# fft_iterative_stream_flat

Fig. 1: fft_iterative_stream_flat, cells coloured by class
The bar under the picture is 50 um long.
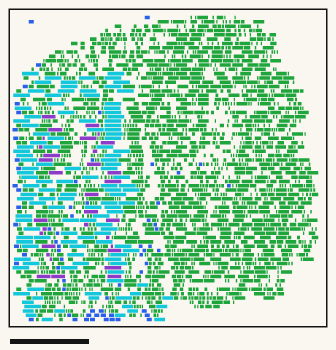

$ cat config.mk
export PLATFORM = sky130hd
export DESIGN_NAME = fft_iterative_stream_flat
export DESIGN_NICKNAME = d
export VERILOG_FILES = /design/src/rtl/fft_iterative_stream_if.sv /design/src/rtl/fft_iterative_stream.sv /design/src/flat_wrapper.sv
export SDC_FILE = /design/constraint.sdc
export NUM_CORES = 1
export LEC_CHECK = 0
export ABC_CLOCK_PERIOD_IN_PS = 19100
export CORE_UTILIZATION = 55
export DETAILED_ROUTE_END_ITERATION = 6
export HOLD_SLACK_MARGIN = 0.02
export PLACE_DENSITY = 0.71
export SYNTH_ARGS = -nofsm -noshare
export SYNTH_HDL_FRONTEND = slang
export SYNTH_SLANG_ARGS = --single-unit
$ cat constraint.sdc
create_clock -name clk -period 19.1 [get_ports clk]
set_input_delay 3.82 -clock clk [delete_from_list [all_inputs] [get_ports clk]]
set_output_delay 3.82 -clock clk [all_outputs]
set_load 0.02 [all_outputs]
$ cat src/rtl/fft_iterative_stream_if.sv
// rtl/fft_iterative_stream_if.sv - sample-in / bin-out stream bundle for fft_iterative_stream
interface fft_iterative_stream_if #(
  parameter int IN_WIDTH  = 4,
  parameter int OUT_WIDTH = 7,
  parameter int IDX_WIDTH = 3
);
  logic                        inverse;
  logic                        in_valid;
  logic                        in_ready;
  logic signed [IN_WIDTH-1:0]  in_re;
  logic signed [IN_WIDTH-1:0]  in_im;
  logic                        out_valid;
  logic                        out_ready;
  logic signed [OUT_WIDTH-1:0] out_re;
  logic signed [OUT_WIDTH-1:0] out_im;
  logic [IDX_WIDTH-1:0]        out_index;
  logic                        out_last;

  modport slave (
    input  inverse, in_valid, in_re, in_im, out_ready,
    output in_ready, out_valid, out_re, out_im, out_index, out_last
  );

  modport master (
    output inverse, in_valid, in_re, in_im, out_ready,
    input  in_ready, out_valid, out_re, out_im, out_index, out_last
  );
endinterface

$ cat src/rtl/fft_iterative_stream.sv
// rtl/fft_iterative_stream.sv - in-place radix-2 DIT FFT, one butterfly per clock
// Loads N samples bit-reversed, runs log2N stages in a register array, unloads bins in order.
module fft_iterative_stream #(
  parameter int N_POINTS = 8,
  parameter int IN_WIDTH = 4,
  parameter int TW_WIDTH = 16
) (
  input  logic                    clk,
  input  logic                    rst_n,
  fft_iterative_stream_if.slave   s,
  output logic                    busy
);
  localparam int LG        = $clog2(N_POINTS);
  localparam int OUT_WIDTH = IN_WIDTH + LG;
  localparam int HALF      = N_POINTS / 2;
  localparam int SH        = TW_WIDTH - 2;
  localparam int PW        = OUT_WIDTH + TW_WIDTH + 1;

  typedef enum logic [1:0] {LOAD, COMPUTE, UNLOAD} state_t;

  state_t          state_q, state_d;
  logic [LG-1:0]   cnt_q, cnt_d;
  logic [LG-1:0]   stage_q, stage_d;
  logic [LG-2:0]   bfly_q, bfly_d;
  logic            full_q, full_d;
  logic            inv_q, inv_d;
  logic signed [OUT_WIDTH-1:0] re_q [N_POINTS];
  logic signed [OUT_WIDTH-1:0] im_q [N_POINTS];

  function automatic logic signed [TW_WIDTH-1:0] tw_round(real x);
    real y;
    y = x * (2.0 ** SH);
    if (y >= 0.0) return TW_WIDTH'($rtoi(y + 0.5));
    return TW_WIDTH'(-$rtoi(0.5 - y));
  endfunction

  function automatic logic [LG-1:0] bitrev(logic [LG-1:0] v);
    logic [LG-1:0] r;
    for (int b = 0; b < LG; b++) r[b] = v[LG-1-b];
    return r;
  endfunction

  logic signed [TW_WIDTH-1:0] cos_tab [HALF];
  logic signed [TW_WIDTH-1:0] sin_tab [HALF];

  for (genvar g = 0; g < HALF; g++) begin : g_tw
    localparam real ANG = 2.0 * 3.141592653589793 * g / N_POINTS;
    localparam logic signed [TW_WIDTH-1:0] C = tw_round($cos(ANG));
    localparam logic signed [TW_WIDTH-1:0] S = tw_round($sin(ANG));
    assign cos_tab[g] = C;
    assign sin_tab[g] = S;
  end

  logic                        in_ready_w, load_fire;
  logic [LG-1:0]               span, lo, top_idx, bot_idx;
  logic [LG-2:0]               tw_idx;
  logic signed [PW-1:0]        cx, sx, brx, bix, p_re, p_im;
  logic signed [OUT_WIDTH-1:0] a_re, a_im, t_re, t_im;

  assign in_ready_w  = (state_q == LOAD) && !full_q;
  assign load_fire   = s.in_valid && in_ready_w;
  assign s.in_ready  = in_ready_w;
  assign s.out_valid = (state_q == UNLOAD);
  assign s.out_re    = s.out_valid ? re_q[cnt_q] : '0;
  assign s.out_im    = s.out_valid ? im_q[cnt_q] : '0;
  assign s.out_index = s.out_valid ? cnt_q : '0;
  assign s.out_last  = s.out_valid && (cnt_q == LG'(N_POINTS - 1));
  assign busy        = (state_q != LOAD);

  // Butterfly addressing and the rounded twiddle product t = W * bot.
  always_comb begin
    span    = LG'(1) << stage_q;
    lo      = {1'b0, bfly_q} & (span - LG'(1));
    top_idx = (({1'b0, bfly_q} >> stage_q) << (stage_q + LG'(1))) | lo;
    bot_idx = top_idx + span;
    tw_idx  = (LG-1)'(lo << (LG'(LG - 1) - stage_q));
    cx      = PW'(cos_tab[tw_idx]);
    sx      = PW'(sin_tab[tw_idx]);
    if (inv_q) sx = -sx;
    brx     = PW'(re_q[bot_idx]);
    bix     = PW'(im_q[bot_idx]);
    a_re    = re_q[top_idx];
    a_im    = im_q[top_idx];
    p_re    = cx * brx + sx * bix;
    p_im    = cx * bix - sx * brx;
    t_re    = OUT_WIDTH'((p_re >>> SH) + $signed(PW'({1'b0, p_re[SH-1]})));
    t_im    = OUT_WIDTH'((p_im >>> SH) + $signed(PW'({1'b0, p_im[SH-1]})));
  end

  always_comb begin
    state_d = state_q;
    cnt_d   = cnt_q;
    stage_d = stage_q;
    bfly_d  = bfly_q;
    full_d  = full_q;
    inv_d   = inv_q;
    case (state_q)
      LOAD: begin
        if (full_q) begin
          state_d = COMPUTE;
          full_d  = 1'b0;
        end else if (s.in_valid) begin
          if (cnt_q == '0) inv_d = s.inverse;
          if (cnt_q == LG'(N_POINTS - 1)) begin
            full_d = 1'b1;
            cnt_d  = '0;
          end else begin
            cnt_d = cnt_q + LG'(1);
          end
        end
      end
      COMPUTE: begin
        if (bfly_q == (LG-1)'(HALF - 1)) begin
          bfly_d = '0;
          if (stage_q == LG'(LG - 1)) begin
            stage_d = '0;
            state_d = UNLOAD;
          end else begin
            stage_d = stage_q + LG'(1);
          end
        end else begin
          bfly_d = bfly_q + (LG-1)'(1);
        end
      end
      UNLOAD: begin
        if (s.out_ready) begin
          if (cnt_q == LG'(N_POINTS - 1)) begin
            cnt_d   = '0;
            state_d = LOAD;
          end else begin
            cnt_d = cnt_q + LG'(1);
          end
        end
      end
      default: state_d = LOAD;
    endcase
  end

  always_ff @(posedge clk) begin
    if (!rst_n) begin
      state_q <= LOAD;
      cnt_q   <= '0;
      stage_q <= '0;
      bfly_q  <= '0;
      full_q  <= 1'b0;
      inv_q   <= 1'b0;
    end else begin
      state_q <= state_d;
      cnt_q   <= cnt_d;
      stage_q <= stage_d;
      bfly_q  <= bfly_d;
      full_q  <= full_d;
      inv_q   <= inv_d;
    end
  end

  // Sample storage carries no reset; contents are meaningless until a frame loads.
  always_ff @(posedge clk) begin
    if (rst_n) begin
      if (load_fire) begin
        re_q[bitrev(cnt_q)] <= OUT_WIDTH'(s.in_re);
        im_q[bitrev(cnt_q)] <= OUT_WIDTH'(s.in_im);
      end else if (state_q == COMPUTE) begin
        re_q[top_idx] <= a_re + t_re;
        im_q[top_idx] <= a_im + t_im;
        re_q[bot_idx] <= a_re - t_re;
        im_q[bot_idx] <= a_im - t_im;
      end
    end
  end
endmodule

$ cat src/flat_wrapper.sv
// flat-port wrapper written by rule: the top's interface ports become plain ports
module fft_iterative_stream_flat 
#(
  parameter int N_POINTS = 8,
  parameter int IN_WIDTH = 4,
  parameter int TW_WIDTH = 16
)
  (clk, rst_n, busy, s_inverse, s_in_valid, s_in_re, s_in_im, s_out_ready, s_in_ready, s_out_valid, s_out_re, s_out_im, s_out_index, s_out_last);
  fft_iterative_stream_if #(.IN_WIDTH(IN_WIDTH), .OUT_WIDTH((7)), .IDX_WIDTH((3))) s_i ();
  input  logic clk;
  input  logic rst_n;
  output logic busy;
  input wire logic [$bits(s_i.inverse)-1:0] s_inverse;
  input wire logic [$bits(s_i.in_valid)-1:0] s_in_valid;
  input wire logic [$bits(s_i.in_re)-1:0] s_in_re;
  input wire logic [$bits(s_i.in_im)-1:0] s_in_im;
  input wire logic [$bits(s_i.out_ready)-1:0] s_out_ready;
  output wire logic [$bits(s_i.in_ready)-1:0] s_in_ready;
  output wire logic [$bits(s_i.out_valid)-1:0] s_out_valid;
  output wire logic [$bits(s_i.out_re)-1:0] s_out_re;
  output wire logic [$bits(s_i.out_im)-1:0] s_out_im;
  output wire logic [$bits(s_i.out_index)-1:0] s_out_index;
  output wire logic [$bits(s_i.out_last)-1:0] s_out_last;
  assign s_i.inverse = s_inverse;
  assign s_i.in_valid = s_in_valid;
  assign s_i.in_re = s_in_re;
  assign s_i.in_im = s_in_im;
  assign s_i.out_ready = s_out_ready;
  assign s_in_ready = s_i.in_ready;
  assign s_out_valid = s_i.out_valid;
  assign s_out_re = s_i.out_re;
  assign s_out_im = s_i.out_im;
  assign s_out_index = s_i.out_index;
  assign s_out_last = s_i.out_last;
  fft_iterative_stream #(.N_POINTS(N_POINTS), .IN_WIDTH(IN_WIDTH), .TW_WIDTH(TW_WIDTH)) u_core (.clk(clk), .rst_n(rst_n), .s(s_i), .busy(busy));
endmodule
# instr_fetch_flat

File: src/rtl/instr_fetch_if.sv
// Fetch-stage bus bundle: PC handshake, instruction-memory handshake and decode-side outputs.
// master = fetch unit, slave = surrounding pipeline / memory.
interface instr_fetch_if #(
  parameter int DATA_W = 32,
  parameter int ADDR_W = 32
);
  logic [ADDR_W-1:0] pc_in;
  logic              pc_valid;
  logic              pc_ready;
  logic              flush;
  logic              imem_req;
  logic [ADDR_W-1:0] imem_addr;
  logic              imem_gnt;
  logic              imem_rvalid;
  logic [DATA_W-1:0] imem_rdata;
  logic              if_valid;
  logic [DATA_W-1:0] if_instr;
  logic [ADDR_W-1:0] if_pc;
  logic              if_ready;
  logic              misalign_fault;
  logic [31:0]       fetch_count;

  modport master (
    input  pc_in, pc_valid, flush, imem_gnt, imem_rvalid, imem_rdata, if_ready,
    output pc_ready, imem_req, imem_addr, if_valid, if_instr, if_pc,
           misalign_fault, fetch_count
  );

  modport slave (
    output pc_in, pc_valid, flush, imem_gnt, imem_rvalid, imem_rdata, if_ready,
    input  pc_ready, imem_req, imem_addr, if_valid, if_instr, if_pc,
           misalign_fault, fetch_count
  );
endinterface

File: src/rtl/instr_fetch.sv
// Instruction fetch stage: one outstanding imem transaction, holds the result for decode.
// Optional FETCH_MISALIGN_CHECK_EN turns misaligned PCs into NOP fault entries instead of masking.
module instr_fetch #(
  parameter int DATA_W = 32,
  parameter int ADDR_W = 32
) (
  input  logic          clk,
  input  logic          rst_n,
  instr_fetch_if.master bus
);

  typedef enum logic [2:0] {IDLE, REQ, WAIT, HOLD, DRAIN} state_e;

  state_e            state_q, state_d;
  logic [ADDR_W-1:0] addr_q, addr_d;
  logic              imem_req_q, imem_req_d;
  logic              if_valid_q, if_valid_d;
  logic [DATA_W-1:0] if_instr_q, if_instr_d;
  logic [ADDR_W-1:0] if_pc_q, if_pc_d;
  logic              misalign_q, misalign_d;
  logic [31:0]       fetch_count_q, fetch_count_d;
  logic              pc_ready;
  logic              accept;

  // A held entry can be replaced in the same cycle decode takes it.
  assign pc_ready = !bus.flush && (state_q == IDLE || (state_q == HOLD && bus.if_ready));
  assign accept   = bus.pc_valid && pc_ready;

  always_comb begin
    state_d       = state_q;
    addr_d        = addr_q;
    imem_req_d    = imem_req_q;
    if_valid_d    = if_valid_q;
    if_instr_d    = if_instr_q;
    if_pc_d       = if_pc_q;
    misalign_d    = misalign_q;
    fetch_count_d = fetch_count_q;

    case (state_q)
      IDLE: ;
      REQ: begin
        // A grant coinciding with flush still owes us a response, so drain it.
        if (bus.flush) begin
          imem_req_d = 1'b0;
          state_d    = bus.imem_gnt ? DRAIN : IDLE;
        end else if (bus.imem_gnt) begin
          imem_req_d = 1'b0;
          state_d    = WAIT;
        end
      end
      WAIT: begin
        if (bus.flush) begin
          state_d = DRAIN;
        end else if (bus.imem_rvalid) begin
          if_valid_d = 1'b1;
          if_instr_d = bus.imem_rdata;
          if_pc_d    = addr_q;
          misalign_d = 1'b0;
          state_d    = HOLD;
        end
      end
      HOLD: begin
        if (bus.flush) begin
          if_valid_d = 1'b0;
          misalign_d = 1'b0;
          state_d    = IDLE;
        end else if (bus.if_ready) begin
          if_valid_d    = 1'b0;
          misalign_d    = 1'b0;
          fetch_count_d = fetch_count_q + 32'd1;
          state_d       = IDLE;
        end
      end
      DRAIN: begin
        if (bus.imem_rvalid) state_d = IDLE;
      end
      default: state_d = IDLE;
    endcase

    if (accept) begin
`ifdef FETCH_MISALIGN_CHECK_EN
      if (bus.pc_in[1:0] != 2'b00) begin
        if_valid_d = 1'b1;
        if_instr_d = '0;
        if_pc_d    = bus.pc_in;
        misalign_d = 1'b1;
        state_d    = HOLD;
      end else begin
        addr_d     = bus.pc_in;
        imem_req_d = 1'b1;
        state_d    = REQ;
      end
`else
      addr_d     = bus.pc_in & ~ADDR_W'(3);
      imem_req_d = 1'b1;
      state_d    = REQ;
`endif
    end
  end

  always_ff @(posedge clk or negedge rst_n) begin
    if (!rst_n) begin
      state_q       <= IDLE;
      addr_q        <= '0;
      imem_req_q    <= 1'b0;
      if_valid_q    <= 1'b0;
      if_instr_q    <= '0;
      if_pc_q       <= '0;
      misalign_q    <= 1'b0;
      fetch_count_q <= '0;
    end else begin
      state_q       <= state_d;
      addr_q        <= addr_d;
      imem_req_q    <= imem_req_d;
      if_valid_q    <= if_valid_d;
      if_instr_q    <= if_instr_d;
      if_pc_q       <= if_pc_d;
      misalign_q    <= misalign_d;
      fetch_count_q <= fetch_count_d;
    end
  end

  assign bus.pc_ready       = pc_ready;
  assign bus.imem_req       = imem_req_q;
  assign bus.imem_addr      = addr_q;
  assign bus.if_valid       = if_valid_q;
  assign bus.if_instr       = if_instr_q;
  assign bus.if_pc          = if_pc_q;
  assign bus.misalign_fault = misalign_q;
  assign bus.fetch_count    = fetch_count_q;

endmodule

File: src/flat_wrapper.sv
// flat-port wrapper written by rule: the top's interface ports become plain ports
module instr_fetch_flat 
#(
  parameter int DATA_W = 32,
  parameter int ADDR_W = 32
)
  (clk, rst_n, bus_pc_in, bus_pc_valid, bus_flush, bus_imem_gnt, bus_imem_rvalid, bus_imem_rdata, bus_if_ready, bus_pc_ready, bus_imem_req, bus_imem_addr, bus_if_valid, bus_if_instr, bus_if_pc, bus_misalign_fault, bus_fetch_count);
  instr_fetch_if #(.DATA_W(DATA_W), .ADDR_W(ADDR_W)) bus_i ();
  input  logic clk;
  input  logic rst_n;
  input wire logic [$bits(bus_i.pc_in)-1:0] bus_pc_in;
  input wire logic [$bits(bus_i.pc_valid)-1:0] bus_pc_valid;
  input wire logic [$bits(bus_i.flush)-1:0] bus_flush;
  input wire logic [$bits(bus_i.imem_gnt)-1:0] bus_imem_gnt;
  input wire logic [$bits(bus_i.imem_rvalid)-1:0] bus_imem_rvalid;
  input wire logic [$bits(bus_i.imem_rdata)-1:0] bus_imem_rdata;
  input wire logic [$bits(bus_i.if_ready)-1:0] bus_if_ready;
  output wire logic [$bits(bus_i.pc_ready)-1:0] bus_pc_ready;
  output wire logic [$bits(bus_i.imem_req)-1:0] bus_imem_req;
  output wire logic [$bits(bus_i.imem_addr)-1:0] bus_imem_addr;
  output wire logic [$bits(bus_i.if_valid)-1:0] bus_if_valid;
  output wire logic [$bits(bus_i.if_instr)-1:0] bus_if_instr;
  output wire logic [$bits(bus_i.if_pc)-1:0] bus_if_pc;
  output wire logic [$bits(bus_i.misalign_fault)-1:0] bus_misalign_fault;
  output wire logic [$bits(bus_i.fetch_count)-1:0] bus_fetch_count;
  assign bus_i.pc_in = bus_pc_in;
  assign bus_i.pc_valid = bus_pc_valid;
  assign bus_i.flush = bus_flush;
  assign bus_i.imem_gnt = bus_imem_gnt;
  assign bus_i.imem_rvalid = bus_imem_rvalid;
  assign bus_i.imem_rdata = bus_imem_rdata;
  assign bus_i.if_ready = bus_if_ready;
  assign bus_pc_ready = bus_i.pc_ready;
  assign bus_imem_req = bus_i.imem_req;
  assign bus_imem_addr = bus_i.imem_addr;
  assign bus_if_valid = bus_i.if_valid;
  assign bus_if_instr = bus_i.if_instr;
  assign bus_if_pc = bus_i.if_pc;
  assign bus_misalign_fault = bus_i.misalign_fault;
  assign bus_fetch_count = bus_i.fetch_count;
  instr_fetch #(.DATA_W(DATA_W), .ADDR_W(ADDR_W)) u_core (.clk(clk), .rst_n(rst_n), .bus(bus_i));
endmodule
File: config.mk
export PLATFORM = sky130hd
export DESIGN_NAME = instr_fetch_flat
export DESIGN_NICKNAME = d
export VERILOG_FILES = /design/src/rtl/instr_fetch_if.sv /design/src/rtl/instr_fetch.sv /design/src/flat_wrapper.sv
export SDC_FILE = /design/constraint.sdc
export NUM_CORES = 1
export LEC_CHECK = 0
export CAP_MARGIN = 0
export CORE_UTILIZATION = 28
export CTS_CLUSTER_DIAMETER = 80
export DETAILED_ROUTE_END_ITERATION = 10
export HOLD_SLACK_MARGIN = 0.15
export MAX_ROUTING_LAYER = met4
export RECOVER_POWER = 100
export SYNTH_ARGS = -nofsm -noshare
export SYNTH_HDL_FRONTEND = slang
export SYNTH_SLANG_ARGS = --single-unit
File: constraint.sdc
create_clock -name clk -period 1.6 [get_ports clk]
set_input_delay 0.32 -clock clk [delete_from_list [all_inputs] [get_ports clk]]
set_output_delay 0.32 -clock clk [all_outputs]
set_load 0.01 [all_outputs]
# sram_arbiter

**src/rtl/sram_arbiter.sv**
```systemverilog
// sram_arbiter: round-robin write/read sequencer for a single-port SRAM macro.
// Optional macro SRAM_ARB_RANGE_CHECK_EN: block macro access for addr >= DEPTH.
module sram_arbiter #(
    parameter int AW    = 8,
    parameter int DW    = 32,
    parameter int DEPTH = 160
) (
    input  logic          clk,
    input  logic          rst_n,
    input  logic          wr_req,
    input  logic [AW-1:0] wr_addr,
    input  logic [DW-1:0] wr_data,
    output logic          wr_gnt,
    input  logic          rd_req,
    input  logic [AW-1:0] rd_addr,
    output logic          rd_gnt,
    output logic [DW-1:0] rd_data,
    output logic          rd_valid,
    output logic          busy,
    output logic          addr_err,
    output logic          sram_csn,
    output logic          sram_wen,
    output logic [AW-1:0] sram_addr,
    output logic [DW-1:0] sram_d,
    input  logic [DW-1:0] sram_q,
    input  logic          sram_ry
);

`ifdef SRAM_ARB_RANGE_CHECK_EN
    localparam bit RANGE_EN = 1'b1;
`else
    localparam bit RANGE_EN = 1'b0;
`endif

    localparam logic [1:0] S_IDLE  = 2'd0;
    localparam logic [1:0] S_ISSUE = 2'd1;
    localparam logic [1:0] S_WAIT  = 2'd2;

    logic [1:0]    state_q, state_d;
    logic          csn_q, csn_d;
    logic          wen_q, wen_d;
    logic [AW-1:0] addr_q, addr_d;
    logic [DW-1:0] d_q, d_d;
    logic [DW-1:0] rd_data_q, rd_data_d;
    logic          wr_gnt_q, wr_gnt_d;
    logic          rd_gnt_q, rd_gnt_d;
    logic          rd_valid_q, rd_valid_d;
    logic          err_q, err_d;
    logic          last_wr_q, last_wr_d;
    logic          op_rd_q, op_rd_d;
    logic          bad_q, bad_d;

    logic          pick_wr;
    logic [AW-1:0] pick_addr;
    logic          pick_bad;

    // Winner: a lone requester, else whoever was not served last.
    assign pick_wr   = wr_req && (!rd_req || !last_wr_q);
    assign pick_addr = pick_wr ? wr_addr : rd_addr;
    assign pick_bad  = RANGE_EN && (int'(pick_addr) >= DEPTH);

    // Next-state and registered-output computation for the access sequencer.
    always_comb begin
        state_d    = state_q;
        csn_d      = 1'b1;
        wen_d      = 1'b1;
        addr_d     = addr_q;
        d_d        = d_q;
        rd_data_d  = rd_data_q;
        wr_gnt_d   = 1'b0;
        rd_gnt_d   = 1'b0;
        rd_valid_d = 1'b0;
        err_d      = 1'b0;
        last_wr_d  = last_wr_q;
        op_rd_d    = op_rd_q;
        bad_d      = bad_q;
        unique case (state_q)
            S_IDLE: begin
                if (sram_ry && (wr_req || rd_req)) begin
                    state_d   = S_ISSUE;
                    csn_d     = pick_bad;
                    wen_d     = !pick_wr || pick_bad;
                    addr_d    = pick_addr;
                    if (pick_wr) d_d = wr_data;
                    wr_gnt_d  = pick_wr;
                    rd_gnt_d  = !pick_wr;
                    err_d     = pick_bad;
                    last_wr_d = pick_wr;
                    op_rd_d   = !pick_wr;
                    bad_d     = pick_bad;
                end
            end
            S_ISSUE: begin
                state_d = S_WAIT;
            end
            S_WAIT: begin
                if (sram_ry) begin
                    state_d = S_IDLE;
                    if (op_rd_q) begin
                        rd_valid_d = 1'b1;
                        rd_data_d  = bad_q ? '0 : sram_q;
                    end
                end
            end
            default: begin
                state_d = S_IDLE;
            end
        endcase
    end

    // State and output registers; reset drops any in-flight read.
    always_ff @(posedge clk or negedge rst_n) begin
        if (!rst_n) begin
            state_q    <= S_IDLE;
            csn_q      <= 1'b1;
            wen_q      <= 1'b1;
            addr_q     <= '0;
            d_q        <= '0;
            rd_data_q  <= '0;
            wr_gnt_q   <= 1'b0;
            rd_gnt_q   <= 1'b0;
            rd_valid_q <= 1'b0;
            err_q      <= 1'b0;
            last_wr_q  <= 1'b0;
            op_rd_q    <= 1'b0;
            bad_q      <= 1'b0;
        end else begin
            state_q    <= state_d;
            csn_q      <= csn_d;
            wen_q      <= wen_d;
            addr_q     <= addr_d;
            d_q        <= d_d;
            rd_data_q  <= rd_data_d;
            wr_gnt_q   <= wr_gnt_d;
            rd_gnt_q   <= rd_gnt_d;
            rd_valid_q <= rd_valid_d;
            err_q      <= err_d;
            last_wr_q  <= last_wr_d;
            op_rd_q    <= op_rd_d;
            bad_q      <= bad_d;
        end
    end

    assign sram_csn  = csn_q;
    assign sram_wen  = wen_q;
    assign sram_addr = addr_q;
    assign sram_d    = d_q;
    assign rd_data   = rd_data_q;
    assign wr_gnt    = wr_gnt_q;
    assign rd_gnt    = rd_gnt_q;
    assign rd_valid  = rd_valid_q;
    assign addr_err  = err_q;
    assign busy      = (state_q != S_IDLE);

endmodule

```
**config.mk**
```make
export PLATFORM = sky130hd
export DESIGN_NAME = sram_arbiter
export DESIGN_NICKNAME = d
export VERILOG_FILES = /design/src/rtl/sram_arbiter.sv
export SDC_FILE = /design/constraint.sdc
export NUM_CORES = 1
export LEC_CHECK = 0
export CAP_MARGIN = 20
export CORE_ASPECT_RATIO = 1.1
export CORE_UTILIZATION = 30
export DETAILED_ROUTE_END_ITERATION = 10
export GPL_TIMING_DRIVEN = 0
export HOLD_SLACK_MARGIN = 0.03
export SLEW_MARGIN = 40
export SYNTH_ARGS = -nofsm -noshare
export SYNTH_HDL_FRONTEND = slang
export SYNTH_SLANG_ARGS = --single-unit
```
**constraint.sdc**
```tcl
create_clock -name clk -period 3.94 [get_ports clk]
set_input_delay 0.788 -clock clk [delete_from_list [all_inputs] [get_ports clk]]
set_output_delay 0.788 -clock clk [all_outputs]
set_load 0.02 [all_outputs]
```
# fir_mac_sequencer

## src/rtl/fir_mac_sequencer.sv

```systemverilog
// fir_mac_sequencer
//   Time-multiplexed FIR filter. One multiplier and one accumulator are
//   shared across all taps. Each accepted sample is written into a circular
//   delay line. The sample then takes TAPS multiply-accumulate cycles, and the
//   aligned result is held on the output until it is consumed.
//
// Ports
//   clk, rst                      : clock, asynchronous active-high reset
//   in_valid/in_ready/in_data     : sample input stream
//   out_valid/out_ready/out_data  : filtered output stream
//   coef_we/coef_addr/coef_data   : coefficient write port (IDLE only)
//   coef_err                      : one-cycle pulse when a coefficient write
//                                   arrives outside IDLE and is dropped
//   dbg_state                     : current FSM state (IDLE=0, MAC=1, OUT=2)
//
// Handshake: a transfer happens on a rising edge where valid && ready are
// both high. The producer holds its data stable while valid is high and
// ready is low. The ready signals here depend only on the FSM state, so they
// never depend combinationally on the partner's valid.
module fir_mac_sequencer #(
  parameter int TAPS       = 8,
  parameter int X_WORD_LEN = 9,
  parameter int X_FRAC_LEN = 8,
  parameter int H_WORD_LEN = 9,
  parameter int H_FRAC_LEN = 8,
  parameter int Y_WORD_LEN = 9,
  parameter int Y_FRAC_LEN = 8
) (
  input  logic                     clk,
  input  logic                     rst,
  input  logic                     in_valid,
  output logic                     in_ready,
  input  logic [X_WORD_LEN-1:0]    in_data,
  output logic                     out_valid,
  input  logic                     out_ready,
  output logic [Y_WORD_LEN-1:0]    out_data,
  input  logic                     coef_we,
  input  logic [$clog2(TAPS)-1:0]  coef_addr,
  input  logic [H_WORD_LEN-1:0]    coef_data,
  output logic                     coef_err,
  output logic [1:0]               dbg_state
);

  localparam int AW     = $clog2(TAPS);
  localparam int P_W    = X_WORD_LEN + H_WORD_LEN;
  localparam int P_FRAC = X_FRAC_LEN + H_FRAC_LEN;
  // Headroom of clog2(TAPS) bits lets TAPS full-scale products add up
  // without overflow.
  localparam int ACC_W  = P_W + AW;

  typedef enum logic [1:0] {
    IDLE = 2'd0,
    MAC  = 2'd1,
    OUT  = 2'd2
  } state_t;

  state_t state, next_state;

  logic        [AW-1:0]         wr_ptr;
  logic        [AW-1:0]         tap_cnt;
  logic        [AW-1:0]         rd_idx;
  logic signed [ACC_W-1:0]      acc;
  logic signed [ACC_W-1:0]      acc_sum;
  logic signed [P_W-1:0]        prod;
  logic        [Y_WORD_LEN-1:0] y_aligned;
  logic                         accept;
  logic                         addr_ok;

  logic signed [X_WORD_LEN-1:0] xline [TAPS];
  logic signed [H_WORD_LEN-1:0] hcoef [TAPS];

  assign dbg_state = state;
  assign accept    = in_valid && in_ready;
  assign addr_ok   = ({1'b0, coef_addr} < (AW+1)'(TAPS));

  // x[(n-k) mod TAPS]: the newest sample sits at wr_ptr. Subtracting in AW
  // bits gives the modulo wrap directly.
  assign rd_idx  = wr_ptr - tap_cnt;
  assign prod    = P_W'(xline[rd_idx]) * P_W'(hcoef[tap_cnt]);
  assign acc_sum = acc + ACC_W'(prod);

  // Output alignment. Shifting right with >>> floors (toward minus
  // infinity). The final selection keeps the low Y_WORD_LEN bits, so
  // results outside the output range wrap.
  generate
    if (Y_FRAC_LEN <= P_FRAC) begin : g_trunc
      localparam int SHR = P_FRAC - Y_FRAC_LEN;
      logic signed [ACC_W-1:0] shifted;
      assign shifted = acc_sum >>> SHR;
      if (Y_WORD_LEN <= ACC_W) begin : g_narrow
        assign y_aligned = shifted[Y_WORD_LEN-1:0];
      end else begin : g_wide
        assign y_aligned = Y_WORD_LEN'(shifted);
      end
    end else begin : g_pad
      localparam int SHL = Y_FRAC_LEN - P_FRAC;
      logic signed [ACC_W+SHL-1:0] shifted;
      assign shifted = {acc_sum, {SHL{1'b0}}};
      if (Y_WORD_LEN <= ACC_W + SHL) begin : g_narrow
        assign y_aligned = shifted[Y_WORD_LEN-1:0];
      end else begin : g_wide
        assign y_aligned = Y_WORD_LEN'(shifted);
      end
    end
  endgenerate

  // State register
  always_ff @(posedge clk or posedge rst) begin
    if (rst) state <= IDLE;
    else     state <= next_state;
  end

  // Next state and handshake outputs
  always_comb begin
    next_state = state;
    in_ready   = 1'b0;
    out_valid  = 1'b0;
    case (state)
      IDLE: begin
        in_ready = 1'b1;
        if (in_valid) next_state = MAC;
      end
      MAC: begin
        if (tap_cnt == '0) next_state = OUT;
      end
      OUT: begin
        out_valid = 1'b1;
        if (out_ready) next_state = IDLE;
      end
      default: next_state = IDLE;
    endcase
  end

  // Datapath, delay line and coefficient store
  always_ff @(posedge clk or posedge rst) begin
    if (rst) begin
      wr_ptr   <= '0;
      tap_cnt  <= '0;
      acc      <= '0;
      out_data <= '0;
      coef_err <= 1'b0;
      for (int i = 0; i < TAPS; i++) begin
        xline[i] <= '0;
        hcoef[i] <= '0;
      end
    end else begin
      coef_err <= coef_we && (state != IDLE);

      // A write in the same edge as an accept lands before the first MAC
      // cycle reads it, so that computation already sees the new value.
      if (coef_we && (state == IDLE) && addr_ok)
        hcoef[coef_addr] <= coef_data;

      case (state)
        IDLE: begin
          if (accept) begin
            xline[wr_ptr] <= in_data;
            acc           <= '0;
            tap_cnt       <= AW'(TAPS - 1);
          end
        end
        MAC: begin
          acc <= acc_sum;
          if (tap_cnt == '0) begin
            out_data <= y_aligned;
            wr_ptr   <= wr_ptr + AW'(1);
          end else begin
            tap_cnt <= tap_cnt - AW'(1);
          end
        end
        default: ;
      endcase
    end
  end

endmodule

```

## config.mk

```make
export PLATFORM = sky130hd
export DESIGN_NAME = fir_mac_sequencer
export DESIGN_NICKNAME = d
export VERILOG_FILES = /design/src/rtl/fir_mac_sequencer.sv
export SDC_FILE = /design/constraint.sdc
export NUM_CORES = 1
export LEC_CHECK = 0
export ABC_AREA = 1
export ABC_CLOCK_PERIOD_IN_PS = 9100
export CORE_AREA = 5 5 160 162
export DETAILED_ROUTE_END_ITERATION = 6
export DIE_AREA = 0 0 165 167
export GPL_TIMING_DRIVEN = 0
export PLACE_DENSITY = 0.66
export SKIP_CTS_REPAIR_TIMING = 1
export SLEW_MARGIN = 30
export SYNTH_ARGS = -nofsm -noshare
export SYNTH_HDL_FRONTEND = slang
export SYNTH_SLANG_ARGS = --single-unit
```

## constraint.sdc

```tcl
create_clock -name clk -period 9.1 [get_ports clk]
set_clock_uncertainty 0.2 [all_clocks]
set_input_delay 1.82 -clock clk [delete_from_list [all_inputs] [get_ports clk]]
set_output_delay 1.82 -clock clk [all_outputs]
set_load 0.05 [all_outputs]
```

Fig. 2: sram_arbiter, gate-type map
The bar under the picture is 20 um long.
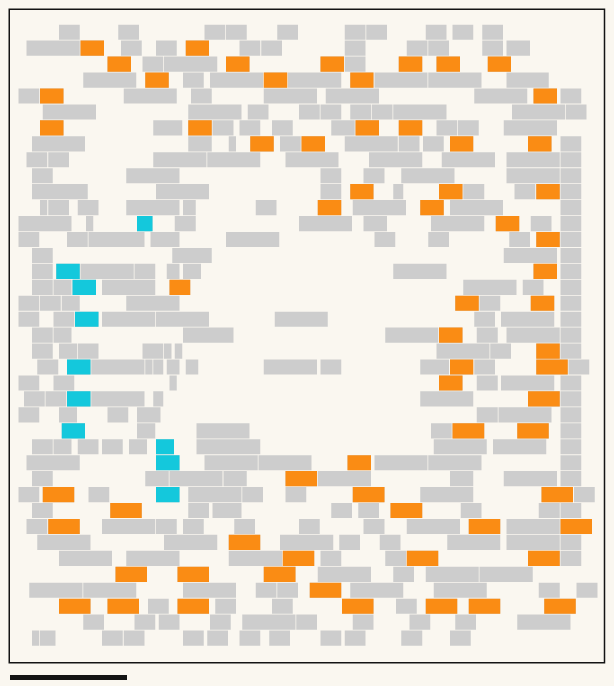
cyan -> AND-OR and OR-AND gates  # cells 10, where left middle
orange -> multiplexers  # cells 65, where all over the die
logic gate fraction of the total cell area: 20.6%
non-filler cells, final: 511
dominant logic cell type in the layout: clkdlybuf4s50_1

==> deck_impl_summary.md, sram_arbiter <==
Physical Implementation Snapshot

Status
  • Status: finished clean

Clock tree
  • Hold Buf Count CTS: 0
  • Largest buffer count on any clock path: 2
  • Sink Count: a little over 80
  • CTS resizes: 0

Yosys
  • Top cell area share: 60.7%
  • Top logic family: multiplexers
  • Adder Area Share: 0%
  • Yosys stat chip area: 0.00325 mm^2
  • FF+latch count, synth: 81
  • Commonest cells in the synthesized netlist: 79 x dfrtp_1, 36 x mux2_2, 28 x mux2_4, 8 x nand4b_1, 8 x o221a_2

Place
  • Worst slack, placed: 1.49 ns
  • Placer congestion estimate: 0.651

Layout
  • Reg area: between 0.002 and 0.0025 mm^2
  • Most frequent cells in the layout: 161 x clkdlybuf4s50_1, 79 x dfrtp_1, 36 x mux2_2
  • Sequential cell area share: 37.6%
  • Comb gate area: 0.00111 mm^2

Timing
  • Hold_ws: roughly 0.36 ns
  • Final Hold Vio Count: 0
  • Clk_skew: 0.00553 ns
  • RSZ-0062 raised after global routing: false
  • Final period utilization: 61.5%

Route
  • Post-Route WL: 7.38 mm
  • DR WL met3: 507 um

Floorplan
  • Die Ht: approximately 110 um
  • Cell Rows: 39
  • Initial core utilization: a little under a third
  • Total die size: 0.0113 mm^2

Worst setup path
  • WP buf/inv: 1
  • Critical path depth in cells: 2
  • CP Cell Sequence: or2_2 -> clkdlybuf4s50_1

Flow run
  • Tool Warnings: 26

GRT
  • GR Util All Layers: 13.6%
  • Grt ovf: 0

Min path
  • Hold Crit Class: in -> async
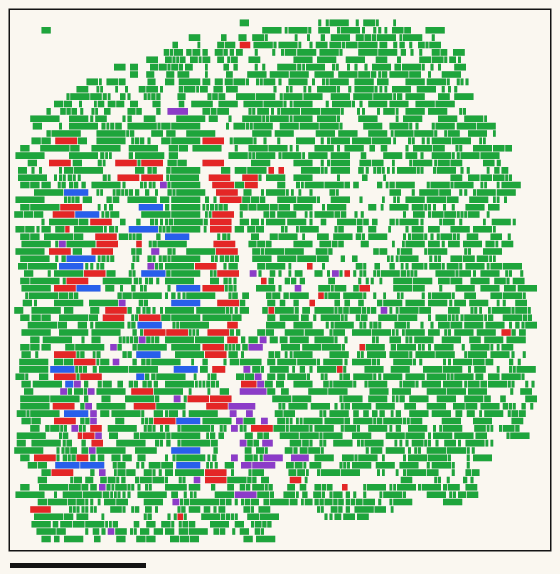
Fig. 3. Cells by drive strength (fft_iterative_stream_flat).
The bar under the picture is 50 um long.
blue -> _6 and larger  # cells 23, share 1.1%, most used clkbuf_16
purple -> _3 and _4 cells  # cells 48, share 2.2%, most used buf_4
red -> _2 cells  # cells 86, share 4.0%, most used mux4_2
green -> _0 and _1 cells  # cells 1994, share 93%, most used inv_1
min setup slack post-route: 5.00 ns
fin area: 0.0230 mm^2
bufs w/o clock: 66

Fig. 4: fft_iterative_stream_flat, register map, names as in the netlist
The bar under the picture is 50 um long. Other sequential cells in the stronger grey, the rest of the logic in the fainter grey.
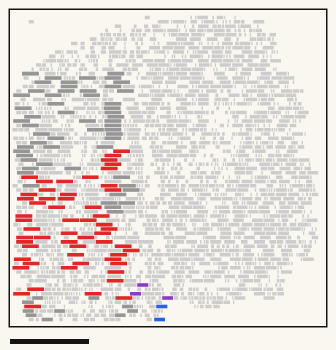
blue -> `u_core.bfly_q`  # flops 2
purple -> `u_core.stage_q`  # flops 3
red -> `u_core.re_q`  # flops 56
not coloured = 66
sequential cell area share: 16.0%
Reg area: 0.00366 mm^2
final core occ: 60.6%

## Picture notes: Fig. 1
purple -> clock drivers and dummy loads  # cells 32, share of their area 2.8%
green -> combinational and other logic  # cells 1926, share of their area 78%
cyan -> flops  # cells 127, share of their area 16%
blue -> other buffers and delay cells  # cells 66, share of their area 2.6%
Core Box Area: 0.0379 mm^2
Cell Rows: 71

==> deck_impl_summary.md, fft_iterative_stream_flat <==
Physical Implementation Snapshot

Route
  • # DRC: 0
  • DR WL met3: 3.63 mm
  • M1 WL: 22.0 mm

Worst setup path
  • Req. time, crit path: 19.25 ns
  • Crit end category: register
  • Critical Path Sink: u_core.im_q[2][6]
  • Depth of the most critical reg-to-reg path: about 45

Yosys
  • Commonest cells in the synthesized netlist: 435 x inv_1, 329 x fa_1, 200 x nand2_1, 170 x ha_1, 119 x nor2_1
  • FF+latch count, synth: around 130
  • Basic Gates by Area: about an eighth

Timing
  • Final Hold Vio Count: 0
  • Worst Tran Pin Value: 1.28 ns
  • F_max: slightly above 70 MHz
  • Slew HR: 14.4%

Clock tree
  • CTS resizes: 0
  • H-Tree Depth: 4

GRT
  • GR Util All Layers: 29.7%
  • Initial antenna violation count: 0

Place
  • Placer congestion estimate: 0.925
  • Port bufs: 33

Status
  • Status: finished clean

Layout
  • Clock-cell share: 2.70%
  • Dominant logic cell type in the layout: inv_1

Floorplan
  • Ports: 34
Fig. 5: fir_mac_sequencer, routing congestion
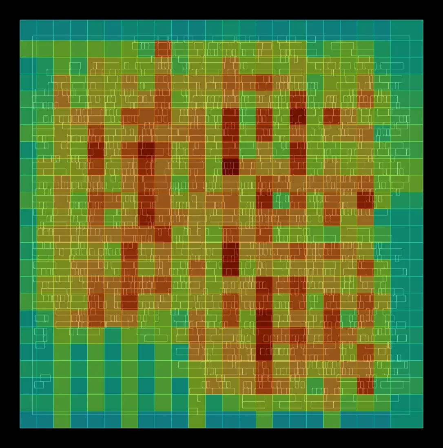
M2 GR Usage: 35.6%
gr busiest metal: met2

==> deck_impl_summary.md, fir_mac_sequencer <==
Physical Implementation Snapshot

Yosys
  • Cells after Synth: between 1000 and 1500
  • Adder Area Share: 18.8%
  • Mapped Area: 0.0118 mm^2
  • Number of enable flip-flop cells: 0
  • FFs w/ async S/R, synth: 100%
  • Basic Gates by Area: 21.6%
  • Syn_nets: 1571
  • # Cells Yosys: 1416
  • Seq share, synth: between 30% and 40%
  • Post-synth area hogs: dfrtp_1 38%, fa_1 14%, nand2_1 13%, o21ai_0 6.6%, inv_1 6.6%
  • Top cell area share: a little under two fifths

Timing
  • Slew HR: 61.2%
  • # setup viols final: 0
  • Final period utilization: 84.4%
  • TNS Setup: 0 ns
  • Worst Tran Pin Value: 0.582 ns
  • Min cycle time layout: 7.68 ns

Route
  • Routed len/inst: 15.9 um
  • DR WL met2: 13.7 mm
  • DR WL met3: 1.55 mm
  • DR pass1 iterations: 5
  • # DRC: 0
  • Post-Route WL: 28.8 mm
  • M1 WL: 13.1 mm
  • Detailed router's first-iteration violation count: 926
  • Vias per cell: between 5 and 6

GRT
  • Grt ovf: 0
  • GR Util All Layers: 22.3%
  • First-pass GRT wire length: 49.1 mm
  • Met3 usage: around 3.7%

Layout
  • Non-filler cells, final: 1811
  • Logic Gate Count: roughly 1000
  • Comb gate area: 0.00621 mm^2
  • Flops: 179
  • Biggest regs: hcoef (72), xline (72), acc (17)
  • Area Overhead vs Synth: 12.2%
  • NonClk Buf Share: 5.25%
  • Fin area: 0.0132 mm^2
  • Most frequent cells in the layout: 415 x nand2_1, 205 x inv_1, 179 x dfrtp_1
  • Inverters: 214
  • Layout Nets: 1629

Floorplan
  • Ports: 40
  • Cell Rows: 57
  • Die X: 165 um

Clock tree
  • Clock Latency Late Sink: around 0.45 ns
  • Num CTS Buffers: 17
  • H-Tree Depth: 4
  • Sink Count: about 180

Min path
  • Hold Path Sink: out_data[8]
  • WHS Path Cells: 2
  • Min-delay src: out_data[8]

Worst setup path
  • Start of the worst register-to-register path: tap_cnt[1]
  • RR Endpoint: acc[14]
  • Slowest stage delay, CP: approximately 0.54 ns
  • Critical path arrival: about 7.8 ns
  • CP top delay family: adder cells
  • Critical Path Sink: acc[14]

Flow run
  • Max-cap violations: 0

Place
  • Post-DP HPWL: 21.4 mm
  • Post-DP Area: roughly 0.013 mm^2
  • Port bufs: 37

Status
  • Status: finished clean
Fig. 6: instr_fetch_flat, register map, names as in the netlist
The bar under the picture is 50 um long. Other sequential cells in the stronger grey, the rest of the logic in the fainter grey.
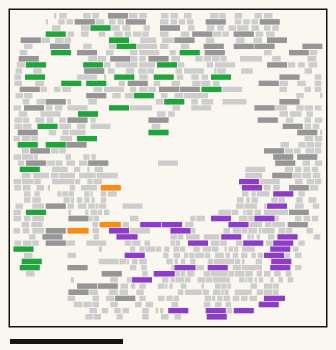
purple -> `u_core.bus.fetch_count`  # flops 32
green -> `u_core.bus.if_pc`  # flops 30
orange -> `u_core.state_q`  # flops 3
not coloured = 64
final core occ: 48.4%
sequential cell area share: 35.8%
Reg area: 0.00324 mm^2

==> deck_impl_summary.md, instr_fetch_flat <==
Physical Implementation Snapshot

GRT
  • Met1 Usage GRT: 18.1%
  • Initial antenna violation count: 0
  • Gr busiest metal: met2
  • Vias in the first global route: roughly 4300
  • First-pass GRT wire length: 23.1 mm

Route
  • DR WL met3: about 810 um
  • DR WL met2: 7.33 mm

Timing
  • # setup viols final: 99
  • Min setup slack post-route: -0.187 ns
  • Clk_skew: between 0.007 and 0.008 ns

Layout
  • Inverters: 7
  • Leading cell kind: registers
  • Area Overhead vs Synth: 69.6%
  • Non-filler cells, final: between 800 and 900
  • Clock Buffer Count: 19
  • Flops: ~130
  • Clock-cell share: 6.60%

Status
  • Failing checks: negative setup slack
  • Status: complete, but fails checks

Yosys
  • Yosys warning tally: 0
  • Seq share, synth: between 60% and 70%
  • Top cell area share: 60.6%
  • Commonest cells in the synthesized netlist: 129 x dfrtp_1, 85 x mux2_2, 16 x xnor2_1, 15 x nand4_1, 15 x xor2_1
  • Yosys stat chip area: 0.00532 mm^2
  • Mux area share: 20.5%
  • Mean post-synth cell area: 14.4 um^2
  • Synth area leader: dfrtp_1
  • FFs w/ async S/R, synth: 100%
  • FF+latch count, synth: 129

Worst setup path
  • Start of the worst register-to-register path: u_core.state_q[0]
  • Setup crit start kind: register
  • Reg2reg setup slack: -0.17 ns
  • Critical Path Sink: bus_pc_ready
  • Critical path arrival: roughly 1.5 ns
  • Critical Path Fanout Max: 6
  • Slowest cell on crit path: dfrtp_2
  • Critical path depth in cells: 2
  • Req. time, crit path: between 1 and 1.5 ns
  • Depth of the most critical reg-to-reg path: 6

Clock tree
  • CTS resizes: 181
  • Sink Count: 129

Flow run
  • Max-cap violations: 0
  • Tool Warnings: 31

Place
  • Port bufs: 195
  • Placer congestion estimate: just over 0.8
  • Post-DP Area: 0.00786 mm^2

# dw_mult_seq

Fig. 7: dw_mult_seq, cells by drive strength
The bar under the picture is 50 um long.
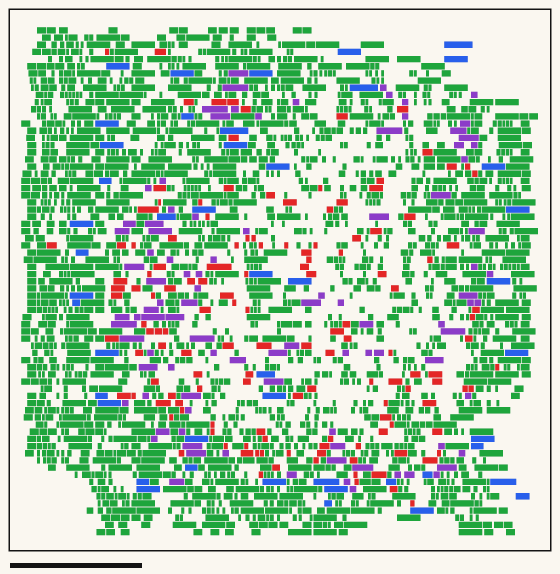

$ cat src/rtl/dw_mult_seq.sv
// Sequential radix-2 shift-add multiplier with a signed/unsigned mode, flush and output backpressure.
// Define DW_MULT_SEQ_EARLY_TERM_EN to end CALC as soon as the remaining multiplier bits are zero.
module dw_mult_seq #(
  parameter int A_WIDTH = 32,
  parameter int B_WIDTH = 32
) (
  input  logic                       clk,
  input  logic                       rst_n,
  input  logic                       in_valid,
  output logic                       in_ready,
  input  logic [A_WIDTH-1:0]         a,
  input  logic [B_WIDTH-1:0]         b,
  input  logic                       tc,
  input  logic                       flush,
  output logic                       out_valid,
  input  logic                       out_ready,
  output logic [A_WIDTH+B_WIDTH-1:0] product,
  output logic                       busy
);

  localparam int P  = A_WIDTH + B_WIDTH;
  localparam int CW = $clog2(B_WIDTH + 1);

  typedef enum logic [1:0] {
    IDLE = 2'd0,
    CALC = 2'd1,
    DONE = 2'd2
  } state_t;

  state_t             state;
  state_t             state_next;
  logic [P-1:0]       mcand;
  logic [P-1:0]       acc;
  logic [P-1:0]       acc_step;
  logic [P-1:0]       product_q;
  logic [B_WIDTH-1:0] mult;
  logic [CW-1:0]      cnt;
  logic               sign;
  logic               last_step;
  logic               accept;
  logic [A_WIDTH-1:0] a_mag;
  logic [B_WIDTH-1:0] b_mag;

  // Magnitudes are held unsigned, so the most negative operand maps to 2^(W-1) without overflow.
  assign a_mag    = (tc && a[A_WIDTH-1]) ? -a : a;
  assign b_mag    = (tc && b[B_WIDTH-1]) ? -b : b;
  assign accept   = (state == IDLE) && in_valid && !flush;
  assign acc_step = mult[0] ? (acc + mcand) : acc;

`ifdef DW_MULT_SEQ_EARLY_TERM_EN
  assign last_step = (mult[B_WIDTH-1:1] == '0) || (cnt == CW'(B_WIDTH - 1));
`else
  assign last_step = (cnt == CW'(B_WIDTH - 1));
`endif

  always_ff @(posedge clk or negedge rst_n) begin
    if (!rst_n) begin
      state <= IDLE;
    end else begin
      state <= state_next;
    end
  end

  // flush outranks out_ready and in_valid in every state.
  always_comb begin
    state_next = state;
    case (state)
      IDLE:    if (accept) state_next = CALC;
      CALC: begin
        if (flush)          state_next = IDLE;
        else if (last_step) state_next = DONE;
      end
      DONE:    if (flush || out_ready) state_next = IDLE;
      default: state_next = IDLE;
    endcase
  end

  always_ff @(posedge clk or negedge rst_n) begin
    if (!rst_n) begin
      mcand     <= '0;
      acc       <= '0;
      mult      <= '0;
      cnt       <= '0;
      sign      <= 1'b0;
      product_q <= '0;
    end else if (accept) begin
      mcand <= P'(a_mag);
      mult  <= b_mag;
      acc   <= '0;
      cnt   <= '0;
      sign  <= tc & (a[A_WIDTH-1] ^ b[B_WIDTH-1]);
    end else if (state == CALC && !flush) begin
      acc   <= acc_step;
      mcand <= mcand << 1;
      mult  <= mult >> 1;
      cnt   <= cnt + CW'(1);
      // product is loaded only on the edge entering DONE and retained afterwards.
      if (last_step) product_q <= sign ? -acc_step : acc_step;
    end
  end

  assign in_ready  = (state == IDLE);
  assign out_valid = (state == DONE);
  assign busy      = (state != IDLE);
  assign product   = product_q;

endmodule

$ cat config.mk
export PLATFORM = sky130hd
export DESIGN_NAME = dw_mult_seq
export DESIGN_NICKNAME = d
export VERILOG_FILES = /design/src/rtl/dw_mult_seq.sv
export SDC_FILE = /design/constraint.sdc
export NUM_CORES = 1
export LEC_CHECK = 0
export CAP_MARGIN = 5
export CORE_MARGIN = 4
export CORE_UTILIZATION = 45
export DETAILED_ROUTE_END_ITERATION = 8
export GPL_TIMING_DRIVEN = 0
export PLACE_DENSITY = 0.76
export SLEW_MARGIN = 15
export SYNTH_ARGS = -nofsm -noshare
export SYNTH_HDL_FRONTEND = slang
export SYNTH_SLANG_ARGS = --single-unit
$ cat constraint.sdc
create_clock -name clk -period 4.6 [get_ports clk]
set_clock_uncertainty 0.15 [all_clocks]
set_input_delay 0.92 -clock clk [delete_from_list [all_inputs] [get_ports clk]]
set_output_delay 0.92 -clock clk [all_outputs]
set_load 0.05 [all_outputs]
# traffic_phase_scheduler

[src/rtl/traffic_phase_scheduler.sv]
// Two-road signalised intersection controller with pedestrian walk phases.
// Road 1 rests in green until road 2 or a pedestrian asks for service.
module traffic_phase_scheduler #(
  parameter int unsigned CLK_HZ   = 1000000,
  parameter int unsigned GREEN_S  = 30,
  parameter int unsigned YELLOW_S = 5,
  parameter int unsigned ALLRED_S = 2,
  parameter int unsigned WALK_S   = 10
) (
  input  logic       clk,
  input  logic       reset_n,
  input  logic       ped1_req,
  input  logic       ped2_req,
  input  logic       veh2,
  output logic       r1,
  output logic       y1,
  output logic       g1,
  output logic       r2,
  output logic       y2,
  output logic       g2,
  output logic       walk1,
  output logic       walk2,
  output logic       tick,
  output logic [2:0] phase
);

  localparam int unsigned PRE_W = (CLK_HZ > 1) ? $clog2(CLK_HZ) : 1;
  localparam int unsigned MAX_S = (GREEN_S > YELLOW_S)
                                ? ((GREEN_S > ALLRED_S) ? GREEN_S : ALLRED_S)
                                : ((YELLOW_S > ALLRED_S) ? YELLOW_S : ALLRED_S);
  localparam int unsigned SEC_W = (MAX_S > 1) ? $clog2(MAX_S) : 1;

  localparam logic [PRE_W-1:0] PRE_LAST = PRE_W'(CLK_HZ - 1);
  // sec value at the tick that completes WALK_S seconds of a green
  localparam logic [SEC_W-1:0] WALK_END = SEC_W'(GREEN_S - WALK_S);

  typedef enum logic [2:0] {
    G1  = 3'd0,
    Y1  = 3'd1,
    AR1 = 3'd2,
    G2  = 3'd3,
    Y2  = 3'd4,
    AR2 = 3'd5
  } state_t;

  state_t           state;
  state_t           state_n;
  logic [PRE_W-1:0] prescaler;
  logic [SEC_W-1:0] sec;
  logic             ped1_pend;
  logic             ped2_pend;
  logic             expire;
  logic             enter_g1;
  logic             enter_g2;
  logic             walk_done;

  function automatic logic [SEC_W-1:0] load_val(input state_t s);
    case (s)
      G1, G2:  load_val = SEC_W'(GREEN_S - 1);
      Y1, Y2:  load_val = SEC_W'(YELLOW_S - 1);
      default: load_val = SEC_W'(ALLRED_S - 1);
    endcase
  endfunction

  assign tick      = (prescaler == PRE_LAST);
  assign expire    = tick && (sec == '0);
  assign enter_g1  = (state_n == G1) && (state != G1);
  assign enter_g2  = (state_n == G2) && (state != G2);
  assign walk_done = tick && (sec <= WALK_END);
  assign phase     = state;

  always_comb begin
    state_n = state;
    case (state)
      G1:  if (expire && (veh2 || ped1_pend || ped2_pend)) state_n = Y1;
      Y1:  if (expire) state_n = AR1;
      AR1: if (expire) state_n = G2;
      G2:  if (expire) state_n = Y2;
      Y2:  if (expire) state_n = AR2;
      AR2: if (expire) state_n = G1;
      default: state_n = G1;
    endcase
  end

  // Resting G1 keeps sec at 0 so every later tick re-evaluates the exit
  always_ff @(posedge clk) begin
    if (!reset_n) begin
      state     <= G1;
      sec       <= SEC_W'(GREEN_S - 1);
      prescaler <= '0;
    end else begin
      state     <= state_n;
      prescaler <= tick ? '0 : prescaler + PRE_W'(1);
      if (state_n != state) begin
        sec <= load_val(state_n);
      end else if (tick && (sec != '0)) begin
        sec <= sec - SEC_W'(1);
      end
    end
  end

  // A request seen on the green-entry cycle is served directly, not latched
  always_ff @(posedge clk) begin
    if (!reset_n) begin
      walk1     <= 1'b0;
      walk2     <= 1'b0;
      ped1_pend <= 1'b0;
      ped2_pend <= 1'b0;
    end else begin
      if (enter_g1) begin
        walk1 <= ped1_pend || ped1_req;
      end else if ((state_n != G1) || walk_done) begin
        walk1 <= 1'b0;
      end

      if (enter_g2) begin
        walk2 <= ped2_pend || ped2_req;
      end else if ((state_n != G2) || walk_done) begin
        walk2 <= 1'b0;
      end

      if (enter_g1 && (ped1_pend || ped1_req)) begin
        ped1_pend <= 1'b0;
      end else if (ped1_req && !walk1) begin
        ped1_pend <= 1'b1;
      end

      if (enter_g2 && (ped2_pend || ped2_req)) begin
        ped2_pend <= 1'b0;
      end else if (ped2_req && !walk2) begin
        ped2_pend <= 1'b1;
      end
    end
  end

  always_comb begin
    r1 = 1'b0;
    y1 = 1'b0;
    g1 = 1'b0;
    r2 = 1'b0;
    y2 = 1'b0;
    g2 = 1'b0;
    case (state)
      G1:      begin g1 = 1'b1; r2 = 1'b1; end
      Y1:      begin y1 = 1'b1; r2 = 1'b1; end
      G2:      begin r1 = 1'b1; g2 = 1'b1; end
      Y2:      begin r1 = 1'b1; y2 = 1'b1; end
      default: begin r1 = 1'b1; r2 = 1'b1; end
    endcase
  end

endmodule
[config.mk]
export PLATFORM = sky130hd
export DESIGN_NAME = traffic_phase_scheduler
export DESIGN_NICKNAME = d
export VERILOG_FILES = /design/src/rtl/traffic_phase_scheduler.sv
export SDC_FILE = /design/constraint.sdc
export NUM_CORES = 1
export LEC_CHECK = 0
export ABC_AREA = 1
export CAP_MARGIN = 20
export CORE_ASPECT_RATIO = 0.6
export CORE_MARGIN = 4
export CORE_UTILIZATION = 50
export CTS_BUF_LIST = sky130_fd_sc_hd__clkbuf_4 sky130_fd_sc_hd__clkbuf_8 sky130_fd_sc_hd__clkbuf_16
export CTS_CLUSTER_DIAMETER = 40
export DETAILED_ROUTE_END_ITERATION = 12
export PLACE_DENSITY = 0.74
export SLEW_MARGIN = 20
export SYNTH_ARGS = -nofsm -noshare
export SYNTH_HDL_FRONTEND = slang
export SYNTH_SLANG_ARGS = --single-unit
[constraint.sdc]
create_clock -name clk -period 1.5 [get_ports clk]
set_input_delay 0.225 -clock clk [delete_from_list [all_inputs] [get_ports clk]]
set_output_delay 0.225 -clock clk [all_outputs]
set_load 0.01 [all_outputs]
Fig. 8: traffic_phase_scheduler, gate-type map
The bar under the picture is 20 um long.
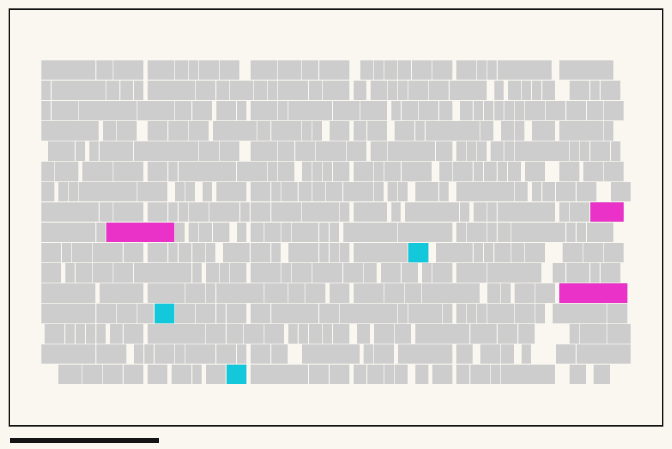
cyan -> AND-OR and OR-AND gates  # cells 3
magenta -> adder and majority cells  # cells 3
non-filler cells, final: 445
logic gate fraction of the total cell area: 40.1%
dominant logic cell type in the layout: buf_4

Fig. 9: traffic_phase_scheduler, cells by drive strength
The bar under the picture is 20 um long.
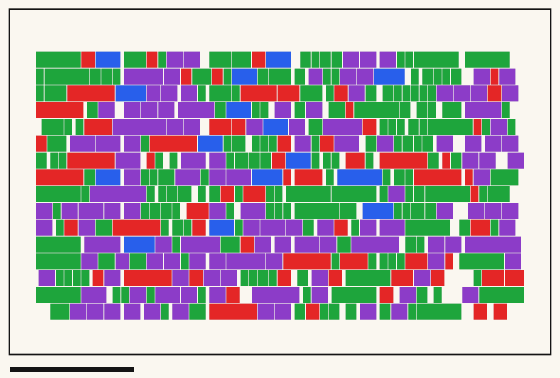
red -> _2 cells  # cells 62, share 16%, most used nand2_2
blue -> _6 and larger  # cells 15, share 3.8%, most used buf_6
green -> _0 and _1 cells  # cells 198, share 50%, most used nand2_1
purple -> _3 and _4 cells  # cells 125, share 31%, most used buf_4
bufs w/o clock: 120
Area Overhead vs Synth: 70.2%
fin area: 0.00322 mm^2
min setup slack post-route: -0.649 ns

==> deck_impl_summary.md, traffic_phase_scheduler <==
Physical Implementation Snapshot

Yosys
  • Number of enable flip-flop cells: 0
  • Top logic family: simple AND/OR/NAND/NOR gates
  • Synth area leader: dfxtp_1
  • Mean post-synth cell area: 6.88 um^2
  • Adder Area Share: 1.98%
  • Yosys warning tally: 0

Worst setup path
  • CP Cell Sequence: inv_1 -> nand2_1 -> nor2_1 -> nand2_2 -> nor2_1 -> nand4_1 -> nand2_2 -> nand2_1 -> nor2_1 -> nand2_1 -> nand3_2 -> nand2_1 -> nand2_1 -> nand3_1
  • Critical Path Fanout Max: 4
  • Crit end category: register
  • Critical path depth in cells: 14
  • Critical Path Most Common Cell: nand2_1
  • Setup CP Type: reg -> reg
  • Start of the worst register-to-register path: prescaler[7]
  • Critical Path Sink: sec[2]
  • Setup crit start kind: register
  • Reg2reg setup slack: -0.65 ns

Power and ir drop
  • Int Power: 1.24 mW
  • Sequential power: 0.873 mW
  • Power Combinational: about 0.11 mW
  • Combinational Power Share: 6.4%
  • Clock group: a little under 0.7 mW
  • Clock power share: 41.0%

Clock tree
  • Setup Buffers After CTS: 17
  • Reg clk slew, reported paths: 0.07 ns
  • CTS resizes: 52
  • Sink Count: 32
  • Hold Buf Count CTS: 0
  • Num CTS Buffers: 5
  • Clock Tree Root: clkbuf_8

Status
  • Status: complete, but fails checks
  • Failing checks: negative setup slack

Timing
  • # setup viols final: 34
  • Min setup slack post-route: -0.649 ns
  • RSZ-0062 raised after global routing: true

GRT
  • First-pass GRT wire length: just over 10 mm
  • Gr busiest metal: met2
  • GR Util All Layers: about 28%
  • Grt ovf: 0

Layout
  • Final core occ: 93.5%
  • Most frequent cells in the layout: 95 x buf_4, 45 x nand2_1, 32 x inv_1
  • NonClk Buf Share: 29.8%
  • Logic Gate Count: about 200
  • Clock Buffer Count: 6
  • Flip-flop count of the largest register after layout: 20
  • Share of layout cells above drive strength 1: between 50 and 60%
  • Reg area: between 600 and 700 um^2

Floorplan
  • Initial core utilization: 54.9%
  • Die Ht: 55.6 um
  • N_taps: 45

Route
  • Top routing layer used: met4
  • Post-Route WL: 8.99 mm
  • Post-route ant nets: 0

Flow run
  • Tool Warnings: 30
Fig. 10: dw_mult_seq, register map, names as in the netlist
The bar under the picture is 50 um long. Other sequential cells in the stronger grey, the rest of the logic in the fainter grey.
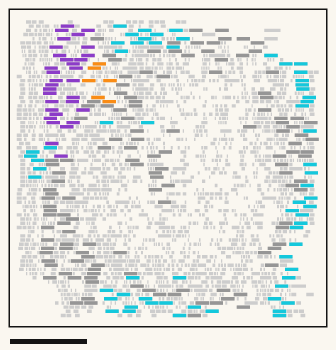
orange -> `cnt`  # flops 6, where top left
cyan -> `product`  # flops 64, where all over the die
purple -> `mult`  # flops 32, where top left
Reg area: 0.00583 mm^2
sequential power: 2.64 mW

About Fig. 7:
purple -> _3 and _4 cells  # cells 97, share 4.1%, most used buf_4
blue -> _6 and larger  # cells 46, share 1.9%, most used clkbuf_16
green -> _0 and _1 cells  # cells 2101, share 88%, most used nand2_1
red -> _2 cells  # cells 139, share 5.8%, most used buf_2
fin area: 0.0215 mm^2
min setup slack post-route: -0.0582 ns

==> deck_impl_summary.md, dw_mult_seq <==
Physical Implementation Snapshot

Status
  • Status: complete, but fails checks
  • Failing checks: negative setup slack

Place
  • Post-DP HPWL: 49.5 mm

Floorplan
  • Ports: between 100 and 150
  • Initial core utilization: between 40% and 50%

Yosys
  • Number of library cell types mapped by synthesis: 100

Flow run
  • Max-cap violations: 0

Timing
  • Min setup slack post-route: -0.0582 ns
  • # setup viols final: 6
  • Worst Tran Pin Value: 1.30 ns

Layout
  • Clock-cell share: 4.42%
  • Comb gate area: approximately 0.012 mm^2
  • Inverters: 35

Power and ir drop
  • Top power group: combinational cells

Clock tree
  • Sink Count: 233

Route
  • Post-route ant nets: 0

# ir_encoder

Fig. 11: ir_encoder, routing congestion
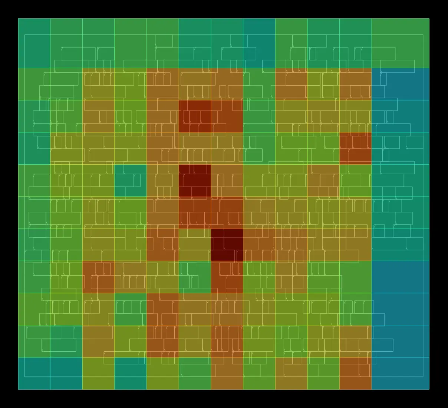

==> src/rtl/ir_pkg.sv <==
// Shared NEC infrared definitions for ir_encoder and ir_decoder.
// Holds the state enum, NEC unit counts and the 32-bit frame-word builder.
package ir_pkg;

  typedef enum logic [3:0] {
    IDLE,
    LEAD_MARK,
    LEAD_SPACE,
    BIT_MARK,
    BIT_SPACE,
    STOP_MARK,
    GAP,
    REP_MARK,
    REP_SPACE,
    REP_STOP
  } ir_state_t;

  localparam int LEAD_MARK_UNITS  = 16;
  localparam int LEAD_SPACE_UNITS = 8;
  localparam int ONE_SPACE_UNITS  = 3;
  localparam int ZERO_SPACE_UNITS = 1;
  localparam int REP_SPACE_UNITS  = 4;
  localparam int FRAME_UNITS      = 192;

  // NEC word as transmitted LSB first: address leaves the LED first.
  function automatic logic [31:0] build_frame_word(input logic [7:0] address,
                                                   input logic [7:0] command);
    return {~command, command, ~address, address};
  endfunction

endpackage

==> src/rtl/ir_carrier_gen.sv <==
// Carrier square wave for IR marks: high for the first half of each period.
// A synchronous restart makes the following cycle the start of a fresh period.
module ir_carrier_gen #(
  parameter int CARRIER_DIV = 1316
) (
  input  logic clk,
  input  logic reset,
  input  logic restart,
  output logic carrier
);

  localparam int CW = (CARRIER_DIV > 1) ? $clog2(CARRIER_DIV) : 1;
  localparam logic [CW-1:0] LAST = CW'(CARRIER_DIV - 1);
  localparam logic [CW-1:0] HALF = CW'(CARRIER_DIV / 2);

  logic [CW-1:0] count;

  always_ff @(posedge clk) begin
    if (reset || restart || count == LAST) begin
      count <= '0;
    end else begin
      count <= count + CW'(1);
    end
  end

  assign carrier = (count < HALF);

endmodule

==> src/rtl/ir_encoder.sv <==
// NEC-format IR transmitter: serialises {~cmd, cmd, ~addr, addr} with a carrier.
// Define IR_REPEAT_EN to add the 192-unit frame gap and key-held repeat codes.
module ir_encoder
  import ir_pkg::*;
#(
  parameter int UNIT_CYCLES = 28125,
  parameter int CARRIER_DIV = 1316
) (
  input  logic       i_clk,
  input  logic       i_reset,
  input  logic       i_start,
  input  logic [7:0] i_address,
  input  logic [7:0] i_command,
  input  logic       i_hold,
  output logic       o_ir_led,
  output logic       o_envelope,
  output logic       o_busy,
  output logic       o_done
);

  localparam int UW = (UNIT_CYCLES > 1) ? $clog2(UNIT_CYCLES) : 1;
  localparam logic [UW-1:0] UNIT_LAST = UW'(UNIT_CYCLES - 1);

  ir_state_t   state;
  logic [UW-1:0] unit_cnt;
  logic [3:0]  seg_cnt;
  logic [3:0]  seg_last;
  logic [4:0]  bit_idx;
  logic [31:0] word;
  logic        envelope;
  logic        busy;
  logic        done;
  logic        carrier;
  logic        cur_bit;
  logic        unit_end;
  logic        seg_end;
  logic        leave;
  logic        restart;

  assign cur_bit  = word[bit_idx];
  assign unit_end = (unit_cnt == UNIT_LAST);
  assign seg_end  = unit_end && (seg_cnt == seg_last);

  // Length of the current segment in units, minus one.
  always_comb begin
    seg_last = 4'd0;
    case (state)
      LEAD_MARK, REP_MARK: seg_last = 4'(LEAD_MARK_UNITS - 1);
      LEAD_SPACE:          seg_last = 4'(LEAD_SPACE_UNITS - 1);
      BIT_SPACE:           seg_last = cur_bit ? 4'(ONE_SPACE_UNITS - 1)
                                              : 4'(ZERO_SPACE_UNITS - 1);
      REP_SPACE:           seg_last = 4'(REP_SPACE_UNITS - 1);
      default:             seg_last = 4'd0;
    endcase
  end

`ifdef IR_REPEAT_EN
  logic [7:0] frame_units;
  logic       gap_end;

  // The gap is timed from the start of the lead or repeat mark, not from its own start.
  assign gap_end = (state == GAP) && unit_end && (frame_units == 8'(FRAME_UNITS - 1));
  assign leave   = (state == GAP) ? gap_end : seg_end;
  assign restart = (state == IDLE && i_start) ||
                   (seg_end && (state == LEAD_SPACE || state == BIT_SPACE ||
                                state == REP_SPACE)) ||
                   (gap_end && i_hold);
`else
  logic unused_hold;

  assign unused_hold = i_hold;
  assign leave       = seg_end;
  assign restart     = (state == IDLE && i_start) ||
                       (seg_end && (state == LEAD_SPACE || state == BIT_SPACE));
`endif

  always_ff @(posedge i_clk) begin
    if (i_reset) begin
      state    <= IDLE;
      unit_cnt <= '0;
      seg_cnt  <= '0;
      bit_idx  <= '0;
      word     <= '0;
      envelope <= 1'b0;
      busy     <= 1'b0;
      done     <= 1'b0;
`ifdef IR_REPEAT_EN
      frame_units <= '0;
`endif
    end else begin
      done <= 1'b0;
      if (state == IDLE) begin
        unit_cnt <= '0;
        seg_cnt  <= '0;
        if (i_start) begin
          word     <= build_frame_word(i_address, i_command);
          bit_idx  <= '0;
          state    <= LEAD_MARK;
          envelope <= 1'b1;
          busy     <= 1'b1;
`ifdef IR_REPEAT_EN
          frame_units <= '0;
`endif
        end
      end else begin
        unit_cnt <= unit_end ? '0 : unit_cnt + UW'(1);
        if (unit_end) begin
          seg_cnt <= seg_end ? 4'd0 : seg_cnt + 4'd1;
`ifdef IR_REPEAT_EN
          frame_units <= frame_units + 8'd1;
`endif
        end
        if (leave) begin
          case (state)
            LEAD_MARK: begin
              state    <= LEAD_SPACE;
              envelope <= 1'b0;
            end
            LEAD_SPACE: begin
              state    <= BIT_MARK;
              envelope <= 1'b1;
            end
            BIT_MARK: begin
              state    <= BIT_SPACE;
              envelope <= 1'b0;
            end
            BIT_SPACE: begin
              envelope <= 1'b1;
              if (bit_idx == 5'd31) begin
                state <= STOP_MARK;
              end else begin
                bit_idx <= bit_idx + 5'd1;
                state   <= BIT_MARK;
              end
            end
`ifdef IR_REPEAT_EN
            STOP_MARK, REP_STOP: begin
              state    <= GAP;
              envelope <= 1'b0;
            end
            GAP: begin
              if (i_hold) begin
                state       <= REP_MARK;
                envelope    <= 1'b1;
                frame_units <= '0;
              end else begin
                state <= IDLE;
                busy  <= 1'b0;
                done  <= 1'b1;
              end
            end
            REP_MARK: begin
              state    <= REP_SPACE;
              envelope <= 1'b0;
            end
            REP_SPACE: begin
              state    <= REP_STOP;
              envelope <= 1'b1;
            end
`else
            STOP_MARK: begin
              state    <= IDLE;
              envelope <= 1'b0;
              busy     <= 1'b0;
              done     <= 1'b1;
            end
`endif
            default: begin
              state    <= IDLE;
              envelope <= 1'b0;
              busy     <= 1'b0;
            end
          endcase
        end
      end
    end
  end

  ir_carrier_gen #(
    .CARRIER_DIV(CARRIER_DIV)
  ) u_carrier (
    .clk    (i_clk),
    .reset  (i_reset),
    .restart(restart),
    .carrier(carrier)
  );

  assign o_envelope = envelope;
  assign o_busy     = busy;
  assign o_done     = done;
  assign o_ir_led   = envelope & carrier;

endmodule
==> config.mk <==
export PLATFORM = sky130hd
export DESIGN_NAME = ir_encoder
export DESIGN_NICKNAME = d
export VERILOG_FILES = /design/src/rtl/ir_pkg.sv /design/src/rtl/ir_carrier_gen.sv /design/src/rtl/ir_encoder.sv
export SDC_FILE = /design/constraint.sdc
export NUM_CORES = 1
export LEC_CHECK = 0
export CAP_MARGIN = 20
export CORE_ASPECT_RATIO = 0.9
export CORE_UTILIZATION = 50
export CTS_CLUSTER_DIAMETER = 120
export DETAILED_ROUTE_END_ITERATION = 12
export GPL_ROUTABILITY_DRIVEN = 0
export PLACE_DENSITY_LB_ADDON = 0.2
export SLEW_MARGIN = 20
export SYNTH_ARGS = -nofsm -noshare
export SYNTH_HDL_FRONTEND = slang
export SYNTH_SLANG_ARGS = --single-unit
export TNS_END_PERCENT = 20
==> constraint.sdc <==
create_clock -name i_clk -period 6.2 [get_ports i_clk]
set_input_delay 1.86 -clock i_clk [delete_from_list [all_inputs] [get_ports i_clk]]
set_output_delay 1.86 -clock i_clk [all_outputs]
set_load 0.1 [all_outputs]
# calc_keypad

<file path="config.mk">
export PLATFORM = sky130hd
export DESIGN_NAME = calc_keypad
export DESIGN_NICKNAME = d
export VERILOG_FILES = /design/src/rtl/calc_pkg.sv /design/src/rtl/calc_sync.sv /design/src/rtl/calc_keypad.sv
export SDC_FILE = /design/constraint.sdc
export NUM_CORES = 1
export LEC_CHECK = 0
export ABC_CLOCK_PERIOD_IN_PS = 2050
export CORE_MARGIN = 5
export CORE_UTILIZATION = 27
export CTS_BUF_LIST = sky130_fd_sc_hd__clkbuf_16
export CTS_CLUSTER_DIAMETER = 200
export CTS_CLUSTER_SIZE = 8
export DETAILED_ROUTE_END_ITERATION = 16
export GPL_TIMING_DRIVEN = 0
export PLACE_DENSITY = 0.41
export SKIP_CTS_REPAIR_TIMING = 1
export SYNTH_ARGS = -nofsm -noshare
export SYNTH_HDL_FRONTEND = slang
export SYNTH_HIERARCHICAL = 1
export SYNTH_SLANG_ARGS = --single-unit
</file>
<file path="constraint.sdc">
create_clock -name clock -period 2.05 [get_ports clock]
set_input_delay 0.3075 -clock clock [delete_from_list [all_inputs] [get_ports clock]]
set_output_delay 0.3075 -clock clock [all_outputs]
set_load 0.005 [all_outputs]
</file>
<file path="src/rtl/calc_pkg.sv">
// Shared definitions for the calculator keypad scanner: command codes,
// the 4x4 key map, the scanner state encoding and small helpers.
package calc_pkg;

    localparam logic [3:0] CMD_0    = 4'h0;
    localparam logic [3:0] CMD_1    = 4'h1;
    localparam logic [3:0] CMD_2    = 4'h2;
    localparam logic [3:0] CMD_3    = 4'h3;
    localparam logic [3:0] CMD_4    = 4'h4;
    localparam logic [3:0] CMD_5    = 4'h5;
    localparam logic [3:0] CMD_6    = 4'h6;
    localparam logic [3:0] CMD_7    = 4'h7;
    localparam logic [3:0] CMD_8    = 4'h8;
    localparam logic [3:0] CMD_9    = 4'h9;
    localparam logic [3:0] CMD_ADD  = 4'hA;
    localparam logic [3:0] CMD_SUB  = 4'hB;
    localparam logic [3:0] CMD_MUL  = 4'hC;
    localparam logic [3:0] CMD_CLR  = 4'hD;
    localparam logic [3:0] CMD_EQ   = 4'hE;
    localparam logic [3:0] CMD_IDLE = 4'hF;

    // Indexed KEY_MAP[row][col]; r3/c3 is the unassigned key.
    localparam logic [3:0][3:0][3:0] KEY_MAP = {
        {CMD_IDLE, CMD_EQ,  CMD_0,  CMD_CLR},
        {CMD_MUL,  CMD_9,   CMD_8,  CMD_7},
        {CMD_SUB,  CMD_6,   CMD_5,  CMD_4},
        {CMD_ADD,  CMD_3,   CMD_2,  CMD_1}
    };

    localparam logic [1:0] NONE_ROW = 2'd3;
    localparam logic [1:0] NONE_COL = 2'd3;

    typedef enum logic [1:0] {
        ST_SCAN,
        ST_DEBOUNCE,
        ST_PRESS,
        ST_WAIT_RELEASE
    } state_e;

    function automatic int max3(input int a, input int b, input int c);
        int m;
        m = (a > b) ? a : b;
        return (m > c) ? m : c;
    endfunction

    function automatic logic one_low(input logic [3:0] rows);
        return rows inside {4'b1110, 4'b1101, 4'b1011, 4'b0111};
    endfunction

    function automatic logic [1:0] row_of(input logic [3:0] rows);
        case (rows)
            4'b1110: return 2'd0;
            4'b1101: return 2'd1;
            4'b1011: return 2'd2;
            default: return 2'd3;
        endcase
    endfunction

endpackage

</file>
<file path="src/rtl/calc_sync.sv">
// Two-flop synchronizer for the asynchronous keypad row lines.
module calc_sync #(
    parameter int               WIDTH     = 4,
    parameter logic [WIDTH-1:0] RESET_VAL = '1
) (
    input  logic             clock,
    input  logic             reset,
    input  logic [WIDTH-1:0] d,
    output logic [WIDTH-1:0] q
);

    logic [WIDTH-1:0] meta_q;
    logic [WIDTH-1:0] sync_q;

    // NOTE: non-blocking so the second stage takes the first stage's pre-edge value.
    always_ff @(posedge clock or posedge reset) begin
        if (reset) begin
            meta_q <= RESET_VAL;
            sync_q <= RESET_VAL;
        end else begin
            meta_q <= d;
            sync_q <= meta_q;
        end
    end

    assign q = sync_q;

endmodule

</file>
<file path="src/rtl/calc_keypad.sv">
// 4x4 keypad scanner: column scan, press/release debounce and a fixed-width
// registered command pulse toward the calculator core.
module calc_keypad
    import calc_pkg::*;
#(
    parameter int         SCAN_DIV        = 4,
    parameter int         DEBOUNCE_CYCLES = 8,
    parameter int         HOLD_CYCLES     = 10,
    parameter logic [3:0] IDLE_CMD        = 4'hF
) (
    input  logic       clock,
    input  logic       reset,
    input  logic [3:0] row_n,
    output logic [3:0] col_n,
    output logic [3:0] cmd,
    output logic       cmd_valid
);

    localparam int CNT_MAX = max3(SCAN_DIV, DEBOUNCE_CYCLES, HOLD_CYCLES);
    localparam int CNT_W   = $clog2(CNT_MAX + 1);

    localparam logic [CNT_W-1:0] SCAN_LAST = CNT_W'(SCAN_DIV - 1);
    localparam logic [CNT_W-1:0] DEB_LAST  = CNT_W'(DEBOUNCE_CYCLES - 1);
    localparam logic [CNT_W-1:0] HOLD_LAST = CNT_W'(HOLD_CYCLES - 1);
    // rows_s lags a column change by the synchronizer depth; needs SCAN_DIV >= 3.
    localparam logic [CNT_W-1:0] SETTLE    = CNT_W'(2);

    logic [3:0]       rows_s;
    state_e           state_q, state_d;
    logic [1:0]       col_q, col_d;
    logic [CNT_W-1:0] cnt_q, cnt_d;
    logic [3:0]       pat_q, pat_d;
    logic             armed_q, armed_d;
    logic             clean_q, clean_d;
    logic [3:0]       cmd_q, cmd_d;
    logic             valid_q, valid_d;
    logic [1:0]       key_row;
    logic             sample_ok;

    calc_sync #(.WIDTH(4), .RESET_VAL(4'hF)) u_sync (
        .clock (clock),
        .reset (reset),
        .d     (row_n),
        .q     (rows_s)
    );

    always_ff @(posedge clock or posedge reset) begin
        if (reset) begin
            state_q <= ST_SCAN;
            col_q   <= 2'd0;
            cnt_q   <= '0;
            pat_q   <= 4'hF;
            armed_q <= 1'b0;
            clean_q <= 1'b1;
            cmd_q   <= IDLE_CMD;
            valid_q <= 1'b0;
        end else begin
            state_q <= state_d;
            col_q   <= col_d;
            cnt_q   <= cnt_d;
            pat_q   <= pat_d;
            armed_q <= armed_d;
            clean_q <= clean_d;
            cmd_q   <= cmd_d;
            valid_q <= valid_d;
        end
    end

    // NOTE: every output gets a default first so no latch is inferred.
    always_comb begin
        state_d   = state_q;
        col_d     = col_q;
        cnt_d     = cnt_q;
        pat_d     = pat_q;
        armed_d   = armed_q;
        clean_d   = clean_q;
        key_row   = row_of(pat_q);
        sample_ok = (cnt_q >= SETTLE);

        case (state_q)
            ST_SCAN: begin
                if (sample_ok && rows_s != 4'hF) clean_d = 1'b0;
                // Until one clean rotation is seen, a key held across reset is only waited out.
                if (sample_ok && one_low(rows_s)) begin
                    pat_d   = rows_s;
                    cnt_d   = '0;
                    state_d = armed_q ? ST_DEBOUNCE : ST_WAIT_RELEASE;
                end else if (cnt_q == SCAN_LAST) begin
                    cnt_d = '0;
                    col_d = col_q + 2'd1;
                    if (col_q == 2'd3) begin
                        armed_d = armed_q | clean_d;
                        clean_d = 1'b1;
                    end
                end else begin
                    cnt_d = cnt_q + 1'b1;
                end
            end
            ST_DEBOUNCE: begin
                if (rows_s != pat_q) begin
                    state_d = ST_SCAN;
                    col_d   = col_q + 2'd1;
                    cnt_d   = '0;
                end else if (cnt_q == DEB_LAST) begin
                    cnt_d   = '0;
                    state_d = (key_row == NONE_ROW && col_q == NONE_COL) ? ST_WAIT_RELEASE : ST_PRESS;
                end else begin
                    cnt_d = cnt_q + 1'b1;
                end
            end
            ST_PRESS: begin
                if (cnt_q == HOLD_LAST) begin
                    cnt_d   = '0;
                    state_d = ST_WAIT_RELEASE;
                end else begin
                    cnt_d = cnt_q + 1'b1;
                end
            end
            ST_WAIT_RELEASE: begin
                if (rows_s != 4'hF) begin
                    cnt_d = '0;
                end else if (cnt_q == DEB_LAST) begin
                    cnt_d   = '0;
                    state_d = ST_SCAN;
                    col_d   = col_q + 2'd1;
                    armed_d = 1'b1;
                end else begin
                    cnt_d = cnt_q + 1'b1;
                end
            end
            default: state_d = ST_SCAN;
        endcase

        valid_d = (state_d == ST_PRESS);
        cmd_d   = valid_d ? KEY_MAP[key_row][col_q] : IDLE_CMD;
    end

    assign col_n     = ~(4'b0001 << col_q);
    assign cmd       = cmd_q;
    assign cmd_valid = valid_q;

endmodule

</file>
# ser160_tx

[config.mk]
export PLATFORM = sky130hd
export DESIGN_NAME = ser160_tx
export DESIGN_NICKNAME = d
export VERILOG_FILES = /design/src/rtl/ser160_tx.sv
export SDC_FILE = /design/constraint.sdc
export NUM_CORES = 1
export LEC_CHECK = 0
export CORE_MARGIN = 3
export CORE_UTILIZATION = 50
export CTS_BUF_LIST = sky130_fd_sc_hd__clkbuf_4
export DETAILED_ROUTE_END_ITERATION = 10
export PLACE_DENSITY = 0.81
export SLEW_MARGIN = 40
export SYNTH_ARGS = -nofsm -noshare
export SYNTH_HDL_FRONTEND = slang
export SYNTH_SLANG_ARGS = --single-unit
[constraint.sdc]
create_clock -name clock_i -period 2 [get_ports clock_i]
set_input_delay 0.4 -clock clock_i [delete_from_list [all_inputs] [get_ports clock_i]]
set_output_delay 0.4 -clock clock_i [all_outputs]
set_load 0.1 [all_outputs]
[src/rtl/ser160_tx.sv]
// 4b/5b framing serializer: 16-bit words in via valid/ready, J K <nibbles> T packets out MSB first.
// Build option SER160_NRZI_EN selects NRZI line coding instead of plain NRZ.
module ser160_tx #(
  parameter int unsigned IDLE_MIN = 1
) (
  input  logic        clock_i,
  input  logic        res_i,
  input  logic        run_i,
  input  logic [15:0] data_i,
  input  logic        last_i,
  input  logic        valid_i,
  output logic        ready_o,
  output logic        ser_out_o,
  output logic        busy_o,
  output logic        underrun_o,
  output logic [15:0] pkt_count_o
);

  localparam logic [4:0] SymI = 5'b11111;
  localparam logic [4:0] SymJ = 5'b11000;
  localparam logic [4:0] SymK = 5'b10001;
  localparam logic [4:0] SymT = 5'b01101;
  localparam logic [3:0] IdleMinC = 4'(IDLE_MIN);

  typedef enum logic [1:0] {StIdle, StSop, StData, StEop} state_e;

  state_e      state_q, state_d;
  logic [2:0]  bit_cnt_q, bit_cnt_d;
  logic [1:0]  nib_cnt_q, nib_cnt_d;
  logic [3:0]  idle_cnt_q, idle_cnt_d;
  logic        sop_k_q, sop_k_d;
  logic [15:0] word_q, word_d;
  logic        last_q, last_d;
  logic        ser_q, ser_d;
  logic        busy_q, busy_d;
  logic        underrun_q, underrun_d;
  logic [15:0] pkt_count_q, pkt_count_d;

  logic        boundary;
  logic        accept;
  logic [3:0]  nibble;
  logic [4:0]  sym;
  logic        sym_bit;

  function automatic logic [4:0] enc4b5b(input logic [3:0] n);
    logic [4:0] s;
    unique case (n)
      4'h0: s = 5'b11110;
      4'h1: s = 5'b01001;
      4'h2: s = 5'b10100;
      4'h3: s = 5'b10101;
      4'h4: s = 5'b01010;
      4'h5: s = 5'b01011;
      4'h6: s = 5'b01110;
      4'h7: s = 5'b01111;
      4'h8: s = 5'b10010;
      4'h9: s = 5'b10011;
      4'hA: s = 5'b10110;
      4'hB: s = 5'b10111;
      4'hC: s = 5'b11010;
      4'hD: s = 5'b11011;
      4'hE: s = 5'b11100;
      4'hF: s = 5'b11101;
    endcase
    return s;
  endfunction

  always_ff @(posedge clock_i) begin
    if (res_i) begin
      state_q     <= StIdle;
      bit_cnt_q   <= 3'd0;
      nib_cnt_q   <= 2'd0;
      idle_cnt_q  <= 4'd0;
      sop_k_q     <= 1'b0;
      word_q      <= 16'd0;
      last_q      <= 1'b0;
      ser_q       <= 1'b0;
      busy_q      <= 1'b0;
      underrun_q  <= 1'b0;
      pkt_count_q <= 16'd0;
    end else begin
      state_q     <= state_d;
      bit_cnt_q   <= bit_cnt_d;
      nib_cnt_q   <= nib_cnt_d;
      idle_cnt_q  <= idle_cnt_d;
      sop_k_q     <= sop_k_d;
      word_q      <= word_d;
      last_q      <= last_d;
      ser_q       <= ser_d;
      busy_q      <= busy_d;
      underrun_q  <= underrun_d;
      pkt_count_q <= pkt_count_d;
    end
  end

  // Output / symbol decode for the current state.
  always_comb begin
    boundary = (bit_cnt_q == 3'd4);
    unique case (nib_cnt_q)
      2'd0: nibble = word_q[15:12];
      2'd1: nibble = word_q[11:8];
      2'd2: nibble = word_q[7:4];
      2'd3: nibble = word_q[3:0];
    endcase
    unique case (state_q)
      StIdle: sym = SymI;
      StSop:  sym = sop_k_q ? SymK : SymJ;
      StData: sym = enc4b5b(nibble);
      StEop:  sym = SymT;
    endcase
    sym_bit = sym[3'd4 - bit_cnt_q];
    ready_o = boundary &&
              (((state_q == StIdle) && run_i && (idle_cnt_q == IdleMinC)) ||
               ((state_q == StData) && (nib_cnt_q == 2'd3) && !last_q));
    accept  = ready_o && valid_i;
  end

  always_comb begin
    state_d     = state_q;
    nib_cnt_d   = nib_cnt_q;
    idle_cnt_d  = idle_cnt_q;
    sop_k_d     = sop_k_q;
    word_d      = word_q;
    last_d      = last_q;
    underrun_d  = underrun_q;
    pkt_count_d = pkt_count_q;
    bit_cnt_d   = boundary ? 3'd0 : bit_cnt_q + 3'd1;
`ifdef SER160_NRZI_EN
    ser_d       = ser_q ^ sym_bit;
`else
    ser_d       = sym_bit;
`endif
    // Registered busy follows the bit being driven onto ser_out this edge.
    busy_d      = (state_q != StIdle);
    unique case (state_q)
      StIdle: begin
        // Count each idle symbol as it starts so ready opens at its end.
        if ((bit_cnt_q == 3'd0) && (idle_cnt_q != IdleMinC)) idle_cnt_d = idle_cnt_q + 4'd1;
        if (accept) begin
          word_d  = data_i;
          last_d  = last_i;
          sop_k_d = 1'b0;
          state_d = StSop;
        end
      end
      StSop: begin
        if (boundary) begin
          if (sop_k_q) begin
            state_d   = StData;
            nib_cnt_d = 2'd0;
          end else begin
            sop_k_d = 1'b1;
          end
        end
      end
      StData: begin
        if (boundary) begin
          if (nib_cnt_q != 2'd3) begin
            nib_cnt_d = nib_cnt_q + 2'd1;
          end else if (last_q) begin
            state_d = StEop;
          end else if (valid_i) begin
            word_d    = data_i;
            last_d    = last_i;
            nib_cnt_d = 2'd0;
          end else begin
            state_d    = StEop;
            underrun_d = 1'b1;
          end
        end
      end
      StEop: begin
        if (boundary) begin
          state_d     = StIdle;
          idle_cnt_d  = 4'd0;
          pkt_count_d = pkt_count_q + 16'd1;
        end
      end
    endcase
  end

  assign ser_out_o   = ser_q;
  assign busy_o      = busy_q;
  assign underrun_o  = underrun_q;
  assign pkt_count_o = pkt_count_q;

endmodule

# io_bank_cfg_ctrl

File: config.mk
export PLATFORM = sky130hd
export DESIGN_NAME = io_bank_cfg_ctrl
export DESIGN_NICKNAME = d
export VERILOG_FILES = /design/src/rtl/io_bank_cfg_pkg.sv /design/src/rtl/io_settle_timer.sv /design/src/rtl/io_bank_cfg_ctrl.sv
export SDC_FILE = /design/constraint.sdc
export NUM_CORES = 1
export LEC_CHECK = 0
export CAP_MARGIN = 30
export CORE_MARGIN = 1
export CORE_UTILIZATION = 35
export CTS_BUF_LIST = sky130_fd_sc_hd__clkbuf_2 sky130_fd_sc_hd__clkbuf_4 sky130_fd_sc_hd__clkbuf_8
export CTS_CLUSTER_SIZE = 28
export DETAILED_ROUTE_END_ITERATION = 10
export PLACE_DENSITY = 0.62
export SYNTH_ARGS = -nofsm -noshare
export SYNTH_HDL_FRONTEND = slang
export SYNTH_HIERARCHICAL = 1
export SYNTH_SLANG_ARGS = --single-unit
File: constraint.sdc
create_clock -name clk -period 5.9 [get_ports clk]
set_input_delay 0.885 -clock clk [delete_from_list [all_inputs] [get_ports clk]]
set_output_delay 0.885 -clock clk [all_outputs]
set_load 0.01 [all_outputs]
File: src/rtl/io_bank_cfg_pkg.sv
`default_nettype none
//------------------------------------------------------------------------------
// Module   : io_bank_cfg_pkg
// Purpose  : Shared types and constants for the IO bank configuration
//            sequencer: sequencer state encoding, the per-pad 3-bit
//            configuration word, pad safe values and small helpers.
// Revision : 1.0 - initial release
//------------------------------------------------------------------------------
package io_bank_cfg_pkg;

  // Sequencer states
  typedef enum logic [2:0] {
    ST_SAFE   = 3'd0,
    ST_LOAD   = 3'd1,
    ST_PULL   = 3'd2,
    ST_INEN   = 3'd3,
    ST_ACTIVE = 3'd4
  } state_t;

  // Per-pad configuration word, MSB first on cfg_data
  typedef struct packed {
    logic use_output;
    logic pull_en;
    logic input_en;
  } cfg_word_t;

  // Per-bit pad values that keep a pad harmless (driver off, pull off,
  // input buffer off, boundary scan off)
  localparam logic c_safe_do   = 1'b0;
  localparam logic c_safe_oen  = 1'b1;
  localparam logic c_safe_ren  = 1'b1;
  localparam logic c_safe_ie   = 1'b0;
  localparam logic c_safe_bsen = 1'b0;

  // Width of the pull settle down-counter
  localparam int c_timer_w = 8;

  // Pad index width; a single-pad bank still needs a 1-bit index
  function automatic int idx_width(input int n);
    return (n > 1) ? $clog2(n) : 1;
  endfunction

endpackage : io_bank_cfg_pkg
`default_nettype wire

File: src/rtl/io_settle_timer.sv
`default_nettype none
//------------------------------------------------------------------------------
// Module   : io_settle_timer
// Purpose  : 8-bit down-counter used to hold the pull-settle phase.
//            A load pulse arms the counter with load_val; done is high for
//            the single cycle in which the armed counter sits at zero.
// Ports    : clk, rst (async, active-high)
//            load      in   arm counter with load_val
//            load_val  in   start value (cycles - 1)
//            done      out  one-cycle pulse when count expires
// Revision : 1.0 - initial release
//------------------------------------------------------------------------------
module io_settle_timer
  import io_bank_cfg_pkg::*;
(
  input  logic                 clk,
  input  logic                 rst,
  input  logic                 load,
  input  logic [c_timer_w-1:0] load_val,
  output logic                 done
);

  logic [c_timer_w-1:0] r_count;
  logic                 r_busy;

  always_ff @(posedge clk or posedge rst) begin
    if (rst) begin
      r_count <= '0;
      r_busy  <= 1'b0;
    end else if (load) begin
      r_count <= load_val;
      r_busy  <= 1'b1;
    end else if (r_busy) begin
      if (r_count == '0) begin
        r_busy <= 1'b0;
      end else begin
        r_count <= r_count - c_timer_w'(1);
      end
    end
  end

  // Armed and expired: a load value of N-1 yields exactly N busy cycles
  assign done = r_busy && (r_count == '0);

endmodule : io_settle_timer
`default_nettype wire

File: src/rtl/io_bank_cfg_ctrl.sv
`default_nettype none
//------------------------------------------------------------------------------
// Module   : io_bank_cfg_ctrl
// Purpose  : Power-up / reconfiguration sequencer for one GPIO pad bank.
//            Holds pads safe, loads one 3-bit word per pad over valid/ready,
//            then enables pulls, waits PULL_SETTLE cycles, enables inputs,
//            and finally hands output data/enable to the fabric.
// Ports    : clk, rst (async, active-high)
//            cfg_start            restart request (SAFE / ACTIVE only)
//            cfg_valid/cfg_ready  config word handshake
//            cfg_data             {use_output, pull_en, input_en}
//            core_do/core_oe      fabric data / output enable
//            pad_DO/OEN/REN/IE/BSEN  registered pad control pins
//            cfg_done             bank is operational
// Options  : IO_BSCAN_EN adds bscan_mode/bscan_do/bscan_oe, which override
//            the output path in ACTIVE; otherwise pad_BSEN is tied low.
// Revision : 1.0 - initial release
//------------------------------------------------------------------------------
module io_bank_cfg_ctrl
  import io_bank_cfg_pkg::*;
#(
  parameter int NUM_PADS    = 8,
  parameter int PULL_SETTLE = 16
) (
  input  logic                clk,
  input  logic                rst,
  input  logic                cfg_start,
  input  logic                cfg_valid,
  output logic                cfg_ready,
  input  logic [2:0]          cfg_data,
  input  logic [NUM_PADS-1:0] core_do,
  input  logic [NUM_PADS-1:0] core_oe,
`ifdef IO_BSCAN_EN
  input  logic                bscan_mode,
  input  logic [NUM_PADS-1:0] bscan_do,
  input  logic [NUM_PADS-1:0] bscan_oe,
`endif
  output logic [NUM_PADS-1:0] pad_DO,
  output logic [NUM_PADS-1:0] pad_OEN,
  output logic [NUM_PADS-1:0] pad_REN,
  output logic [NUM_PADS-1:0] pad_IE,
  output logic [NUM_PADS-1:0] pad_BSEN,
  output logic                cfg_done
);

  localparam int                   c_idx_w       = idx_width(NUM_PADS);
  localparam logic [c_idx_w-1:0]   c_last_idx    = c_idx_w'(NUM_PADS - 1);
  localparam logic [c_timer_w-1:0] c_settle_load = c_timer_w'(PULL_SETTLE - 1);

  state_t               r_state, w_next_state;
  logic [c_idx_w-1:0]   r_idx;
  cfg_word_t            r_cfg [NUM_PADS];
  logic                 r_restart;
  logic                 r_cfg_ready;
  logic                 r_cfg_done;
  logic [NUM_PADS-1:0]  r_pad_do, r_pad_oen, r_pad_ren, r_pad_ie;

  logic                 w_accept, w_last_word, w_leave_active, w_timer_done;
  logic [NUM_PADS-1:0]  w_use_output, w_pull_en, w_input_en;
  logic [NUM_PADS-1:0]  w_act_do, w_act_oen;

  assign w_accept       = cfg_valid & r_cfg_ready;
  assign w_last_word    = w_accept & (r_idx == c_last_idx);
  assign w_leave_active = (r_state == ST_ACTIVE) & cfg_start;

  // Flatten stored words into per-field bank vectors
  for (genvar k = 0; k < NUM_PADS; k++) begin : g_pad
    assign w_use_output[k] = r_cfg[k].use_output;
    assign w_pull_en[k]    = r_cfg[k].pull_en;
    assign w_input_en[k]   = r_cfg[k].input_en;
  end

  io_settle_timer u_settle (
    .clk      (clk),
    .rst      (rst),
    .load     (w_last_word),
    .load_val (c_settle_load),
    .done     (w_timer_done)
  );

  //--------------------------------------------------------------------------
  // Sequencer
  //--------------------------------------------------------------------------
  always_comb begin
    w_next_state = r_state;
    case (r_state)
      // r_restart carries a reconfigure request out of ACTIVE through the
      // one mandatory SAFE cycle without needing a second cfg_start
      ST_SAFE:   if (cfg_start || r_restart) w_next_state = ST_LOAD;
      ST_LOAD:   if (w_last_word)            w_next_state = ST_PULL;
      ST_PULL:   if (w_timer_done)           w_next_state = ST_INEN;
      ST_INEN:                               w_next_state = ST_ACTIVE;
      ST_ACTIVE: if (cfg_start)              w_next_state = ST_SAFE;
      default:                               w_next_state = ST_SAFE;
    endcase
  end

  always_ff @(posedge clk or posedge rst) begin
    if (rst) begin
      r_state     <= ST_SAFE;
      r_restart   <= 1'b0;
      r_cfg_ready <= 1'b0;
    end else begin
      r_state     <= w_next_state;
      r_restart   <= w_leave_active;
      // Decoded from the next state so ready lines up exactly with LOAD
      r_cfg_ready <= (w_next_state == ST_LOAD);
    end
  end

  //--------------------------------------------------------------------------
  // Configuration store
  //--------------------------------------------------------------------------
  always_ff @(posedge clk or posedge rst) begin
    if (rst) begin
      r_idx <= '0;
      for (int k = 0; k < NUM_PADS; k++) r_cfg[k] <= '0;
    end else if (w_accept) begin
      r_cfg[r_idx] <= cfg_word_t'(cfg_data);
      r_idx        <= (r_idx == c_last_idx) ? '0 : r_idx + c_idx_w'(1);
    end
  end

  //--------------------------------------------------------------------------
  // Pad drive
  //--------------------------------------------------------------------------
`ifdef IO_BSCAN_EN
  logic [NUM_PADS-1:0] r_pad_bsen;

  assign w_act_do  = bscan_mode ? bscan_do  : (core_do & w_use_output);
  assign w_act_oen = bscan_mode ? ~bscan_oe : ~(w_use_output & core_oe);

  always_ff @(posedge clk or posedge rst) begin
    if (rst) begin
      r_pad_bsen <= {NUM_PADS{c_safe_bsen}};
    end else begin
      r_pad_bsen <= {NUM_PADS{(r_state == ST_ACTIVE) & ~cfg_start & bscan_mode}};
    end
  end

  assign pad_BSEN = r_pad_bsen;
`else
  assign w_act_do  = core_do & w_use_output;
  assign w_act_oen = ~(w_use_output & core_oe);
  assign pad_BSEN  = {NUM_PADS{c_safe_bsen}};
`endif

  // Outputs lag the state by one register stage; leaving ACTIVE bypasses
  // that lag so the pads are safe on the very next cycle.
  always_ff @(posedge clk or posedge rst) begin
    if (rst) begin
      r_pad_do   <= {NUM_PADS{c_safe_do}};
      r_pad_oen  <= {NUM_PADS{c_safe_oen}};
      r_pad_ren  <= {NUM_PADS{c_safe_ren}};
      r_pad_ie   <= {NUM_PADS{c_safe_ie}};
      r_cfg_done <= 1'b0;
    end else begin
      r_cfg_done <= (r_state == ST_ACTIVE) & ~cfg_start;
      if (w_leave_active) begin
        r_pad_do  <= {NUM_PADS{c_safe_do}};
        r_pad_oen <= {NUM_PADS{c_safe_oen}};
        r_pad_ren <= {NUM_PADS{c_safe_ren}};
        r_pad_ie  <= {NUM_PADS{c_safe_ie}};
      end else begin
        case (r_state)
          ST_PULL:   r_pad_ren <= ~w_pull_en;
          ST_INEN:   r_pad_ie  <= w_input_en;
          ST_ACTIVE: begin
            r_pad_do  <= w_act_do;
            r_pad_oen <= w_act_oen;
          end
          default: begin
            r_pad_do  <= {NUM_PADS{c_safe_do}};
            r_pad_oen <= {NUM_PADS{c_safe_oen}};
            r_pad_ren <= {NUM_PADS{c_safe_ren}};
            r_pad_ie  <= {NUM_PADS{c_safe_ie}};
          end
        endcase
      end
    end
  end

  assign pad_DO    = r_pad_do;
  assign pad_OEN   = r_pad_oen;
  assign pad_REN   = r_pad_ren;
  assign pad_IE    = r_pad_ie;
  assign cfg_ready = r_cfg_ready;
  assign cfg_done  = r_cfg_done;

endmodule : io_bank_cfg_ctrl
`default_nettype wire


==> gallery <==
Register map, names as in the netlist.
The bar under the picture is 20 um long. Other sequential cells in the stronger grey, the rest of the logic in the fainter grey.
shot_01.png
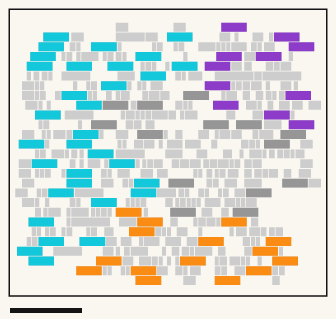
shot_02.png
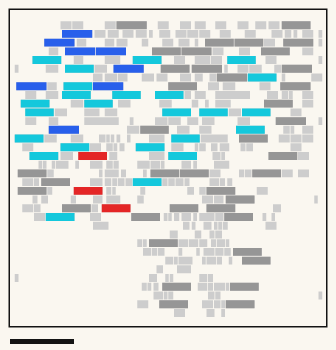
shot_03.png
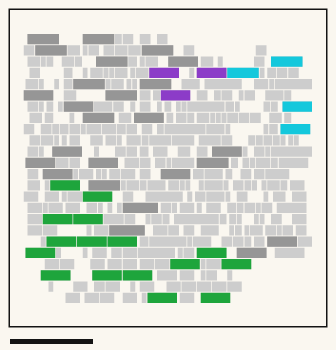
ser160_tx is shot_03.png.
ir_encoder is shot_01.png.
io_bank_cfg_ctrl is shot_02.png.
The one with the smallest die is shot_03.png.
The one with the fewest sequential cells is shot_03.png.

Fig. 12: io_bank_cfg_ctrl, gate-type map
The bar under the picture is 20 um long.
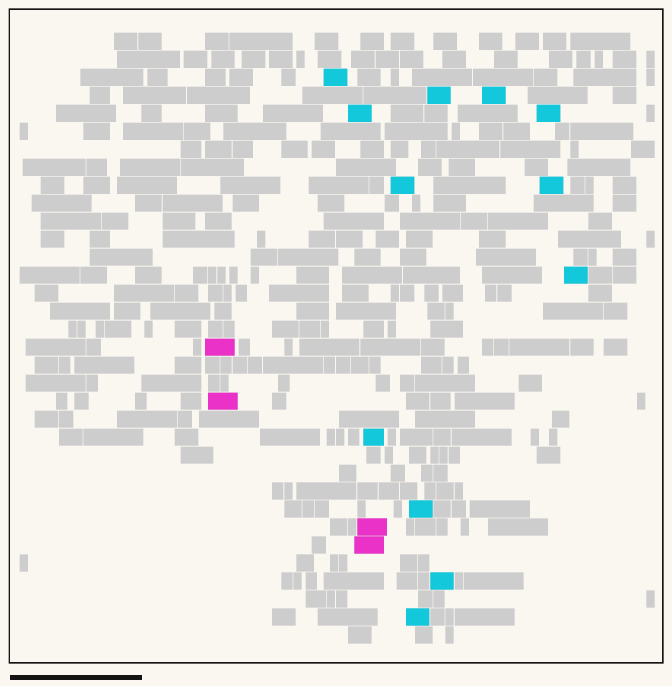
cyan -> AND-OR and OR-AND gates  # cells 12
magenta -> adder and majority cells  # cells 4
logic gate fraction of the total cell area: 31.3%
dominant logic cell type in the layout: dfrtp_1
non-filler cells, final: 449

==> deck_impl_summary.md, io_bank_cfg_ctrl <==
Physical Implementation Snapshot

Route
  • Via count: 2320
  • Vias per cell: 5.17
  • Detailed router's first-iteration violation count: 138
  • Top routing layer used: met4

Worst setup path
  • Setup CP Type: in -> reg
  • Critical path depth in cells: 5
  • Req. time, crit path: 6.14 ns

Yosys
  • FFs w/ async S/R, synth: 100%
  • Mapped Area: ~0.0033 mm^2
  • Synth Area in XOR/XNOR: 0%

GRT
  • Met3 usage: around 4.8%

Min path
  • WHS Path Cells: 1

Layout
  • Logic Gate Count: 186
  • Ant. Diodes: 0
  • Most frequent cells in the layout: 58 x dfrtp_1, 56 x clkdlybuf4s50_1, 23 x mux2_2

Clock tree
  • Clock Tree Root: clkbuf_8

Timing
  • Final period utilization: 46.0%
  • TNS Setup: 0 ns
  • Min setup slack post-route: 3.19 ns

Flow run
  • Tool Warnings: 27

Status
  • Status: finished clean

Power and ir drop
  • Clock group: 0.439 mW
  • Leak pwr: 1.67 nW
  • Worst VDD drop: 0.168 mV
  • Int Power: approximately 1.1 mW

Floorplan
  • Total die size: 0.00972 mm^2
  • Cell Rows: 34
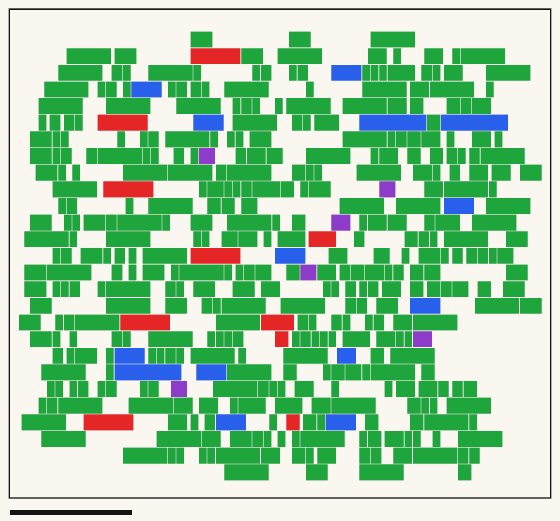
Fig. 13. Cells by drive strength (ir_encoder).
The bar under the picture is 20 um long.
red -> _2 cells  # cells 10, share 2.4%, most used mux4_2
green -> _0 and _1 cells  # cells 388, share 93%, most used dfxtp_1
purple -> _3 and _4 cells  # cells 6, share 1.4%, most used buf_4
blue -> _6 and larger  # cells 14, share 3.3%, most used clkbuf_8
bufs w/o clock: 25
min setup slack post-route: 1.66 ns
Area Overhead vs Synth: 14.7%
fin area: 0.00384 mm^2

Fig. 14: ir_encoder, cells coloured by class
The bar under the picture is 20 um long.
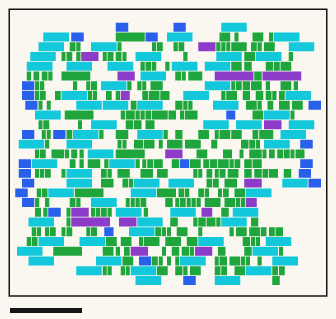
cyan -> flops  # cells 72, share of their area 39%
green -> combinational and other logic  # cells 305, share of their area 48%
blue -> other buffers and delay cells  # cells 25, share of their area 6.5%
purple -> clock drivers and dummy loads  # cells 16, share of their area 6.8%
final core occ: 61.1%
sequential cell area share: 37.5%
Cell Rows: 27

## Picture notes: Fig. 11
met3 usage: 7.24%
met1 Usage GRT: 27.4%

==> deck_impl_summary.md, ir_encoder <==
Physical Implementation Snapshot

Timing
  • Worst Tran Pin Value: 0.962 ns
  • Final period utilization: ~73%
  • RSZ-0062 raised after global routing: false
  • Final Hold Vio Count: 0
  • Final Max Tran Viols: 0
  • TNS Setup: 0 ns
  • Slew HR: 35.7%
  • # setup viols final: 0
  • Hold_ws: 0.450 ns

Worst setup path
  • Slowest cell on crit path: clkdlybuf4s50_1
  • Start of the worst register-to-register path: bit_idx[2]
  • CP top delay family: buffers and inverters
  • WP buf/inv: 1
  • Depth of the most critical reg-to-reg path: 8
  • Slowest stage delay, CP: 1.12 ns
  • Setup CP Type: reg -> out
  • Critical path arrival: between 2 and 3 ns

Layout
  • Leading cell kind: multi-input combinational cells
  • Flip-flop count of the largest register after layout: 32
  • Clock Buffer Count: 10
  • Logic gate fraction of the total cell area: between 40% and 50%
  • Inverters: 8
  • Comb gate area: 0.00176 mm^2

Power and ir drop
  • Worst VDD drop: 0.222 mV
  • Switching Share: 24.0%
  • Sequential Power Share: 46.7%
  • Clock power share: 43.6%
  • Top power group: sequential cells

Yosys
  • Top cell area share: 43.1%
  • Synth Area in XOR/XNOR: 6.02%
  • Commonest cells in the synthesized netlist: 72 x dfxtp_1, 68 x nor2_1, 57 x nand2_1, 40 x a21oi_1, 18 x clkbuf_1
  • Mux area share: 7.07%
  • Yosys stat chip area: about 0.0033 mm^2
  • Top logic family: simple AND/OR/NAND/NOR gates
  • Syn_nets: roughly 430
  • Basic Gates by Area: between 20% and 30%
  • Mean post-synth cell area: 8.37 um^2
  • Yosys warning tally: 0
  • Number of library cell types mapped by synthesis: ~50
  • Mapped Area: between 0.003 and 0.004 mm^2

Route
  • Routed len/inst: roughly 13 um
  • Via count: 2673
  • Post-Route WL: 6.37 mm

Floorplan
  • Core Box Area: 0.00628 mm^2

GRT
  • GR Util All Layers: 20.8%
  • Vias in the first global route: 2484
  • Grt ovf: 0

Clock tree
  • CTS resizes: 0
  • Sink Count: 72
  • Largest buffer count on any clock path: 2

Flow run
  • Max-cap violations: 0

Place
  • Post-DP HPWL: approximately 4.4 mm
  • Worst slack, placed: between 2 and 2.5 ns

Status
  • Status: finished clean

Min path
  • WHS Path Cells: 2
Fig. 15: calc_keypad, gate-type map
The bar under the picture is 20 um long.
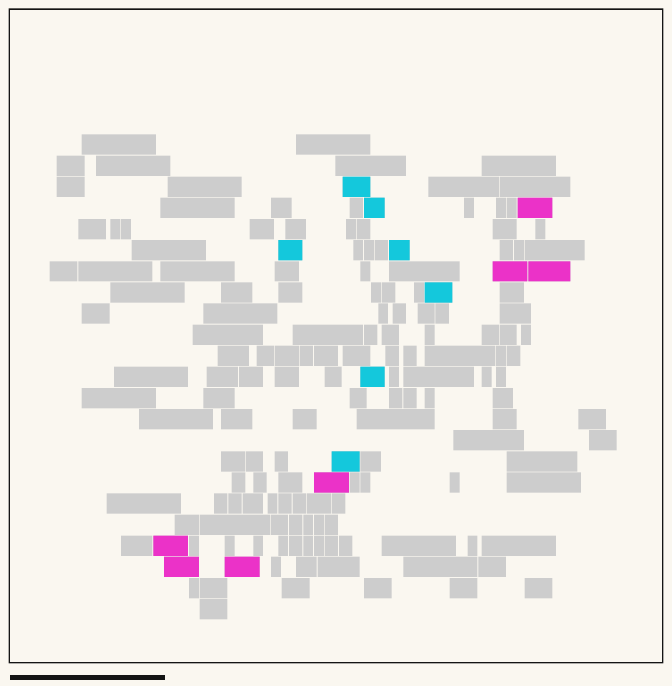
cyan -> AND-OR and OR-AND gates  # cells 7
magenta -> adder and majority cells  # cells 7
non-filler cells, final: 234
dominant logic cell type in the layout: dfstp_2

==> deck_impl_summary.md, calc_keypad <==
Physical Implementation Snapshot

Power and ir drop
  • Combinational Power Share: a little over two fifths
  • Leak pwr: approximately 0.7 nW
  • Int Power: 1.56 mW
  • Power Combinational: about 1.0 mW
  • Sequential Power Share: 40.1%
  • Worst VDD drop: approximately 0.43 mV
  • Sequential power: between 0.9 and 1 mW

Yosys
  • Post-synth area hogs: dfstp_2 30%, dfrtp_1 17%, ha_1 5.9%, xnor2_1 4.7%, mux2_2 4.6%
  • FF+latch count, synth: 27
  • Synth top cell by count: dfstp_2
  • Yosys warning tally: 6
  • Commonest cells in the synthesized netlist: 17 x dfstp_2, 15 x nor2_1, 11 x inv_1, 10 x dfrtp_1, 10 x nand2_1
  • Top logic family: simple AND/OR/NAND/NOR gates
  • Mux area share: 4.57%
  • Number of library cell types mapped by synthesis: roughly 42
  • Seq share, synth: 47.2%
  • Number of enable flip-flop cells: 0
  • Synth Area in XOR/XNOR: approximately 5.3%

Min path
  • Min-delay src: u_sync/meta_q[2]
  • WHS Path Cells: 0
  • Hold Crit Class: reg -> reg

Route
  • Vias per cell: 4.59
  • # DRC: 0
  • Via count: approximately 1100
  • DR WL met3: around 150 um
  • Routed len/inst: 12.2 um
  • DR pass1 iterations: 4
  • DR WL met2: 1.31 mm

Layout
  • Logic gate fraction of the total cell area: between 40% and 50%
  • NonClk Buf Share: between 8 and 9%
  • Fin area: 0.00181 mm^2
  • Area Overhead vs Synth: 22.7%
  • Clock Buffer Count: 3
  • Logic Gate Count: 103
  • Fill count: 561
  • Comb gate area: 739 um^2
  • Most frequent cells in the layout: 17 x dfstp_2, 14 x nor2_1, 14 x clkdlybuf4s50_1
  • Inverters: 11

Clock tree
  • Largest buffer count on any clock path: 2
  • Num CTS Buffers: 3
  • Clock Latency Late Sink: 0.26 ns

Timing
  • RSZ-0062 raised after global routing: true
  • # setup viols final: 0
  • Slew HR: about half
  • Final period utilization: 97.2%
  • TNS Setup: 0 ns
  • Hold_ws: 0.355 ns
  • Final Hold Vio Count: 0
  • Min setup slack post-route: 0.0572 ns

Worst setup path
  • Slowest stage delay, CP: 0.50 ns
  • Start of the worst register-to-register path: cnt_q[0]
  • Critical path depth in cells: 6
  • CP Cell Sequence: ha_2 -> or3b_2 -> nor2_1 -> a21oi_1 -> nor2_2 -> mux2_2
  • RR Endpoint: col_q[1]
  • Critical Path Source: cnt_q[0]

Floorplan
  • Cell Rows: 27
  • Initial core utilization: between 20 and 30%
  • Die Ht: 84.0 um
  • N_taps: 72

Place
  • Post-DP Area: around 0.0017 mm^2
  • Worst slack, placed: -0.224 ns
  • Placer congestion estimate: 0.774

GRT
  • Pin count of the biggest net entering global routing: 20
  • Met1 Usage GRT: 11.5%

Flow run
  • Tool Warnings: 32

Status
  • Status: finished clean
Fig. 16: ser160_tx, routing congestion
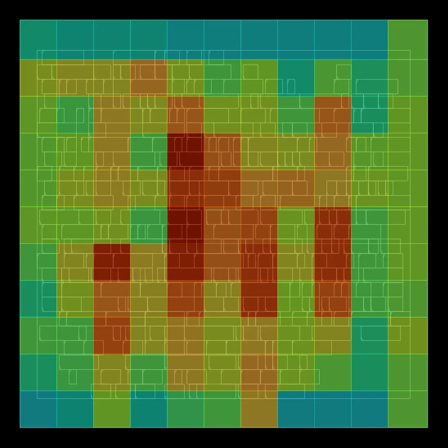
M2 GR Usage: 33.0%
met3 usage: 4.37%
gr busiest metal: met2

==> deck_impl_summary.md, ser160_tx <==
Physical Implementation Snapshot

Clock tree
  • CTS tree: yes
  • CTS resizes: 22
  • H-Tree Depth: 2

Min path
  • Min-delay src: last_q

Power and ir drop
  • PD cells: around 610 mW/mm^2
  • Sequential power: 1.00 mW
  • Clock group: 0.594 mW
  • Net Sw Power: 0.603 mW

Layout
  • Logic Gate Count: 201
  • Share of layout cells above drive strength 1: between 20 and 30%
  • Area Overhead vs Synth: 37.2%

Yosys
  • Mean post-synth cell area: between 8 and 9 um^2
  • Adder Area Share: 8.08%

Worst setup path
  • Reg2reg setup slack: -0.34 ns
  • Critical Path Source: nib_cnt_q[0]
  • Depth of the most critical reg-to-reg path: 8
  • Slowest stage delay, CP: ~0.44 ns

Route
  • Routed len/inst: approximately 14 um
  • DR pass1 iterations: 4

Timing
  • Final Hold Vio Count: 0
  • Slew HR: a little under three quarters
  • # setup viols final: 2
  • Clk_skew: 0.0119 ns
  • Min setup slack post-route: -0.336 ns

Status
  • Failing checks: negative setup slack
  • Status: complete, but fails checks

# pipeline_hazard_ctrl

Fig. 17: pipeline_hazard_ctrl, cells coloured by class
The bar under the picture is 20 um long.
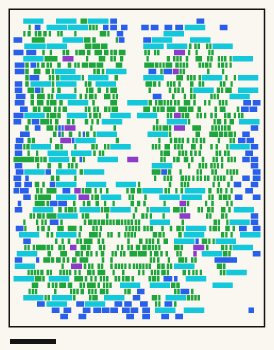

<file path="src/rtl/riscv_pipe_pkg.sv">
// Shared types for the 5-stage pipeline control: forwarding encodings,
// hazard condition names and the per-stage shadow metadata records.
package riscv_pipe_pkg;

  localparam int REG_AW_DEFAULT = 5;

  typedef enum logic [1:0] {
    FWD_RF  = 2'b00,
    FWD_WB  = 2'b01,
    FWD_MEM = 2'b10
  } fwd_sel_e;

  typedef enum logic [1:0] {
    COND_NORMAL,
    COND_LOAD_USE,
    COND_FLUSH,
    COND_FREEZE
  } hazard_cond_e;

  typedef struct packed {
    logic                      valid;
    logic [REG_AW_DEFAULT-1:0] rd;
    logic [REG_AW_DEFAULT-1:0] rs1;
    logic [REG_AW_DEFAULT-1:0] rs2;
    logic                      regwrite;
    logic                      memread;
    logic                      memaccess;
  } stage_meta_t;

  // Later stages only need the fields their hazards actually consult.
  typedef struct packed {
    logic                      valid;
    logic [REG_AW_DEFAULT-1:0] rd;
    logic                      regwrite;
    logic                      memaccess;
  } mem_meta_t;

  typedef struct packed {
    logic                      valid;
    logic [REG_AW_DEFAULT-1:0] rd;
    logic                      regwrite;
  } wb_meta_t;

endpackage

</file>
<file path="src/rtl/forward_sel.sv">
// Combinational forwarding select for one EX operand; the youngest
// in-flight producer (MEM) wins over WB, and x0 is never forwarded.
module forward_sel
  import riscv_pipe_pkg::*;
#(
  parameter int REG_AW = REG_AW_DEFAULT
) (
  input  logic              mem_valid_i,
  input  logic              mem_regwrite_i,
  input  logic [REG_AW-1:0] mem_rd_i,
  input  logic              wb_valid_i,
  input  logic              wb_regwrite_i,
  input  logic [REG_AW-1:0] wb_rd_i,
  input  logic [REG_AW-1:0] ex_rs_i,
  output fwd_sel_e          sel_o
);

  logic mem_hit;
  logic wb_hit;

  assign mem_hit = mem_valid_i & mem_regwrite_i & (mem_rd_i != '0) & (mem_rd_i == ex_rs_i);
  assign wb_hit  = wb_valid_i  & wb_regwrite_i  & (wb_rd_i  != '0) & (wb_rd_i  == ex_rs_i);

  // NOTE: assigning a default before any branch keeps combinational logic latch-free.
  always_comb begin
    sel_o = FWD_RF;
    if (mem_hit) begin
      sel_o = FWD_MEM;
    end else if (wb_hit) begin
      sel_o = FWD_WB;
    end
  end

endmodule

</file>
<file path="src/rtl/pipeline_hazard_ctrl.sv">
// Hazard and sequencing controller for the 5-stage core: shadow register-use
// pipeline, freeze/flush/load-use priority, forwarding selects and perf counters.
module pipeline_hazard_ctrl
  import riscv_pipe_pkg::*;
#(
  parameter int REG_AW = REG_AW_DEFAULT,
  parameter int CNT_W  = 32
) (
  input  logic              clk,
  input  logic              reset,
  input  logic              id_valid,
  input  logic [REG_AW-1:0] id_rs1,
  input  logic [REG_AW-1:0] id_rs2,
  input  logic [REG_AW-1:0] id_rd,
  input  logic              id_regwrite,
  input  logic              id_memread,
  input  logic              id_memwrite,
  input  logic              ex_branch_taken,
  input  logic              dmem_ready,
  output logic              pc_write,
  output logic              ifid_write,
  output logic              ifid_flush,
  output logic              idex_flush,
  output logic              pipe_freeze,
  output logic [1:0]        fwd_a,
  output logic [1:0]        fwd_b,
  output logic [CNT_W-1:0]  stall_cycles,
  output logic [CNT_W-1:0]  flush_cycles
);

  stage_meta_t      ex_q, ex_d;
  mem_meta_t        mem_q, mem_d;
  wb_meta_t         wb_q, wb_d;
  logic [CNT_W-1:0] stall_cycles_q, stall_cycles_d;
  logic [CNT_W-1:0] flush_cycles_q, flush_cycles_d;

  hazard_cond_e cond;
  logic         load_use;
  stage_meta_t  id_meta;
  fwd_sel_e     fwd_a_sel;
  fwd_sel_e     fwd_b_sel;

  assign load_use = id_valid & ex_q.valid & ex_q.memread & (ex_q.rd != '0)
                  & ((ex_q.rd == id_rs1) | (ex_q.rd == id_rs2));

  always_comb begin
    id_meta           = '0;
    id_meta.valid     = id_valid;
    id_meta.rd        = id_rd;
    id_meta.rs1       = id_rs1;
    id_meta.rs2       = id_rs2;
    id_meta.regwrite  = id_regwrite;
    id_meta.memread   = id_memread;
    id_meta.memaccess = id_memread | id_memwrite;
  end

  // A pending branch stays in EX while frozen, so it is honoured exactly once on release.
  always_comb begin
    cond = COND_NORMAL;
    if (mem_q.valid & mem_q.memaccess & ~dmem_ready) begin
      cond = COND_FREEZE;
    end else if (ex_branch_taken) begin
      cond = COND_FLUSH;
    end else if (load_use) begin
      cond = COND_LOAD_USE;
    end
  end

  always_comb begin
    pc_write       = 1'b1;
    ifid_write     = 1'b1;
    ifid_flush     = 1'b0;
    idex_flush     = 1'b0;
    pipe_freeze    = 1'b0;
    ex_d           = id_meta;
    mem_d          = '{valid: ex_q.valid, rd: ex_q.rd, regwrite: ex_q.regwrite,
                       memaccess: ex_q.memaccess};
    wb_d           = '{valid: mem_q.valid, rd: mem_q.rd, regwrite: mem_q.regwrite};
    stall_cycles_d = stall_cycles_q;
    flush_cycles_d = flush_cycles_q;
    unique case (cond)
      COND_FREEZE: begin
        pipe_freeze = 1'b1;
        pc_write    = 1'b0;
        ifid_write  = 1'b0;
        ex_d        = ex_q;
        mem_d       = mem_q;
        wb_d        = wb_q;
      end
      COND_FLUSH: begin
        ifid_flush = 1'b1;
        idex_flush = 1'b1;
        ex_d       = '0;
        if (flush_cycles_q != '1) flush_cycles_d = flush_cycles_q + CNT_W'(1);
      end
      COND_LOAD_USE: begin
        pc_write   = 1'b0;
        ifid_write = 1'b0;
        idex_flush = 1'b1;
        ex_d       = '0;
        if (stall_cycles_q != '1) stall_cycles_d = stall_cycles_q + CNT_W'(1);
      end
      default: ;
    endcase
  end

  // NOTE: sequential state uses non-blocking assignments so every register samples pre-edge values.
  always_ff @(posedge clk or negedge reset) begin
    if (!reset) begin
      // NOTE: shadow metadata is a handful of flops, not a memory, so clearing it all on reset is cheap and keeps x out of the comparators.
      ex_q           <= '0;
      mem_q          <= '0;
      wb_q           <= '0;
      stall_cycles_q <= '0;
      flush_cycles_q <= '0;
    end else begin
      ex_q           <= ex_d;
      mem_q          <= mem_d;
      wb_q           <= wb_d;
      stall_cycles_q <= stall_cycles_d;
      flush_cycles_q <= flush_cycles_d;
    end
  end

  forward_sel #(.REG_AW(REG_AW)) u_fwd_a (
    .mem_valid_i    (mem_q.valid),
    .mem_regwrite_i (mem_q.regwrite),
    .mem_rd_i       (mem_q.rd),
    .wb_valid_i     (wb_q.valid),
    .wb_regwrite_i  (wb_q.regwrite),
    .wb_rd_i        (wb_q.rd),
    .ex_rs_i        (ex_q.rs1),
    .sel_o          (fwd_a_sel)
  );

  forward_sel #(.REG_AW(REG_AW)) u_fwd_b (
    .mem_valid_i    (mem_q.valid),
    .mem_regwrite_i (mem_q.regwrite),
    .mem_rd_i       (mem_q.rd),
    .wb_valid_i     (wb_q.valid),
    .wb_regwrite_i  (wb_q.regwrite),
    .wb_rd_i        (wb_q.rd),
    .ex_rs_i        (ex_q.rs2),
    .sel_o          (fwd_b_sel)
  );

  assign fwd_a        = fwd_a_sel;
  assign fwd_b        = fwd_b_sel;
  assign stall_cycles = stall_cycles_q;
  assign flush_cycles = flush_cycles_q;

endmodule

</file>
<file path="config.mk">
export PLATFORM = sky130hd
export DESIGN_NAME = pipeline_hazard_ctrl
export DESIGN_NICKNAME = d
export VERILOG_FILES = /design/src/rtl/riscv_pipe_pkg.sv /design/src/rtl/forward_sel.sv /design/src/rtl/pipeline_hazard_ctrl.sv
export SDC_FILE = /design/constraint.sdc
export NUM_CORES = 1
export LEC_CHECK = 0
export ABC_AREA = 1
export CORE_ASPECT_RATIO = 1.25
export CORE_UTILIZATION = 42
export CTS_BUF_LIST = sky130_fd_sc_hd__clkbuf_4 sky130_fd_sc_hd__clkbuf_8
export DETAILED_ROUTE_END_ITERATION = 10
export GPL_TIMING_DRIVEN = 0
export PLACE_DENSITY = 0.65
export SYNTH_ARGS = -nofsm -noshare
export SYNTH_HDL_FRONTEND = slang
export SYNTH_SLANG_ARGS = --single-unit
</file>
<file path="constraint.sdc">
create_clock -name clk -period 2.53 [get_ports clk]
set_input_delay 0.506 -clock clk [delete_from_list [all_inputs] [get_ports clk]]
set_output_delay 0.506 -clock clk [all_outputs]
set_load 0.02 [all_outputs]
</file>
# usb_tx_ctrl_flat

$ cat src/rtl/usb_tx_if.sv
// ---------------------------------------------------------------------------
// usb_tx_if
//   Bundles the request, transmit-FIFO and bus-driver signals of the USB
//   full-speed packet transmitter.
//
//   Signals
//     tx_start       request pulse, honoured only while the transmitter idles
//     tx_pid         4-bit PID, latched with an accepted request
//     tx_byte_count  data bytes in the packet (0..64)
//     tx_data        FIFO head byte
//     fifo_empty     FIFO has no valid head
//     fifo_pop       one-cycle pulse consuming tx_data
//     tx_busy        packet in progress
//     tx_done        one-cycle pulse when the packet has ended
//     tx_error       sticky FIFO-underrun flag
//     dplus_out      D+ drive
//     dminus_out     D- drive
//
//   Modports
//     master  requester / FIFO / line monitor side
//     slave   transmitter side (usb_tx_ctrl)
// ---------------------------------------------------------------------------
interface usb_tx_if;
  logic       tx_start;
  logic [3:0] tx_pid;
  logic [6:0] tx_byte_count;
  logic [7:0] tx_data;
  logic       fifo_empty;
  logic       fifo_pop;
  logic       tx_busy;
  logic       tx_done;
  logic       tx_error;
  logic       dplus_out;
  logic       dminus_out;

  modport master (
    output tx_start, tx_pid, tx_byte_count, tx_data, fifo_empty,
    input  fifo_pop, tx_busy, tx_done, tx_error, dplus_out, dminus_out
  );

  modport slave (
    input  tx_start, tx_pid, tx_byte_count, tx_data, fifo_empty,
    output fifo_pop, tx_busy, tx_done, tx_error, dplus_out, dminus_out
  );
endinterface

$ cat src/rtl/usb_tx_ctrl.sv
// ---------------------------------------------------------------------------
// usb_tx_ctrl
//   USB full-speed packet transmitter. One packet per request:
//   SYNC (0x80), PID ({~pid, pid}), N data bytes popped from the transmit
//   FIFO, optional CRC16, then EOP (two SE0 bit times, one J bit time).
//   Bits go out LSB first, bit-stuffed after six consecutive ones and NRZI
//   encoded (0 toggles the line, 1 holds it). All outputs are registered.
//
//   Parameters
//     CLKS_PER_BIT   clock cycles per bus bit time (>= 4)
//
//   Ports
//     clk            system clock
//     n_rst          asynchronous active-low reset
//     bus            usb_tx_if.slave (request, FIFO and line signals)
//
//   Build option
//     USB_TX_CRC16_EN  when defined, a CRC16 field over the data bytes
//                      (x^16+x^15+x^2+1, init 0xFFFF, complemented, bit 15
//                      first) follows DATA.
// ---------------------------------------------------------------------------
module usb_tx_ctrl #(
  parameter int CLKS_PER_BIT = 8
) (
  input  logic      clk,
  input  logic      n_rst,
  usb_tx_if.slave   bus
);

  localparam int CW = (CLKS_PER_BIT > 1) ? $clog2(CLKS_PER_BIT) : 1;
  localparam logic [CW-1:0] CNT_LAST = CW'(CLKS_PER_BIT - 1);

`ifdef USB_TX_CRC16_EN
  localparam int IW = 4;  // bit index must reach 15 inside the CRC field
`else
  localparam int IW = 3;
`endif

  typedef enum logic [2:0] {
    ST_IDLE,
    ST_SYNC,
    ST_PID,
    ST_DATA,
`ifdef USB_TX_CRC16_EN
    ST_CRC,
`endif
    ST_EOP_SE0,
    ST_EOP_J
  } state_t;

  state_t          state_q, state_d;
  logic [CW-1:0]   cnt_q, cnt_d;      // clock within the current bit time
  logic [IW-1:0]   idx_q, idx_d;      // index of the last real bit sent in the field
  logic [7:0]      data_q, data_d;    // SYNC / PID / data byte being sent
  logic [3:0]      pid_q, pid_d;
  logic [6:0]      left_q, left_d;    // data bytes still to load
  logic [2:0]      ones_q, ones_d;    // consecutive logical ones sent
  logic            level_q, level_d;  // NRZI level, 1 = J
  logic            dp_q, dp_d;
  logic            dm_q, dm_d;
  logic            pop_q, pop_d;
  logic            busy_q, busy_d;
  logic            done_q, done_d;
  logic            err_q, err_d;
`ifdef USB_TX_CRC16_EN
  logic [15:0]     crc_q, crc_d;
  logic            crc_upd;

  function automatic logic [15:0] crc16_step(input logic [15:0] c, input logic b);
    logic fb;
    fb = c[15] ^ b;
    return fb ? ({c[14:0], 1'b0} ^ 16'h8005) : {c[14:0], 1'b0};
  endfunction
`endif

  logic            bit_end;
  logic            stuff_field;
  logic            send;
  logic            bit_val;
  logic            to_eop;
  logic [IW-1:0]   nxt_idx;
  logic [IW-1:0]   last_idx;

  // NOTE: sequential state uses non-blocking assignments so every register
  // samples the pre-edge values; blocking here would create ordering races.
  always_ff @(posedge clk or negedge n_rst) begin
    if (!n_rst) begin
      state_q <= ST_IDLE;
      cnt_q   <= '0;
      idx_q   <= '0;
      data_q  <= '0;
      pid_q   <= '0;
      left_q  <= '0;
      ones_q  <= '0;
      level_q <= 1'b1;
      dp_q    <= 1'b1;
      dm_q    <= 1'b0;
      pop_q   <= 1'b0;
      busy_q  <= 1'b0;
      done_q  <= 1'b0;
      err_q   <= 1'b0;
`ifdef USB_TX_CRC16_EN
      crc_q   <= 16'hFFFF;
`endif
    end else begin
      state_q <= state_d;
      cnt_q   <= cnt_d;
      idx_q   <= idx_d;
      data_q  <= data_d;
      pid_q   <= pid_d;
      left_q  <= left_d;
      ones_q  <= ones_d;
      level_q <= level_d;
      dp_q    <= dp_d;
      dm_q    <= dm_d;
      pop_q   <= pop_d;
      busy_q  <= busy_d;
      done_q  <= done_d;
      err_q   <= err_d;
`ifdef USB_TX_CRC16_EN
      crc_q   <= crc_d;
`endif
    end
  end

  // NOTE: every variable gets a default before any branch, so no path can
  // leave one unassigned and infer a latch.
  always_comb begin
    state_d = state_q;
    cnt_d   = (cnt_q == CNT_LAST) ? '0 : cnt_q + CW'(1);
    idx_d   = idx_q;
    data_d  = data_q;
    pid_d   = pid_q;
    left_d  = left_q;
    ones_d  = ones_q;
    level_d = level_q;
    dp_d    = dp_q;
    dm_d    = dm_q;
    pop_d   = 1'b0;
    done_d  = 1'b0;
    err_d   = err_q;
    send    = 1'b0;
    bit_val = 1'b0;
    to_eop  = 1'b0;
    nxt_idx = idx_q + IW'(1);
    bit_end = (cnt_q == CNT_LAST);
    stuff_field = state_q inside {ST_SYNC, ST_PID, ST_DATA};
`ifdef USB_TX_CRC16_EN
    crc_d    = crc_q;
    crc_upd  = 1'b0;
    last_idx = (state_q == ST_CRC) ? 4'd15 : 4'd7;
    if (state_q == ST_CRC) stuff_field = 1'b1;
`else
    last_idx = 3'd7;
`endif

    if (state_q == ST_IDLE) begin
      cnt_d = '0;
      if (bus.tx_start) begin
        state_d = ST_SYNC;
        pid_d   = bus.tx_pid;
        left_d  = bus.tx_byte_count;
        err_d   = 1'b0;
        idx_d   = '0;
        data_d  = 8'h80;
        ones_d  = '0;
`ifdef USB_TX_CRC16_EN
        crc_d   = 16'hFFFF;
`endif
        send    = 1'b1;
        bit_val = 1'b0;  // 0x80 sent LSB first opens with a 0
      end
    end else if (bit_end) begin
      if (stuff_field && ones_q == 3'd6) begin
        // Stuffed 0: the field pointer does not move.
        send    = 1'b1;
        bit_val = 1'b0;
      end else if (stuff_field && idx_q != last_idx) begin
        idx_d   = nxt_idx;
        send    = 1'b1;
        bit_val = data_q[nxt_idx[2:0]];
`ifdef USB_TX_CRC16_EN
        if (state_q == ST_CRC) bit_val = ~crc_q[4'd15 - nxt_idx];
        crc_upd = (state_q == ST_DATA);
`endif
      end else begin
        case (state_q)
          ST_SYNC: begin
            state_d = ST_PID;
            data_d  = {~pid_q, pid_q};
            idx_d   = '0;
            send    = 1'b1;
            bit_val = pid_q[0];
          end
          ST_PID, ST_DATA: begin
            if (left_q != 7'd0) begin
              if (bus.fifo_empty) begin
                err_d  = 1'b1;
                to_eop = 1'b1;
              end else begin
                state_d = ST_DATA;
                data_d  = bus.tx_data;
                left_d  = left_q - 7'd1;
                pop_d   = 1'b1;
                idx_d   = '0;
                send    = 1'b1;
                bit_val = bus.tx_data[0];
`ifdef USB_TX_CRC16_EN
                crc_upd = 1'b1;
`endif
              end
            end else begin
`ifdef USB_TX_CRC16_EN
              state_d = ST_CRC;
              idx_d   = '0;
              send    = 1'b1;
              bit_val = ~crc_q[15];
`else
              to_eop  = 1'b1;
`endif
            end
          end
`ifdef USB_TX_CRC16_EN
          ST_CRC: to_eop = 1'b1;
`endif
          ST_EOP_SE0: begin
            if (idx_q == '0) begin
              idx_d = IW'(1);
            end else begin
              state_d = ST_EOP_J;
              level_d = 1'b1;
              dp_d    = 1'b1;
              dm_d    = 1'b0;
            end
          end
          ST_EOP_J: begin
            state_d = ST_IDLE;
            done_d  = 1'b1;
          end
          default: state_d = ST_IDLE;
        endcase
      end
    end

    if (to_eop) begin
      state_d = ST_EOP_SE0;
      idx_d   = '0;
      ones_d  = '0;
      dp_d    = 1'b0;
      dm_d    = 1'b0;
    end

    if (send) begin
      if (!bit_val) begin
        level_d = ~level_q;
        ones_d  = '0;
      end else begin
        ones_d  = ones_q + 3'd1;
      end
      dp_d = level_d;
      dm_d = ~level_d;
    end

`ifdef USB_TX_CRC16_EN
    if (crc_upd) crc_d = crc16_step(crc_q, bit_val);
`endif

    busy_d = (state_d != ST_IDLE);
  end

  assign bus.fifo_pop   = pop_q;
  assign bus.tx_busy    = busy_q;
  assign bus.tx_done    = done_q;
  assign bus.tx_error   = err_q;
  assign bus.dplus_out  = dp_q;
  assign bus.dminus_out = dm_q;

endmodule

$ cat src/flat_wrapper.sv
// flat-port wrapper written by rule: the top's interface ports become plain ports
module usb_tx_ctrl_flat 
#(
  parameter int CLKS_PER_BIT = 8
)
  (clk, n_rst, bus_tx_start, bus_tx_pid, bus_tx_byte_count, bus_tx_data, bus_fifo_empty, bus_fifo_pop, bus_tx_busy, bus_tx_done, bus_tx_error, bus_dplus_out, bus_dminus_out);
  usb_tx_if bus_i ();
  input  logic clk;
  input  logic n_rst;
  input wire logic [$bits(bus_i.tx_start)-1:0] bus_tx_start;
  input wire logic [$bits(bus_i.tx_pid)-1:0] bus_tx_pid;
  input wire logic [$bits(bus_i.tx_byte_count)-1:0] bus_tx_byte_count;
  input wire logic [$bits(bus_i.tx_data)-1:0] bus_tx_data;
  input wire logic [$bits(bus_i.fifo_empty)-1:0] bus_fifo_empty;
  output wire logic [$bits(bus_i.fifo_pop)-1:0] bus_fifo_pop;
  output wire logic [$bits(bus_i.tx_busy)-1:0] bus_tx_busy;
  output wire logic [$bits(bus_i.tx_done)-1:0] bus_tx_done;
  output wire logic [$bits(bus_i.tx_error)-1:0] bus_tx_error;
  output wire logic [$bits(bus_i.dplus_out)-1:0] bus_dplus_out;
  output wire logic [$bits(bus_i.dminus_out)-1:0] bus_dminus_out;
  assign bus_i.tx_start = bus_tx_start;
  assign bus_i.tx_pid = bus_tx_pid;
  assign bus_i.tx_byte_count = bus_tx_byte_count;
  assign bus_i.tx_data = bus_tx_data;
  assign bus_i.fifo_empty = bus_fifo_empty;
  assign bus_fifo_pop = bus_i.fifo_pop;
  assign bus_tx_busy = bus_i.tx_busy;
  assign bus_tx_done = bus_i.tx_done;
  assign bus_tx_error = bus_i.tx_error;
  assign bus_dplus_out = bus_i.dplus_out;
  assign bus_dminus_out = bus_i.dminus_out;
  usb_tx_ctrl #(.CLKS_PER_BIT(CLKS_PER_BIT)) u_core (.clk(clk), .n_rst(n_rst), .bus(bus_i));
endmodule
$ cat config.mk
export PLATFORM = sky130hd
export DESIGN_NAME = usb_tx_ctrl_flat
export DESIGN_NICKNAME = d
export VERILOG_FILES = /design/src/rtl/usb_tx_if.sv /design/src/rtl/usb_tx_ctrl.sv /design/src/flat_wrapper.sv
export SDC_FILE = /design/constraint.sdc
export NUM_CORES = 1
export LEC_CHECK = 0
export ABC_AREA = 1
export ABC_CLOCK_PERIOD_IN_PS = 1550
export CELL_PAD_IN_SITES_DETAIL_PLACEMENT = 2
export CELL_PAD_IN_SITES_GLOBAL_PLACEMENT = 2
export CORE_AREA = 4 4 99 101
export CTS_BUF_LIST = sky130_fd_sc_hd__clkbuf_8
export DETAILED_ROUTE_END_ITERATION = 12
export DIE_AREA = 0 0 103 105
export PLACE_DENSITY = 0.75
export SKIP_LAST_GASP = 1
export SLEW_MARGIN = 30
export SYNTH_ARGS = -nofsm -noshare
export SYNTH_HDL_FRONTEND = slang
export SYNTH_SLANG_ARGS = --single-unit
$ cat constraint.sdc
create_clock -name clk -period 1.55 [get_ports clk]
set_input_delay 0.31 -clock clk [delete_from_list [all_inputs] [get_ports clk]]
set_output_delay 0.31 -clock clk [all_outputs]
set_load 0.005 [all_outputs]
# motion_zone_ctrl

===== src/rtl/motion_pkg.sv =====
// motion_pkg: shared zone state and mode encodings for the motion lighting controller.
package motion_pkg;

    typedef enum logic [1:0] {
        IDLE   = 2'b00,
        ON     = 2'b01,
        WARN   = 2'b10,
        FORCED = 2'b11
    } zone_state_t;

    // Mode encoding 2'b11 has no member and behaves as AUTO.
    typedef enum logic [1:0] {
        AUTO      = 2'b00,
        FORCE_ON  = 2'b01,
        FORCE_OFF = 2'b10
    } zone_mode_t;

endpackage


===== src/rtl/motion_zone_fsm.sv =====
// motion_zone_fsm: one lighting zone (synchroniser, debounce, inactivity timer, FSM).
// Ports: clk_i, rst_n_i (async active-low), motion_i (raw sensor), mode_i (zone_mode_t),
//        light_o / warn_o (registered outputs), light_d_o (next value of light_o).
// Optional MOTION_PREWARN_EN adds the WARN state and the warn_o output.
module motion_zone_fsm
    import motion_pkg::*;
#(
    parameter int unsigned TIMEOUT_CYCLES  = 1000000,
    parameter int unsigned TIMER_W         = 32,
    parameter int unsigned DEBOUNCE_CYCLES = 4
`ifdef MOTION_PREWARN_EN
    ,
    parameter int unsigned WARN_CYCLES     = 1000
`endif
) (
    input  logic       clk_i,
    input  logic       rst_n_i,
    input  logic       motion_i,
    input  logic [1:0] mode_i,
    output logic       light_o,
    output logic       warn_o,
    output logic       light_d_o
);

    localparam int unsigned CNT_W = $clog2(DEBOUNCE_CYCLES + 1);

    logic               sync1_q, sync2_q;
    logic [CNT_W-1:0]   cnt_q, cnt_d;
    logic [TIMER_W-1:0] timer_q, timer_d;
    zone_state_t        state_q, state_d;
    logic               force_on_q, force_on_d;
    logic               light_q, light_d;
    logic               force_on, force_off, forced, motion_ok, timeout;

    assign force_on  = mode_i == FORCE_ON;
    assign force_off = mode_i == FORCE_OFF;
    assign forced    = force_on | force_off;
    assign motion_ok = cnt_q == CNT_W'(DEBOUNCE_CYCLES);
    assign timeout   = timer_q == TIMER_W'(TIMEOUT_CYCLES - 1);

    always_comb begin
        // Held at zero during FORCE_OFF so motion present on return must re-qualify.
        cnt_d      = (force_off || !sync2_q) ? '0 : motion_ok ? cnt_q : cnt_q + 1'b1;
        state_d    = state_q;
        timer_d    = timer_q + 1'b1;
        force_on_d = force_on_q;
        if (forced) begin
            state_d    = FORCED;
            timer_d    = '0;
            force_on_d = force_on;
        end else begin
            case (state_q)
                IDLE: begin
                    timer_d = '0;
                    if (motion_ok) state_d = ON;
                end
                ON: begin
                    if (motion_ok) timer_d = '0;
                    else if (timeout) state_d = IDLE;
`ifdef MOTION_PREWARN_EN
                    else if (timer_q == TIMER_W'(TIMEOUT_CYCLES - WARN_CYCLES - 1)) state_d = WARN;
`endif
                end
`ifdef MOTION_PREWARN_EN
                WARN: begin
                    if (motion_ok) begin
                        state_d = ON;
                        timer_d = '0;
                    end else if (timeout) state_d = IDLE;
                end
`endif
                FORCED: begin
                    timer_d = '0;
                    if (force_on_q) state_d = ON;
                    else state_d = IDLE;
                end
                default: state_d = IDLE;
            endcase
        end
        light_d = state_d == ON || state_d == WARN || (state_d == FORCED && force_on_d);
    end

    always_ff @(posedge clk_i or negedge rst_n_i) begin
        if (!rst_n_i) begin
            sync1_q    <= 1'b0;
            sync2_q    <= 1'b0;
            cnt_q      <= '0;
            timer_q    <= '0;
            state_q    <= IDLE;
            force_on_q <= 1'b0;
            light_q    <= 1'b0;
        end else begin
            sync1_q    <= motion_i;
            sync2_q    <= sync1_q;
            cnt_q      <= cnt_d;
            timer_q    <= timer_d;
            state_q    <= state_d;
            force_on_q <= force_on_d;
            light_q    <= light_d;
        end
    end

    assign light_o   = light_q;
    assign light_d_o = light_d;

`ifdef MOTION_PREWARN_EN
    logic warn_q;

    always_ff @(posedge clk_i or negedge rst_n_i) begin
        if (!rst_n_i) warn_q <= 1'b0;
        else warn_q <= state_d == WARN;
    end

    assign warn_o = warn_q;
`else
    assign warn_o = 1'b0;
`endif

endmodule


===== src/rtl/motion_zone_ctrl.sv =====
// motion_zone_ctrl: N_ZONES independent motion-activated lighting zones.
// Ports: clk, reset (async active-low), motion[N_ZONES] (raw PIR), mode[2*N_ZONES]
//        (per-zone zone_mode_t), lights_on / warn (registered per zone), any_on (registered OR).
// Optional MOTION_PREWARN_EN enables the pre-off warn outputs.
module motion_zone_ctrl
    import motion_pkg::*;
#(
    parameter int unsigned N_ZONES         = 4,
    parameter int unsigned TIMEOUT_CYCLES  = 1000000,
    parameter int unsigned TIMER_W         = 32,
    parameter int unsigned DEBOUNCE_CYCLES = 4,
    parameter int unsigned WARN_CYCLES     = 1000
) (
    input  logic                 clk,
    input  logic                 reset,
    input  logic [N_ZONES-1:0]   motion,
    input  logic [2*N_ZONES-1:0] mode,
    output logic [N_ZONES-1:0]   lights_on,
    output logic [N_ZONES-1:0]   warn,
    output logic                 any_on
);

    logic [N_ZONES-1:0] light_d;
    logic               any_on_q;

    for (genvar i = 0; i < N_ZONES; i++) begin : g_zone
        motion_zone_fsm #(
            .TIMEOUT_CYCLES (TIMEOUT_CYCLES),
            .TIMER_W        (TIMER_W),
            .DEBOUNCE_CYCLES(DEBOUNCE_CYCLES)
`ifdef MOTION_PREWARN_EN
            ,
            .WARN_CYCLES    (WARN_CYCLES)
`endif
        ) u_zone (
            .clk_i    (clk),
            .rst_n_i  (reset),
            .motion_i (motion[i]),
            .mode_i   (mode[2*i +: 2]),
            .light_o  (lights_on[i]),
            .warn_o   (warn[i]),
            .light_d_o(light_d[i])
        );
    end

    // Registered from next-state lights so any_on changes on the same edge as lights_on.
    always_ff @(posedge clk or negedge reset) begin
        if (!reset) any_on_q <= 1'b0;
        else any_on_q <= |light_d;
    end

    assign any_on = any_on_q;

endmodule


===== config.mk =====
export PLATFORM = sky130hd
export DESIGN_NAME = motion_zone_ctrl
export DESIGN_NICKNAME = d
export VERILOG_FILES = /design/src/rtl/motion_pkg.sv /design/src/rtl/motion_zone_fsm.sv /design/src/rtl/motion_zone_ctrl.sv
export SDC_FILE = /design/constraint.sdc
export NUM_CORES = 1
export LEC_CHECK = 0
export CORE_MARGIN = 5
export CORE_UTILIZATION = 40
export DETAILED_ROUTE_END_ITERATION = 7
export GPL_TIMING_DRIVEN = 1
export PLACE_DENSITY = 0.64
export REMOVE_ABC_BUFFERS = 1
export SYNTH_ARGS = -nofsm -noshare
export SYNTH_HDL_FRONTEND = slang
export SYNTH_SLANG_ARGS = --single-unit
export TNS_END_PERCENT = 20

===== constraint.sdc =====
create_clock -name clk -period 3 [get_ports clk]
set_input_delay 0.3 -clock clk [delete_from_list [all_inputs] [get_ports clk]]
set_output_delay 0.3 -clock clk [all_outputs]
set_load 0.05 [all_outputs]


==> screenshots <==
Cells by drive strength.
panel A
The bar under the picture is 20 um long.
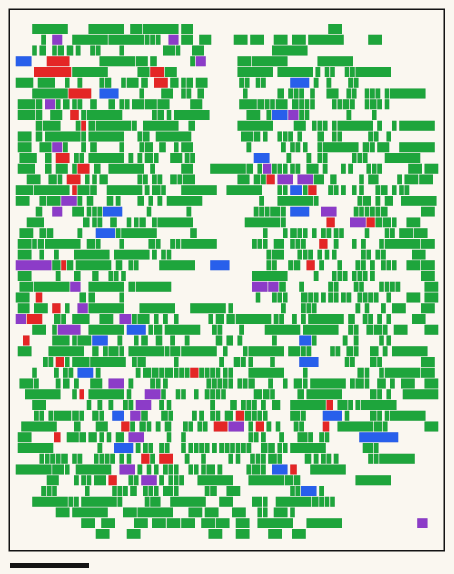
panel B
The bar under the picture is 50 um long.
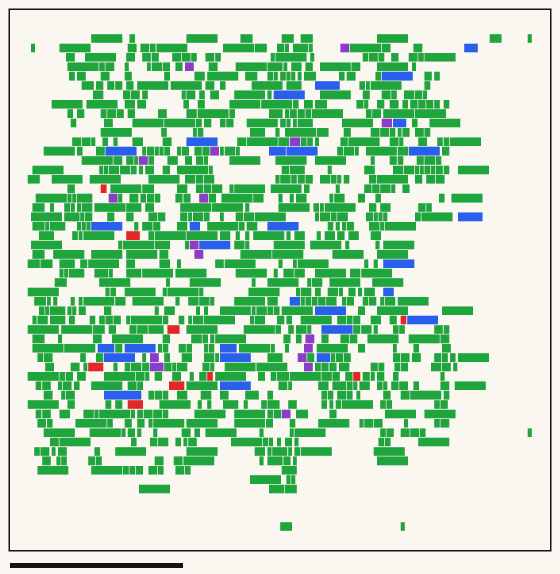
panel C
The bar under the picture is 20 um long.
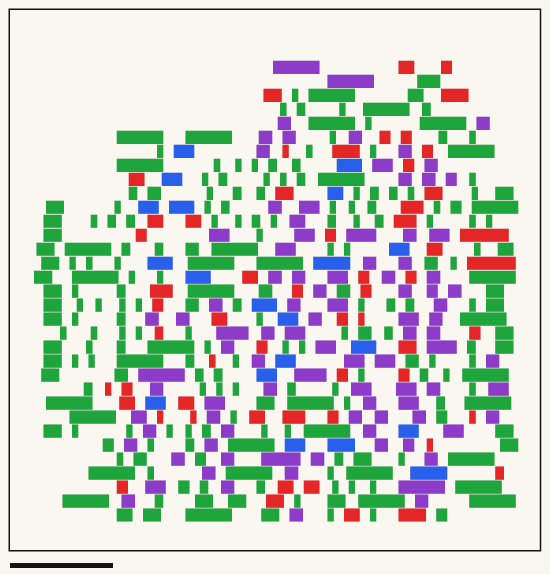
- usb_tx_ctrl_flat = panel C
- motion_zone_ctrl = panel B
- pipeline_hazard_ctrl = panel A
The one with the smallest die is panel C.

Key to panel B:
red -> _2 cells  # cells 9, share 0.97%, most used clkinv_2
purple -> _3 and _4 cells  # cells 17, share 1.8%, most used buf_4
blue -> _6 and larger  # cells 29, share 3.1%, most used clkbuf_16
green -> _0 and _1 cells  # cells 869, share 94%, most used dfrtp_1

Fig. 18: usb_tx_ctrl_flat, register map, names as in the netlist
The bar under the picture is 20 um long. Other sequential cells in the stronger grey, the rest of the logic in the fainter grey.
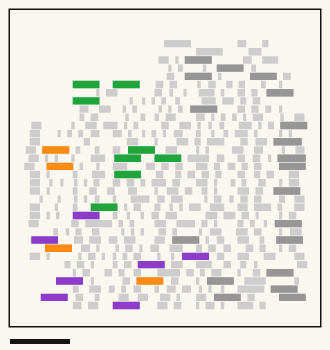
orange -> `u_core.pid_q`  # flops 4
green -> `u_core.data_q`  # flops 8
purple -> `u_core.left_q`  # flops 7
not coloured = 19
final core occ: 40.5%
Reg area: 953 um^2
sequential power: 1.63 mW

==> deck_impl_summary.md, usb_tx_ctrl_flat <==
Physical Implementation Snapshot

Status
  • Status: complete, but fails checks
  • Failing checks: negative setup slack

Yosys
  • Number of library cell types mapped by synthesis: 31
  • Ao+oa area frac: between 10% and 20%
  • Synth area leader: dfrtp_1
  • Mean post-synth cell area: 7.76 um^2

Timing
  • Final Hold Vio Count: 0
  • Min setup slack post-route: -0.220 ns
  • # setup viols final: 28
  • RSZ-0062 raised after global routing: true

GRT
  • Grt ovf: 0
  • Initial antenna violation count: 0
  • Pin count of the biggest net entering global routing: 25

Clock tree
  • Largest buffer count on any clock path: 2

Worst setup path
  • CP top delay family: simple AND/OR/NAND/NOR gates

Place
  • Post-DP Area: 0.00307 mm^2
  • Post-DP HPWL: 5.73 mm

Power and ir drop
  • Leak pwr: 1.68 nW
  • Switching Share: 44.2%

Route
  • Vias per cell: 4.75
  • DR WL met3: between 200 and 300 um
  • DR pass1 iterations: 4

Layout
  • Layout Nets: 418

Floorplan
  • Core Box Area: 0.00902 mm^2
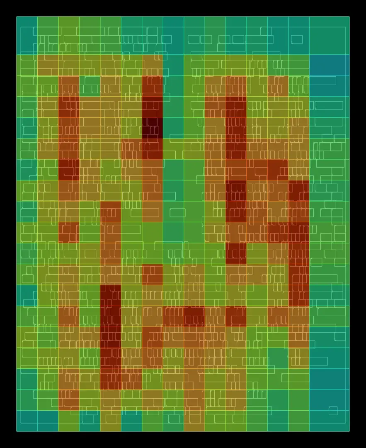
Fig. 19. Routing congestion (pipeline_hazard_ctrl).
final core occ: 54.7%
gr busiest metal: met2
met1 Usage GRT: 29.9%
M2 GR Usage: 39.2%
GR Util All Layers: 23.1%

Fig. 20: pipeline_hazard_ctrl, gate-type map
The bar under the picture is 20 um long.
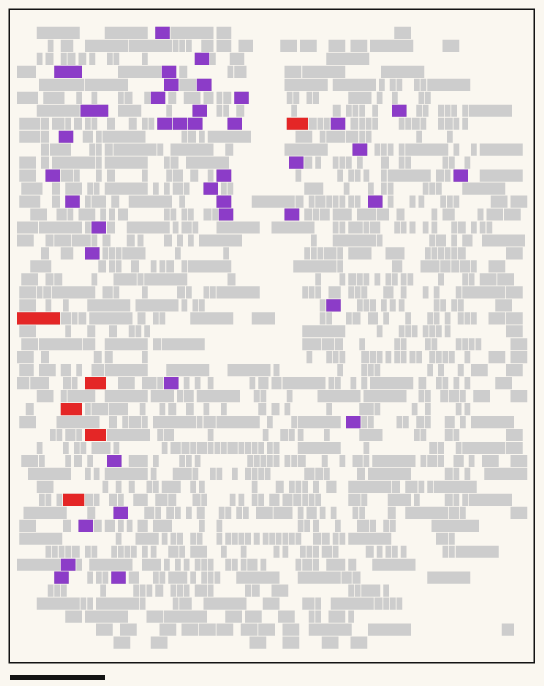
red -> adder and majority cells  # cells 6
purple -> XOR/XNOR gates  # cells 39
logic gate fraction of the total cell area: 43.0%
dominant logic cell type in the layout: nand2_1
non-filler cells, final: 1185

## Picture notes: Fig. 17
blue -> other buffers and delay cells  # cells 121, share of their area 16%
cyan -> flops  # cells 98, share of their area 33%
purple -> clock drivers and dummy loads  # cells 16, share of their area 2.5%
green -> combinational and other logic  # cells 775, share of their area 49%
fin area: 0.00766 mm^2
sequential cell area share: 32.0%
Core Box Area: 0.0140 mm^2
Cell Rows: 48

==> deck_impl_summary.md, pipeline_hazard_ctrl <==
Physical Implementation Snapshot

Status
  • Status: finished clean

Power and ir drop
  • Clock group: around 1.0 mW
  • PD cells: 456 mW/mm^2
  • Leak pwr: 3.40 nW
  • Top power group: sequential cells
  • Tot Pwr: 3.49 mW

Worst setup path
  • Reg2reg setup slack: about 0.22 ns
  • WP buf/inv: 3
  • Setup crit start kind: input pin
  • Req. time, crit path: 2.02 ns
  • Critical Path Sink: idex_flush
  • Start of the worst register-to-register path: ex_q[13]

Layout
  • Inverters: 90
  • Flops: 98
  • Leading cell kind: multi-input combinational cells
  • Comb gate area: 0.00329 mm^2
  • Area Overhead vs Synth: 25.6%
  • NonClk Buf Share: between 15 and 20%
  • Clock Buffer Count: 10

Floorplan
  • Die X: 110 um
  • Ports: about 96

Timing
  • Hold_ws: about 0.095 ns
  • Clk_skew: 0.0145 ns
  • TNS Setup: 0 ns
  • Min cycle time layout: 2.47 ns
  • Final Max Tran Viols: 0

Route
  • M1 WL: between 7 and 8 mm
  • Top routing layer used: met4
  • Routed len/inst: 13.7 um
  • # DRC: 0

GRT
  • Pin count of the biggest net entering global routing: between 60 and 70
  • Vias in the first global route: 5442

Yosys
  • Commonest cells in the synthesized netlist: 347 x nand2_1, 124 x nor2_1, 98 x dfrtp_1, 87 x inv_1, 63 x nand3_1
  • Number of enable flip-flop cells: 0
  • Syn_nets: around 900
  • Cells after Synth: 895
  • Synth area leader: dfrtp_1
  • # Cells Yosys: 895
  • Mux area share: 0%
  • Most used flip-flop cell: dfrtp_1
  • FFs w/ async S/R, synth: 100%

Clock tree
  • H-Tree Depth: 3
  • Num CTS Buffers: 9
  • CTS tree: yes

Place
  • Post-DP Area: 0.00729 mm^2
Fig. 21: motion_zone_ctrl, gate-type map
The bar under the picture is 50 um long.
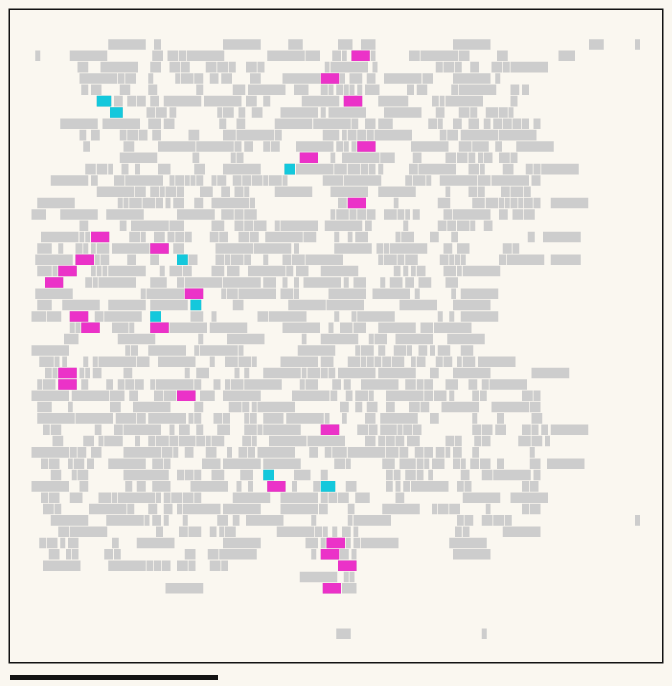
cyan -> AND-OR and OR-AND gates  # cells 8
magenta -> adder and majority cells  # cells 24
logic gate fraction of the total cell area: 42.5%
dominant logic cell type in the layout: dfrtp_1
non-filler cells, final: 1199

==> deck_impl_summary.md, motion_zone_ctrl <==
Physical Implementation Snapshot

Min path
  • Hold Crit Class: in -> reg
  • Min-delay src: motion[0]

Worst setup path
  • Critical Path Most Common Cell: ha_1
  • Req. time, crit path: 3.30 ns
  • Reg2reg setup slack: 0.31 ns
  • RR Endpoint: any_on
  • Slowest cell on crit path: or3_1

Layout
  • Area Overhead vs Synth: 12.3%
  • Fin area: just under 0.01 mm^2
  • Layout Nets: 949
  • Ant. Diodes: 0
  • Biggest regs: g_zone.u_zone.timer_q (128), g_zone.u_zone.cnt_q (12), g_zone.u_zone.state_q (8)
  • NonClk Buf Share: under 10%

Clock tree
  • CTS resizes: 0
  • Largest buffer count on any clock path: 2

Yosys
  • Number of enable flip-flop cells: 0
  • Commonest cells in the synthesized netlist: 165 x dfrtp_1, 76 x nor2_1, 65 x a21oi_1, 60 x nand2_1, 52 x nand3_1
  • Number of library cell types mapped by synthesis: 47
  • Most used flip-flop cell: dfrtp_1

Timing
  • RSZ-0062 raised after global routing: false
  • Final Max Tran Viols: 0
  • Slew HR: a little over three fifths

Power and ir drop
  • PD cells: 514 mW/mm^2

Route
  • Routed len/inst: 14.8 um
  • Vias per cell: 5.58
  • Detailed router's first-iteration violation count: 381

GRT
  • Vias in the first global route: ~6400

Place
  • Post-DP Area: ~0.0090 mm^2

Status
  • Status: finished clean

# fetch_buffer

Fig. 22: fetch_buffer, gate-type map
The bar under the picture is 50 um long.
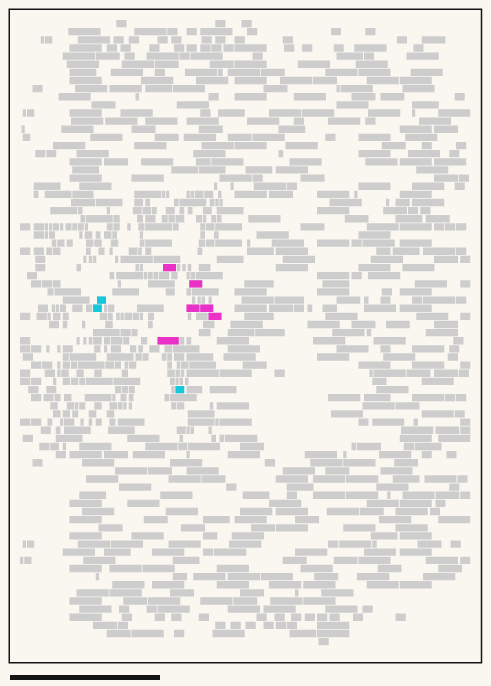

[src/rtl/fetch_buffer.sv]
// ============================================================================
// Module      : fetch_buffer
// Description : Instruction fetch queue. Walks a sequential fetch PC through
//               instruction memory, buffers {pc, instr, misaligned} entries in
//               a circular FIFO for decode, and flushes/retargets on redirect.
//               Optional feature macro: FETCH_MISALIGN_CHECK_EN. When defined,
//               a misaligned fetch PC pushes a single marker entry and halts
//               fetch until the next redirect. When it is not defined,
//               redirect targets are forced word-aligned instead.
// Revision    : 1.0 - initial release
// ============================================================================
`default_nettype none

`ifndef XLEN
`define XLEN 32
`endif

module fetch_buffer #(
    parameter int              XLEN     = `XLEN,
    parameter int              DEPTH    = 4,
    parameter logic [XLEN-1:0] RESET_PC = '0
) (
    input  logic            clk,
    input  logic            reset_n,
    output logic [XLEN-1:0] imem_addr,
    input  logic [31:0]     imem_instr,
    input  logic            redirect_valid,
    input  logic [XLEN-1:0] redirect_pc,
    output logic            out_valid,
    input  logic            out_ready,
    output logic [31:0]     out_instr,
    output logic [XLEN-1:0] out_pc,
    output logic            out_misaligned
);

    localparam int              PTR_W       = (DEPTH > 1) ? $clog2(DEPTH) : 1;
    localparam int              CNT_W       = PTR_W + 1;
    localparam logic [CNT_W-1:0] c_full     = CNT_W'(DEPTH);
    localparam logic [CNT_W-1:0] c_cnt_one  = CNT_W'(1);
    localparam logic [PTR_W-1:0] c_ptr_one  = PTR_W'(1);
    localparam logic [XLEN-1:0] c_pc_step   = XLEN'(4);
    localparam logic [XLEN-1:0] c_word_mask = ~(XLEN'(3));
    localparam logic [31:0]     c_nop_instr = 32'h0000_0013;

    localparam logic [0:0] S_FETCH = 1'b0;
    localparam logic [0:0] S_HALT  = 1'b1;

    logic [0:0]       r_state;
    logic [0:0]       w_state_next;
    logic             w_fetch_en;

    logic [XLEN-1:0]  r_fetch_pc;
    logic [PTR_W-1:0] r_head;
    logic [PTR_W-1:0] r_tail;
    logic [CNT_W-1:0] r_count;

    logic [XLEN-1:0]  r_pc_mem    [DEPTH];
    logic [31:0]      r_instr_mem [DEPTH];

    logic             w_pop;
    logic             w_push;
    logic             w_room;
    logic             w_fetch_misaligned;
    logic             w_mis_push;
    logic [31:0]      w_push_instr;
    logic [XLEN-1:0]  w_redirect_target;

`ifdef FETCH_MISALIGN_CHECK_EN
    logic             r_mis_mem [DEPTH];

    assign w_fetch_misaligned = (r_fetch_pc[1:0] != 2'b00);
    assign w_redirect_target  = redirect_pc;
    assign out_misaligned     = out_valid && r_mis_mem[r_head];

    // Marker flag storage travels alongside the pc/instr entry
    always_ff @(posedge clk) begin
        if (w_push) begin
            r_mis_mem[r_tail] <= w_fetch_misaligned;
        end
    end
`else
    // Low target bits dropped so the fetch PC can never become misaligned
    assign w_fetch_misaligned = 1'b0;
    assign w_redirect_target  = redirect_pc & c_word_mask;
    assign out_misaligned     = 1'b0;
`endif

    // Handshake and push qualification; a pop frees a slot in the same cycle
    assign w_pop        = out_valid && out_ready;
    assign w_room       = (r_count != c_full) || w_pop;
    assign w_push       = w_fetch_en && !redirect_valid && w_room;
    assign w_mis_push   = w_push && w_fetch_misaligned;
    assign w_push_instr = w_fetch_misaligned ? c_nop_instr : imem_instr;

    // FSM state register
    always_ff @(posedge clk or negedge reset_n) begin
        if (!reset_n) begin
            r_state <= S_FETCH;
        end else begin
            r_state <= w_state_next;
        end
    end

    // FSM next state: redirect always resumes fetch, marker push halts it
    always_comb begin
        w_state_next = r_state;
        if (redirect_valid) begin
            w_state_next = S_FETCH;
        end else if (w_mis_push) begin
            w_state_next = S_HALT;
        end
    end

    // FSM outputs: fetching is only enabled in the FETCH state
    always_comb begin
        w_fetch_en = 1'b0;
        if (r_state == S_FETCH) begin
            w_fetch_en = 1'b1;
        end
    end

    // Queue pointers, occupancy and fetch PC; redirect flushes everything
    always_ff @(posedge clk or negedge reset_n) begin
        if (!reset_n) begin
            r_fetch_pc <= RESET_PC;
            r_head     <= '0;
            r_tail     <= '0;
            r_count    <= '0;
        end else if (redirect_valid) begin
            r_fetch_pc <= w_redirect_target;
            r_head     <= '0;
            r_tail     <= '0;
            r_count    <= '0;
        end else begin
            if (w_push) begin
                r_tail <= r_tail + c_ptr_one;
            end
            if (w_pop) begin
                r_head <= r_head + c_ptr_one;
            end
            if (w_push && !w_pop) begin
                r_count <= r_count + c_cnt_one;
            end else if (w_pop && !w_push) begin
                r_count <= r_count - c_cnt_one;
            end
            // A marker push leaves the PC parked on the faulting address
            if (w_push && !w_fetch_misaligned) begin
                r_fetch_pc <= r_fetch_pc + c_pc_step;
            end
        end
    end

    // Entry payload storage; contents are only observed behind out_valid
    always_ff @(posedge clk) begin
        if (w_push) begin
            r_pc_mem[r_tail]    <= r_fetch_pc;
            r_instr_mem[r_tail] <= w_push_instr;
        end
    end

    assign imem_addr = r_fetch_pc;
    assign out_valid = (r_count != '0);
    assign out_pc    = r_pc_mem[r_head];
    assign out_instr = r_instr_mem[r_head];

endmodule

`default_nettype wire

[config.mk]
export PLATFORM = sky130hd
export DESIGN_NAME = fetch_buffer
export DESIGN_NICKNAME = d
export VERILOG_FILES = /design/src/rtl/fetch_buffer.sv
export SDC_FILE = /design/constraint.sdc
export NUM_CORES = 1
export LEC_CHECK = 0
export CORE_ASPECT_RATIO = 1.4
export CORE_MARGIN = 3
export CORE_UTILIZATION = 35
export DETAILED_ROUTE_END_ITERATION = 10
export GPL_TIMING_DRIVEN = 0
export PLACE_DENSITY_LB_ADDON = 0.12
export SLEW_MARGIN = 10
export SYNTH_ARGS = -nofsm -noshare
export SYNTH_HDL_FRONTEND = slang
export SYNTH_SLANG_ARGS = --single-unit
[constraint.sdc]
create_clock -name clk -period 4.3 [get_ports clk]
set_input_delay 0.86 -clock clk [delete_from_list [all_inputs] [get_ports clk]]
set_output_delay 0.86 -clock clk [all_outputs]
set_load 0.05 [all_outputs]
# obi_cache_if_pipe

## src/rtl/obi_cache_if_pipe.sv

```systemverilog
// OBI slave front-end for the key/value cache: queues up to DEPTH requests, issues them
// one at a time to the cache controller and returns responses in order through a skid register.
module obi_cache_if_pipe #(
    parameter int unsigned KEY_WIDTH   = 64,
    parameter int unsigned VALUE_WIDTH = 128,
    parameter int unsigned DEPTH       = 4
) (
    input  logic                     clk,
    input  logic                     rst,
    input  logic                     obi_req_i,
    input  logic                     obi_we_i,
    input  logic [VALUE_WIDTH/8-1:0] obi_be_i,
    input  logic [KEY_WIDTH-1:0]     obi_addr_i,
    input  logic [VALUE_WIDTH-1:0]   obi_wdata_i,
    output logic                     obi_gnt_o,
    output logic                     obi_rvalid_o,
    output logic [VALUE_WIDTH-1:0]   obi_rdata_o,
    output logic                     obi_err_o,
    input  logic                     obi_rready_i,
    output logic                     ctrl_valid_o,
    input  logic                     ctrl_ready_i,
    output logic [1:0]               ctrl_op_o,
    output logic [KEY_WIDTH-1:0]     ctrl_key_o,
    output logic [VALUE_WIDTH-1:0]   ctrl_value_o,
    input  logic                     ctrl_resp_valid_i,
    output logic                     ctrl_resp_ready_o,
    input  logic                     ctrl_resp_hit_i,
    input  logic [VALUE_WIDTH-1:0]   ctrl_resp_data_i
);

    localparam int unsigned AW = $clog2(DEPTH);
    localparam int unsigned PW = AW + 1;
    localparam int unsigned CW = $clog2(DEPTH + 1);

    typedef enum logic [1:0] {
        OP_GET = 2'b00,
        OP_PUT = 2'b01,
        OP_DEL = 2'b10
    } op_e;

    typedef struct packed {
        op_e                    op;
        logic [KEY_WIDTH-1:0]   key;
        logic [VALUE_WIDTH-1:0] value;
    } req_entry_t;

    typedef enum logic [1:0] {
        C_IDLE,
        C_ISSUE,
        C_WAIT
    } c_state_e;

    req_entry_t             fifo_q [DEPTH];
    logic [PW-1:0]          wr_ptr_q;
    logic [PW-1:0]          rd_ptr_q;
    logic [CW-1:0]          outstanding_q;
    c_state_e               state_q;
    op_e                    inflight_op_q;
    logic                   rvalid_q;
    logic [VALUE_WIDTH-1:0] rdata_q;
    logic                   err_q;

    req_entry_t new_entry;
    req_entry_t head;
    op_e        new_op;
    logic       fifo_empty;
    logic       push;
    logic       pop;
    logic       ctrl_hs;
    logic       obi_hs;

    // Request decode: a write with no byte enables is a DELETE.
    always_comb begin
        new_op = OP_GET;
        if (obi_we_i) begin
            new_op = (|obi_be_i) ? OP_PUT : OP_DEL;
        end
        new_entry.op    = new_op;
        new_entry.key   = obi_addr_i;
        new_entry.value = (new_op == OP_PUT) ? obi_wdata_i : '0;
    end

    assign head       = fifo_q[rd_ptr_q[AW-1:0]];
    assign fifo_empty = (wr_ptr_q == rd_ptr_q);

    assign obi_gnt_o         = obi_req_i & ~rst & (outstanding_q < CW'(DEPTH));
    assign ctrl_valid_o      = (state_q == C_ISSUE) & ~rst;
    assign ctrl_resp_ready_o = (state_q == C_WAIT) & ~rst & (~rvalid_q | obi_rready_i);

    assign ctrl_op_o    = ctrl_valid_o ? head.op    : OP_GET;
    assign ctrl_key_o   = ctrl_valid_o ? head.key   : '0;
    assign ctrl_value_o = ctrl_valid_o ? head.value : '0;

    assign obi_rvalid_o = rvalid_q;
    assign obi_rdata_o  = rdata_q;
    assign obi_err_o    = err_q;

    assign push    = obi_gnt_o;
    assign pop     = ctrl_valid_o & ctrl_ready_i;
    assign ctrl_hs = ctrl_resp_valid_i & ctrl_resp_ready_o;
    assign obi_hs  = rvalid_q & obi_rready_i;

    // Storage only; validity is tracked by the pointers, so no reset is needed here.
    always_ff @(posedge clk) begin
        if (push) begin
            fifo_q[wr_ptr_q[AW-1:0]] <= new_entry;
        end
    end

    always_ff @(posedge clk) begin
        if (rst) begin
            wr_ptr_q      <= '0;
            rd_ptr_q      <= '0;
            outstanding_q <= '0;
            state_q       <= C_IDLE;
            inflight_op_q <= OP_GET;
            rvalid_q      <= 1'b0;
            rdata_q       <= '0;
            err_q         <= 1'b0;
        end else begin
            if (push) begin
                wr_ptr_q <= wr_ptr_q + PW'(1);
            end
            if (pop) begin
                rd_ptr_q      <= rd_ptr_q + PW'(1);
                inflight_op_q <= head.op;
            end

            if (push && !obi_hs) begin
                outstanding_q <= outstanding_q + CW'(1);
            end else if (!push && obi_hs) begin
                outstanding_q <= outstanding_q - CW'(1);
            end

            // A new controller result may overwrite the skid entry in the cycle it drains.
            if (ctrl_hs) begin
                rvalid_q <= 1'b1;
                rdata_q  <= (inflight_op_q == OP_GET && ctrl_resp_hit_i) ? ctrl_resp_data_i : '0;
                err_q    <= (inflight_op_q != OP_PUT) & ~ctrl_resp_hit_i;
            end else if (obi_hs) begin
                rvalid_q <= 1'b0;
            end

            case (state_q)
                C_IDLE: begin
                    if (!fifo_empty) begin
                        state_q <= C_ISSUE;
                    end
                end
                C_ISSUE: begin
                    if (ctrl_ready_i) begin
                        state_q <= C_WAIT;
                    end
                end
                C_WAIT: begin
                    if (ctrl_hs) begin
                        state_q <= fifo_empty ? C_IDLE : C_ISSUE;
                    end
                end
                default: state_q <= C_IDLE;
            endcase
        end
    end

endmodule
```

## config.mk

```make
export PLATFORM = sky130hd
export DESIGN_NAME = obi_cache_if_pipe
export DESIGN_NICKNAME = d
export VERILOG_FILES = /design/src/rtl/obi_cache_if_pipe.sv
export SDC_FILE = /design/constraint.sdc
export NUM_CORES = 1
export LEC_CHECK = 0
export ABC_CLOCK_PERIOD_IN_PS = 8950
export CAP_MARGIN = 10
export CORE_MARGIN = 3
export CORE_UTILIZATION = 52
export DETAILED_ROUTE_END_ITERATION = 7
export PLACE_DENSITY = 0.9
export SLEW_MARGIN = 10
export SYNTH_ARGS = -nofsm -noshare
export SYNTH_HDL_FRONTEND = slang
export SYNTH_SLANG_ARGS = --single-unit
```

## constraint.sdc

```tcl
create_clock -name clk -period 8.95 [get_ports clk]
set_clock_uncertainty 0.2 [all_clocks]
set_input_delay 1.79 -clock clk [delete_from_list [all_inputs] [get_ports clk]]
set_output_delay 1.79 -clock clk [all_outputs]
set_load 0.05 [all_outputs]
```

# cbfp_block_align

File: src/rtl/cbfp_pkg.sv
// rtl/cbfp_pkg.sv - shared types and sizes for the post-CBFP block alignment stage
package cbfp_pkg;
    localparam int ARRAY_SIZE      = 16;
    localparam int DIN_SIZE        = 11;
    localparam int CNT_SIZE        = 5;
    localparam int BEATS_PER_BLOCK = 4;
    localparam int SLOT_W          = $clog2(BEATS_PER_BLOCK);

    typedef logic signed [DIN_SIZE-1:0] sample_t;
    typedef sample_t                    lane_vec_t [ARRAY_SIZE];
    typedef logic [CNT_SIZE-1:0]        zcnt_t;
    typedef logic [SLOT_W-1:0]          slot_t;

    typedef enum logic {
        RD_IDLE = 1'b0,
        RD_OUT  = 1'b1
    } rd_state_t;

    localparam slot_t LAST_SLOT   = slot_t'(BEATS_PER_BLOCK - 1);
    localparam zcnt_t SHIFT_CLAMP = zcnt_t'(DIN_SIZE - 1);

    function automatic zcnt_t zcnt_min(input zcnt_t a, input zcnt_t b);
        return (a < b) ? a : b;
    endfunction
endpackage

File: src/rtl/cbfp_lane_shift.sv
// rtl/cbfp_lane_shift.sv - one lane of arithmetic right shift with sign-fill clamp
module cbfp_lane_shift
    import cbfp_pkg::*;
(
    input  sample_t     i_din,
    input  zcnt_t       i_shift,
    output sample_t     o_dout
);
    logic    w_clamp;
    sample_t w_fill;

    // Past DIN_SIZE-1 positions only sign bits remain, so force the fill directly.
    assign w_clamp = (i_shift >= SHIFT_CLAMP);
    assign w_fill  = sample_t'({DIN_SIZE{i_din[DIN_SIZE-1]}});
    assign o_dout  = w_clamp ? w_fill : (i_din >>> i_shift);
endmodule

File: src/rtl/cbfp_block_align.sv
// rtl/cbfp_block_align.sv - ping-pong block buffer re-aligning 4-beat blocks to a shared exponent
module cbfp_block_align
    import cbfp_pkg::*;
(
    input  logic      clk,
    input  logic      rstn,
    input  logic      valid_in,
    input  lane_vec_t din_re_p,
    input  zcnt_t     zero_cnt_in,
    output logic      valid_out,
    output lane_vec_t dout_re_p,
    output zcnt_t     blk_exp_out,
    output logic      blk_first_out
);
    lane_vec_t r_mem     [2][BEATS_PER_BLOCK];
    zcnt_t     r_cnt_mem [2][BEATS_PER_BLOCK];
    zcnt_t     r_bank_min[2];
    zcnt_t     r_run_min;

    slot_t     r_wr_cnt;
    logic      r_wr_bank;
    logic [1:0] r_full;
    slot_t     r_rd_cnt;
    logic      r_rd_bank;
    rd_state_t r_state;
    rd_state_t w_next_state;

    logic       w_emit;
    logic       w_wr_last;
    zcnt_t      w_new_min;
    logic [1:0] w_set;
    logic [1:0] w_clr;
    lane_vec_t  w_rd_beat;
    zcnt_t      w_rd_min;
    zcnt_t      w_shift;
    lane_vec_t  w_aligned;

    lane_vec_t r_dout;
    logic      r_valid;
    zcnt_t     r_exp;
    logic      r_first;

    assign w_wr_last = valid_in && (r_wr_cnt == LAST_SLOT);
    assign w_new_min = (r_wr_cnt == '0) ? zero_cnt_in : zcnt_min(r_run_min, zero_cnt_in);

    // Buffer storage is deliberately left out of reset.
    always_ff @(posedge clk) begin
        if (valid_in) begin
            r_mem[r_wr_bank][r_wr_cnt]     <= din_re_p;
            r_cnt_mem[r_wr_bank][r_wr_cnt] <= zero_cnt_in;
            r_run_min                      <= w_new_min;
            if (w_wr_last) begin
                r_bank_min[r_wr_bank] <= w_new_min;
            end
        end
    end

    always_ff @(posedge clk or negedge rstn) begin
        if (!rstn) begin
            r_wr_cnt  <= '0;
            r_wr_bank <= 1'b0;
        end else if (valid_in) begin
            r_wr_cnt <= r_wr_cnt + 1'b1;
            if (w_wr_last) begin
                r_wr_bank <= ~r_wr_bank;
            end
        end
    end

    always_ff @(posedge clk or negedge rstn) begin
        if (!rstn) begin
            r_state <= RD_IDLE;
        end else begin
            r_state <= w_next_state;
        end
    end

    // IDLE emits slot 0 on the same edge it sees a full bank, giving one-edge latency.
    always_comb begin
        w_next_state = r_state;
        w_emit       = 1'b0;
        case (r_state)
            RD_IDLE: begin
                if (r_full[r_rd_bank]) begin
                    w_emit       = 1'b1;
                    w_next_state = RD_OUT;
                end
            end
            RD_OUT: begin
                w_emit = 1'b1;
                if (r_rd_cnt == LAST_SLOT) begin
                    w_next_state = r_full[~r_rd_bank] ? RD_OUT : RD_IDLE;
                end
            end
            default: w_next_state = RD_IDLE;
        endcase
    end

    always_comb begin
        w_set = '0;
        w_clr = '0;
        if (w_wr_last) begin
            w_set[r_wr_bank] = 1'b1;
        end
        if (w_emit && (r_rd_cnt == LAST_SLOT)) begin
            w_clr[r_rd_bank] = 1'b1;
        end
    end

    always_ff @(posedge clk or negedge rstn) begin
        if (!rstn) begin
            r_full    <= '0;
            r_rd_cnt  <= '0;
            r_rd_bank <= 1'b0;
        end else begin
            r_full <= (r_full & ~w_clr) | w_set;
            if (w_emit) begin
                r_rd_cnt <= r_rd_cnt + 1'b1;
                if (r_rd_cnt == LAST_SLOT) begin
                    r_rd_bank <= ~r_rd_bank;
                end
            end
        end
    end

    assign w_rd_beat = r_mem[r_rd_bank][r_rd_cnt];
    assign w_rd_min  = r_bank_min[r_rd_bank];
    assign w_shift   = r_cnt_mem[r_rd_bank][r_rd_cnt] - w_rd_min;

    for (genvar g = 0; g < ARRAY_SIZE; g++) begin : g_lane
        cbfp_lane_shift u_lane_shift (
            .i_din   (w_rd_beat[g]),
            .i_shift (w_shift),
            .o_dout  (w_aligned[g])
        );
    end

    always_ff @(posedge clk or negedge rstn) begin
        if (!rstn) begin
            r_valid <= 1'b0;
            r_dout  <= '{default: '0};
            r_exp   <= '0;
            r_first <= 1'b0;
        end else begin
            r_valid <= w_emit;
            r_first <= w_emit && (r_rd_cnt == '0);
            if (w_emit) begin
                r_dout <= w_aligned;
                if (r_rd_cnt == '0) begin
                    r_exp <= w_rd_min;
                end
            end
        end
    end

    assign valid_out     = r_valid;
    assign dout_re_p     = r_dout;
    assign blk_exp_out   = r_exp;
    assign blk_first_out = r_first;
endmodule

File: config.mk
export PLATFORM = sky130hd
export DESIGN_NAME = cbfp_block_align
export DESIGN_NICKNAME = d
export VERILOG_FILES = /design/src/rtl/cbfp_pkg.sv /design/src/rtl/cbfp_lane_shift.sv /design/src/rtl/cbfp_block_align.sv
export SDC_FILE = /design/constraint.sdc
export NUM_CORES = 2
export LEC_CHECK = 0
export CAP_MARGIN = 20
export CORE_UTILIZATION = 55
export DETAILED_ROUTE_END_ITERATION = 7
export GPL_TIMING_DRIVEN = 0
export HOLD_SLACK_MARGIN = 0.05
export PLACE_DENSITY = 0.8
export SKIP_LAST_GASP = 1
export SLEW_MARGIN = 40
export SYNTH_ARGS = -nofsm -noshare
export SYNTH_HDL_FRONTEND = slang
export SYNTH_SLANG_ARGS = --single-unit
export TNS_END_PERCENT = 10
File: constraint.sdc
create_clock -name clk -period 11.5 [get_ports clk]
set_clock_uncertainty 0.15 [all_clocks]
set_input_delay 2.3 -clock clk [delete_from_list [all_inputs] [get_ports clk]]
set_output_delay 2.3 -clock clk [all_outputs]
set_load 0.1 [all_outputs]
# pcileech_rstseq_ctl

**config.mk**
```make
export PLATFORM = sky130hd
export DESIGN_NAME = pcileech_rstseq_ctl
export DESIGN_NICKNAME = d
export VERILOG_FILES = /design/src/rtl/pcileech_rstseq_ctl.sv
export SDC_FILE = /design/constraint.sdc
export NUM_CORES = 1
export LEC_CHECK = 0
export ABC_CLOCK_PERIOD_IN_PS = 6520
export CAP_MARGIN = 20
export CORE_MARGIN = 2
export CORE_UTILIZATION = 50
export CTS_CLUSTER_DIAMETER = 60
export DETAILED_ROUTE_END_ITERATION = 7
export PLACE_DENSITY = 0.67
export SYNTH_ARGS = -nofsm -noshare
export SYNTH_HDL_FRONTEND = slang
export SYNTH_SLANG_ARGS = --single-unit
export TNS_END_PERCENT = 5
```
**constraint.sdc**
```tcl
create_clock -name clk -period 6.52 [get_ports clk]
set_input_delay 1.956 -clock clk [delete_from_list [all_inputs] [get_ports clk]]
set_output_delay 1.956 -clock clk [all_outputs]
set_load 0.02 [all_outputs]
```
**src/rtl/pcileech_rstseq_ctl.sv**
```systemverilog
// Reset sequencer: releases COM, FIFO and PCIe resets in a fixed order with a fixed gap,
// holds PCIe on PERST#, debounces the user button and flags a long press as a config reload.
module pcileech_rstseq_ctl #(
    parameter int DEBOUNCE_CYCLES  = 1000000,
    parameter int STAGE_GAP        = 64,
    parameter int LONGPRESS_CYCLES = 500000000,
    parameter int CNT_W            = 32
) (
    input  logic       clk,
    input  logic       rst_n,
    input  logic       user_sw_n,
    input  logic       pcie_perst_n,
    output logic       rst_com,
    output logic       rst_fifo,
    output logic       rst_pcie,
    output logic       cfg_reload,
    output logic [2:0] seq_state
);

    localparam int GAP_W = $clog2(STAGE_GAP);
    localparam logic [CNT_W-1:0] DB_LAST  = CNT_W'(DEBOUNCE_CYCLES - 1);
    localparam logic [CNT_W-1:0] LP_LAST  = CNT_W'(LONGPRESS_CYCLES - 1);
    localparam logic [CNT_W-1:0] LP_SAT   = CNT_W'(LONGPRESS_CYCLES);
    localparam logic [GAP_W-1:0] GAP_LAST = GAP_W'(STAGE_GAP - 1);

    typedef enum logic [2:0] {
        S_HOLD       = 3'd0,
        S_REL_COM    = 3'd1,
        S_REL_FIFO   = 3'd2,
        S_WAIT_PERST = 3'd3,
        S_RUN        = 3'd4
    } state_t;

    state_t           state;
    logic [GAP_W-1:0] gap_cnt;
    logic             gap_done;

    logic             sw_s1;
    logic             sw_s2;
    logic             perst_s1;
    logic             perst_s2;

    logic             db_level;
    logic [CNT_W-1:0] db_cnt;
    logic             db_flip;
    logic             db_next;

    logic [CNT_W-1:0] lp_cnt;

    // Button idles released (1); PERST# is treated as asserted until proven otherwise.
    always_ff @(posedge clk or negedge rst_n) begin
        if (!rst_n) begin
            sw_s1    <= 1'b1;
            sw_s2    <= 1'b1;
            perst_s1 <= 1'b0;
            perst_s2 <= 1'b0;
        end else begin
            sw_s1    <= user_sw_n;
            sw_s2    <= sw_s1;
            perst_s1 <= pcie_perst_n;
            perst_s2 <= perst_s1;
        end
    end

    assign db_flip = (sw_s2 != db_level) && (db_cnt == DB_LAST);
    assign db_next = db_flip ? sw_s2 : db_level;

    always_ff @(posedge clk or negedge rst_n) begin
        if (!rst_n) begin
            db_level <= 1'b1;
            db_cnt   <= '0;
        end else if (sw_s2 == db_level) begin
            db_cnt <= '0;
        end else if (db_flip) begin
            db_level <= sw_s2;
            db_cnt   <= '0;
        end else begin
            db_cnt <= db_cnt + CNT_W'(1);
        end
    end

    // Saturating at LONGPRESS_CYCLES stops a second pulse until the button is released.
    always_ff @(posedge clk or negedge rst_n) begin
        if (!rst_n) begin
            lp_cnt     <= '0;
            cfg_reload <= 1'b0;
        end else begin
            cfg_reload <= !db_level && (lp_cnt == LP_LAST);
            if (db_level) begin
                lp_cnt <= '0;
            end else if (lp_cnt != LP_SAT) begin
                lp_cnt <= lp_cnt + CNT_W'(1);
            end
        end
    end

    assign gap_done = (gap_cnt == GAP_LAST);

    // The FSM looks at the level the debouncer adopts on this edge, so an accepted
    // press or release acts on the resets in the same cycle it is accepted.
    always_ff @(posedge clk or negedge rst_n) begin
        if (!rst_n) begin
            state    <= S_HOLD;
            gap_cnt  <= '0;
            rst_com  <= 1'b1;
            rst_fifo <= 1'b1;
            rst_pcie <= 1'b1;
        end else if (state != S_HOLD && !db_next) begin
            state    <= S_HOLD;
            gap_cnt  <= '0;
            rst_com  <= 1'b1;
            rst_fifo <= 1'b1;
            rst_pcie <= 1'b1;
        end else begin
            case (state)
                S_HOLD: begin
                    rst_com  <= 1'b1;
                    rst_fifo <= 1'b1;
                    rst_pcie <= 1'b1;
                    gap_cnt  <= '0;
                    if (db_next) begin
                        state <= S_REL_COM;
                    end
                end
                S_REL_COM: begin
                    if (gap_done) begin
                        rst_com <= 1'b0;
                        gap_cnt <= '0;
                        state   <= S_REL_FIFO;
                    end else begin
                        gap_cnt <= gap_cnt + GAP_W'(1);
                    end
                end
                S_REL_FIFO: begin
                    if (gap_done) begin
                        rst_fifo <= 1'b0;
                        gap_cnt  <= '0;
                        state    <= S_WAIT_PERST;
                    end else begin
                        gap_cnt <= gap_cnt + GAP_W'(1);
                    end
                end
                S_WAIT_PERST: begin
                    if (!perst_s2) begin
                        gap_cnt <= '0;
                    end else if (gap_done) begin
                        rst_pcie <= 1'b0;
                        gap_cnt  <= '0;
                        state    <= S_RUN;
                    end else begin
                        gap_cnt <= gap_cnt + GAP_W'(1);
                    end
                end
                S_RUN: begin
                    gap_cnt <= '0;
                    if (!perst_s2) begin
                        rst_pcie <= 1'b1;
                        state    <= S_WAIT_PERST;
                    end
                end
                default: begin
                    state    <= S_HOLD;
                    gap_cnt  <= '0;
                    rst_com  <= 1'b1;
                    rst_fifo <= 1'b1;
                    rst_pcie <= 1'b1;
                end
            endcase
        end
    end

    assign seq_state = state;

endmodule
```

==> layout pictures side by side <==
Cells coloured by class.
image #1
The bar under the picture is 20 um long.
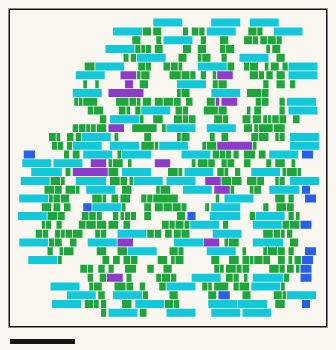
image #2
The bar under the picture is 100 um long.
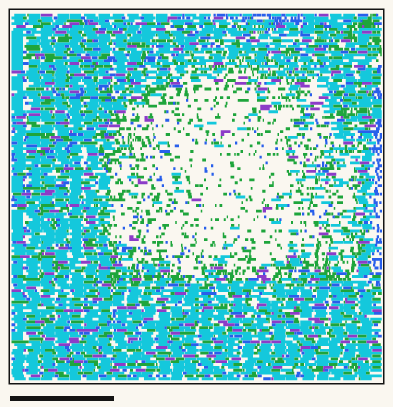
image #3
The bar under the picture is 50 um long.
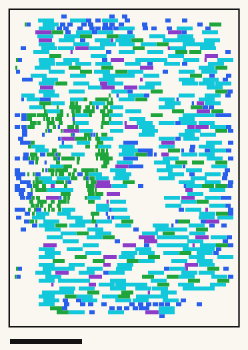
image #4
The bar under the picture is 100 um long.
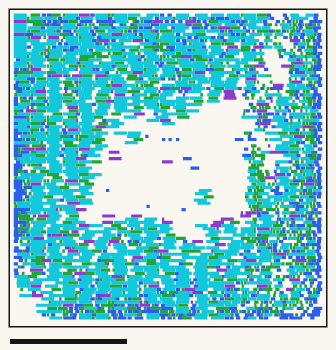
Image #4 comes from obi_cache_if_pipe.
Image #3 comes from fetch_buffer.
Image #1 comes from pcileech_rstseq_ctl.
Image #2 comes from cbfp_block_align.
- lowest utilization: image #3
- fewest cells: image #1

Fig. 23: cbfp_block_align, routing congestion
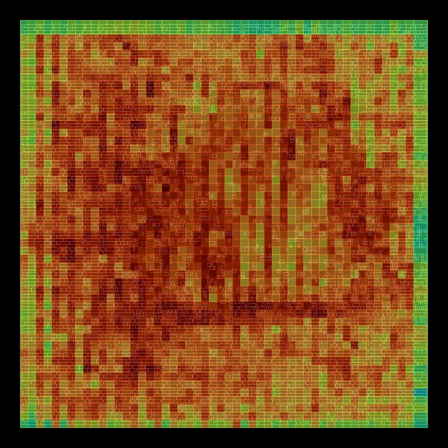
gr busiest metal: met2
M2 GR Usage: 71.5%

==> deck_impl_summary.md, cbfp_block_align <==
Physical Implementation Snapshot

Timing
  • Worst Tran Pin Value: around 1.1 ns
  • F_max: 111 MHz
  • # setup viols final: 0

Yosys
  • Mean post-synth cell area: 17.0 um^2
  • FF+latch count, synth: approximately 1700
  • Number of library cell types mapped by synthesis: 82
  • Seq share, synth: 70.2%
  • Yosys stat chip area: ~0.069 mm^2
  • Number of enable flip-flop cells: 1463
  • Yosys warning tally: 0

Place
  • Post-DP HPWL: 220 mm
  • Post-DP Area: 0.0767 mm^2
  • Port bufs: approximately 370

Layout
  • Most frequent cells in the layout: 1463 x edfxtp_1, 349 x mux2i_1, 267 x buf_2
  • Flops: 1655
  • Bufs w/o clock: approximately 760

Clock tree
  • Clock Latency Late Sink: 0.85 ns
  • Setup Buffers After CTS: 0

Worst setup path
  • Critical Path Sink: dout_re_p[140]
  • Slowest cell on crit path: buf_2
  • Critical Path Fanout Max: 10

GRT
  • Met3 usage: 16.6%

Route
  • Detailed router's first-iteration violation count: 9121

Floorplan
  • Cell Rows: around 130
  • Ports: 367

Min path
  • WHS Path Cells: 2

Status
  • Status: finished clean
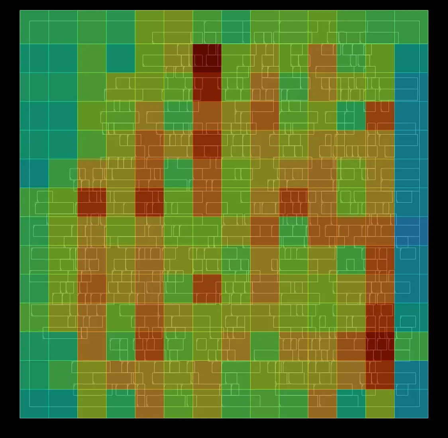
Fig. 24. Routing congestion (pcileech_rstseq_ctl).
GR Util All Layers: 20.2%
routed len/inst: 15.7 um
final core occ: 55.4%
M2 GR Usage: 33.3%
gr busiest metal: met2

==> deck_impl_summary.md, pcileech_rstseq_ctl <==
Physical Implementation Snapshot

Layout
  • Flops: 82
  • Ant. Diodes: 0
  • Layout Nets: 470
  • Reg area: a little over 0.002 mm^2
  • Leading cell kind: multi-input combinational cells
  • Comb gate area: about 0.0022 mm^2
  • Share of layout cells above drive strength 1: 7.28%
  • Sequential cell area share: 43.1%

Yosys
  • Seq share, synth: 46.9%
  • Top logic family: simple AND/OR/NAND/NOR gates
  • Top cell area share: about 43%
  • Adder Area Share: 1.14%
  • Number of enable flip-flop cells: 0
  • Post-synth area hogs: dfrtp_1 43%, a21oi_1 4.9%, or4_1 4.4%, xor2_1 4.4%, o31ai_1 4.1%
  • Yosys warning tally: 0
  • Synth Area in XOR/XNOR: under 10%
  • Commonest cells in the synthesized netlist: 76 x dfrtp_1, 43 x a21oi_1, 29 x nand3_1, 29 x nor2_1, 28 x nand2_1
  • Ao+oa area frac: 14.4%
  • FFs w/ async S/R, synth: 100%

Timing
  • Min setup slack post-route: 3.02 ns
  • Min cycle time layout: approximately 3.5 ns
  • Clk_skew: 0.0135 ns

Place
  • Placer congestion estimate: 0.866

Status
  • Status: finished clean

Worst setup path
  • Critical Path Sink: seq_state[0]
  • Critical Path Source: seq_state[0]
  • Setup crit start kind: register
  • CP top delay family: buffers and inverters
  • Setup CP Type: reg -> out
  • RR Endpoint: lp_cnt[20]

Floorplan
  • Cell Rows: 34
  • Die Ht: between 90 and 100 um
  • Core Box Area: 0.00864 mm^2

Route
  • Detailed router's first-iteration violation count: 148
  • DR WL met2: 4.30 mm
  • Via count: 3594
  • DR WL met3: 228 um
  • DR pass1 iterations: 5
  • Vias per cell: ~6.3
  • # DRC: 0

GRT
  • First-pass GRT wire length: around 16 mm

Min path
  • WHS Path Cells: 0
  • Hold Path Sink: perst_s2
  • Hold Crit Class: reg -> reg

Clock tree
  • Num CTS Buffers: 9
  • H-Tree Depth: 3

Flow run
  • Max-cap violations: 0
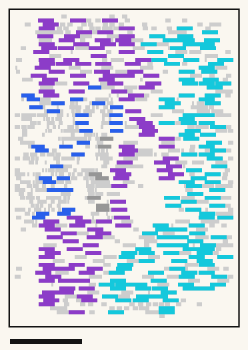
Fig. 25. Register map, names as in the netlist (fetch_buffer).
The bar under the picture is 50 um long. Other sequential cells in the stronger grey, the rest of the logic in the fainter grey.
purple -> `r_pc_mem`  # flops 120
blue -> `imem_addr`  # flops 30
cyan -> `r_instr_mem`  # flops 128
sequential cell area share: 57.8%
final core occ: 45.8%
Reg area: 0.00837 mm^2

About Fig. 22:
magenta -> adder and majority cells  # cells 6, where middle
cyan -> AND-OR and OR-AND gates  # cells 3
non-filler cells, final: 1213
dominant logic cell type in the layout: edfxtp_1
logic gate fraction of the total cell area: 18.6%

==> deck_impl_summary.md, fetch_buffer <==
Physical Implementation Snapshot

Floorplan
  • Cell Rows: 77
  • Die Ht: 218 um
  • N_taps: 395

Clock tree
  • CTS resizes: 0
  • CTS tree: yes

Timing
  • Min cycle time layout: 4.07 ns
  • Slew HR: roughly half
  • Final period utilization: 94.7%

Route
  • Detailed router's first-iteration violation count: 292
  • Via count: 6320
  • DR pass1 iterations: 5

Layout
  • Clock-cell share: 6.90%
  • Most frequent cells in the layout: 248 x edfxtp_1, 157 x clkdlybuf4s50_1, 62 x mux4_2
  • Bufs w/o clock: 199

Yosys
  • FFs w/ async S/R, synth: 13.0%
  • Top logic family: multiplexers
  • Adder Area Share: 0.735%
  • Commonest cells in the synthesized netlist: 248 x edfxtp_1, 62 x mux4_2, 37 x dfrtp_1, 30 x nand2_1, 20 x nor2_1

Place
  • Post-DP Area: 0.0135 mm^2
  • Post-Place Cells: 1160

Status
  • Status: finished clean

Worst setup path
  • Depth of the most critical reg-to-reg path: 5
  • Critical Path Source: r_head[0]

GRT
  • Met3 usage: between 2 and 3%
  • M2 GR Usage: between 20% and 30%
  • Met1 Usage GRT: 18.4%
Fig. 26: obi_cache_if_pipe, routing congestion
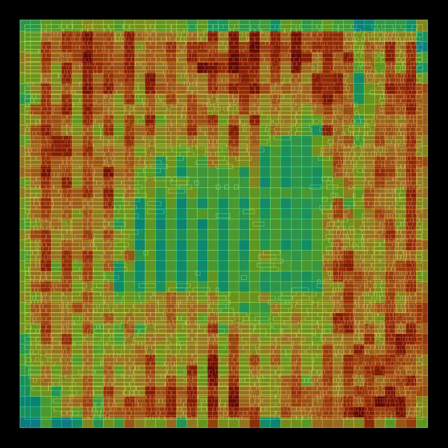
GR Util All Layers: 27.8%
gr busiest metal: met2

==> deck_impl_summary.md, obi_cache_if_pipe <==
Physical Implementation Snapshot

Layout
  • Most frequent cells in the layout: 776 x edfxtp_1, 669 x clkdlybuf4s50_1, 194 x and3_1, 194 x mux4_2, 142 x dfxtp_1
  • Reg area: 0.0262 mm^2
  • Share of layout cells above drive strength 1: 13.1%
  • Fill count: 4246
  • Dominant logic cell type in the layout: edfxtp_1
  • Leading cell kind: registers

Timing
  • Hold_ws: around 0.27 ns
  • Min setup slack post-route: around 2.6 ns
  • Final Max Tran Viols: 0
  • Slew HR: 17.5%
  • Final period utilization: around 71%
  • # setup viols final: 0

Yosys
  • Synth Area in XOR/XNOR: 0.194%
  • Basic Gates by Area: 8.57%
  • Yosys stat chip area: 0.0361 mm^2
  • Post-synth area hogs: edfxtp_1 64%, mux4_2 12%, dfxtp_1 8.0%, and3_1 3.4%, and2_1 2.3%

Clock tree
  • Clock Latency Late Sink: 0.65 ns
  • Clock Tree Root: clkbuf_16
  • CTS tree: yes
  • Setup Buffers After CTS: 0
  • CTS resizes: 0
  • Num CTS Buffers: ~91

Worst setup path
  • Critical path depth in cells: 5
  • Start of the worst register-to-register path: state_q[0]
  • Setup crit start kind: input pin
  • CP Cell Sequence: buf_4 -> nor2_4 -> buf_4 -> and3_1 -> clkdlybuf4s50_1
  • Critical Path Sink: ctrl_value_o[9]
  • Critical Path Source: rst
  • Setup CP Type: in -> out

Place
  • Worst slack, placed: 2.69 ns
  • Post-DP Area: 0.0435 mm^2

GRT
  • First-pass GRT wire length: 152 mm
  • Met3 usage: under 10%
  • Grt ovf: 0

Route
  • Vias per cell: 6.07
  • Detailed router's first-iteration violation count: 2302
  • DR WL met2: 53.7 mm
  • Post-Route WL: 103 mm
  • Post-route ant nets: 1

Status
  • Failing checks: antenna violations
  • Status: complete, but fails checks

Floorplan
  • Total die size: 0.0727 mm^2
  • Die X: 270 um
  • Initial core utilization: 52.6%
  • Die Ht: 270 um

Min path
  • Hold Crit Class: reg -> reg

# pipeline_hazard_sequencer

Fig. 27: pipeline_hazard_sequencer, routing congestion
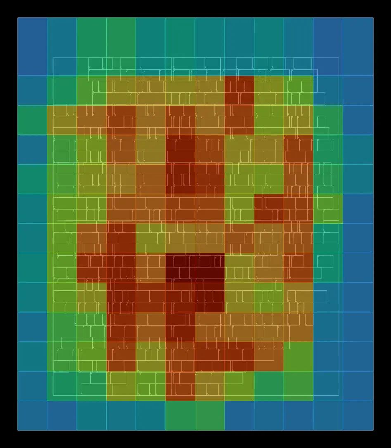

### config.mk
export PLATFORM = sky130hd
export DESIGN_NAME = pipeline_hazard_sequencer
export DESIGN_NICKNAME = d
export VERILOG_FILES = /design/src/rtl/pipeline_hazard_sequencer.sv
export SDC_FILE = /design/constraint.sdc
export NUM_CORES = 1
export LEC_CHECK = 0
export CORE_ASPECT_RATIO = 1.2
export CORE_MARGIN = 8
export CORE_UTILIZATION = 45
export DETAILED_ROUTE_END_ITERATION = 6
export PLACE_DENSITY = 0.77
export REMOVE_ABC_BUFFERS = 1
export SLEW_MARGIN = 0
export SYNTH_ARGS = -nofsm -noshare
export SYNTH_HDL_FRONTEND = slang
export SYNTH_SLANG_ARGS = --single-unit
### constraint.sdc
create_clock -name clk -period 1.95 [get_ports clk]
set_input_delay 0.195 -clock clk [delete_from_list [all_inputs] [get_ports clk]]
set_output_delay 0.195 -clock clk [all_outputs]
set_load 0.02 [all_outputs]
### src/rtl/pipeline_hazard_sequencer.sv
// Stall/flush sequencer for a five-stage pipeline: load-use, taken-branch and data-memory-wait hazards.
// Latency: outputs are combinational (Mealy) from state and current inputs; state and counters update on the next edge.
// Backpressure: mem_req & ~mem_ready freezes every pipeline register; a memory timeout halts the pipe until rst.
//
// Ports:
//   clk, rst                      clock; synchronous active-high reset
//   id_rs1/id_rs2, id_uses_rs*    source operands of the instruction in ID
//   ex_rd, ex_mem_read            destination and load flag of the instruction in EX
//   ex_branch_taken               branch/jump resolved taken in EX
//   mem_req, mem_ready            MEM-stage data-memory handshake
//   en_*                          write-enables for PC and inter-stage registers
//   flush_ifid, flush_idex        load a NOP into IF/ID or ID/EX (with matching enable)
//   stall_count                   saturating count of cycles with en_pc low
//   timeout_err                   sticky memory-timeout flag
module pipeline_hazard_sequencer #(
    parameter int REG_ADDR_W        = 4,
    parameter int LOAD_STALL_CYCLES = 1,
    parameter int MEM_TIMEOUT       = 64,
    parameter int CNT_W             = 32
) (
    input  logic                  clk,
    input  logic                  rst,
    input  logic [REG_ADDR_W-1:0] id_rs1,
    input  logic [REG_ADDR_W-1:0] id_rs2,
    input  logic                  id_uses_rs1,
    input  logic                  id_uses_rs2,
    input  logic [REG_ADDR_W-1:0] ex_rd,
    input  logic                  ex_mem_read,
    input  logic                  ex_branch_taken,
    input  logic                  mem_req,
    input  logic                  mem_ready,
    output logic                  en_pc,
    output logic                  en_ifid,
    output logic                  en_idex,
    output logic                  en_exmem,
    output logic                  en_memwb,
    output logic                  flush_ifid,
    output logic                  flush_idex,
    output logic [CNT_W-1:0]      stall_count,
    output logic                  timeout_err
);

    // Bubble counter only ever holds LOAD_STALL_CYCLES-1; wait counter holds up to MEM_TIMEOUT.
    localparam int BUB_W = (LOAD_STALL_CYCLES > 1) ? $clog2(LOAD_STALL_CYCLES) : 1;
    localparam int WT_W  = $clog2(MEM_TIMEOUT + 1);

    localparam logic [BUB_W-1:0] BUB_INIT = BUB_W'(LOAD_STALL_CYCLES - 1);
    localparam logic [BUB_W-1:0] BUB_LAST = BUB_W'(1);
    localparam logic [WT_W-1:0]  WT_LAST  = WT_W'(MEM_TIMEOUT - 1);
    localparam logic [WT_W-1:0]  WT_FIRST = WT_W'(1);

    typedef enum logic [1:0] {
        S_RUN      = 2'd0,
        S_LU_STALL = 2'd1,
        S_MEM_WAIT = 2'd2,
        S_HALT     = 2'd3
    } state_t;

    state_t             r_state;
    state_t             r_ret_state;
    logic [BUB_W-1:0]   r_bub_cnt;
    logic [WT_W-1:0]    r_wait_cnt;
    logic [CNT_W-1:0]   r_stall_cnt;
    logic               r_timeout_err;

    state_t             w_nxt_state;
    state_t             w_nxt_ret_state;
    state_t             w_eval_state;
    logic [BUB_W-1:0]   w_nxt_bub_cnt;
    logic [WT_W-1:0]    w_nxt_wait_cnt;
    logic               w_nxt_timeout_err;
    logic               w_lu_hz;
    logic               w_mem_stall;

    // ------------------------------------------------------------------
    // Hazard detection
    // ------------------------------------------------------------------
    // r0 is hard-wired zero, so a load targeting it never creates a dependency.
    assign w_lu_hz = ex_mem_read && (ex_rd != '0) &&
                     ((id_uses_rs1 && (id_rs1 == ex_rd)) ||
                      (id_uses_rs2 && (id_rs2 == ex_rd)));

    assign w_mem_stall = mem_req && !mem_ready;

    // On the cycle memory completes, MEM_WAIT behaves exactly like the state
    // it interrupted (outputs and transitions). mem_ready is high then, so
    // w_mem_stall is low and the interrupted state proceeds normally; this
    // also lets a resumed LU_STALL consume its bubble on that cycle.
    assign w_eval_state = ((r_state == S_MEM_WAIT) && mem_ready) ? r_ret_state : r_state;

    // ------------------------------------------------------------------
    // State register and counters
    // ------------------------------------------------------------------
    always_ff @(posedge clk) begin
        if (rst) begin
            r_state       <= S_RUN;
            r_ret_state   <= S_RUN;
            r_bub_cnt     <= '0;
            r_wait_cnt    <= '0;
            r_stall_cnt   <= '0;
            r_timeout_err <= 1'b0;
        end else begin
            r_state       <= w_nxt_state;
            r_ret_state   <= w_nxt_ret_state;
            r_bub_cnt     <= w_nxt_bub_cnt;
            r_wait_cnt    <= w_nxt_wait_cnt;
            r_timeout_err <= w_nxt_timeout_err;
            if (!en_pc && (r_stall_cnt != '1)) begin
                r_stall_cnt <= r_stall_cnt + CNT_W'(1);
            end
        end
    end

    // ------------------------------------------------------------------
    // Next-state logic
    // ------------------------------------------------------------------
    always_comb begin
        w_nxt_state       = r_state;
        w_nxt_ret_state   = r_ret_state;
        w_nxt_bub_cnt     = r_bub_cnt;
        w_nxt_wait_cnt    = r_wait_cnt;
        w_nxt_timeout_err = r_timeout_err;

        case (w_eval_state)
            S_RUN: begin
                w_nxt_state    = S_RUN;
                w_nxt_wait_cnt = '0;
                if (w_mem_stall) begin
                    w_nxt_state     = S_MEM_WAIT;
                    w_nxt_ret_state = S_RUN;
                    w_nxt_wait_cnt  = WT_FIRST;
                end else if (ex_branch_taken) begin
                    w_nxt_state = S_RUN;
                end else if (w_lu_hz && (LOAD_STALL_CYCLES > 1)) begin
                    w_nxt_state   = S_LU_STALL;
                    w_nxt_bub_cnt = BUB_INIT;
                end
            end

            S_LU_STALL: begin
                w_nxt_state    = S_LU_STALL;
                w_nxt_wait_cnt = '0;
                if (w_mem_stall) begin
                    // Bubble count is frozen across the wait and resumed after.
                    w_nxt_state     = S_MEM_WAIT;
                    w_nxt_ret_state = S_LU_STALL;
                    w_nxt_wait_cnt  = WT_FIRST;
                end else if (r_bub_cnt == BUB_LAST) begin
                    w_nxt_state   = S_RUN;
                    w_nxt_bub_cnt = '0;
                end else begin
                    w_nxt_bub_cnt = r_bub_cnt - BUB_W'(1);
                end
            end

            S_MEM_WAIT: begin
                // Only reached here while mem_ready is low.
                if (r_wait_cnt == WT_LAST) begin
                    w_nxt_state       = S_HALT;
                    w_nxt_timeout_err = 1'b1;
                    w_nxt_wait_cnt    = WT_W'(MEM_TIMEOUT);
                end else begin
                    w_nxt_wait_cnt = r_wait_cnt + WT_W'(1);
                end
            end

            S_HALT: begin
                w_nxt_state = S_HALT;
            end

            default: begin
                w_nxt_state = S_RUN;
            end
        endcase
    end

    // ------------------------------------------------------------------
    // Output logic
    // ------------------------------------------------------------------
    always_comb begin
        en_pc      = 1'b0;
        en_ifid    = 1'b0;
        en_idex    = 1'b0;
        en_exmem   = 1'b0;
        en_memwb   = 1'b0;
        flush_ifid = 1'b0;
        flush_idex = 1'b0;

        if (!rst) begin
            case (w_eval_state)
                S_RUN: begin
                    if (w_mem_stall) begin
                        // fully frozen: defaults
                    end else if (ex_branch_taken) begin
                        // Wrong-path instructions in IF/ID and ID/EX are squashed.
                        en_pc      = 1'b1;
                        en_ifid    = 1'b1;
                        en_idex    = 1'b1;
                        en_exmem   = 1'b1;
                        en_memwb   = 1'b1;
                        flush_ifid = 1'b1;
                        flush_idex = 1'b1;
                    end else if (w_lu_hz) begin
                        // Hold PC and ID, inject a bubble into EX, let the load advance.
                        en_idex    = 1'b1;
                        en_exmem   = 1'b1;
                        en_memwb   = 1'b1;
                        flush_idex = 1'b1;
                    end else begin
                        en_pc    = 1'b1;
                        en_ifid  = 1'b1;
                        en_idex  = 1'b1;
                        en_exmem = 1'b1;
                        en_memwb = 1'b1;
                    end
                end

                S_LU_STALL: begin
                    // EX holds a bubble here, so ex_branch_taken cannot be genuine.
                    if (!w_mem_stall) begin
                        en_idex    = 1'b1;
                        en_exmem   = 1'b1;
                        en_memwb   = 1'b1;
                        flush_idex = 1'b1;
                    end
                end

                default: begin
                    // MEM_WAIT (not ready) and HALT: fully frozen.
                end
            endcase
        end
    end

    assign stall_count = r_stall_cnt;
    assign timeout_err = r_timeout_err;

endmodule

# stack_pointer_unit

**src/rtl/sp_pkg.sv**
```systemverilog
// Shared types and helpers for the RAT CPU stack pointer unit.
package sp_pkg;

  typedef enum logic [2:0] {
    SP_OP_HOLD,
    SP_OP_RESTORE,
    SP_OP_LD,
    SP_OP_INCR,
    SP_OP_DECR
  } sp_op_e;

  localparam int unsigned SpMaxWidth = 16;

  // Entries in use for a downward-growing stack, modulo 2**width.
  function automatic logic [SpMaxWidth-1:0] sp_occupancy(
    input logic [SpMaxWidth-1:0] sp,
    input logic [SpMaxWidth-1:0] reset_val,
    input int unsigned           width
  );
    logic [SpMaxWidth-1:0] mask;
    mask = 16'hFFFF >> (SpMaxWidth - width);
    return (reset_val - sp) & mask;
  endfunction

endpackage

```
**src/rtl/sp_op_decode.sv**
```systemverilog
// Priority encoder from control-unit strobes to a single stack pointer operation plus error sets.
module sp_op_decode
  import sp_pkg::*;
#(
  parameter bit SATURATE = 1'b1
) (
  input  logic   sp_ld_i,
  input  logic   sp_incr_i,
  input  logic   sp_decr_i,
  input  logic   sp_restore_i,
  input  logic   full_i,
  input  logic   empty_i,
  input  logic   ld_over_i,
  input  logic   restore_over_i,
  output sp_op_e op_o,
  output logic   ovf_set_o,
  output logic   unf_set_o
);

  always_comb begin
    op_o      = SP_OP_HOLD;
    ovf_set_o = 1'b0;
    unf_set_o = 1'b0;
    if (sp_restore_i) begin
      op_o      = SP_OP_RESTORE;
      ovf_set_o = restore_over_i;
    end else if (sp_ld_i) begin
      op_o      = SP_OP_LD;
      ovf_set_o = ld_over_i;
    end else if (sp_decr_i && !sp_incr_i) begin
      if (full_i) begin
        ovf_set_o = 1'b1;
        op_o      = SATURATE ? SP_OP_HOLD : SP_OP_DECR;
      end else begin
        op_o = SP_OP_DECR;
      end
    end else if (sp_incr_i && !sp_decr_i) begin
      if (empty_i) begin
        unf_set_o = 1'b1;
        op_o      = SATURATE ? SP_OP_HOLD : SP_OP_INCR;
      end else begin
        op_o = SP_OP_INCR;
      end
    end
  end

endmodule

```
**src/rtl/stack_pointer_unit.sv**
```systemverilog
// Downward-growing stack pointer with occupancy flags, sticky errors and an interrupt shadow.
module stack_pointer_unit
  import sp_pkg::*;
#(
  parameter int unsigned WIDTH        = 8,
  parameter int unsigned DEPTH        = 255,
  parameter int unsigned SP_RESET_VAL = 0,
  parameter bit          SATURATE     = 1'b1
) (
  input  logic             clk_i,
  input  logic             rst_ni,
  input  logic             sp_ld_i,
  input  logic             sp_incr_i,
  input  logic             sp_decr_i,
  input  logic             sp_save_i,
  input  logic             sp_restore_i,
  input  logic             err_clr_i,
  input  logic [WIDTH-1:0] data_i,
  output logic [WIDTH-1:0] data_o,
  output logic [WIDTH-1:0] push_addr_o,
  output logic [WIDTH-1:0] occupancy_o,
  output logic             full_o,
  output logic             empty_o,
  output logic             ovf_o,
  output logic             unf_o
);

  localparam logic [WIDTH-1:0] ResetVal = WIDTH'(SP_RESET_VAL);
  localparam logic [WIDTH-1:0] DepthVal = WIDTH'(DEPTH);

  function automatic logic [WIDTH-1:0] occ_of(input logic [WIDTH-1:0] sp);
    logic [SpMaxWidth-1:0] occ;
    occ = sp_occupancy(SpMaxWidth'(sp), SpMaxWidth'(ResetVal), WIDTH);
    return occ[WIDTH-1:0];
  endfunction

  logic [WIDTH-1:0] sp_q, sp_d;
  logic [WIDTH-1:0] shadow_q, shadow_d;
  logic             ovf_q, ovf_d;
  logic             unf_q, unf_d;

  sp_op_e op;
  logic   ovf_set, unf_set;
  logic   ld_over, restore_over;

  assign occupancy_o  = occ_of(sp_q);
  assign full_o       = occupancy_o >= DepthVal;
  assign empty_o      = occupancy_o == '0;
  assign push_addr_o  = sp_q - 1'b1;
  assign data_o       = sp_q;
  assign ovf_o        = ovf_q;
  assign unf_o        = unf_q;

  // Absolute loads are always taken; they only flag when they land past the configured depth.
  assign ld_over      = occ_of(data_i) > DepthVal;
  assign restore_over = occ_of(shadow_q) > DepthVal;

  sp_op_decode #(
    .SATURATE(SATURATE)
  ) u_decode (
    .sp_ld_i       (sp_ld_i),
    .sp_incr_i     (sp_incr_i),
    .sp_decr_i     (sp_decr_i),
    .sp_restore_i  (sp_restore_i),
    .full_i        (full_o),
    .empty_i       (empty_o),
    .ld_over_i     (ld_over),
    .restore_over_i(restore_over),
    .op_o          (op),
    .ovf_set_o     (ovf_set),
    .unf_set_o     (unf_set)
  );

  always_comb begin
    sp_d = sp_q;
    unique case (op)
      SP_OP_HOLD:    sp_d = sp_q;
      SP_OP_RESTORE: sp_d = shadow_q;
      SP_OP_LD:      sp_d = data_i;
      SP_OP_INCR:    sp_d = sp_q + 1'b1;
      SP_OP_DECR:    sp_d = sp_q - 1'b1;
      default:       sp_d = sp_q;
    endcase
  end

  // Save samples the pre-edge SP, so save+restore swaps the two registers.
  assign shadow_d = sp_save_i ? sp_q : shadow_q;
  assign ovf_d    = ovf_set | (ovf_q & ~err_clr_i);
  assign unf_d    = unf_set | (unf_q & ~err_clr_i);

  always_ff @(posedge clk_i or negedge rst_ni) begin
    if (!rst_ni) begin
      sp_q     <= ResetVal;
      shadow_q <= ResetVal;
      ovf_q    <= 1'b0;
      unf_q    <= 1'b0;
    end else begin
      sp_q     <= sp_d;
      shadow_q <= shadow_d;
      ovf_q    <= ovf_d;
      unf_q    <= unf_d;
    end
  end

endmodule

```
**config.mk**
```make
export PLATFORM = sky130hd
export DESIGN_NAME = stack_pointer_unit
export DESIGN_NICKNAME = d
export VERILOG_FILES = /design/src/rtl/sp_pkg.sv /design/src/rtl/sp_op_decode.sv /design/src/rtl/stack_pointer_unit.sv
export SDC_FILE = /design/constraint.sdc
export NUM_CORES = 1
export LEC_CHECK = 0
export ABC_AREA = 1
export CAP_MARGIN = 20
export CORE_MARGIN = 5
export CORE_UTILIZATION = 40
export DETAILED_ROUTE_END_ITERATION = 10
export PLACE_DENSITY_LB_ADDON = 0.3
export SLEW_MARGIN = 20
export SYNTH_ARGS = -nofsm -noshare
export SYNTH_HDL_FRONTEND = slang
export SYNTH_HIERARCHICAL = 1
export SYNTH_SLANG_ARGS = --single-unit
```
**constraint.sdc**
```tcl
create_clock -name clk_i -period 5.1 [get_ports clk_i]
set_input_delay 1.02 -clock clk_i [delete_from_list [all_inputs] [get_ports clk_i]]
set_output_delay 1.02 -clock clk_i [all_outputs]
set_load 0.03 [all_outputs]
```
# kitt_scan_multi

### config.mk
export PLATFORM = sky130hd
export DESIGN_NAME = kitt_scan_multi
export DESIGN_NICKNAME = d
export VERILOG_FILES = /design/src/rtl/kitt_scan_multi.sv
export SDC_FILE = /design/constraint.sdc
export NUM_CORES = 1
export LEC_CHECK = 0
export CAP_MARGIN = 20
export CORE_ASPECT_RATIO = 1.2
export CORE_UTILIZATION = 60
export DETAILED_ROUTE_END_ITERATION = 12
export HOLD_SLACK_MARGIN = 0.1
export PLACE_DENSITY = 0.93
export SYNTH_ARGS = -nofsm -noshare
export SYNTH_HDL_FRONTEND = slang
export SYNTH_SLANG_ARGS = --single-unit
### constraint.sdc
create_clock -name clk -period 4.45 [get_ports clk]
set_clock_uncertainty 0.05 [all_clocks]
set_input_delay 0.89 -clock clk [delete_from_list [all_inputs] [get_ports clk]]
set_output_delay 0.89 -clock clk [all_outputs]
set_load 0.1 [all_outputs]
### src/rtl/kitt_scan_multi.sv
// kitt_scan_multi: parametrised N-channel LED scanner core.
// Debounces the raw enable, divides the clock into scan steps, walks a head
// position through one of four patterns (bounce, wrap, dual centre-out, bar
// fill) and drives direct LED levels plus an optional PWM brightness trail.
// Optional feature macro: KITT_TRAIL_FADE_EN builds the per-channel trail
// levels and PWM counter; without it pwm_out mirrors led_out.
module kitt_scan_multi #(
    parameter int unsigned N_LEDS        = 8,
    parameter int unsigned PWM_BITS      = 4,
    parameter int unsigned STEP_DIV_FAST = 500000,
    parameter int unsigned STEP_DIV_SLOW = 1000000,
    parameter int unsigned DEB_CYCLES    = 10000
) (
    input  logic                      clk,
    input  logic                      rst,
    input  logic                      ena_in,
    input  logic                      speed,
    input  logic [1:0]                mode,
    input  logic                      oinv,
    output logic [N_LEDS-1:0]         led_out,
    output logic [N_LEDS-1:0]         pwm_out,
    output logic [$clog2(N_LEDS)-1:0] pos,
    output logic                      step_tick
);

    localparam int unsigned POS_W = $clog2(N_LEDS);
    localparam int unsigned CNT_W = (STEP_DIV_SLOW > 1) ? $clog2(STEP_DIV_SLOW) : 1;
    localparam int unsigned DEB_W = (DEB_CYCLES > 1) ? $clog2(DEB_CYCLES) : 1;

    localparam logic [CNT_W-1:0] DIV_FAST_M1 = CNT_W'(STEP_DIV_FAST - 1);
    localparam logic [CNT_W-1:0] DIV_SLOW_M1 = CNT_W'(STEP_DIV_SLOW - 1);
    localparam logic [DEB_W-1:0] DEB_LAST    = DEB_W'(DEB_CYCLES - 1);
    localparam logic [POS_W-1:0] POS_LAST    = POS_W'(N_LEDS - 1);
    localparam logic [POS_W-1:0] HALF_LAST   = POS_W'(N_LEDS / 2 - 1);

    typedef enum logic [1:0] {
        MODE_BOUNCE = 2'b00,
        MODE_WRAP   = 2'b01,
        MODE_DUAL   = 2'b10,
        MODE_BAR    = 2'b11
    } mode_e;

    typedef enum logic {
        DIR_UP   = 1'b0,
        DIR_DOWN = 1'b1
    } dir_e;

    // Reject parameter sets the scan logic cannot represent.
    if (N_LEDS < 4 || N_LEDS > 32 || (N_LEDS % 2) != 0 || PWM_BITS < 1 ||
        STEP_DIV_FAST < 1 || STEP_DIV_SLOW < STEP_DIV_FAST || DEB_CYCLES < 1) begin : g_param_check
        $error("kitt_scan_multi: illegal parameter set");
    end

    // ------------------------------------------------------------------
    // Enable synchroniser and debounce
    // ------------------------------------------------------------------
    logic             sync1_q, sync2_q;
    logic             ena_db_q, ena_db_d;
    logic [DEB_W-1:0] deb_cnt_q, deb_cnt_d;

    // Two-flop synchroniser for the asynchronous raw enable.
    always_ff @(posedge clk or posedge rst) begin
        if (rst) begin
            sync1_q <= 1'b0;
            sync2_q <= 1'b0;
        end else begin
            sync1_q <= ena_in;
            sync2_q <= sync1_q;
        end
    end

    // Accept a new enable level only after it has disagreed for DEB_CYCLES in a row.
    always_comb begin
        deb_cnt_d = '0;
        ena_db_d  = ena_db_q;
        if (sync2_q != ena_db_q) begin
            if (deb_cnt_q == DEB_LAST) begin
                ena_db_d = sync2_q;
            end else begin
                deb_cnt_d = deb_cnt_q + DEB_W'(1);
            end
        end
    end

    // Debounce state registers.
    always_ff @(posedge clk or posedge rst) begin
        if (rst) begin
            ena_db_q  <= 1'b0;
            deb_cnt_q <= '0;
        end else begin
            ena_db_q  <= ena_db_d;
            deb_cnt_q <= deb_cnt_d;
        end
    end

    // ------------------------------------------------------------------
    // Step timer
    // ------------------------------------------------------------------
    logic [CNT_W-1:0] step_cnt_q, step_cnt_d;
    logic [CNT_W-1:0] div_m1;

    // The divider follows speed every cycle, so a lowered threshold can fire at once.
    assign div_m1    = speed ? DIV_FAST_M1 : DIV_SLOW_M1;
    assign step_tick = ena_db_q && (step_cnt_q >= div_m1);

    // Count towards the step threshold; restart on a tick or while disabled.
    always_comb begin
        step_cnt_d = '0;
        if (ena_db_q && !step_tick) begin
            step_cnt_d = step_cnt_q + CNT_W'(1);
        end
    end

    // Step counter register.
    always_ff @(posedge clk or posedge rst) begin
        if (rst) begin
            step_cnt_q <= '0;
        end else begin
            step_cnt_q <= step_cnt_d;
        end
    end

    // ------------------------------------------------------------------
    // Scan FSM: registered mode, direction, head position and LED pattern
    // ------------------------------------------------------------------
    mode_e             mode_q, mode_d, mode_in;
    dir_e              dir_q, dir_d;
    logic [POS_W-1:0]  pos_q, pos_d;
    logic [POS_W-1:0]  bounce_last;
    logic [N_LEDS-1:0] led_q, led_d;

    function automatic logic [N_LEDS-1:0] pattern(input mode_e m, input logic [POS_W-1:0] p);
        logic [N_LEDS-1:0] pat;
        int unsigned       pi;
        pat = '0;
        pi  = 32'(p);
        for (int unsigned i = 0; i < N_LEDS; i++) begin
            case (m)
                MODE_DUAL: pat[i] = (i == pi) || (i == N_LEDS - 1 - pi);
                MODE_BAR:  pat[i] = (i <= pi);
                default:   pat[i] = (i == pi);
            endcase
        end
        return pat;
    endfunction

    // Next head position / direction / pattern; a mode change restarts at pos 0
    // and takes precedence over advancing the head.
    always_comb begin
        mode_d      = mode_q;
        dir_d       = dir_q;
        pos_d       = pos_q;
        led_d       = led_q;
        mode_in     = mode_e'(mode);
        bounce_last = (mode_q == MODE_DUAL) ? HALF_LAST : POS_LAST;
        if (!ena_db_q) begin
            dir_d = DIR_UP;
            pos_d = '0;
            led_d = '0;
        end else if (step_tick) begin
            if (mode_in != mode_q) begin
                mode_d = mode_in;
                dir_d  = DIR_UP;
                pos_d  = '0;
            end else begin
                case (mode_q)
                    MODE_BOUNCE, MODE_DUAL: begin
                        if (dir_q == DIR_UP) begin
                            if (pos_q >= bounce_last) begin
                                pos_d = pos_q - POS_W'(1);
                                dir_d = DIR_DOWN;
                            end else begin
                                pos_d = pos_q + POS_W'(1);
                            end
                        end else begin
                            if (pos_q == '0) begin
                                pos_d = POS_W'(1);
                                dir_d = DIR_UP;
                            end else begin
                                pos_d = pos_q - POS_W'(1);
                            end
                        end
                    end
                    default: begin
                        dir_d = DIR_UP;
                        pos_d = (pos_q == POS_LAST) ? '0 : pos_q + POS_W'(1);
                    end
                endcase
            end
            led_d = pattern(mode_d, pos_d);
        end
    end

    // Scan state registers.
    always_ff @(posedge clk or posedge rst) begin
        if (rst) begin
            mode_q <= MODE_BOUNCE;
            dir_q  <= DIR_UP;
            pos_q  <= '0;
            led_q  <= '0;
        end else begin
            mode_q <= mode_d;
            dir_q  <= dir_d;
            pos_q  <= pos_d;
            led_q  <= led_d;
        end
    end

    assign pos     = pos_q;
    assign led_out = led_q ^ {N_LEDS{oinv}};

    // ------------------------------------------------------------------
    // Brightness trail and PWM
    // ------------------------------------------------------------------
`ifdef KITT_TRAIL_FADE_EN
    localparam logic [PWM_BITS-1:0] LVL_MAX = '1;

    logic [N_LEDS-1:0][PWM_BITS-1:0] level_q, level_d;
    logic [PWM_BITS-1:0]             pwm_cnt_q, pwm_cnt_d;
    logic [N_LEDS-1:0]               pwm_raw;

    // Lit channels reload full brightness each step; unlit ones halve.
    always_comb begin
        for (int unsigned i = 0; i < N_LEDS; i++) begin
            level_d[i] = level_q[i];
            if (!ena_db_q) begin
                level_d[i] = '0;
            end else if (step_tick) begin
                level_d[i] = led_d[i] ? LVL_MAX : (level_q[i] >> 1);
            end
        end
    end

    // Free-running PWM phase 0..MAX-1, so MAX is always on and 0 always off.
    always_comb begin
        pwm_cnt_d = (pwm_cnt_q == LVL_MAX - PWM_BITS'(1)) ? '0 : pwm_cnt_q + PWM_BITS'(1);
        for (int unsigned i = 0; i < N_LEDS; i++) begin
            pwm_raw[i] = (level_q[i] > pwm_cnt_q);
        end
    end

    // Trail level and PWM phase registers.
    always_ff @(posedge clk or posedge rst) begin
        if (rst) begin
            level_q   <= '0;
            pwm_cnt_q <= '0;
        end else begin
            level_q   <= level_d;
            pwm_cnt_q <= pwm_cnt_d;
        end
    end

    assign pwm_out = pwm_raw ^ {N_LEDS{oinv}};
`else
    assign pwm_out = led_out;
`endif

endmodule
# alu_multicycle

==> config.mk <==
export PLATFORM = sky130hd
export DESIGN_NAME = alu_multicycle
export DESIGN_NICKNAME = d
export VERILOG_FILES = /design/src/rtl/alu_multicycle.sv
export SDC_FILE = /design/constraint.sdc
export NUM_CORES = 1
export LEC_CHECK = 0
export ABC_AREA = 0
export CORE_ASPECT_RATIO = 0.5
export CORE_MARGIN = 2
export CORE_UTILIZATION = 35
export CTS_BUF_LIST = sky130_fd_sc_hd__clkbuf_2
export DETAILED_ROUTE_END_ITERATION = 7
export DONT_BUFFER_PORTS = 1
export PLACE_DENSITY = 0.48
export SLEW_MARGIN = 20
export SYNTH_ARGS = -nofsm -noshare
export SYNTH_HDL_FRONTEND = slang
export SYNTH_SLANG_ARGS = --single-unit
==> constraint.sdc <==
create_clock -name clk -period 12.4 [get_ports clk]
set_input_delay 2.48 -clock clk [delete_from_list [all_inputs] [get_ports clk]]
set_output_delay 2.48 -clock clk [all_outputs]
set_load 0.03 [all_outputs]
==> src/rtl/alu_multicycle.sv <==
`default_nettype none
// ============================================================================
// Module      : alu_multicycle
// Description : Handshaked ALU. Single-cycle operations (add, sub, logic,
//               compares, shifts) finish one edge after accept; mul runs an
//               iterative shift-add, one multiplier bit per cycle.
// Ports       : clk, rst          - clock, async active-high reset
//               in_valid/in_ready - request handshake (ready only in IDLE)
//               ALUctrl           - 4-bit opcode
//               ALUop1/ALUop2     - operands (DATA_WIDTH)
//               out_valid/out_ready - result handshake (valid only in DONE)
//               ALUout            - registered result
//               eq                - registered ALUop1 == ALUop2 of the request
//               zero              - registered ALUout == 0
// Revision    : 1.0 - initial release
// ============================================================================
module alu_multicycle #(
  // Legal values: powers of two from 8 to 64.
  parameter int DATA_WIDTH  = 32,
  parameter int SHAMT_WIDTH = $clog2(DATA_WIDTH)
) (
  input  logic                  clk,
  input  logic                  rst,
  input  logic                  in_valid,
  output logic                  in_ready,
  input  logic [3:0]            ALUctrl,
  input  logic [DATA_WIDTH-1:0] ALUop1,
  input  logic [DATA_WIDTH-1:0] ALUop2,
  output logic                  out_valid,
  input  logic                  out_ready,
  output logic [DATA_WIDTH-1:0] ALUout,
  output logic                  eq,
  output logic                  zero
);

  localparam int              CNT_W      = $clog2(DATA_WIDTH);
  localparam logic [CNT_W-1:0] C_CNT_LAST = CNT_W'(DATA_WIDTH - 1);

  localparam logic [3:0] C_OP_ADD  = 4'b0000;
  localparam logic [3:0] C_OP_SUB  = 4'b0001;
  localparam logic [3:0] C_OP_AND  = 4'b0010;
  localparam logic [3:0] C_OP_OR   = 4'b0011;
  localparam logic [3:0] C_OP_SLTU = 4'b0100;
  localparam logic [3:0] C_OP_SLT  = 4'b0101;
  localparam logic [3:0] C_OP_XOR  = 4'b0110;
  localparam logic [3:0] C_OP_SLL  = 4'b0111;
  localparam logic [3:0] C_OP_SRL  = 4'b1000;
  localparam logic [3:0] C_OP_SRA  = 4'b1001;
  localparam logic [3:0] C_OP_MUL  = 4'b1010;

  typedef enum logic [1:0] {
    S_IDLE = 2'd0,
    S_MUL  = 2'd1,
    S_DONE = 2'd2
  } state_t;

  state_t                  state_q;
  logic [CNT_W-1:0]        cnt_q;
  logic [DATA_WIDTH-1:0]   mcand_q;   // multiplicand, shifted left each step
  logic [DATA_WIDTH-1:0]   mplier_q;  // multiplier, shifted right each step
  logic [DATA_WIDTH-1:0]   pp_q;      // partial product
  logic                    eq_pend_q; // eq of the accepted mul, held until DONE
  logic [DATA_WIDTH-1:0]   aluout_q;
  logic                    eq_q;
  logic                    zero_q;

  logic [SHAMT_WIDTH-1:0]  w_shamt;
  logic signed [DATA_WIDTH-1:0] w_sra;
  logic [DATA_WIDTH-1:0]   res_d;
  logic [DATA_WIDTH-1:0]   pp_d;
  logic                    w_eq;

  assign w_shamt = ALUop2[SHAMT_WIDTH-1:0];
  assign w_sra   = $signed(ALUop1) >>> w_shamt;
  assign w_eq    = (ALUop1 == ALUop2);

  // Low DATA_WIDTH bits of the product only, so the accumulator never widens.
  assign pp_d = pp_q + (mcand_q & {DATA_WIDTH{mplier_q[0]}});

  always_comb begin
    res_d = '0;
    case (ALUctrl)
      C_OP_ADD:  res_d = ALUop1 + ALUop2;
      C_OP_SUB:  res_d = ALUop1 - ALUop2;
      C_OP_AND:  res_d = ALUop1 & ALUop2;
      C_OP_OR:   res_d = ALUop1 | ALUop2;
      C_OP_SLTU: res_d = {{(DATA_WIDTH-1){1'b0}}, (ALUop1 < ALUop2)};
      C_OP_SLT:  res_d = {{(DATA_WIDTH-1){1'b0}}, ($signed(ALUop1) < $signed(ALUop2))};
      C_OP_XOR:  res_d = ALUop1 ^ ALUop2;
      C_OP_SLL:  res_d = ALUop1 << w_shamt;
      C_OP_SRL:  res_d = ALUop1 >> w_shamt;
      C_OP_SRA:  res_d = w_sra;
      default:   res_d = '0;  // mul handled by the FSM; 1011..1111 yield 0
    endcase
  end

  always_ff @(posedge clk or posedge rst) begin
    if (rst) begin
      state_q   <= S_IDLE;
      cnt_q     <= '0;
      mcand_q   <= '0;
      mplier_q  <= '0;
      pp_q      <= '0;
      eq_pend_q <= 1'b0;
      aluout_q  <= '0;
      eq_q      <= 1'b0;
      zero_q    <= 1'b0;
    end else begin
      case (state_q)
        S_IDLE: begin
          if (in_valid) begin
            if (ALUctrl == C_OP_MUL) begin
              mcand_q   <= ALUop1;
              mplier_q  <= ALUop2;
              pp_q      <= '0;
              cnt_q     <= '0;
              eq_pend_q <= w_eq;
              state_q   <= S_MUL;
            end else begin
              aluout_q <= res_d;
              eq_q     <= w_eq;
              zero_q   <= (res_d == '0);
              state_q  <= S_DONE;
            end
          end
        end
        S_MUL: begin
          pp_q     <= pp_d;
          mcand_q  <= mcand_q << 1;
          mplier_q <= mplier_q >> 1;
          if (cnt_q == C_CNT_LAST) begin
            // Last multiplier bit: publish the finished product.
            aluout_q <= pp_d;
            eq_q     <= eq_pend_q;
            zero_q   <= (pp_d == '0);
            state_q  <= S_DONE;
          end else begin
            cnt_q <= cnt_q + 1'b1;
          end
        end
        S_DONE: begin
          if (out_ready) begin
            state_q <= S_IDLE;
          end
        end
        default: state_q <= S_IDLE;
      endcase
    end
  end

  assign in_ready  = (state_q == S_IDLE);
  assign out_valid = (state_q == S_DONE);
  assign ALUout    = aluout_q;
  assign eq        = eq_q;
  assign zero      = zero_q;

endmodule
`default_nettype wire

Fig. 28: kitt_scan_multi, cells by drive strength
The bar under the picture is 20 um long.
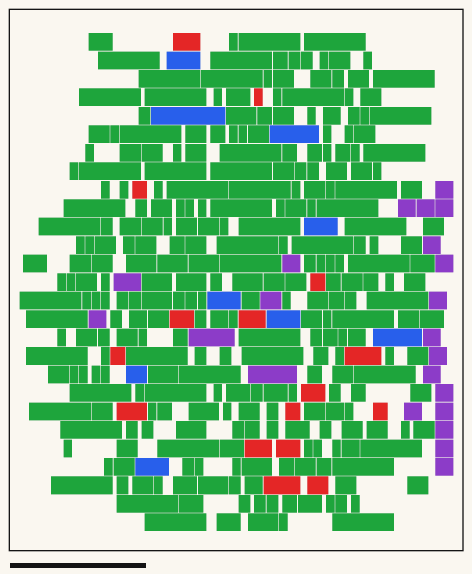
green -> _0 and _1 cells  # cells 281, share 86%, most used dfrtp_1
purple -> _3 and _4 cells  # cells 22, share 6.7%, most used buf_4
blue -> _6 and larger  # cells 9, share 2.7%, most used clkbuf_8
red -> _2 cells  # cells 16, share 4.9%, most used nor2_2
bufs w/o clock: 29
Area Overhead vs Synth: 10.8%

==> deck_impl_summary.md, kitt_scan_multi <==
Physical Implementation Snapshot

Status
  • Status: finished clean

Layout
  • Logic gate fraction of the total cell area: 46.7%
  • Logic Gate Count: approximately 230
  • Most flops, register: step_cnt_q
  • Fin area: ~0.0033 mm^2
  • Flip-flop count of the largest register after layout: 20
  • Most frequent cells in the layout: 51 x dfrtp_1, 46 x nor2_1, 24 x xor2_1
  • Ant. Diodes: 0
  • Final core occ: 70.9%
  • Clock-cell share: 3.50%
  • Sequential cell area share: about two fifths
  • Biggest regs: step_cnt_q (20), deb_cnt_q (14), led_q (8)

Power and ir drop
  • Top power group: sequential cells
  • Sequential power: 0.468 mW
  • Clock power share: 36.5%
  • Leak pwr: 1.45 nW
  • Int Power: roughly 0.66 mW
  • Switching Share: 27.3%
  • Tot Pwr: 0.909 mW

Route
  • Post-Route WL: ~5.5 mm
  • M1 WL: 2.32 mm
  • DR WL met2: about 3 mm
  • Vias per cell: 5.84
  • Via count: around 2300

Yosys
  • # Cells Yosys: between 300 and 400
  • Yosys warning tally: 0
  • Synth top cell by count: dfrtp_1
  • Mean post-synth cell area: 9.72 um^2
  • Synth Area in XOR/XNOR: 11.7%
  • Number of library cell types mapped by synthesis: ~54
  • FFs w/ async S/R, synth: 100%
  • Top cell area share: 42.5%
  • Adder Area Share: under 10%
  • Commonest cells in the synthesized netlist: 51 x dfrtp_1, 46 x nor2_1, 24 x xor2_1, 22 x nand2_1, 20 x nand3_1
  • FF+latch count, synth: 51

Min path
  • WHS Path Cells: 0

Flow run
  • Tool Warnings: 28
  • Max-cap violations: 0

Timing
  • Final Max Tran Viols: 0
  • Worst Tran Pin Value: 0.965 ns
  • RSZ-0062 raised after global routing: false
  • Min cycle time layout: 3.77 ns
  • Hold_ws: around 0.31 ns

Floorplan
  • Ports: 27
  • N_taps: 58
  • Die Ht: 79.5 um

GRT
  • Initial antenna violation count: 0
  • Grt ovf: 0
  • Met1 Usage GRT: 30.0%
  • First-pass GRT wire length: 9.72 mm

Clock tree
  • Hold Buf Count CTS: 0
  • Sink Count: 51
  • Reg clk slew, reported paths: ~0.090 ns
  • H-Tree Depth: 2

Worst setup path
  • Req. time, crit path: 3.51 ns
  • Critical Path Sink: step_tick
  • Reg2reg setup slack: approximately 1.8 ns
  • Critical path depth in cells: 8
  • CP top delay family: buffers and inverters

Place
  • Post-DP HPWL: around 3.8 mm
  • Port bufs: 26
  • Post-DP Area: around 0.0032 mm^2
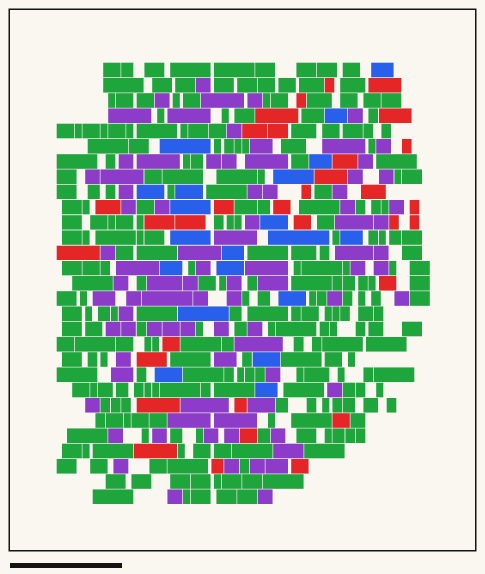
Fig. 29. Cells by drive strength (pipeline_hazard_sequencer).
The bar under the picture is 20 um long.
red -> _2 cells  # cells 32, share 8.0%, most used clkbuf_2
purple -> _3 and _4 cells  # cells 85, share 21%, most used buf_4
green -> _0 and _1 cells  # cells 265, share 66%, most used nor2_1
blue -> _6 and larger  # cells 20, share 5.0%
bufs w/o clock: 126
Area Overhead vs Synth: 64.8%
fin area: 0.00400 mm^2

## Picture notes: Fig. 27
routed len/inst: 17.8 um
final core occ: 75.9%

==> deck_impl_summary.md, pipeline_hazard_sequencer <==
Physical Implementation Snapshot

Status
  • Status: complete, but fails checks
  • Failing checks: negative setup slack

Power and ir drop
  • Combinational Power Share: 17.1%
  • Clock power share: 37.9%
  • Clock group: 0.770 mW
  • Tot Pwr: about 2 mW

Clock tree
  • Largest buffer count on any clock path: 2
  • Clock Latency Late Sink: 0.30 ns
  • Sink Count: 44
  • H-Tree Depth: 2
  • CTS tree: yes
  • CTS resizes: 36
  • Hold Buf Count CTS: 0

Yosys
  • Top cell area share: 36.3%
  • Yosys stat chip area: about 0.0024 mm^2
  • Most used flip-flop cell: dfxtp_1
  • Yosys warning tally: 0
  • Commonest cells in the synthesized netlist: 44 x dfxtp_1, 43 x nor2_1, 28 x xnor2_1, 20 x nand2_1, 15 x nand3_1

Flow run
  • Max-cap violations: 0
  • Tool Warnings: 27

Worst setup path
  • Setup CP Type: reg -> reg
  • Start of the worst register-to-register path: stall_count[0]
  • Critical path depth in cells: 9
  • Slowest stage delay, CP: around 0.37 ns
  • CP Cell Sequence: ha_4 -> and4_4 -> nand3_4 -> buf_6 -> nor4b_4 -> buf_4 -> nand2_2 -> or3_4 -> a21oi_2
  • Crit end category: register
  • Slowest cell on crit path: dfxtp_2
  • Setup crit start kind: register

Floorplan
  • Cell Rows: 29
  • Ports: 60
  • Core Box Area: roughly 0.0053 mm^2

Route
  • DR pass1 iterations: 4

Layout
  • Leading cell kind: multi-input combinational cells
  • Most frequent cells in the layout: 57 x buf_4, 42 x nor2_1, 40 x clkdlybuf4s50_1, 40 x dfxtp_1, 27 x xnor2_1
  • Logic Gate Count: 220
  • Clock Buffer Count: 7

Timing
  • Worst Tran Pin Value: 0.515 ns
  • RSZ-0062 raised after global routing: true
  • Slew HR: 65.7%
  • F_max: 481 MHz
  • TNS Setup: -0.461 ns
  • Min setup slack post-route: -0.131 ns
  • # setup viols final: 9

Place
  • Port bufs: between 50 and 60
  • Post-Place Cells: 444

GRT
  • Met1 Usage GRT: 17.1%

Min path
  • Hold Crit Class: reg -> reg
Fig. 30: alu_multicycle, cells by drive strength
The bar under the picture is 100 um long.
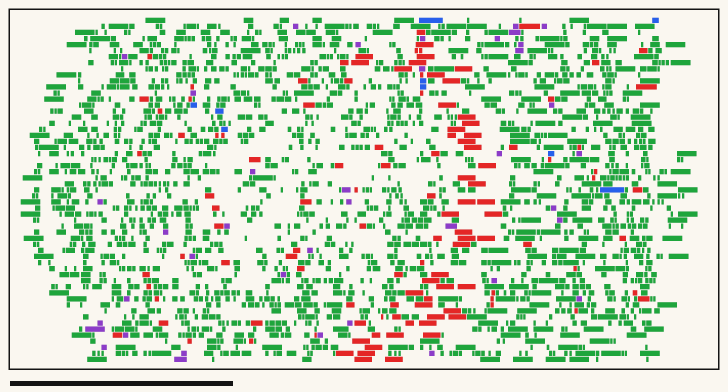
green -> _0 and _1 cells  # cells 1947, share 92%, most used nand2_1
blue -> _6 and larger  # cells 9, share 0.43%, most used inv_6
red -> _2 cells  # cells 121, share 5.7%, most used mux4_2
purple -> _3 and _4 cells  # cells 39, share 1.8%, most used buf_4
Area Overhead vs Synth: 3.75%
fin area: 0.0179 mm^2
bufs w/o clock: 28
min setup slack post-route: 6.08 ns

==> deck_impl_summary.md, alu_multicycle <==
Physical Implementation Snapshot

GRT
  • Vias in the first global route: around 17000
  • Met3 usage: 11.7%
  • Initial antenna violation count: 13
  • Pin count of the biggest net entering global routing: 88
  • M2 GR Usage: between 40% and 50%
  • GR Util All Layers: 33.0%

Worst setup path
  • Slowest stage delay, CP: 0.92 ns
  • Setup crit start kind: input pin
  • CP top delay family: AND-OR/OR-AND gates
  • Critical Path Source: ALUop2[1]
  • CP Cell Sequence: clkinv_1 -> fa_1 -> nand2b_1 -> a2111o_1 -> a31oi_1 -> o211ai_1 -> a2111oi_0 -> nand3b_1 -> a211oi_1 -> nor4bb_1 -> nand4_1 -> or3_1 -> o211ai_2
  • Setup CP Type: in -> reg
  • Crit end category: register
  • Reg2reg setup slack: 7.46 ns
  • Critical Path Sink: zero

Power and ir drop
  • Leak pwr: 7.56 nW
  • Clock group: 0.346 mW
  • Worst VDD drop: roughly 0.062 mV
  • Power Combinational: 0.906 mW
  • Switching Share: 50.2%
  • Int Power: 1.01 mW
  • Clock power share: between 10% and 20%
  • Net Sw Power: 1.02 mW

Clock tree
  • Hold Buf Count CTS: 0
  • CTS tree: yes
  • Clock Tree Root: clkbuf_2
  • CTS resizes: 0
  • Setup Buffers After CTS: 0

Timing
  • Final Max Tran Viols: 0
  • Clk_skew: between 0.15 and 0.2 ns
  • RSZ-0062 raised after global routing: false
  • # setup viols final: 0
  • F_max: 158 MHz
  • Final Hold Vio Count: 0
  • Hold_ws: ~0.52 ns
  • Min cycle time layout: 6.32 ns
  • Final period utilization: 50.9%
  • Slew HR: around 12%

Route
  • DR WL met3: between 10 and 15 mm
  • Via count: 18300
  • Post-Route WL: 86.1 mm
  • Routed len/inst: between 30 and 40 um
  • DR pass1 iterations: 7
  • DR WL met2: 33.5 mm
  • Top routing layer used: met5

Layout
  • Clock Buffer Count: 18
  • Layout Nets: 2311
  • Comb gate area: between 0.01 and 0.015 mm^2
  • Final core occ: 36.8%
  • Logic gate fraction of the total cell area: 71.2%
  • Non-filler cells, final: 2771
  • Flops: approximately 140
  • Logic Gate Count: approximately 1800
  • Reg area: 0.00346 mm^2

Place
  • Placer congestion estimate: 1.02
  • Port bufs: 0

Yosys
  • Syn_nets: 2431
  • Mean post-synth cell area: 7.77 um^2
  • # Cells Yosys: 2223
  • FFs w/ async S/R, synth: 100%
  • Adder Area Share: around a tenth
  • Yosys stat chip area: 0.0173 mm^2
  • Basic Gates by Area: 20.7%
  • Commonest cells in the synthesized netlist: 256 x nand2_1, 178 x o21ai_0, 172 x nor2_1, 146 x a21oi_1, 138 x dfrtp_1

Floorplan
  • Ports: 108
  • Die Ht: 161 um

Min path
  • Hold Path Sink: mplier_q[1]

Status
  • Status: finished clean
Fig. 31: stack_pointer_unit, routing congestion
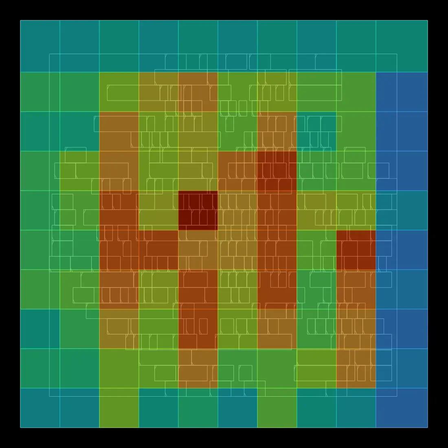
M2 GR Usage: 23.8%
GR Util All Layers: 15.9%
met3 usage: 3.84%

==> deck_impl_summary.md, stack_pointer_unit <==
Physical Implementation Snapshot

Power and ir drop
  • PD cells: 420 mW/mm^2
  • Clock power share: approximately 14%
  • Net Sw Power: 0.409 mW
  • Sequential Power Share: 26.7%
  • Sequential power: approximately 0.22 mW

Worst setup path
  • Req. time, crit path: roughly 4.1 ns
  • Setup CP Type: reg -> out
  • Start of the worst register-to-register path: data_o[0]
  • Depth of the most critical reg-to-reg path: 17
  • Critical path arrival: 2.56 ns
  • Critical path depth in cells: 9
  • Critical Path Source: data_o[0]
  • RR Endpoint: data_o[5]
  • Crit end category: output pin

Yosys
  • Commonest cells in the synthesized netlist: 59 x nand2_1, 29 x inv_1, 22 x nand3_1, 18 x dfrtp_1, 16 x nor2_1
  • Seq share, synth: 30.1%
  • Cells after Synth: 223
  • Post-synth area hogs: dfrtp_1 30%, nand2_1 15%, nand3_1 7.4%, inv_1 7.3%, nand2_2 4.2%
  • FFs w/ async S/R, synth: 100%
  • # Cells Yosys: 223
  • Mux area share: 0%

Min path
  • Hold Path Sink: unf_o
  • WHS Path Cells: 2
  • Min-delay src: unf_o
  • Hold Crit Class: reg -> reg

Clock tree
  • Sink Count: 18
  • Clock Latency Late Sink: 0.26 ns
  • Reg clk slew, reported paths: approximately 0.070 ns
  • Hold Buf Count CTS: 0
  • Largest buffer count on any clock path: 2

Timing
  • TNS Setup: 0 ns
  • Final Hold Vio Count: 0
  • Hold_ws: 0.516 ns
  • Final period utilization: 70.3%
  • Slew HR: 44.0%
  • # setup viols final: 0

Place
  • Post-DP Area: 0.00194 mm^2
  • Worst slack, placed: 1.80 ns

Layout
  • Most frequent cells in the layout: 59 x nand2_1, 43 x clkdlybuf4s50_1, 29 x inv_1
  • Logic Gate Count: 163
  • Fin area: 0.00200 mm^2
  • Comb gate area: 858 um^2
  • Share of layout cells above drive strength 1: 15.8%
  • Reg area: 450 um^2
  • Layout Nets: 286

Floorplan
  • Die X: 71.1 um
  • Total die size: 0.00506 mm^2

GRT
  • Grt ovf: 0
  • Initial antenna violation count: 0

Status
  • Status: finished clean

Route
  • Top routing layer used: met4
  • Post-route ant nets: 0
  • DR WL met3: 341 um
  • DR pass1 iterations: 4
  • M1 WL: roughly 1.8 mm

==> screenshots <==
Gate-type map.
Plate I
The bar under the picture is 20 um long.
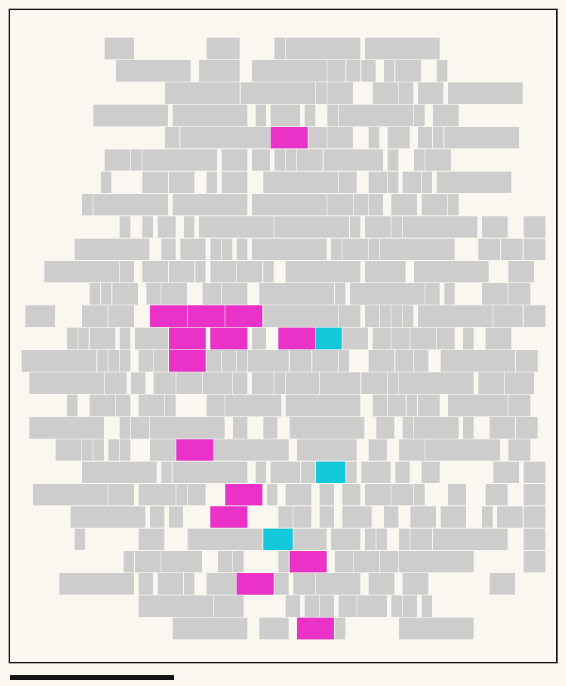
Plate II
The bar under the picture is 100 um long.
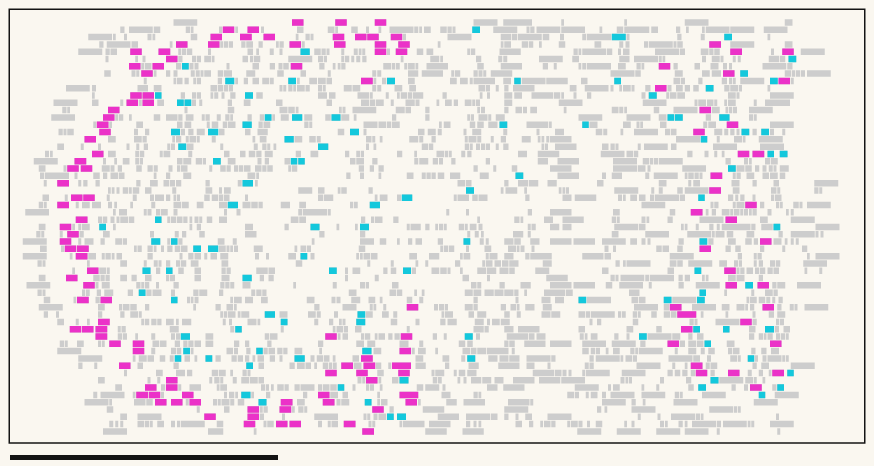
Plate III
The bar under the picture is 20 um long.
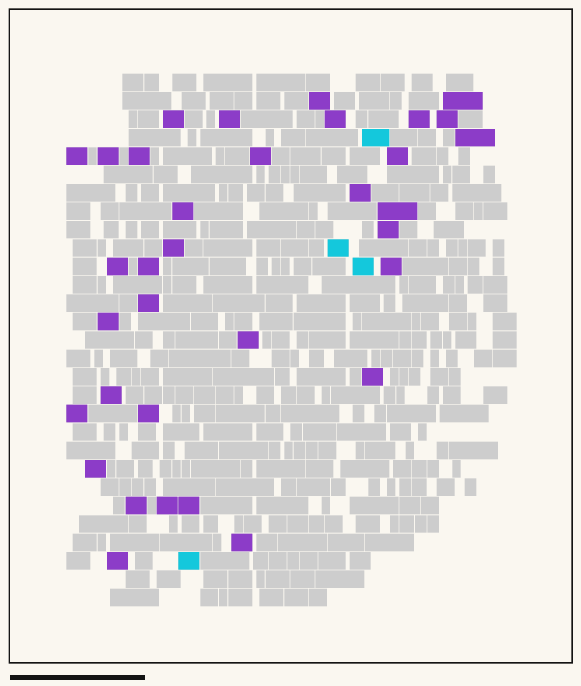
Plate IV
The bar under the picture is 20 um long.
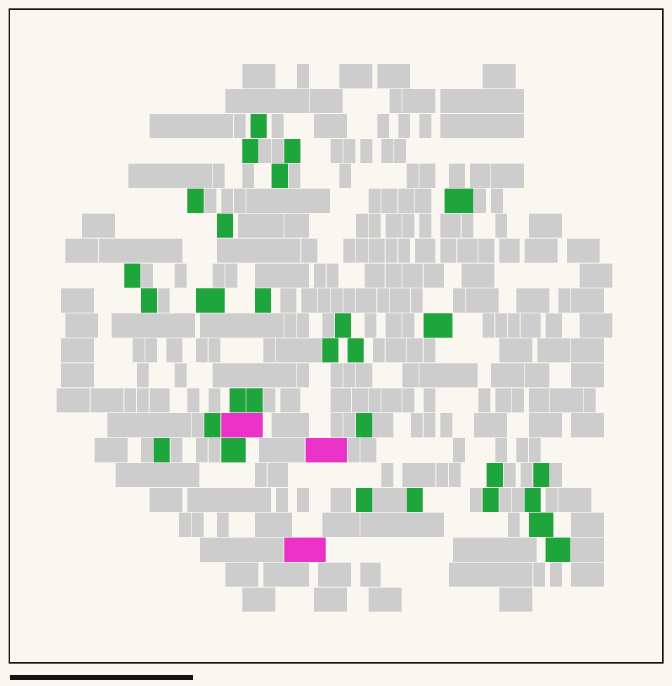
For stack_pointer_unit, see Plate IV.
For alu_multicycle, see Plate II.
For pipeline_hazard_sequencer, see Plate III.
For kitt_scan_multi, see Plate I.
The one with the largest die is Plate II.

Key to Plate II:
cyan -> AND-OR and OR-AND gates  # cells 108, where all over the die
magenta -> adder and majority cells  # cells 136, where all over the die


# gcd_arbiter

Fig. 32: gcd_arbiter, cells by drive strength
The bar under the picture is 50 um long.
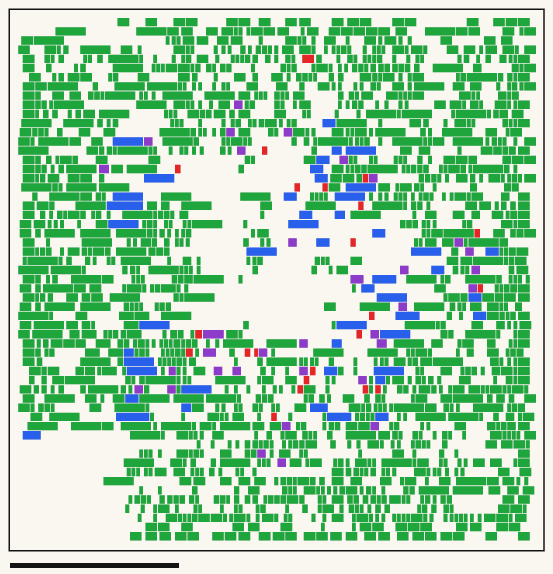
Fig. 33: gcd_arbiter, cells coloured by class
The bar under the picture is 50 um long.
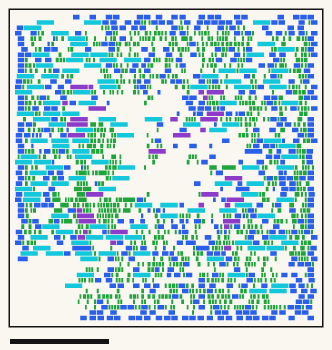
## config.mk

```make
export PLATFORM = sky130hd
export DESIGN_NAME = gcd_arbiter
export DESIGN_NICKNAME = d
export VERILOG_FILES = /design/src/rtl/rsa_pkg.sv /design/src/rtl/gcd_rr_pick.sv /design/src/rtl/gcd_arbiter.sv
export SDC_FILE = /design/constraint.sdc
export NUM_CORES = 1
export LEC_CHECK = 0
export ABC_AREA = 1
export CORE_AREA = 2 2 156 158
export DETAILED_ROUTE_END_ITERATION = 6
export DIE_AREA = 0 0 158 160
export GPL_TIMING_DRIVEN = 0
export PLACE_DENSITY = 0.69
export SLEW_MARGIN = 20
export SYNTH_ARGS = -nofsm -noshare
export SYNTH_HDL_FRONTEND = slang
export SYNTH_SLANG_ARGS = --single-unit
```

## constraint.sdc

```tcl
create_clock -name clk -period 2.35 [get_ports clk]
set_input_delay 0.705 -clock clk [delete_from_list [all_inputs] [get_ports clk]]
set_output_delay 0.705 -clock clk [all_outputs]
set_load 0.01 [all_outputs]
```

## src/rtl/rsa_pkg.sv

```systemverilog
// rsa_pkg: shared state encoding and width default for the RSA key-generation gcd path
package rsa_pkg;
  localparam int GCD_WIDTH = 32;
  typedef enum logic [1:0] {IDLE, LOAD, RUN, DONE} gcd_state_t;
endpackage

```

## src/rtl/gcd_rr_pick.sv

```systemverilog
// gcd_rr_pick: rotate-priority encoder; req/rr_ptr in, valid/idx out (first requester at or after rr_ptr)
module gcd_rr_pick #(
  parameter int NREQ = 4,
  localparam int IW = $clog2(NREQ)
) (
  input  logic [NREQ-1:0] req,
  input  logic [IW-1:0]   rr_ptr,
  output logic            valid,
  output logic [IW-1:0]   idx
);
  logic [IW-1:0] j;
  always_comb begin
    valid = |req;
    idx = '0;
    j = '0;
    for (int k = NREQ - 1; k >= 0; k--) begin
      j = IW'((int'(rr_ptr) + k) % NREQ);
      if (req[j]) idx = j;
    end
  end
endmodule

```

## src/rtl/gcd_arbiter.sv

```systemverilog
// gcd_arbiter: round-robin sharing of one gcd core among NREQ requesters
// req/a_in/b_in: per-requester level request and operand slices
// done/err/result: one-hot completion pulse, timeout flag, registered result
// busy/owner: operation in flight and current or last winner
// core_ina/core_inb/core_rst_n: operands and load(low)/run(high) strobe to the core
// core_result/core_ready_n: result and active-low done flag from the core
module gcd_arbiter
  import rsa_pkg::*;
#(
  parameter int NREQ = 4,
  parameter int WIDTH = GCD_WIDTH,
  parameter int TIMEOUT = 1023,
  localparam int IW = $clog2(NREQ)
) (
  input  logic              clk,
  input  logic              rst_n,
  input  logic [NREQ-1:0]   req,
  input  logic [NREQ*WIDTH-1:0] a_in,
  input  logic [NREQ*WIDTH-1:0] b_in,
  output logic [NREQ-1:0]   done,
  output logic              err,
  output logic [WIDTH-1:0]  result,
  output logic              busy,
  output logic [IW-1:0]     owner,
  output logic [WIDTH-1:0]  core_ina,
  output logic [WIDTH-1:0]  core_inb,
  output logic              core_rst_n,
  input  logic [WIDTH-1:0]  core_result,
  input  logic              core_ready_n
);
  localparam int CW = $clog2(TIMEOUT + 1);
  gcd_state_t state, state_d;
  logic [WIDTH-1:0] a_arr [NREQ];
  logic [WIDTH-1:0] b_arr [NREQ];
  logic [WIDTH-1:0] ina_d, inb_d, result_d;
  logic [IW-1:0] owner_d, rr_ptr, rr_d, pick_idx;
  logic [NREQ-1:0] done_d;
  logic [CW-1:0] cnt, cnt_d;
  logic pick_valid, crst_d, busy_d, err_d, timed_out;

  for (genvar i = 0; i < NREQ; i++) begin : g_op
    assign a_arr[i] = a_in[i*WIDTH +: WIDTH];
    assign b_arr[i] = b_in[i*WIDTH +: WIDTH];
  end

  gcd_rr_pick #(.NREQ(NREQ)) u_pick (
    .req(req),
    .rr_ptr(rr_ptr),
    .valid(pick_valid),
    .idx(pick_idx)
  );

  // ready wins over timeout when both land in the same cycle
  assign timed_out = core_ready_n && cnt == CW'(TIMEOUT);

  always_comb begin
    state_d = state;
    owner_d = owner;
    ina_d = core_ina;
    inb_d = core_inb;
    crst_d = core_rst_n;
    busy_d = busy;
    done_d = '0;
    err_d = 1'b0;
    result_d = result;
    rr_d = rr_ptr;
    cnt_d = cnt;
    case (state)
      IDLE: if (pick_valid) begin
        state_d = LOAD;
        owner_d = pick_idx;
        ina_d = a_arr[pick_idx];
        inb_d = b_arr[pick_idx];
        busy_d = 1'b1;
      end
      LOAD: begin
        state_d = RUN;
        crst_d = 1'b1;
        cnt_d = '0;
      end
      RUN: begin
        cnt_d = cnt + 1'b1;
        if (!core_ready_n || timed_out) begin
          state_d = DONE;
          // a requester that gave up gets no pulse; the core still ran to completion
          done_d[owner] = req[owner];
          err_d = timed_out && req[owner];
          result_d = timed_out ? '0 : core_result;
        end
      end
      DONE: begin
        state_d = IDLE;
        busy_d = 1'b0;
        crst_d = 1'b0;
        rr_d = owner == IW'(NREQ - 1) ? '0 : owner + 1'b1;
      end
      default: state_d = IDLE;
    endcase
  end

  always_ff @(posedge clk or negedge rst_n) begin
    if (!rst_n) begin
      state <= IDLE;
      owner <= '0;
      core_ina <= '0;
      core_inb <= '0;
      core_rst_n <= 1'b0;
      busy <= 1'b0;
      done <= '0;
      err <= 1'b0;
      result <= '0;
      rr_ptr <= '0;
      cnt <= '0;
    end else begin
      state <= state_d;
      owner <= owner_d;
      core_ina <= ina_d;
      core_inb <= inb_d;
      core_rst_n <= crst_d;
      busy <= busy_d;
      done <= done_d;
      err <= err_d;
      result <= result_d;
      rr_ptr <= rr_d;
      cnt <= cnt_d;
    end
  end
endmodule
```

==> deck_impl_summary.md <==
Physical Implementation Snapshot

GRT
  • First-pass GRT wire length: 49.9 mm
  • Met1 Usage GRT: 30.1%
  • Grt ovf: 0
  • Initial antenna violation count: 2

Yosys
  • Syn_nets: 1542
  • Number of library cell types mapped by synthesis: 26
  • Most used flip-flop cell: dfrtp_1
  • Mapped Area: 0.00795 mm^2
  • Mean post-synth cell area: 6.43 um^2
  • Synth top cell by count: nand2_1
  • Basic Gates by Area: 39.5%
  • Cells after Synth: between 1000 and 1500

Place
  • Worst slack, placed: -0.845 ns
  • Post-DP HPWL: 25.7 mm
  • Post-DP Area: 0.0124 mm^2
  • Placer congestion estimate: 0.910

Layout
  • Dominant logic cell type in the layout: nand2_1
  • Clock Buffer Count: 17
  • Layout Nets: 1967
  • Logic Gate Count: around 800
  • Most frequent cells in the layout: 399 x nand2_1, 394 x clkdlybuf4s50_1, 259 x nand3_1

Route
  • M1 WL: 13.1 mm
  • # DRC: 0
  • Routed len/inst: 16.5 um

Clock tree
  • Sink Count: 119
  • Num CTS Buffers: 17
  • CTS resizes: 23
  • Clock Tree Root: clkbuf_16

Worst setup path
  • Depth of the most critical reg-to-reg path: 12
  • Critical path arrival: 2.57 ns
  • Critical path depth in cells: 8
  • Reg2reg setup slack: 0.25 ns
  • RR Endpoint: core_inb[31]
  • Critical Path Sink: core_ina[16]
  • Critical Path Source: req[1]

Power and ir drop
  • Clock group: between 2 and 3 mW
  • Clock power share: 15.0%
  • PD cells: 1340 mW/mm^2
  • Sequential power: 3.53 mW

Timing
  • Min cycle time layout: about 2.2 ns
  • TNS Setup: 0 ns
  • Hold_ws: roughly 0.18 ns

Status
  • Status: finished clean
## Picture notes: Fig. 32
green -> _0 and _1 cells  # cells 1573, share 94%, most used nand2_1
red -> _2 cells  # cells 22, share 1.3%, most used clkbuf_2
purple -> _3 and _4 cells  # cells 33, share 2.0%, most used buf_4
blue -> _6 and larger  # cells 47, share 2.8%, most used clkbuf_16
bufs w/o clock: 480
fin area: 0.0132 mm^2
min setup slack post-route: 0.125 ns

## Picture notes: Fig. 33
purple -> clock drivers and dummy loads  # cells 32, share of their area 4.5%
green -> combinational and other logic  # cells 1044, share of their area 36%
blue -> other buffers and delay cells  # cells 480, share of their area 36%
cyan -> flops  # cells 119, share of their area 23%
sequential cell area share: 22.6%
Cell Rows: 57
Core Box Area: 0.0238 mm^2
final core occ: 55.4%



==> gallery <==
Cells coloured by class.
(a)
The bar under the picture is 50 um long.
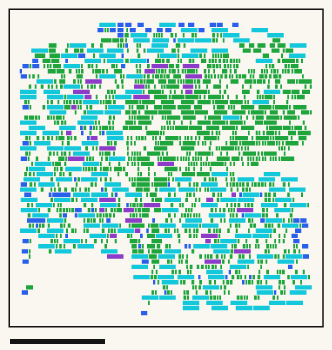
(b)
The bar under the picture is 50 um long.
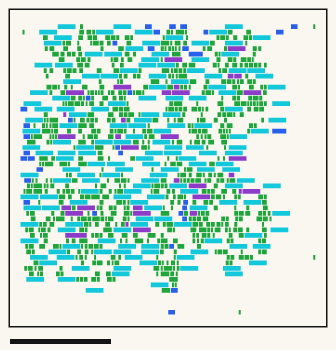
(c)
The bar under the picture is 50 um long.
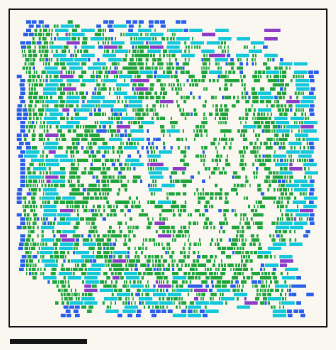
(d)
The bar under the picture is 20 um long.
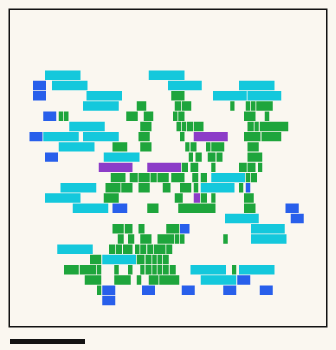
(e)
The bar under the picture is 50 um long.
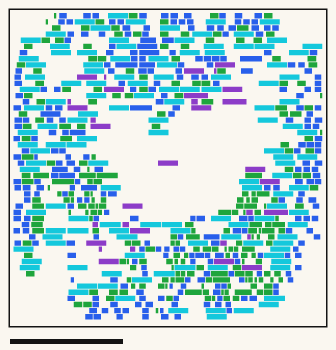
(f)
The bar under the picture is 20 um long.
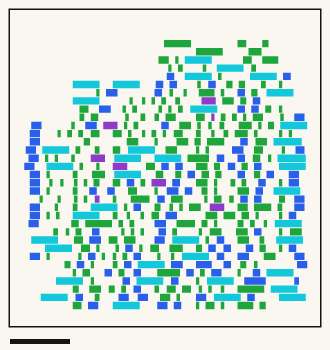
| from | picture |
|---|---|
| fir_mac_sequencer | (a) |
| instr_fetch_flat | (e) |
| calc_keypad | (d) |
| motion_zone_ctrl | (b) |
| dw_mult_seq | (c) |
| usb_tx_ctrl_flat | (f) |


==> gallery <==
Gate-type map.
picture 1
The bar under the picture is 50 um long.
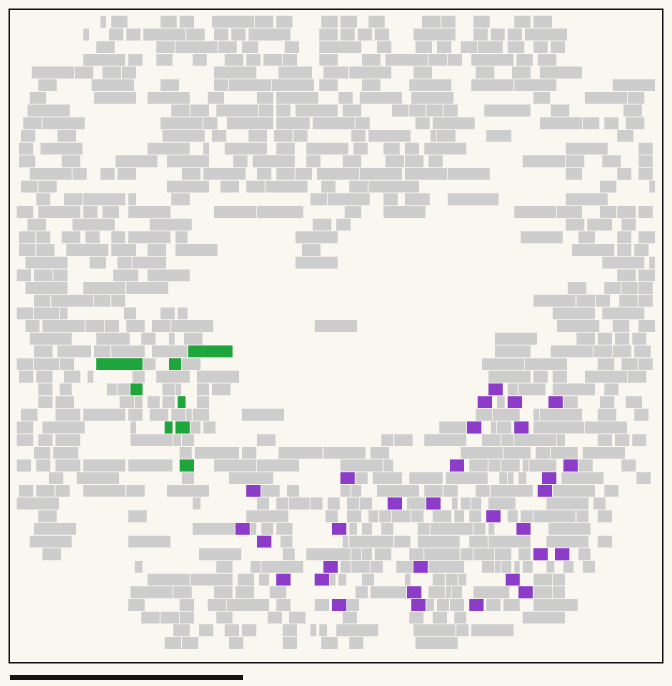
picture 2
The bar under the picture is 100 um long.
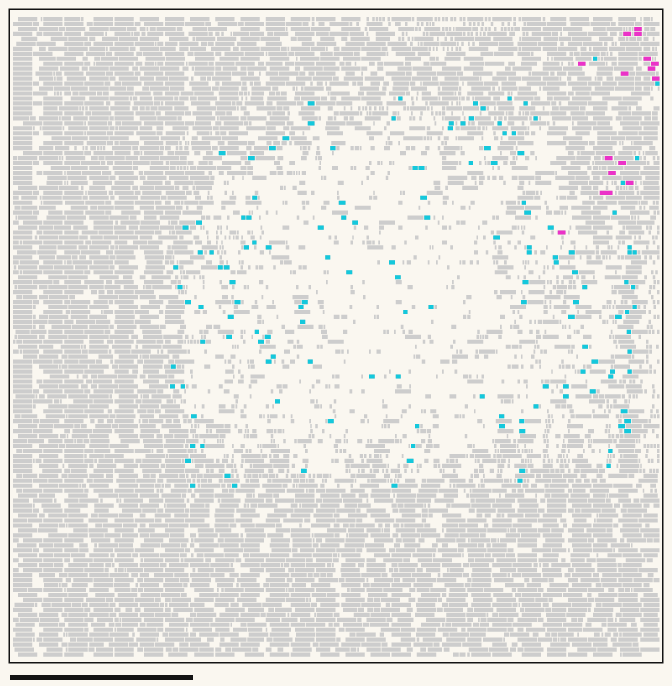
picture 3
The bar under the picture is 20 um long.
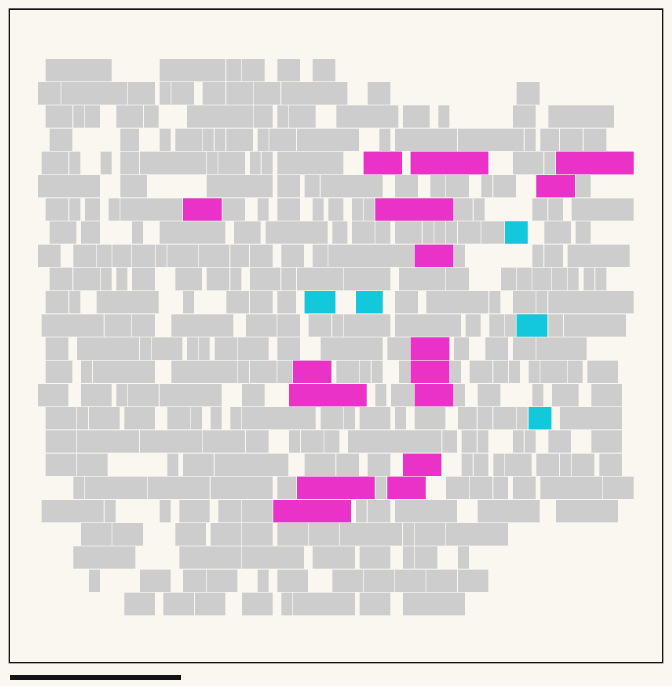
picture 4
The bar under the picture is 50 um long.
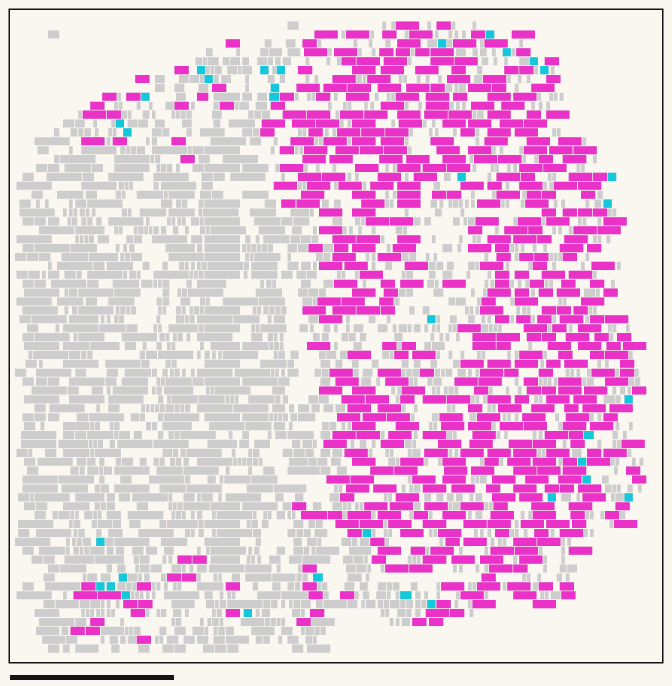
picture 5
The bar under the picture is 50 um long.
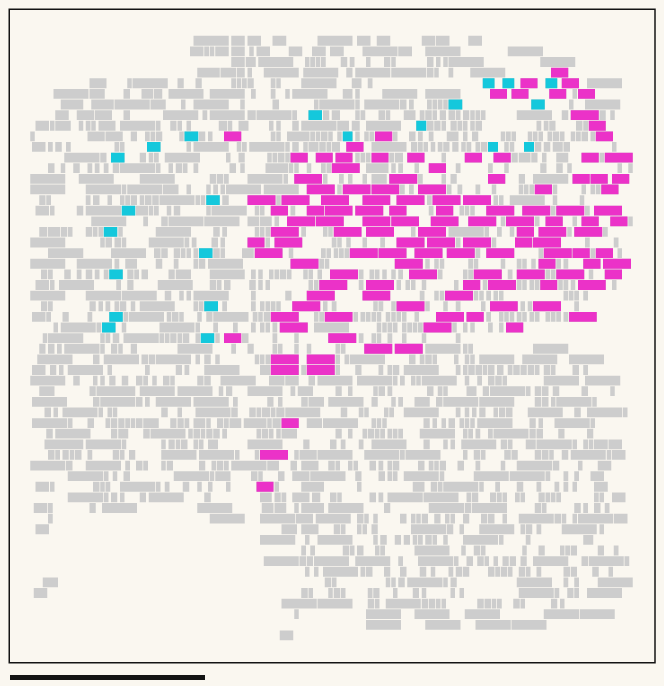
picture 6
The bar under the picture is 20 um long.
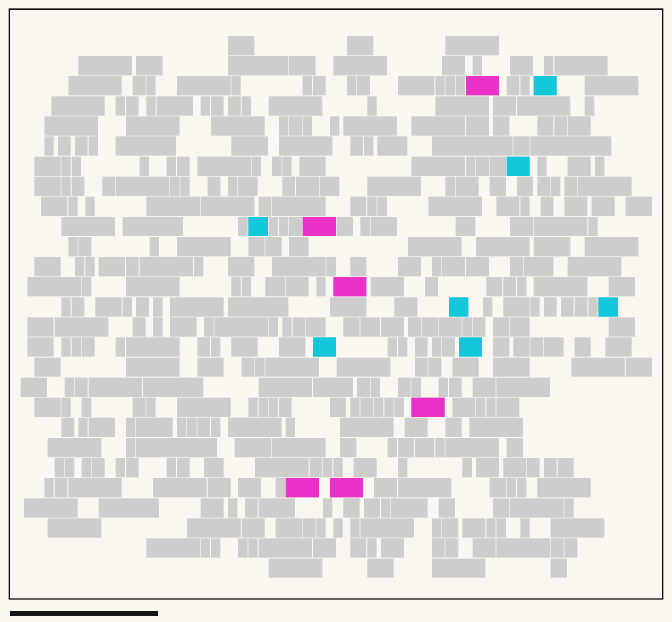
For fir_mac_sequencer, see picture 5.
For instr_fetch_flat, see picture 1.
For ser160_tx, see picture 3.
For cbfp_block_align, see picture 2.
For fft_iterative_stream_flat, see picture 4.
For ir_encoder, see picture 6.
- fewest cells: picture 3
- smallest die: picture 3

Power figures rest on the tool's default switching activity, not on a simulated workload.
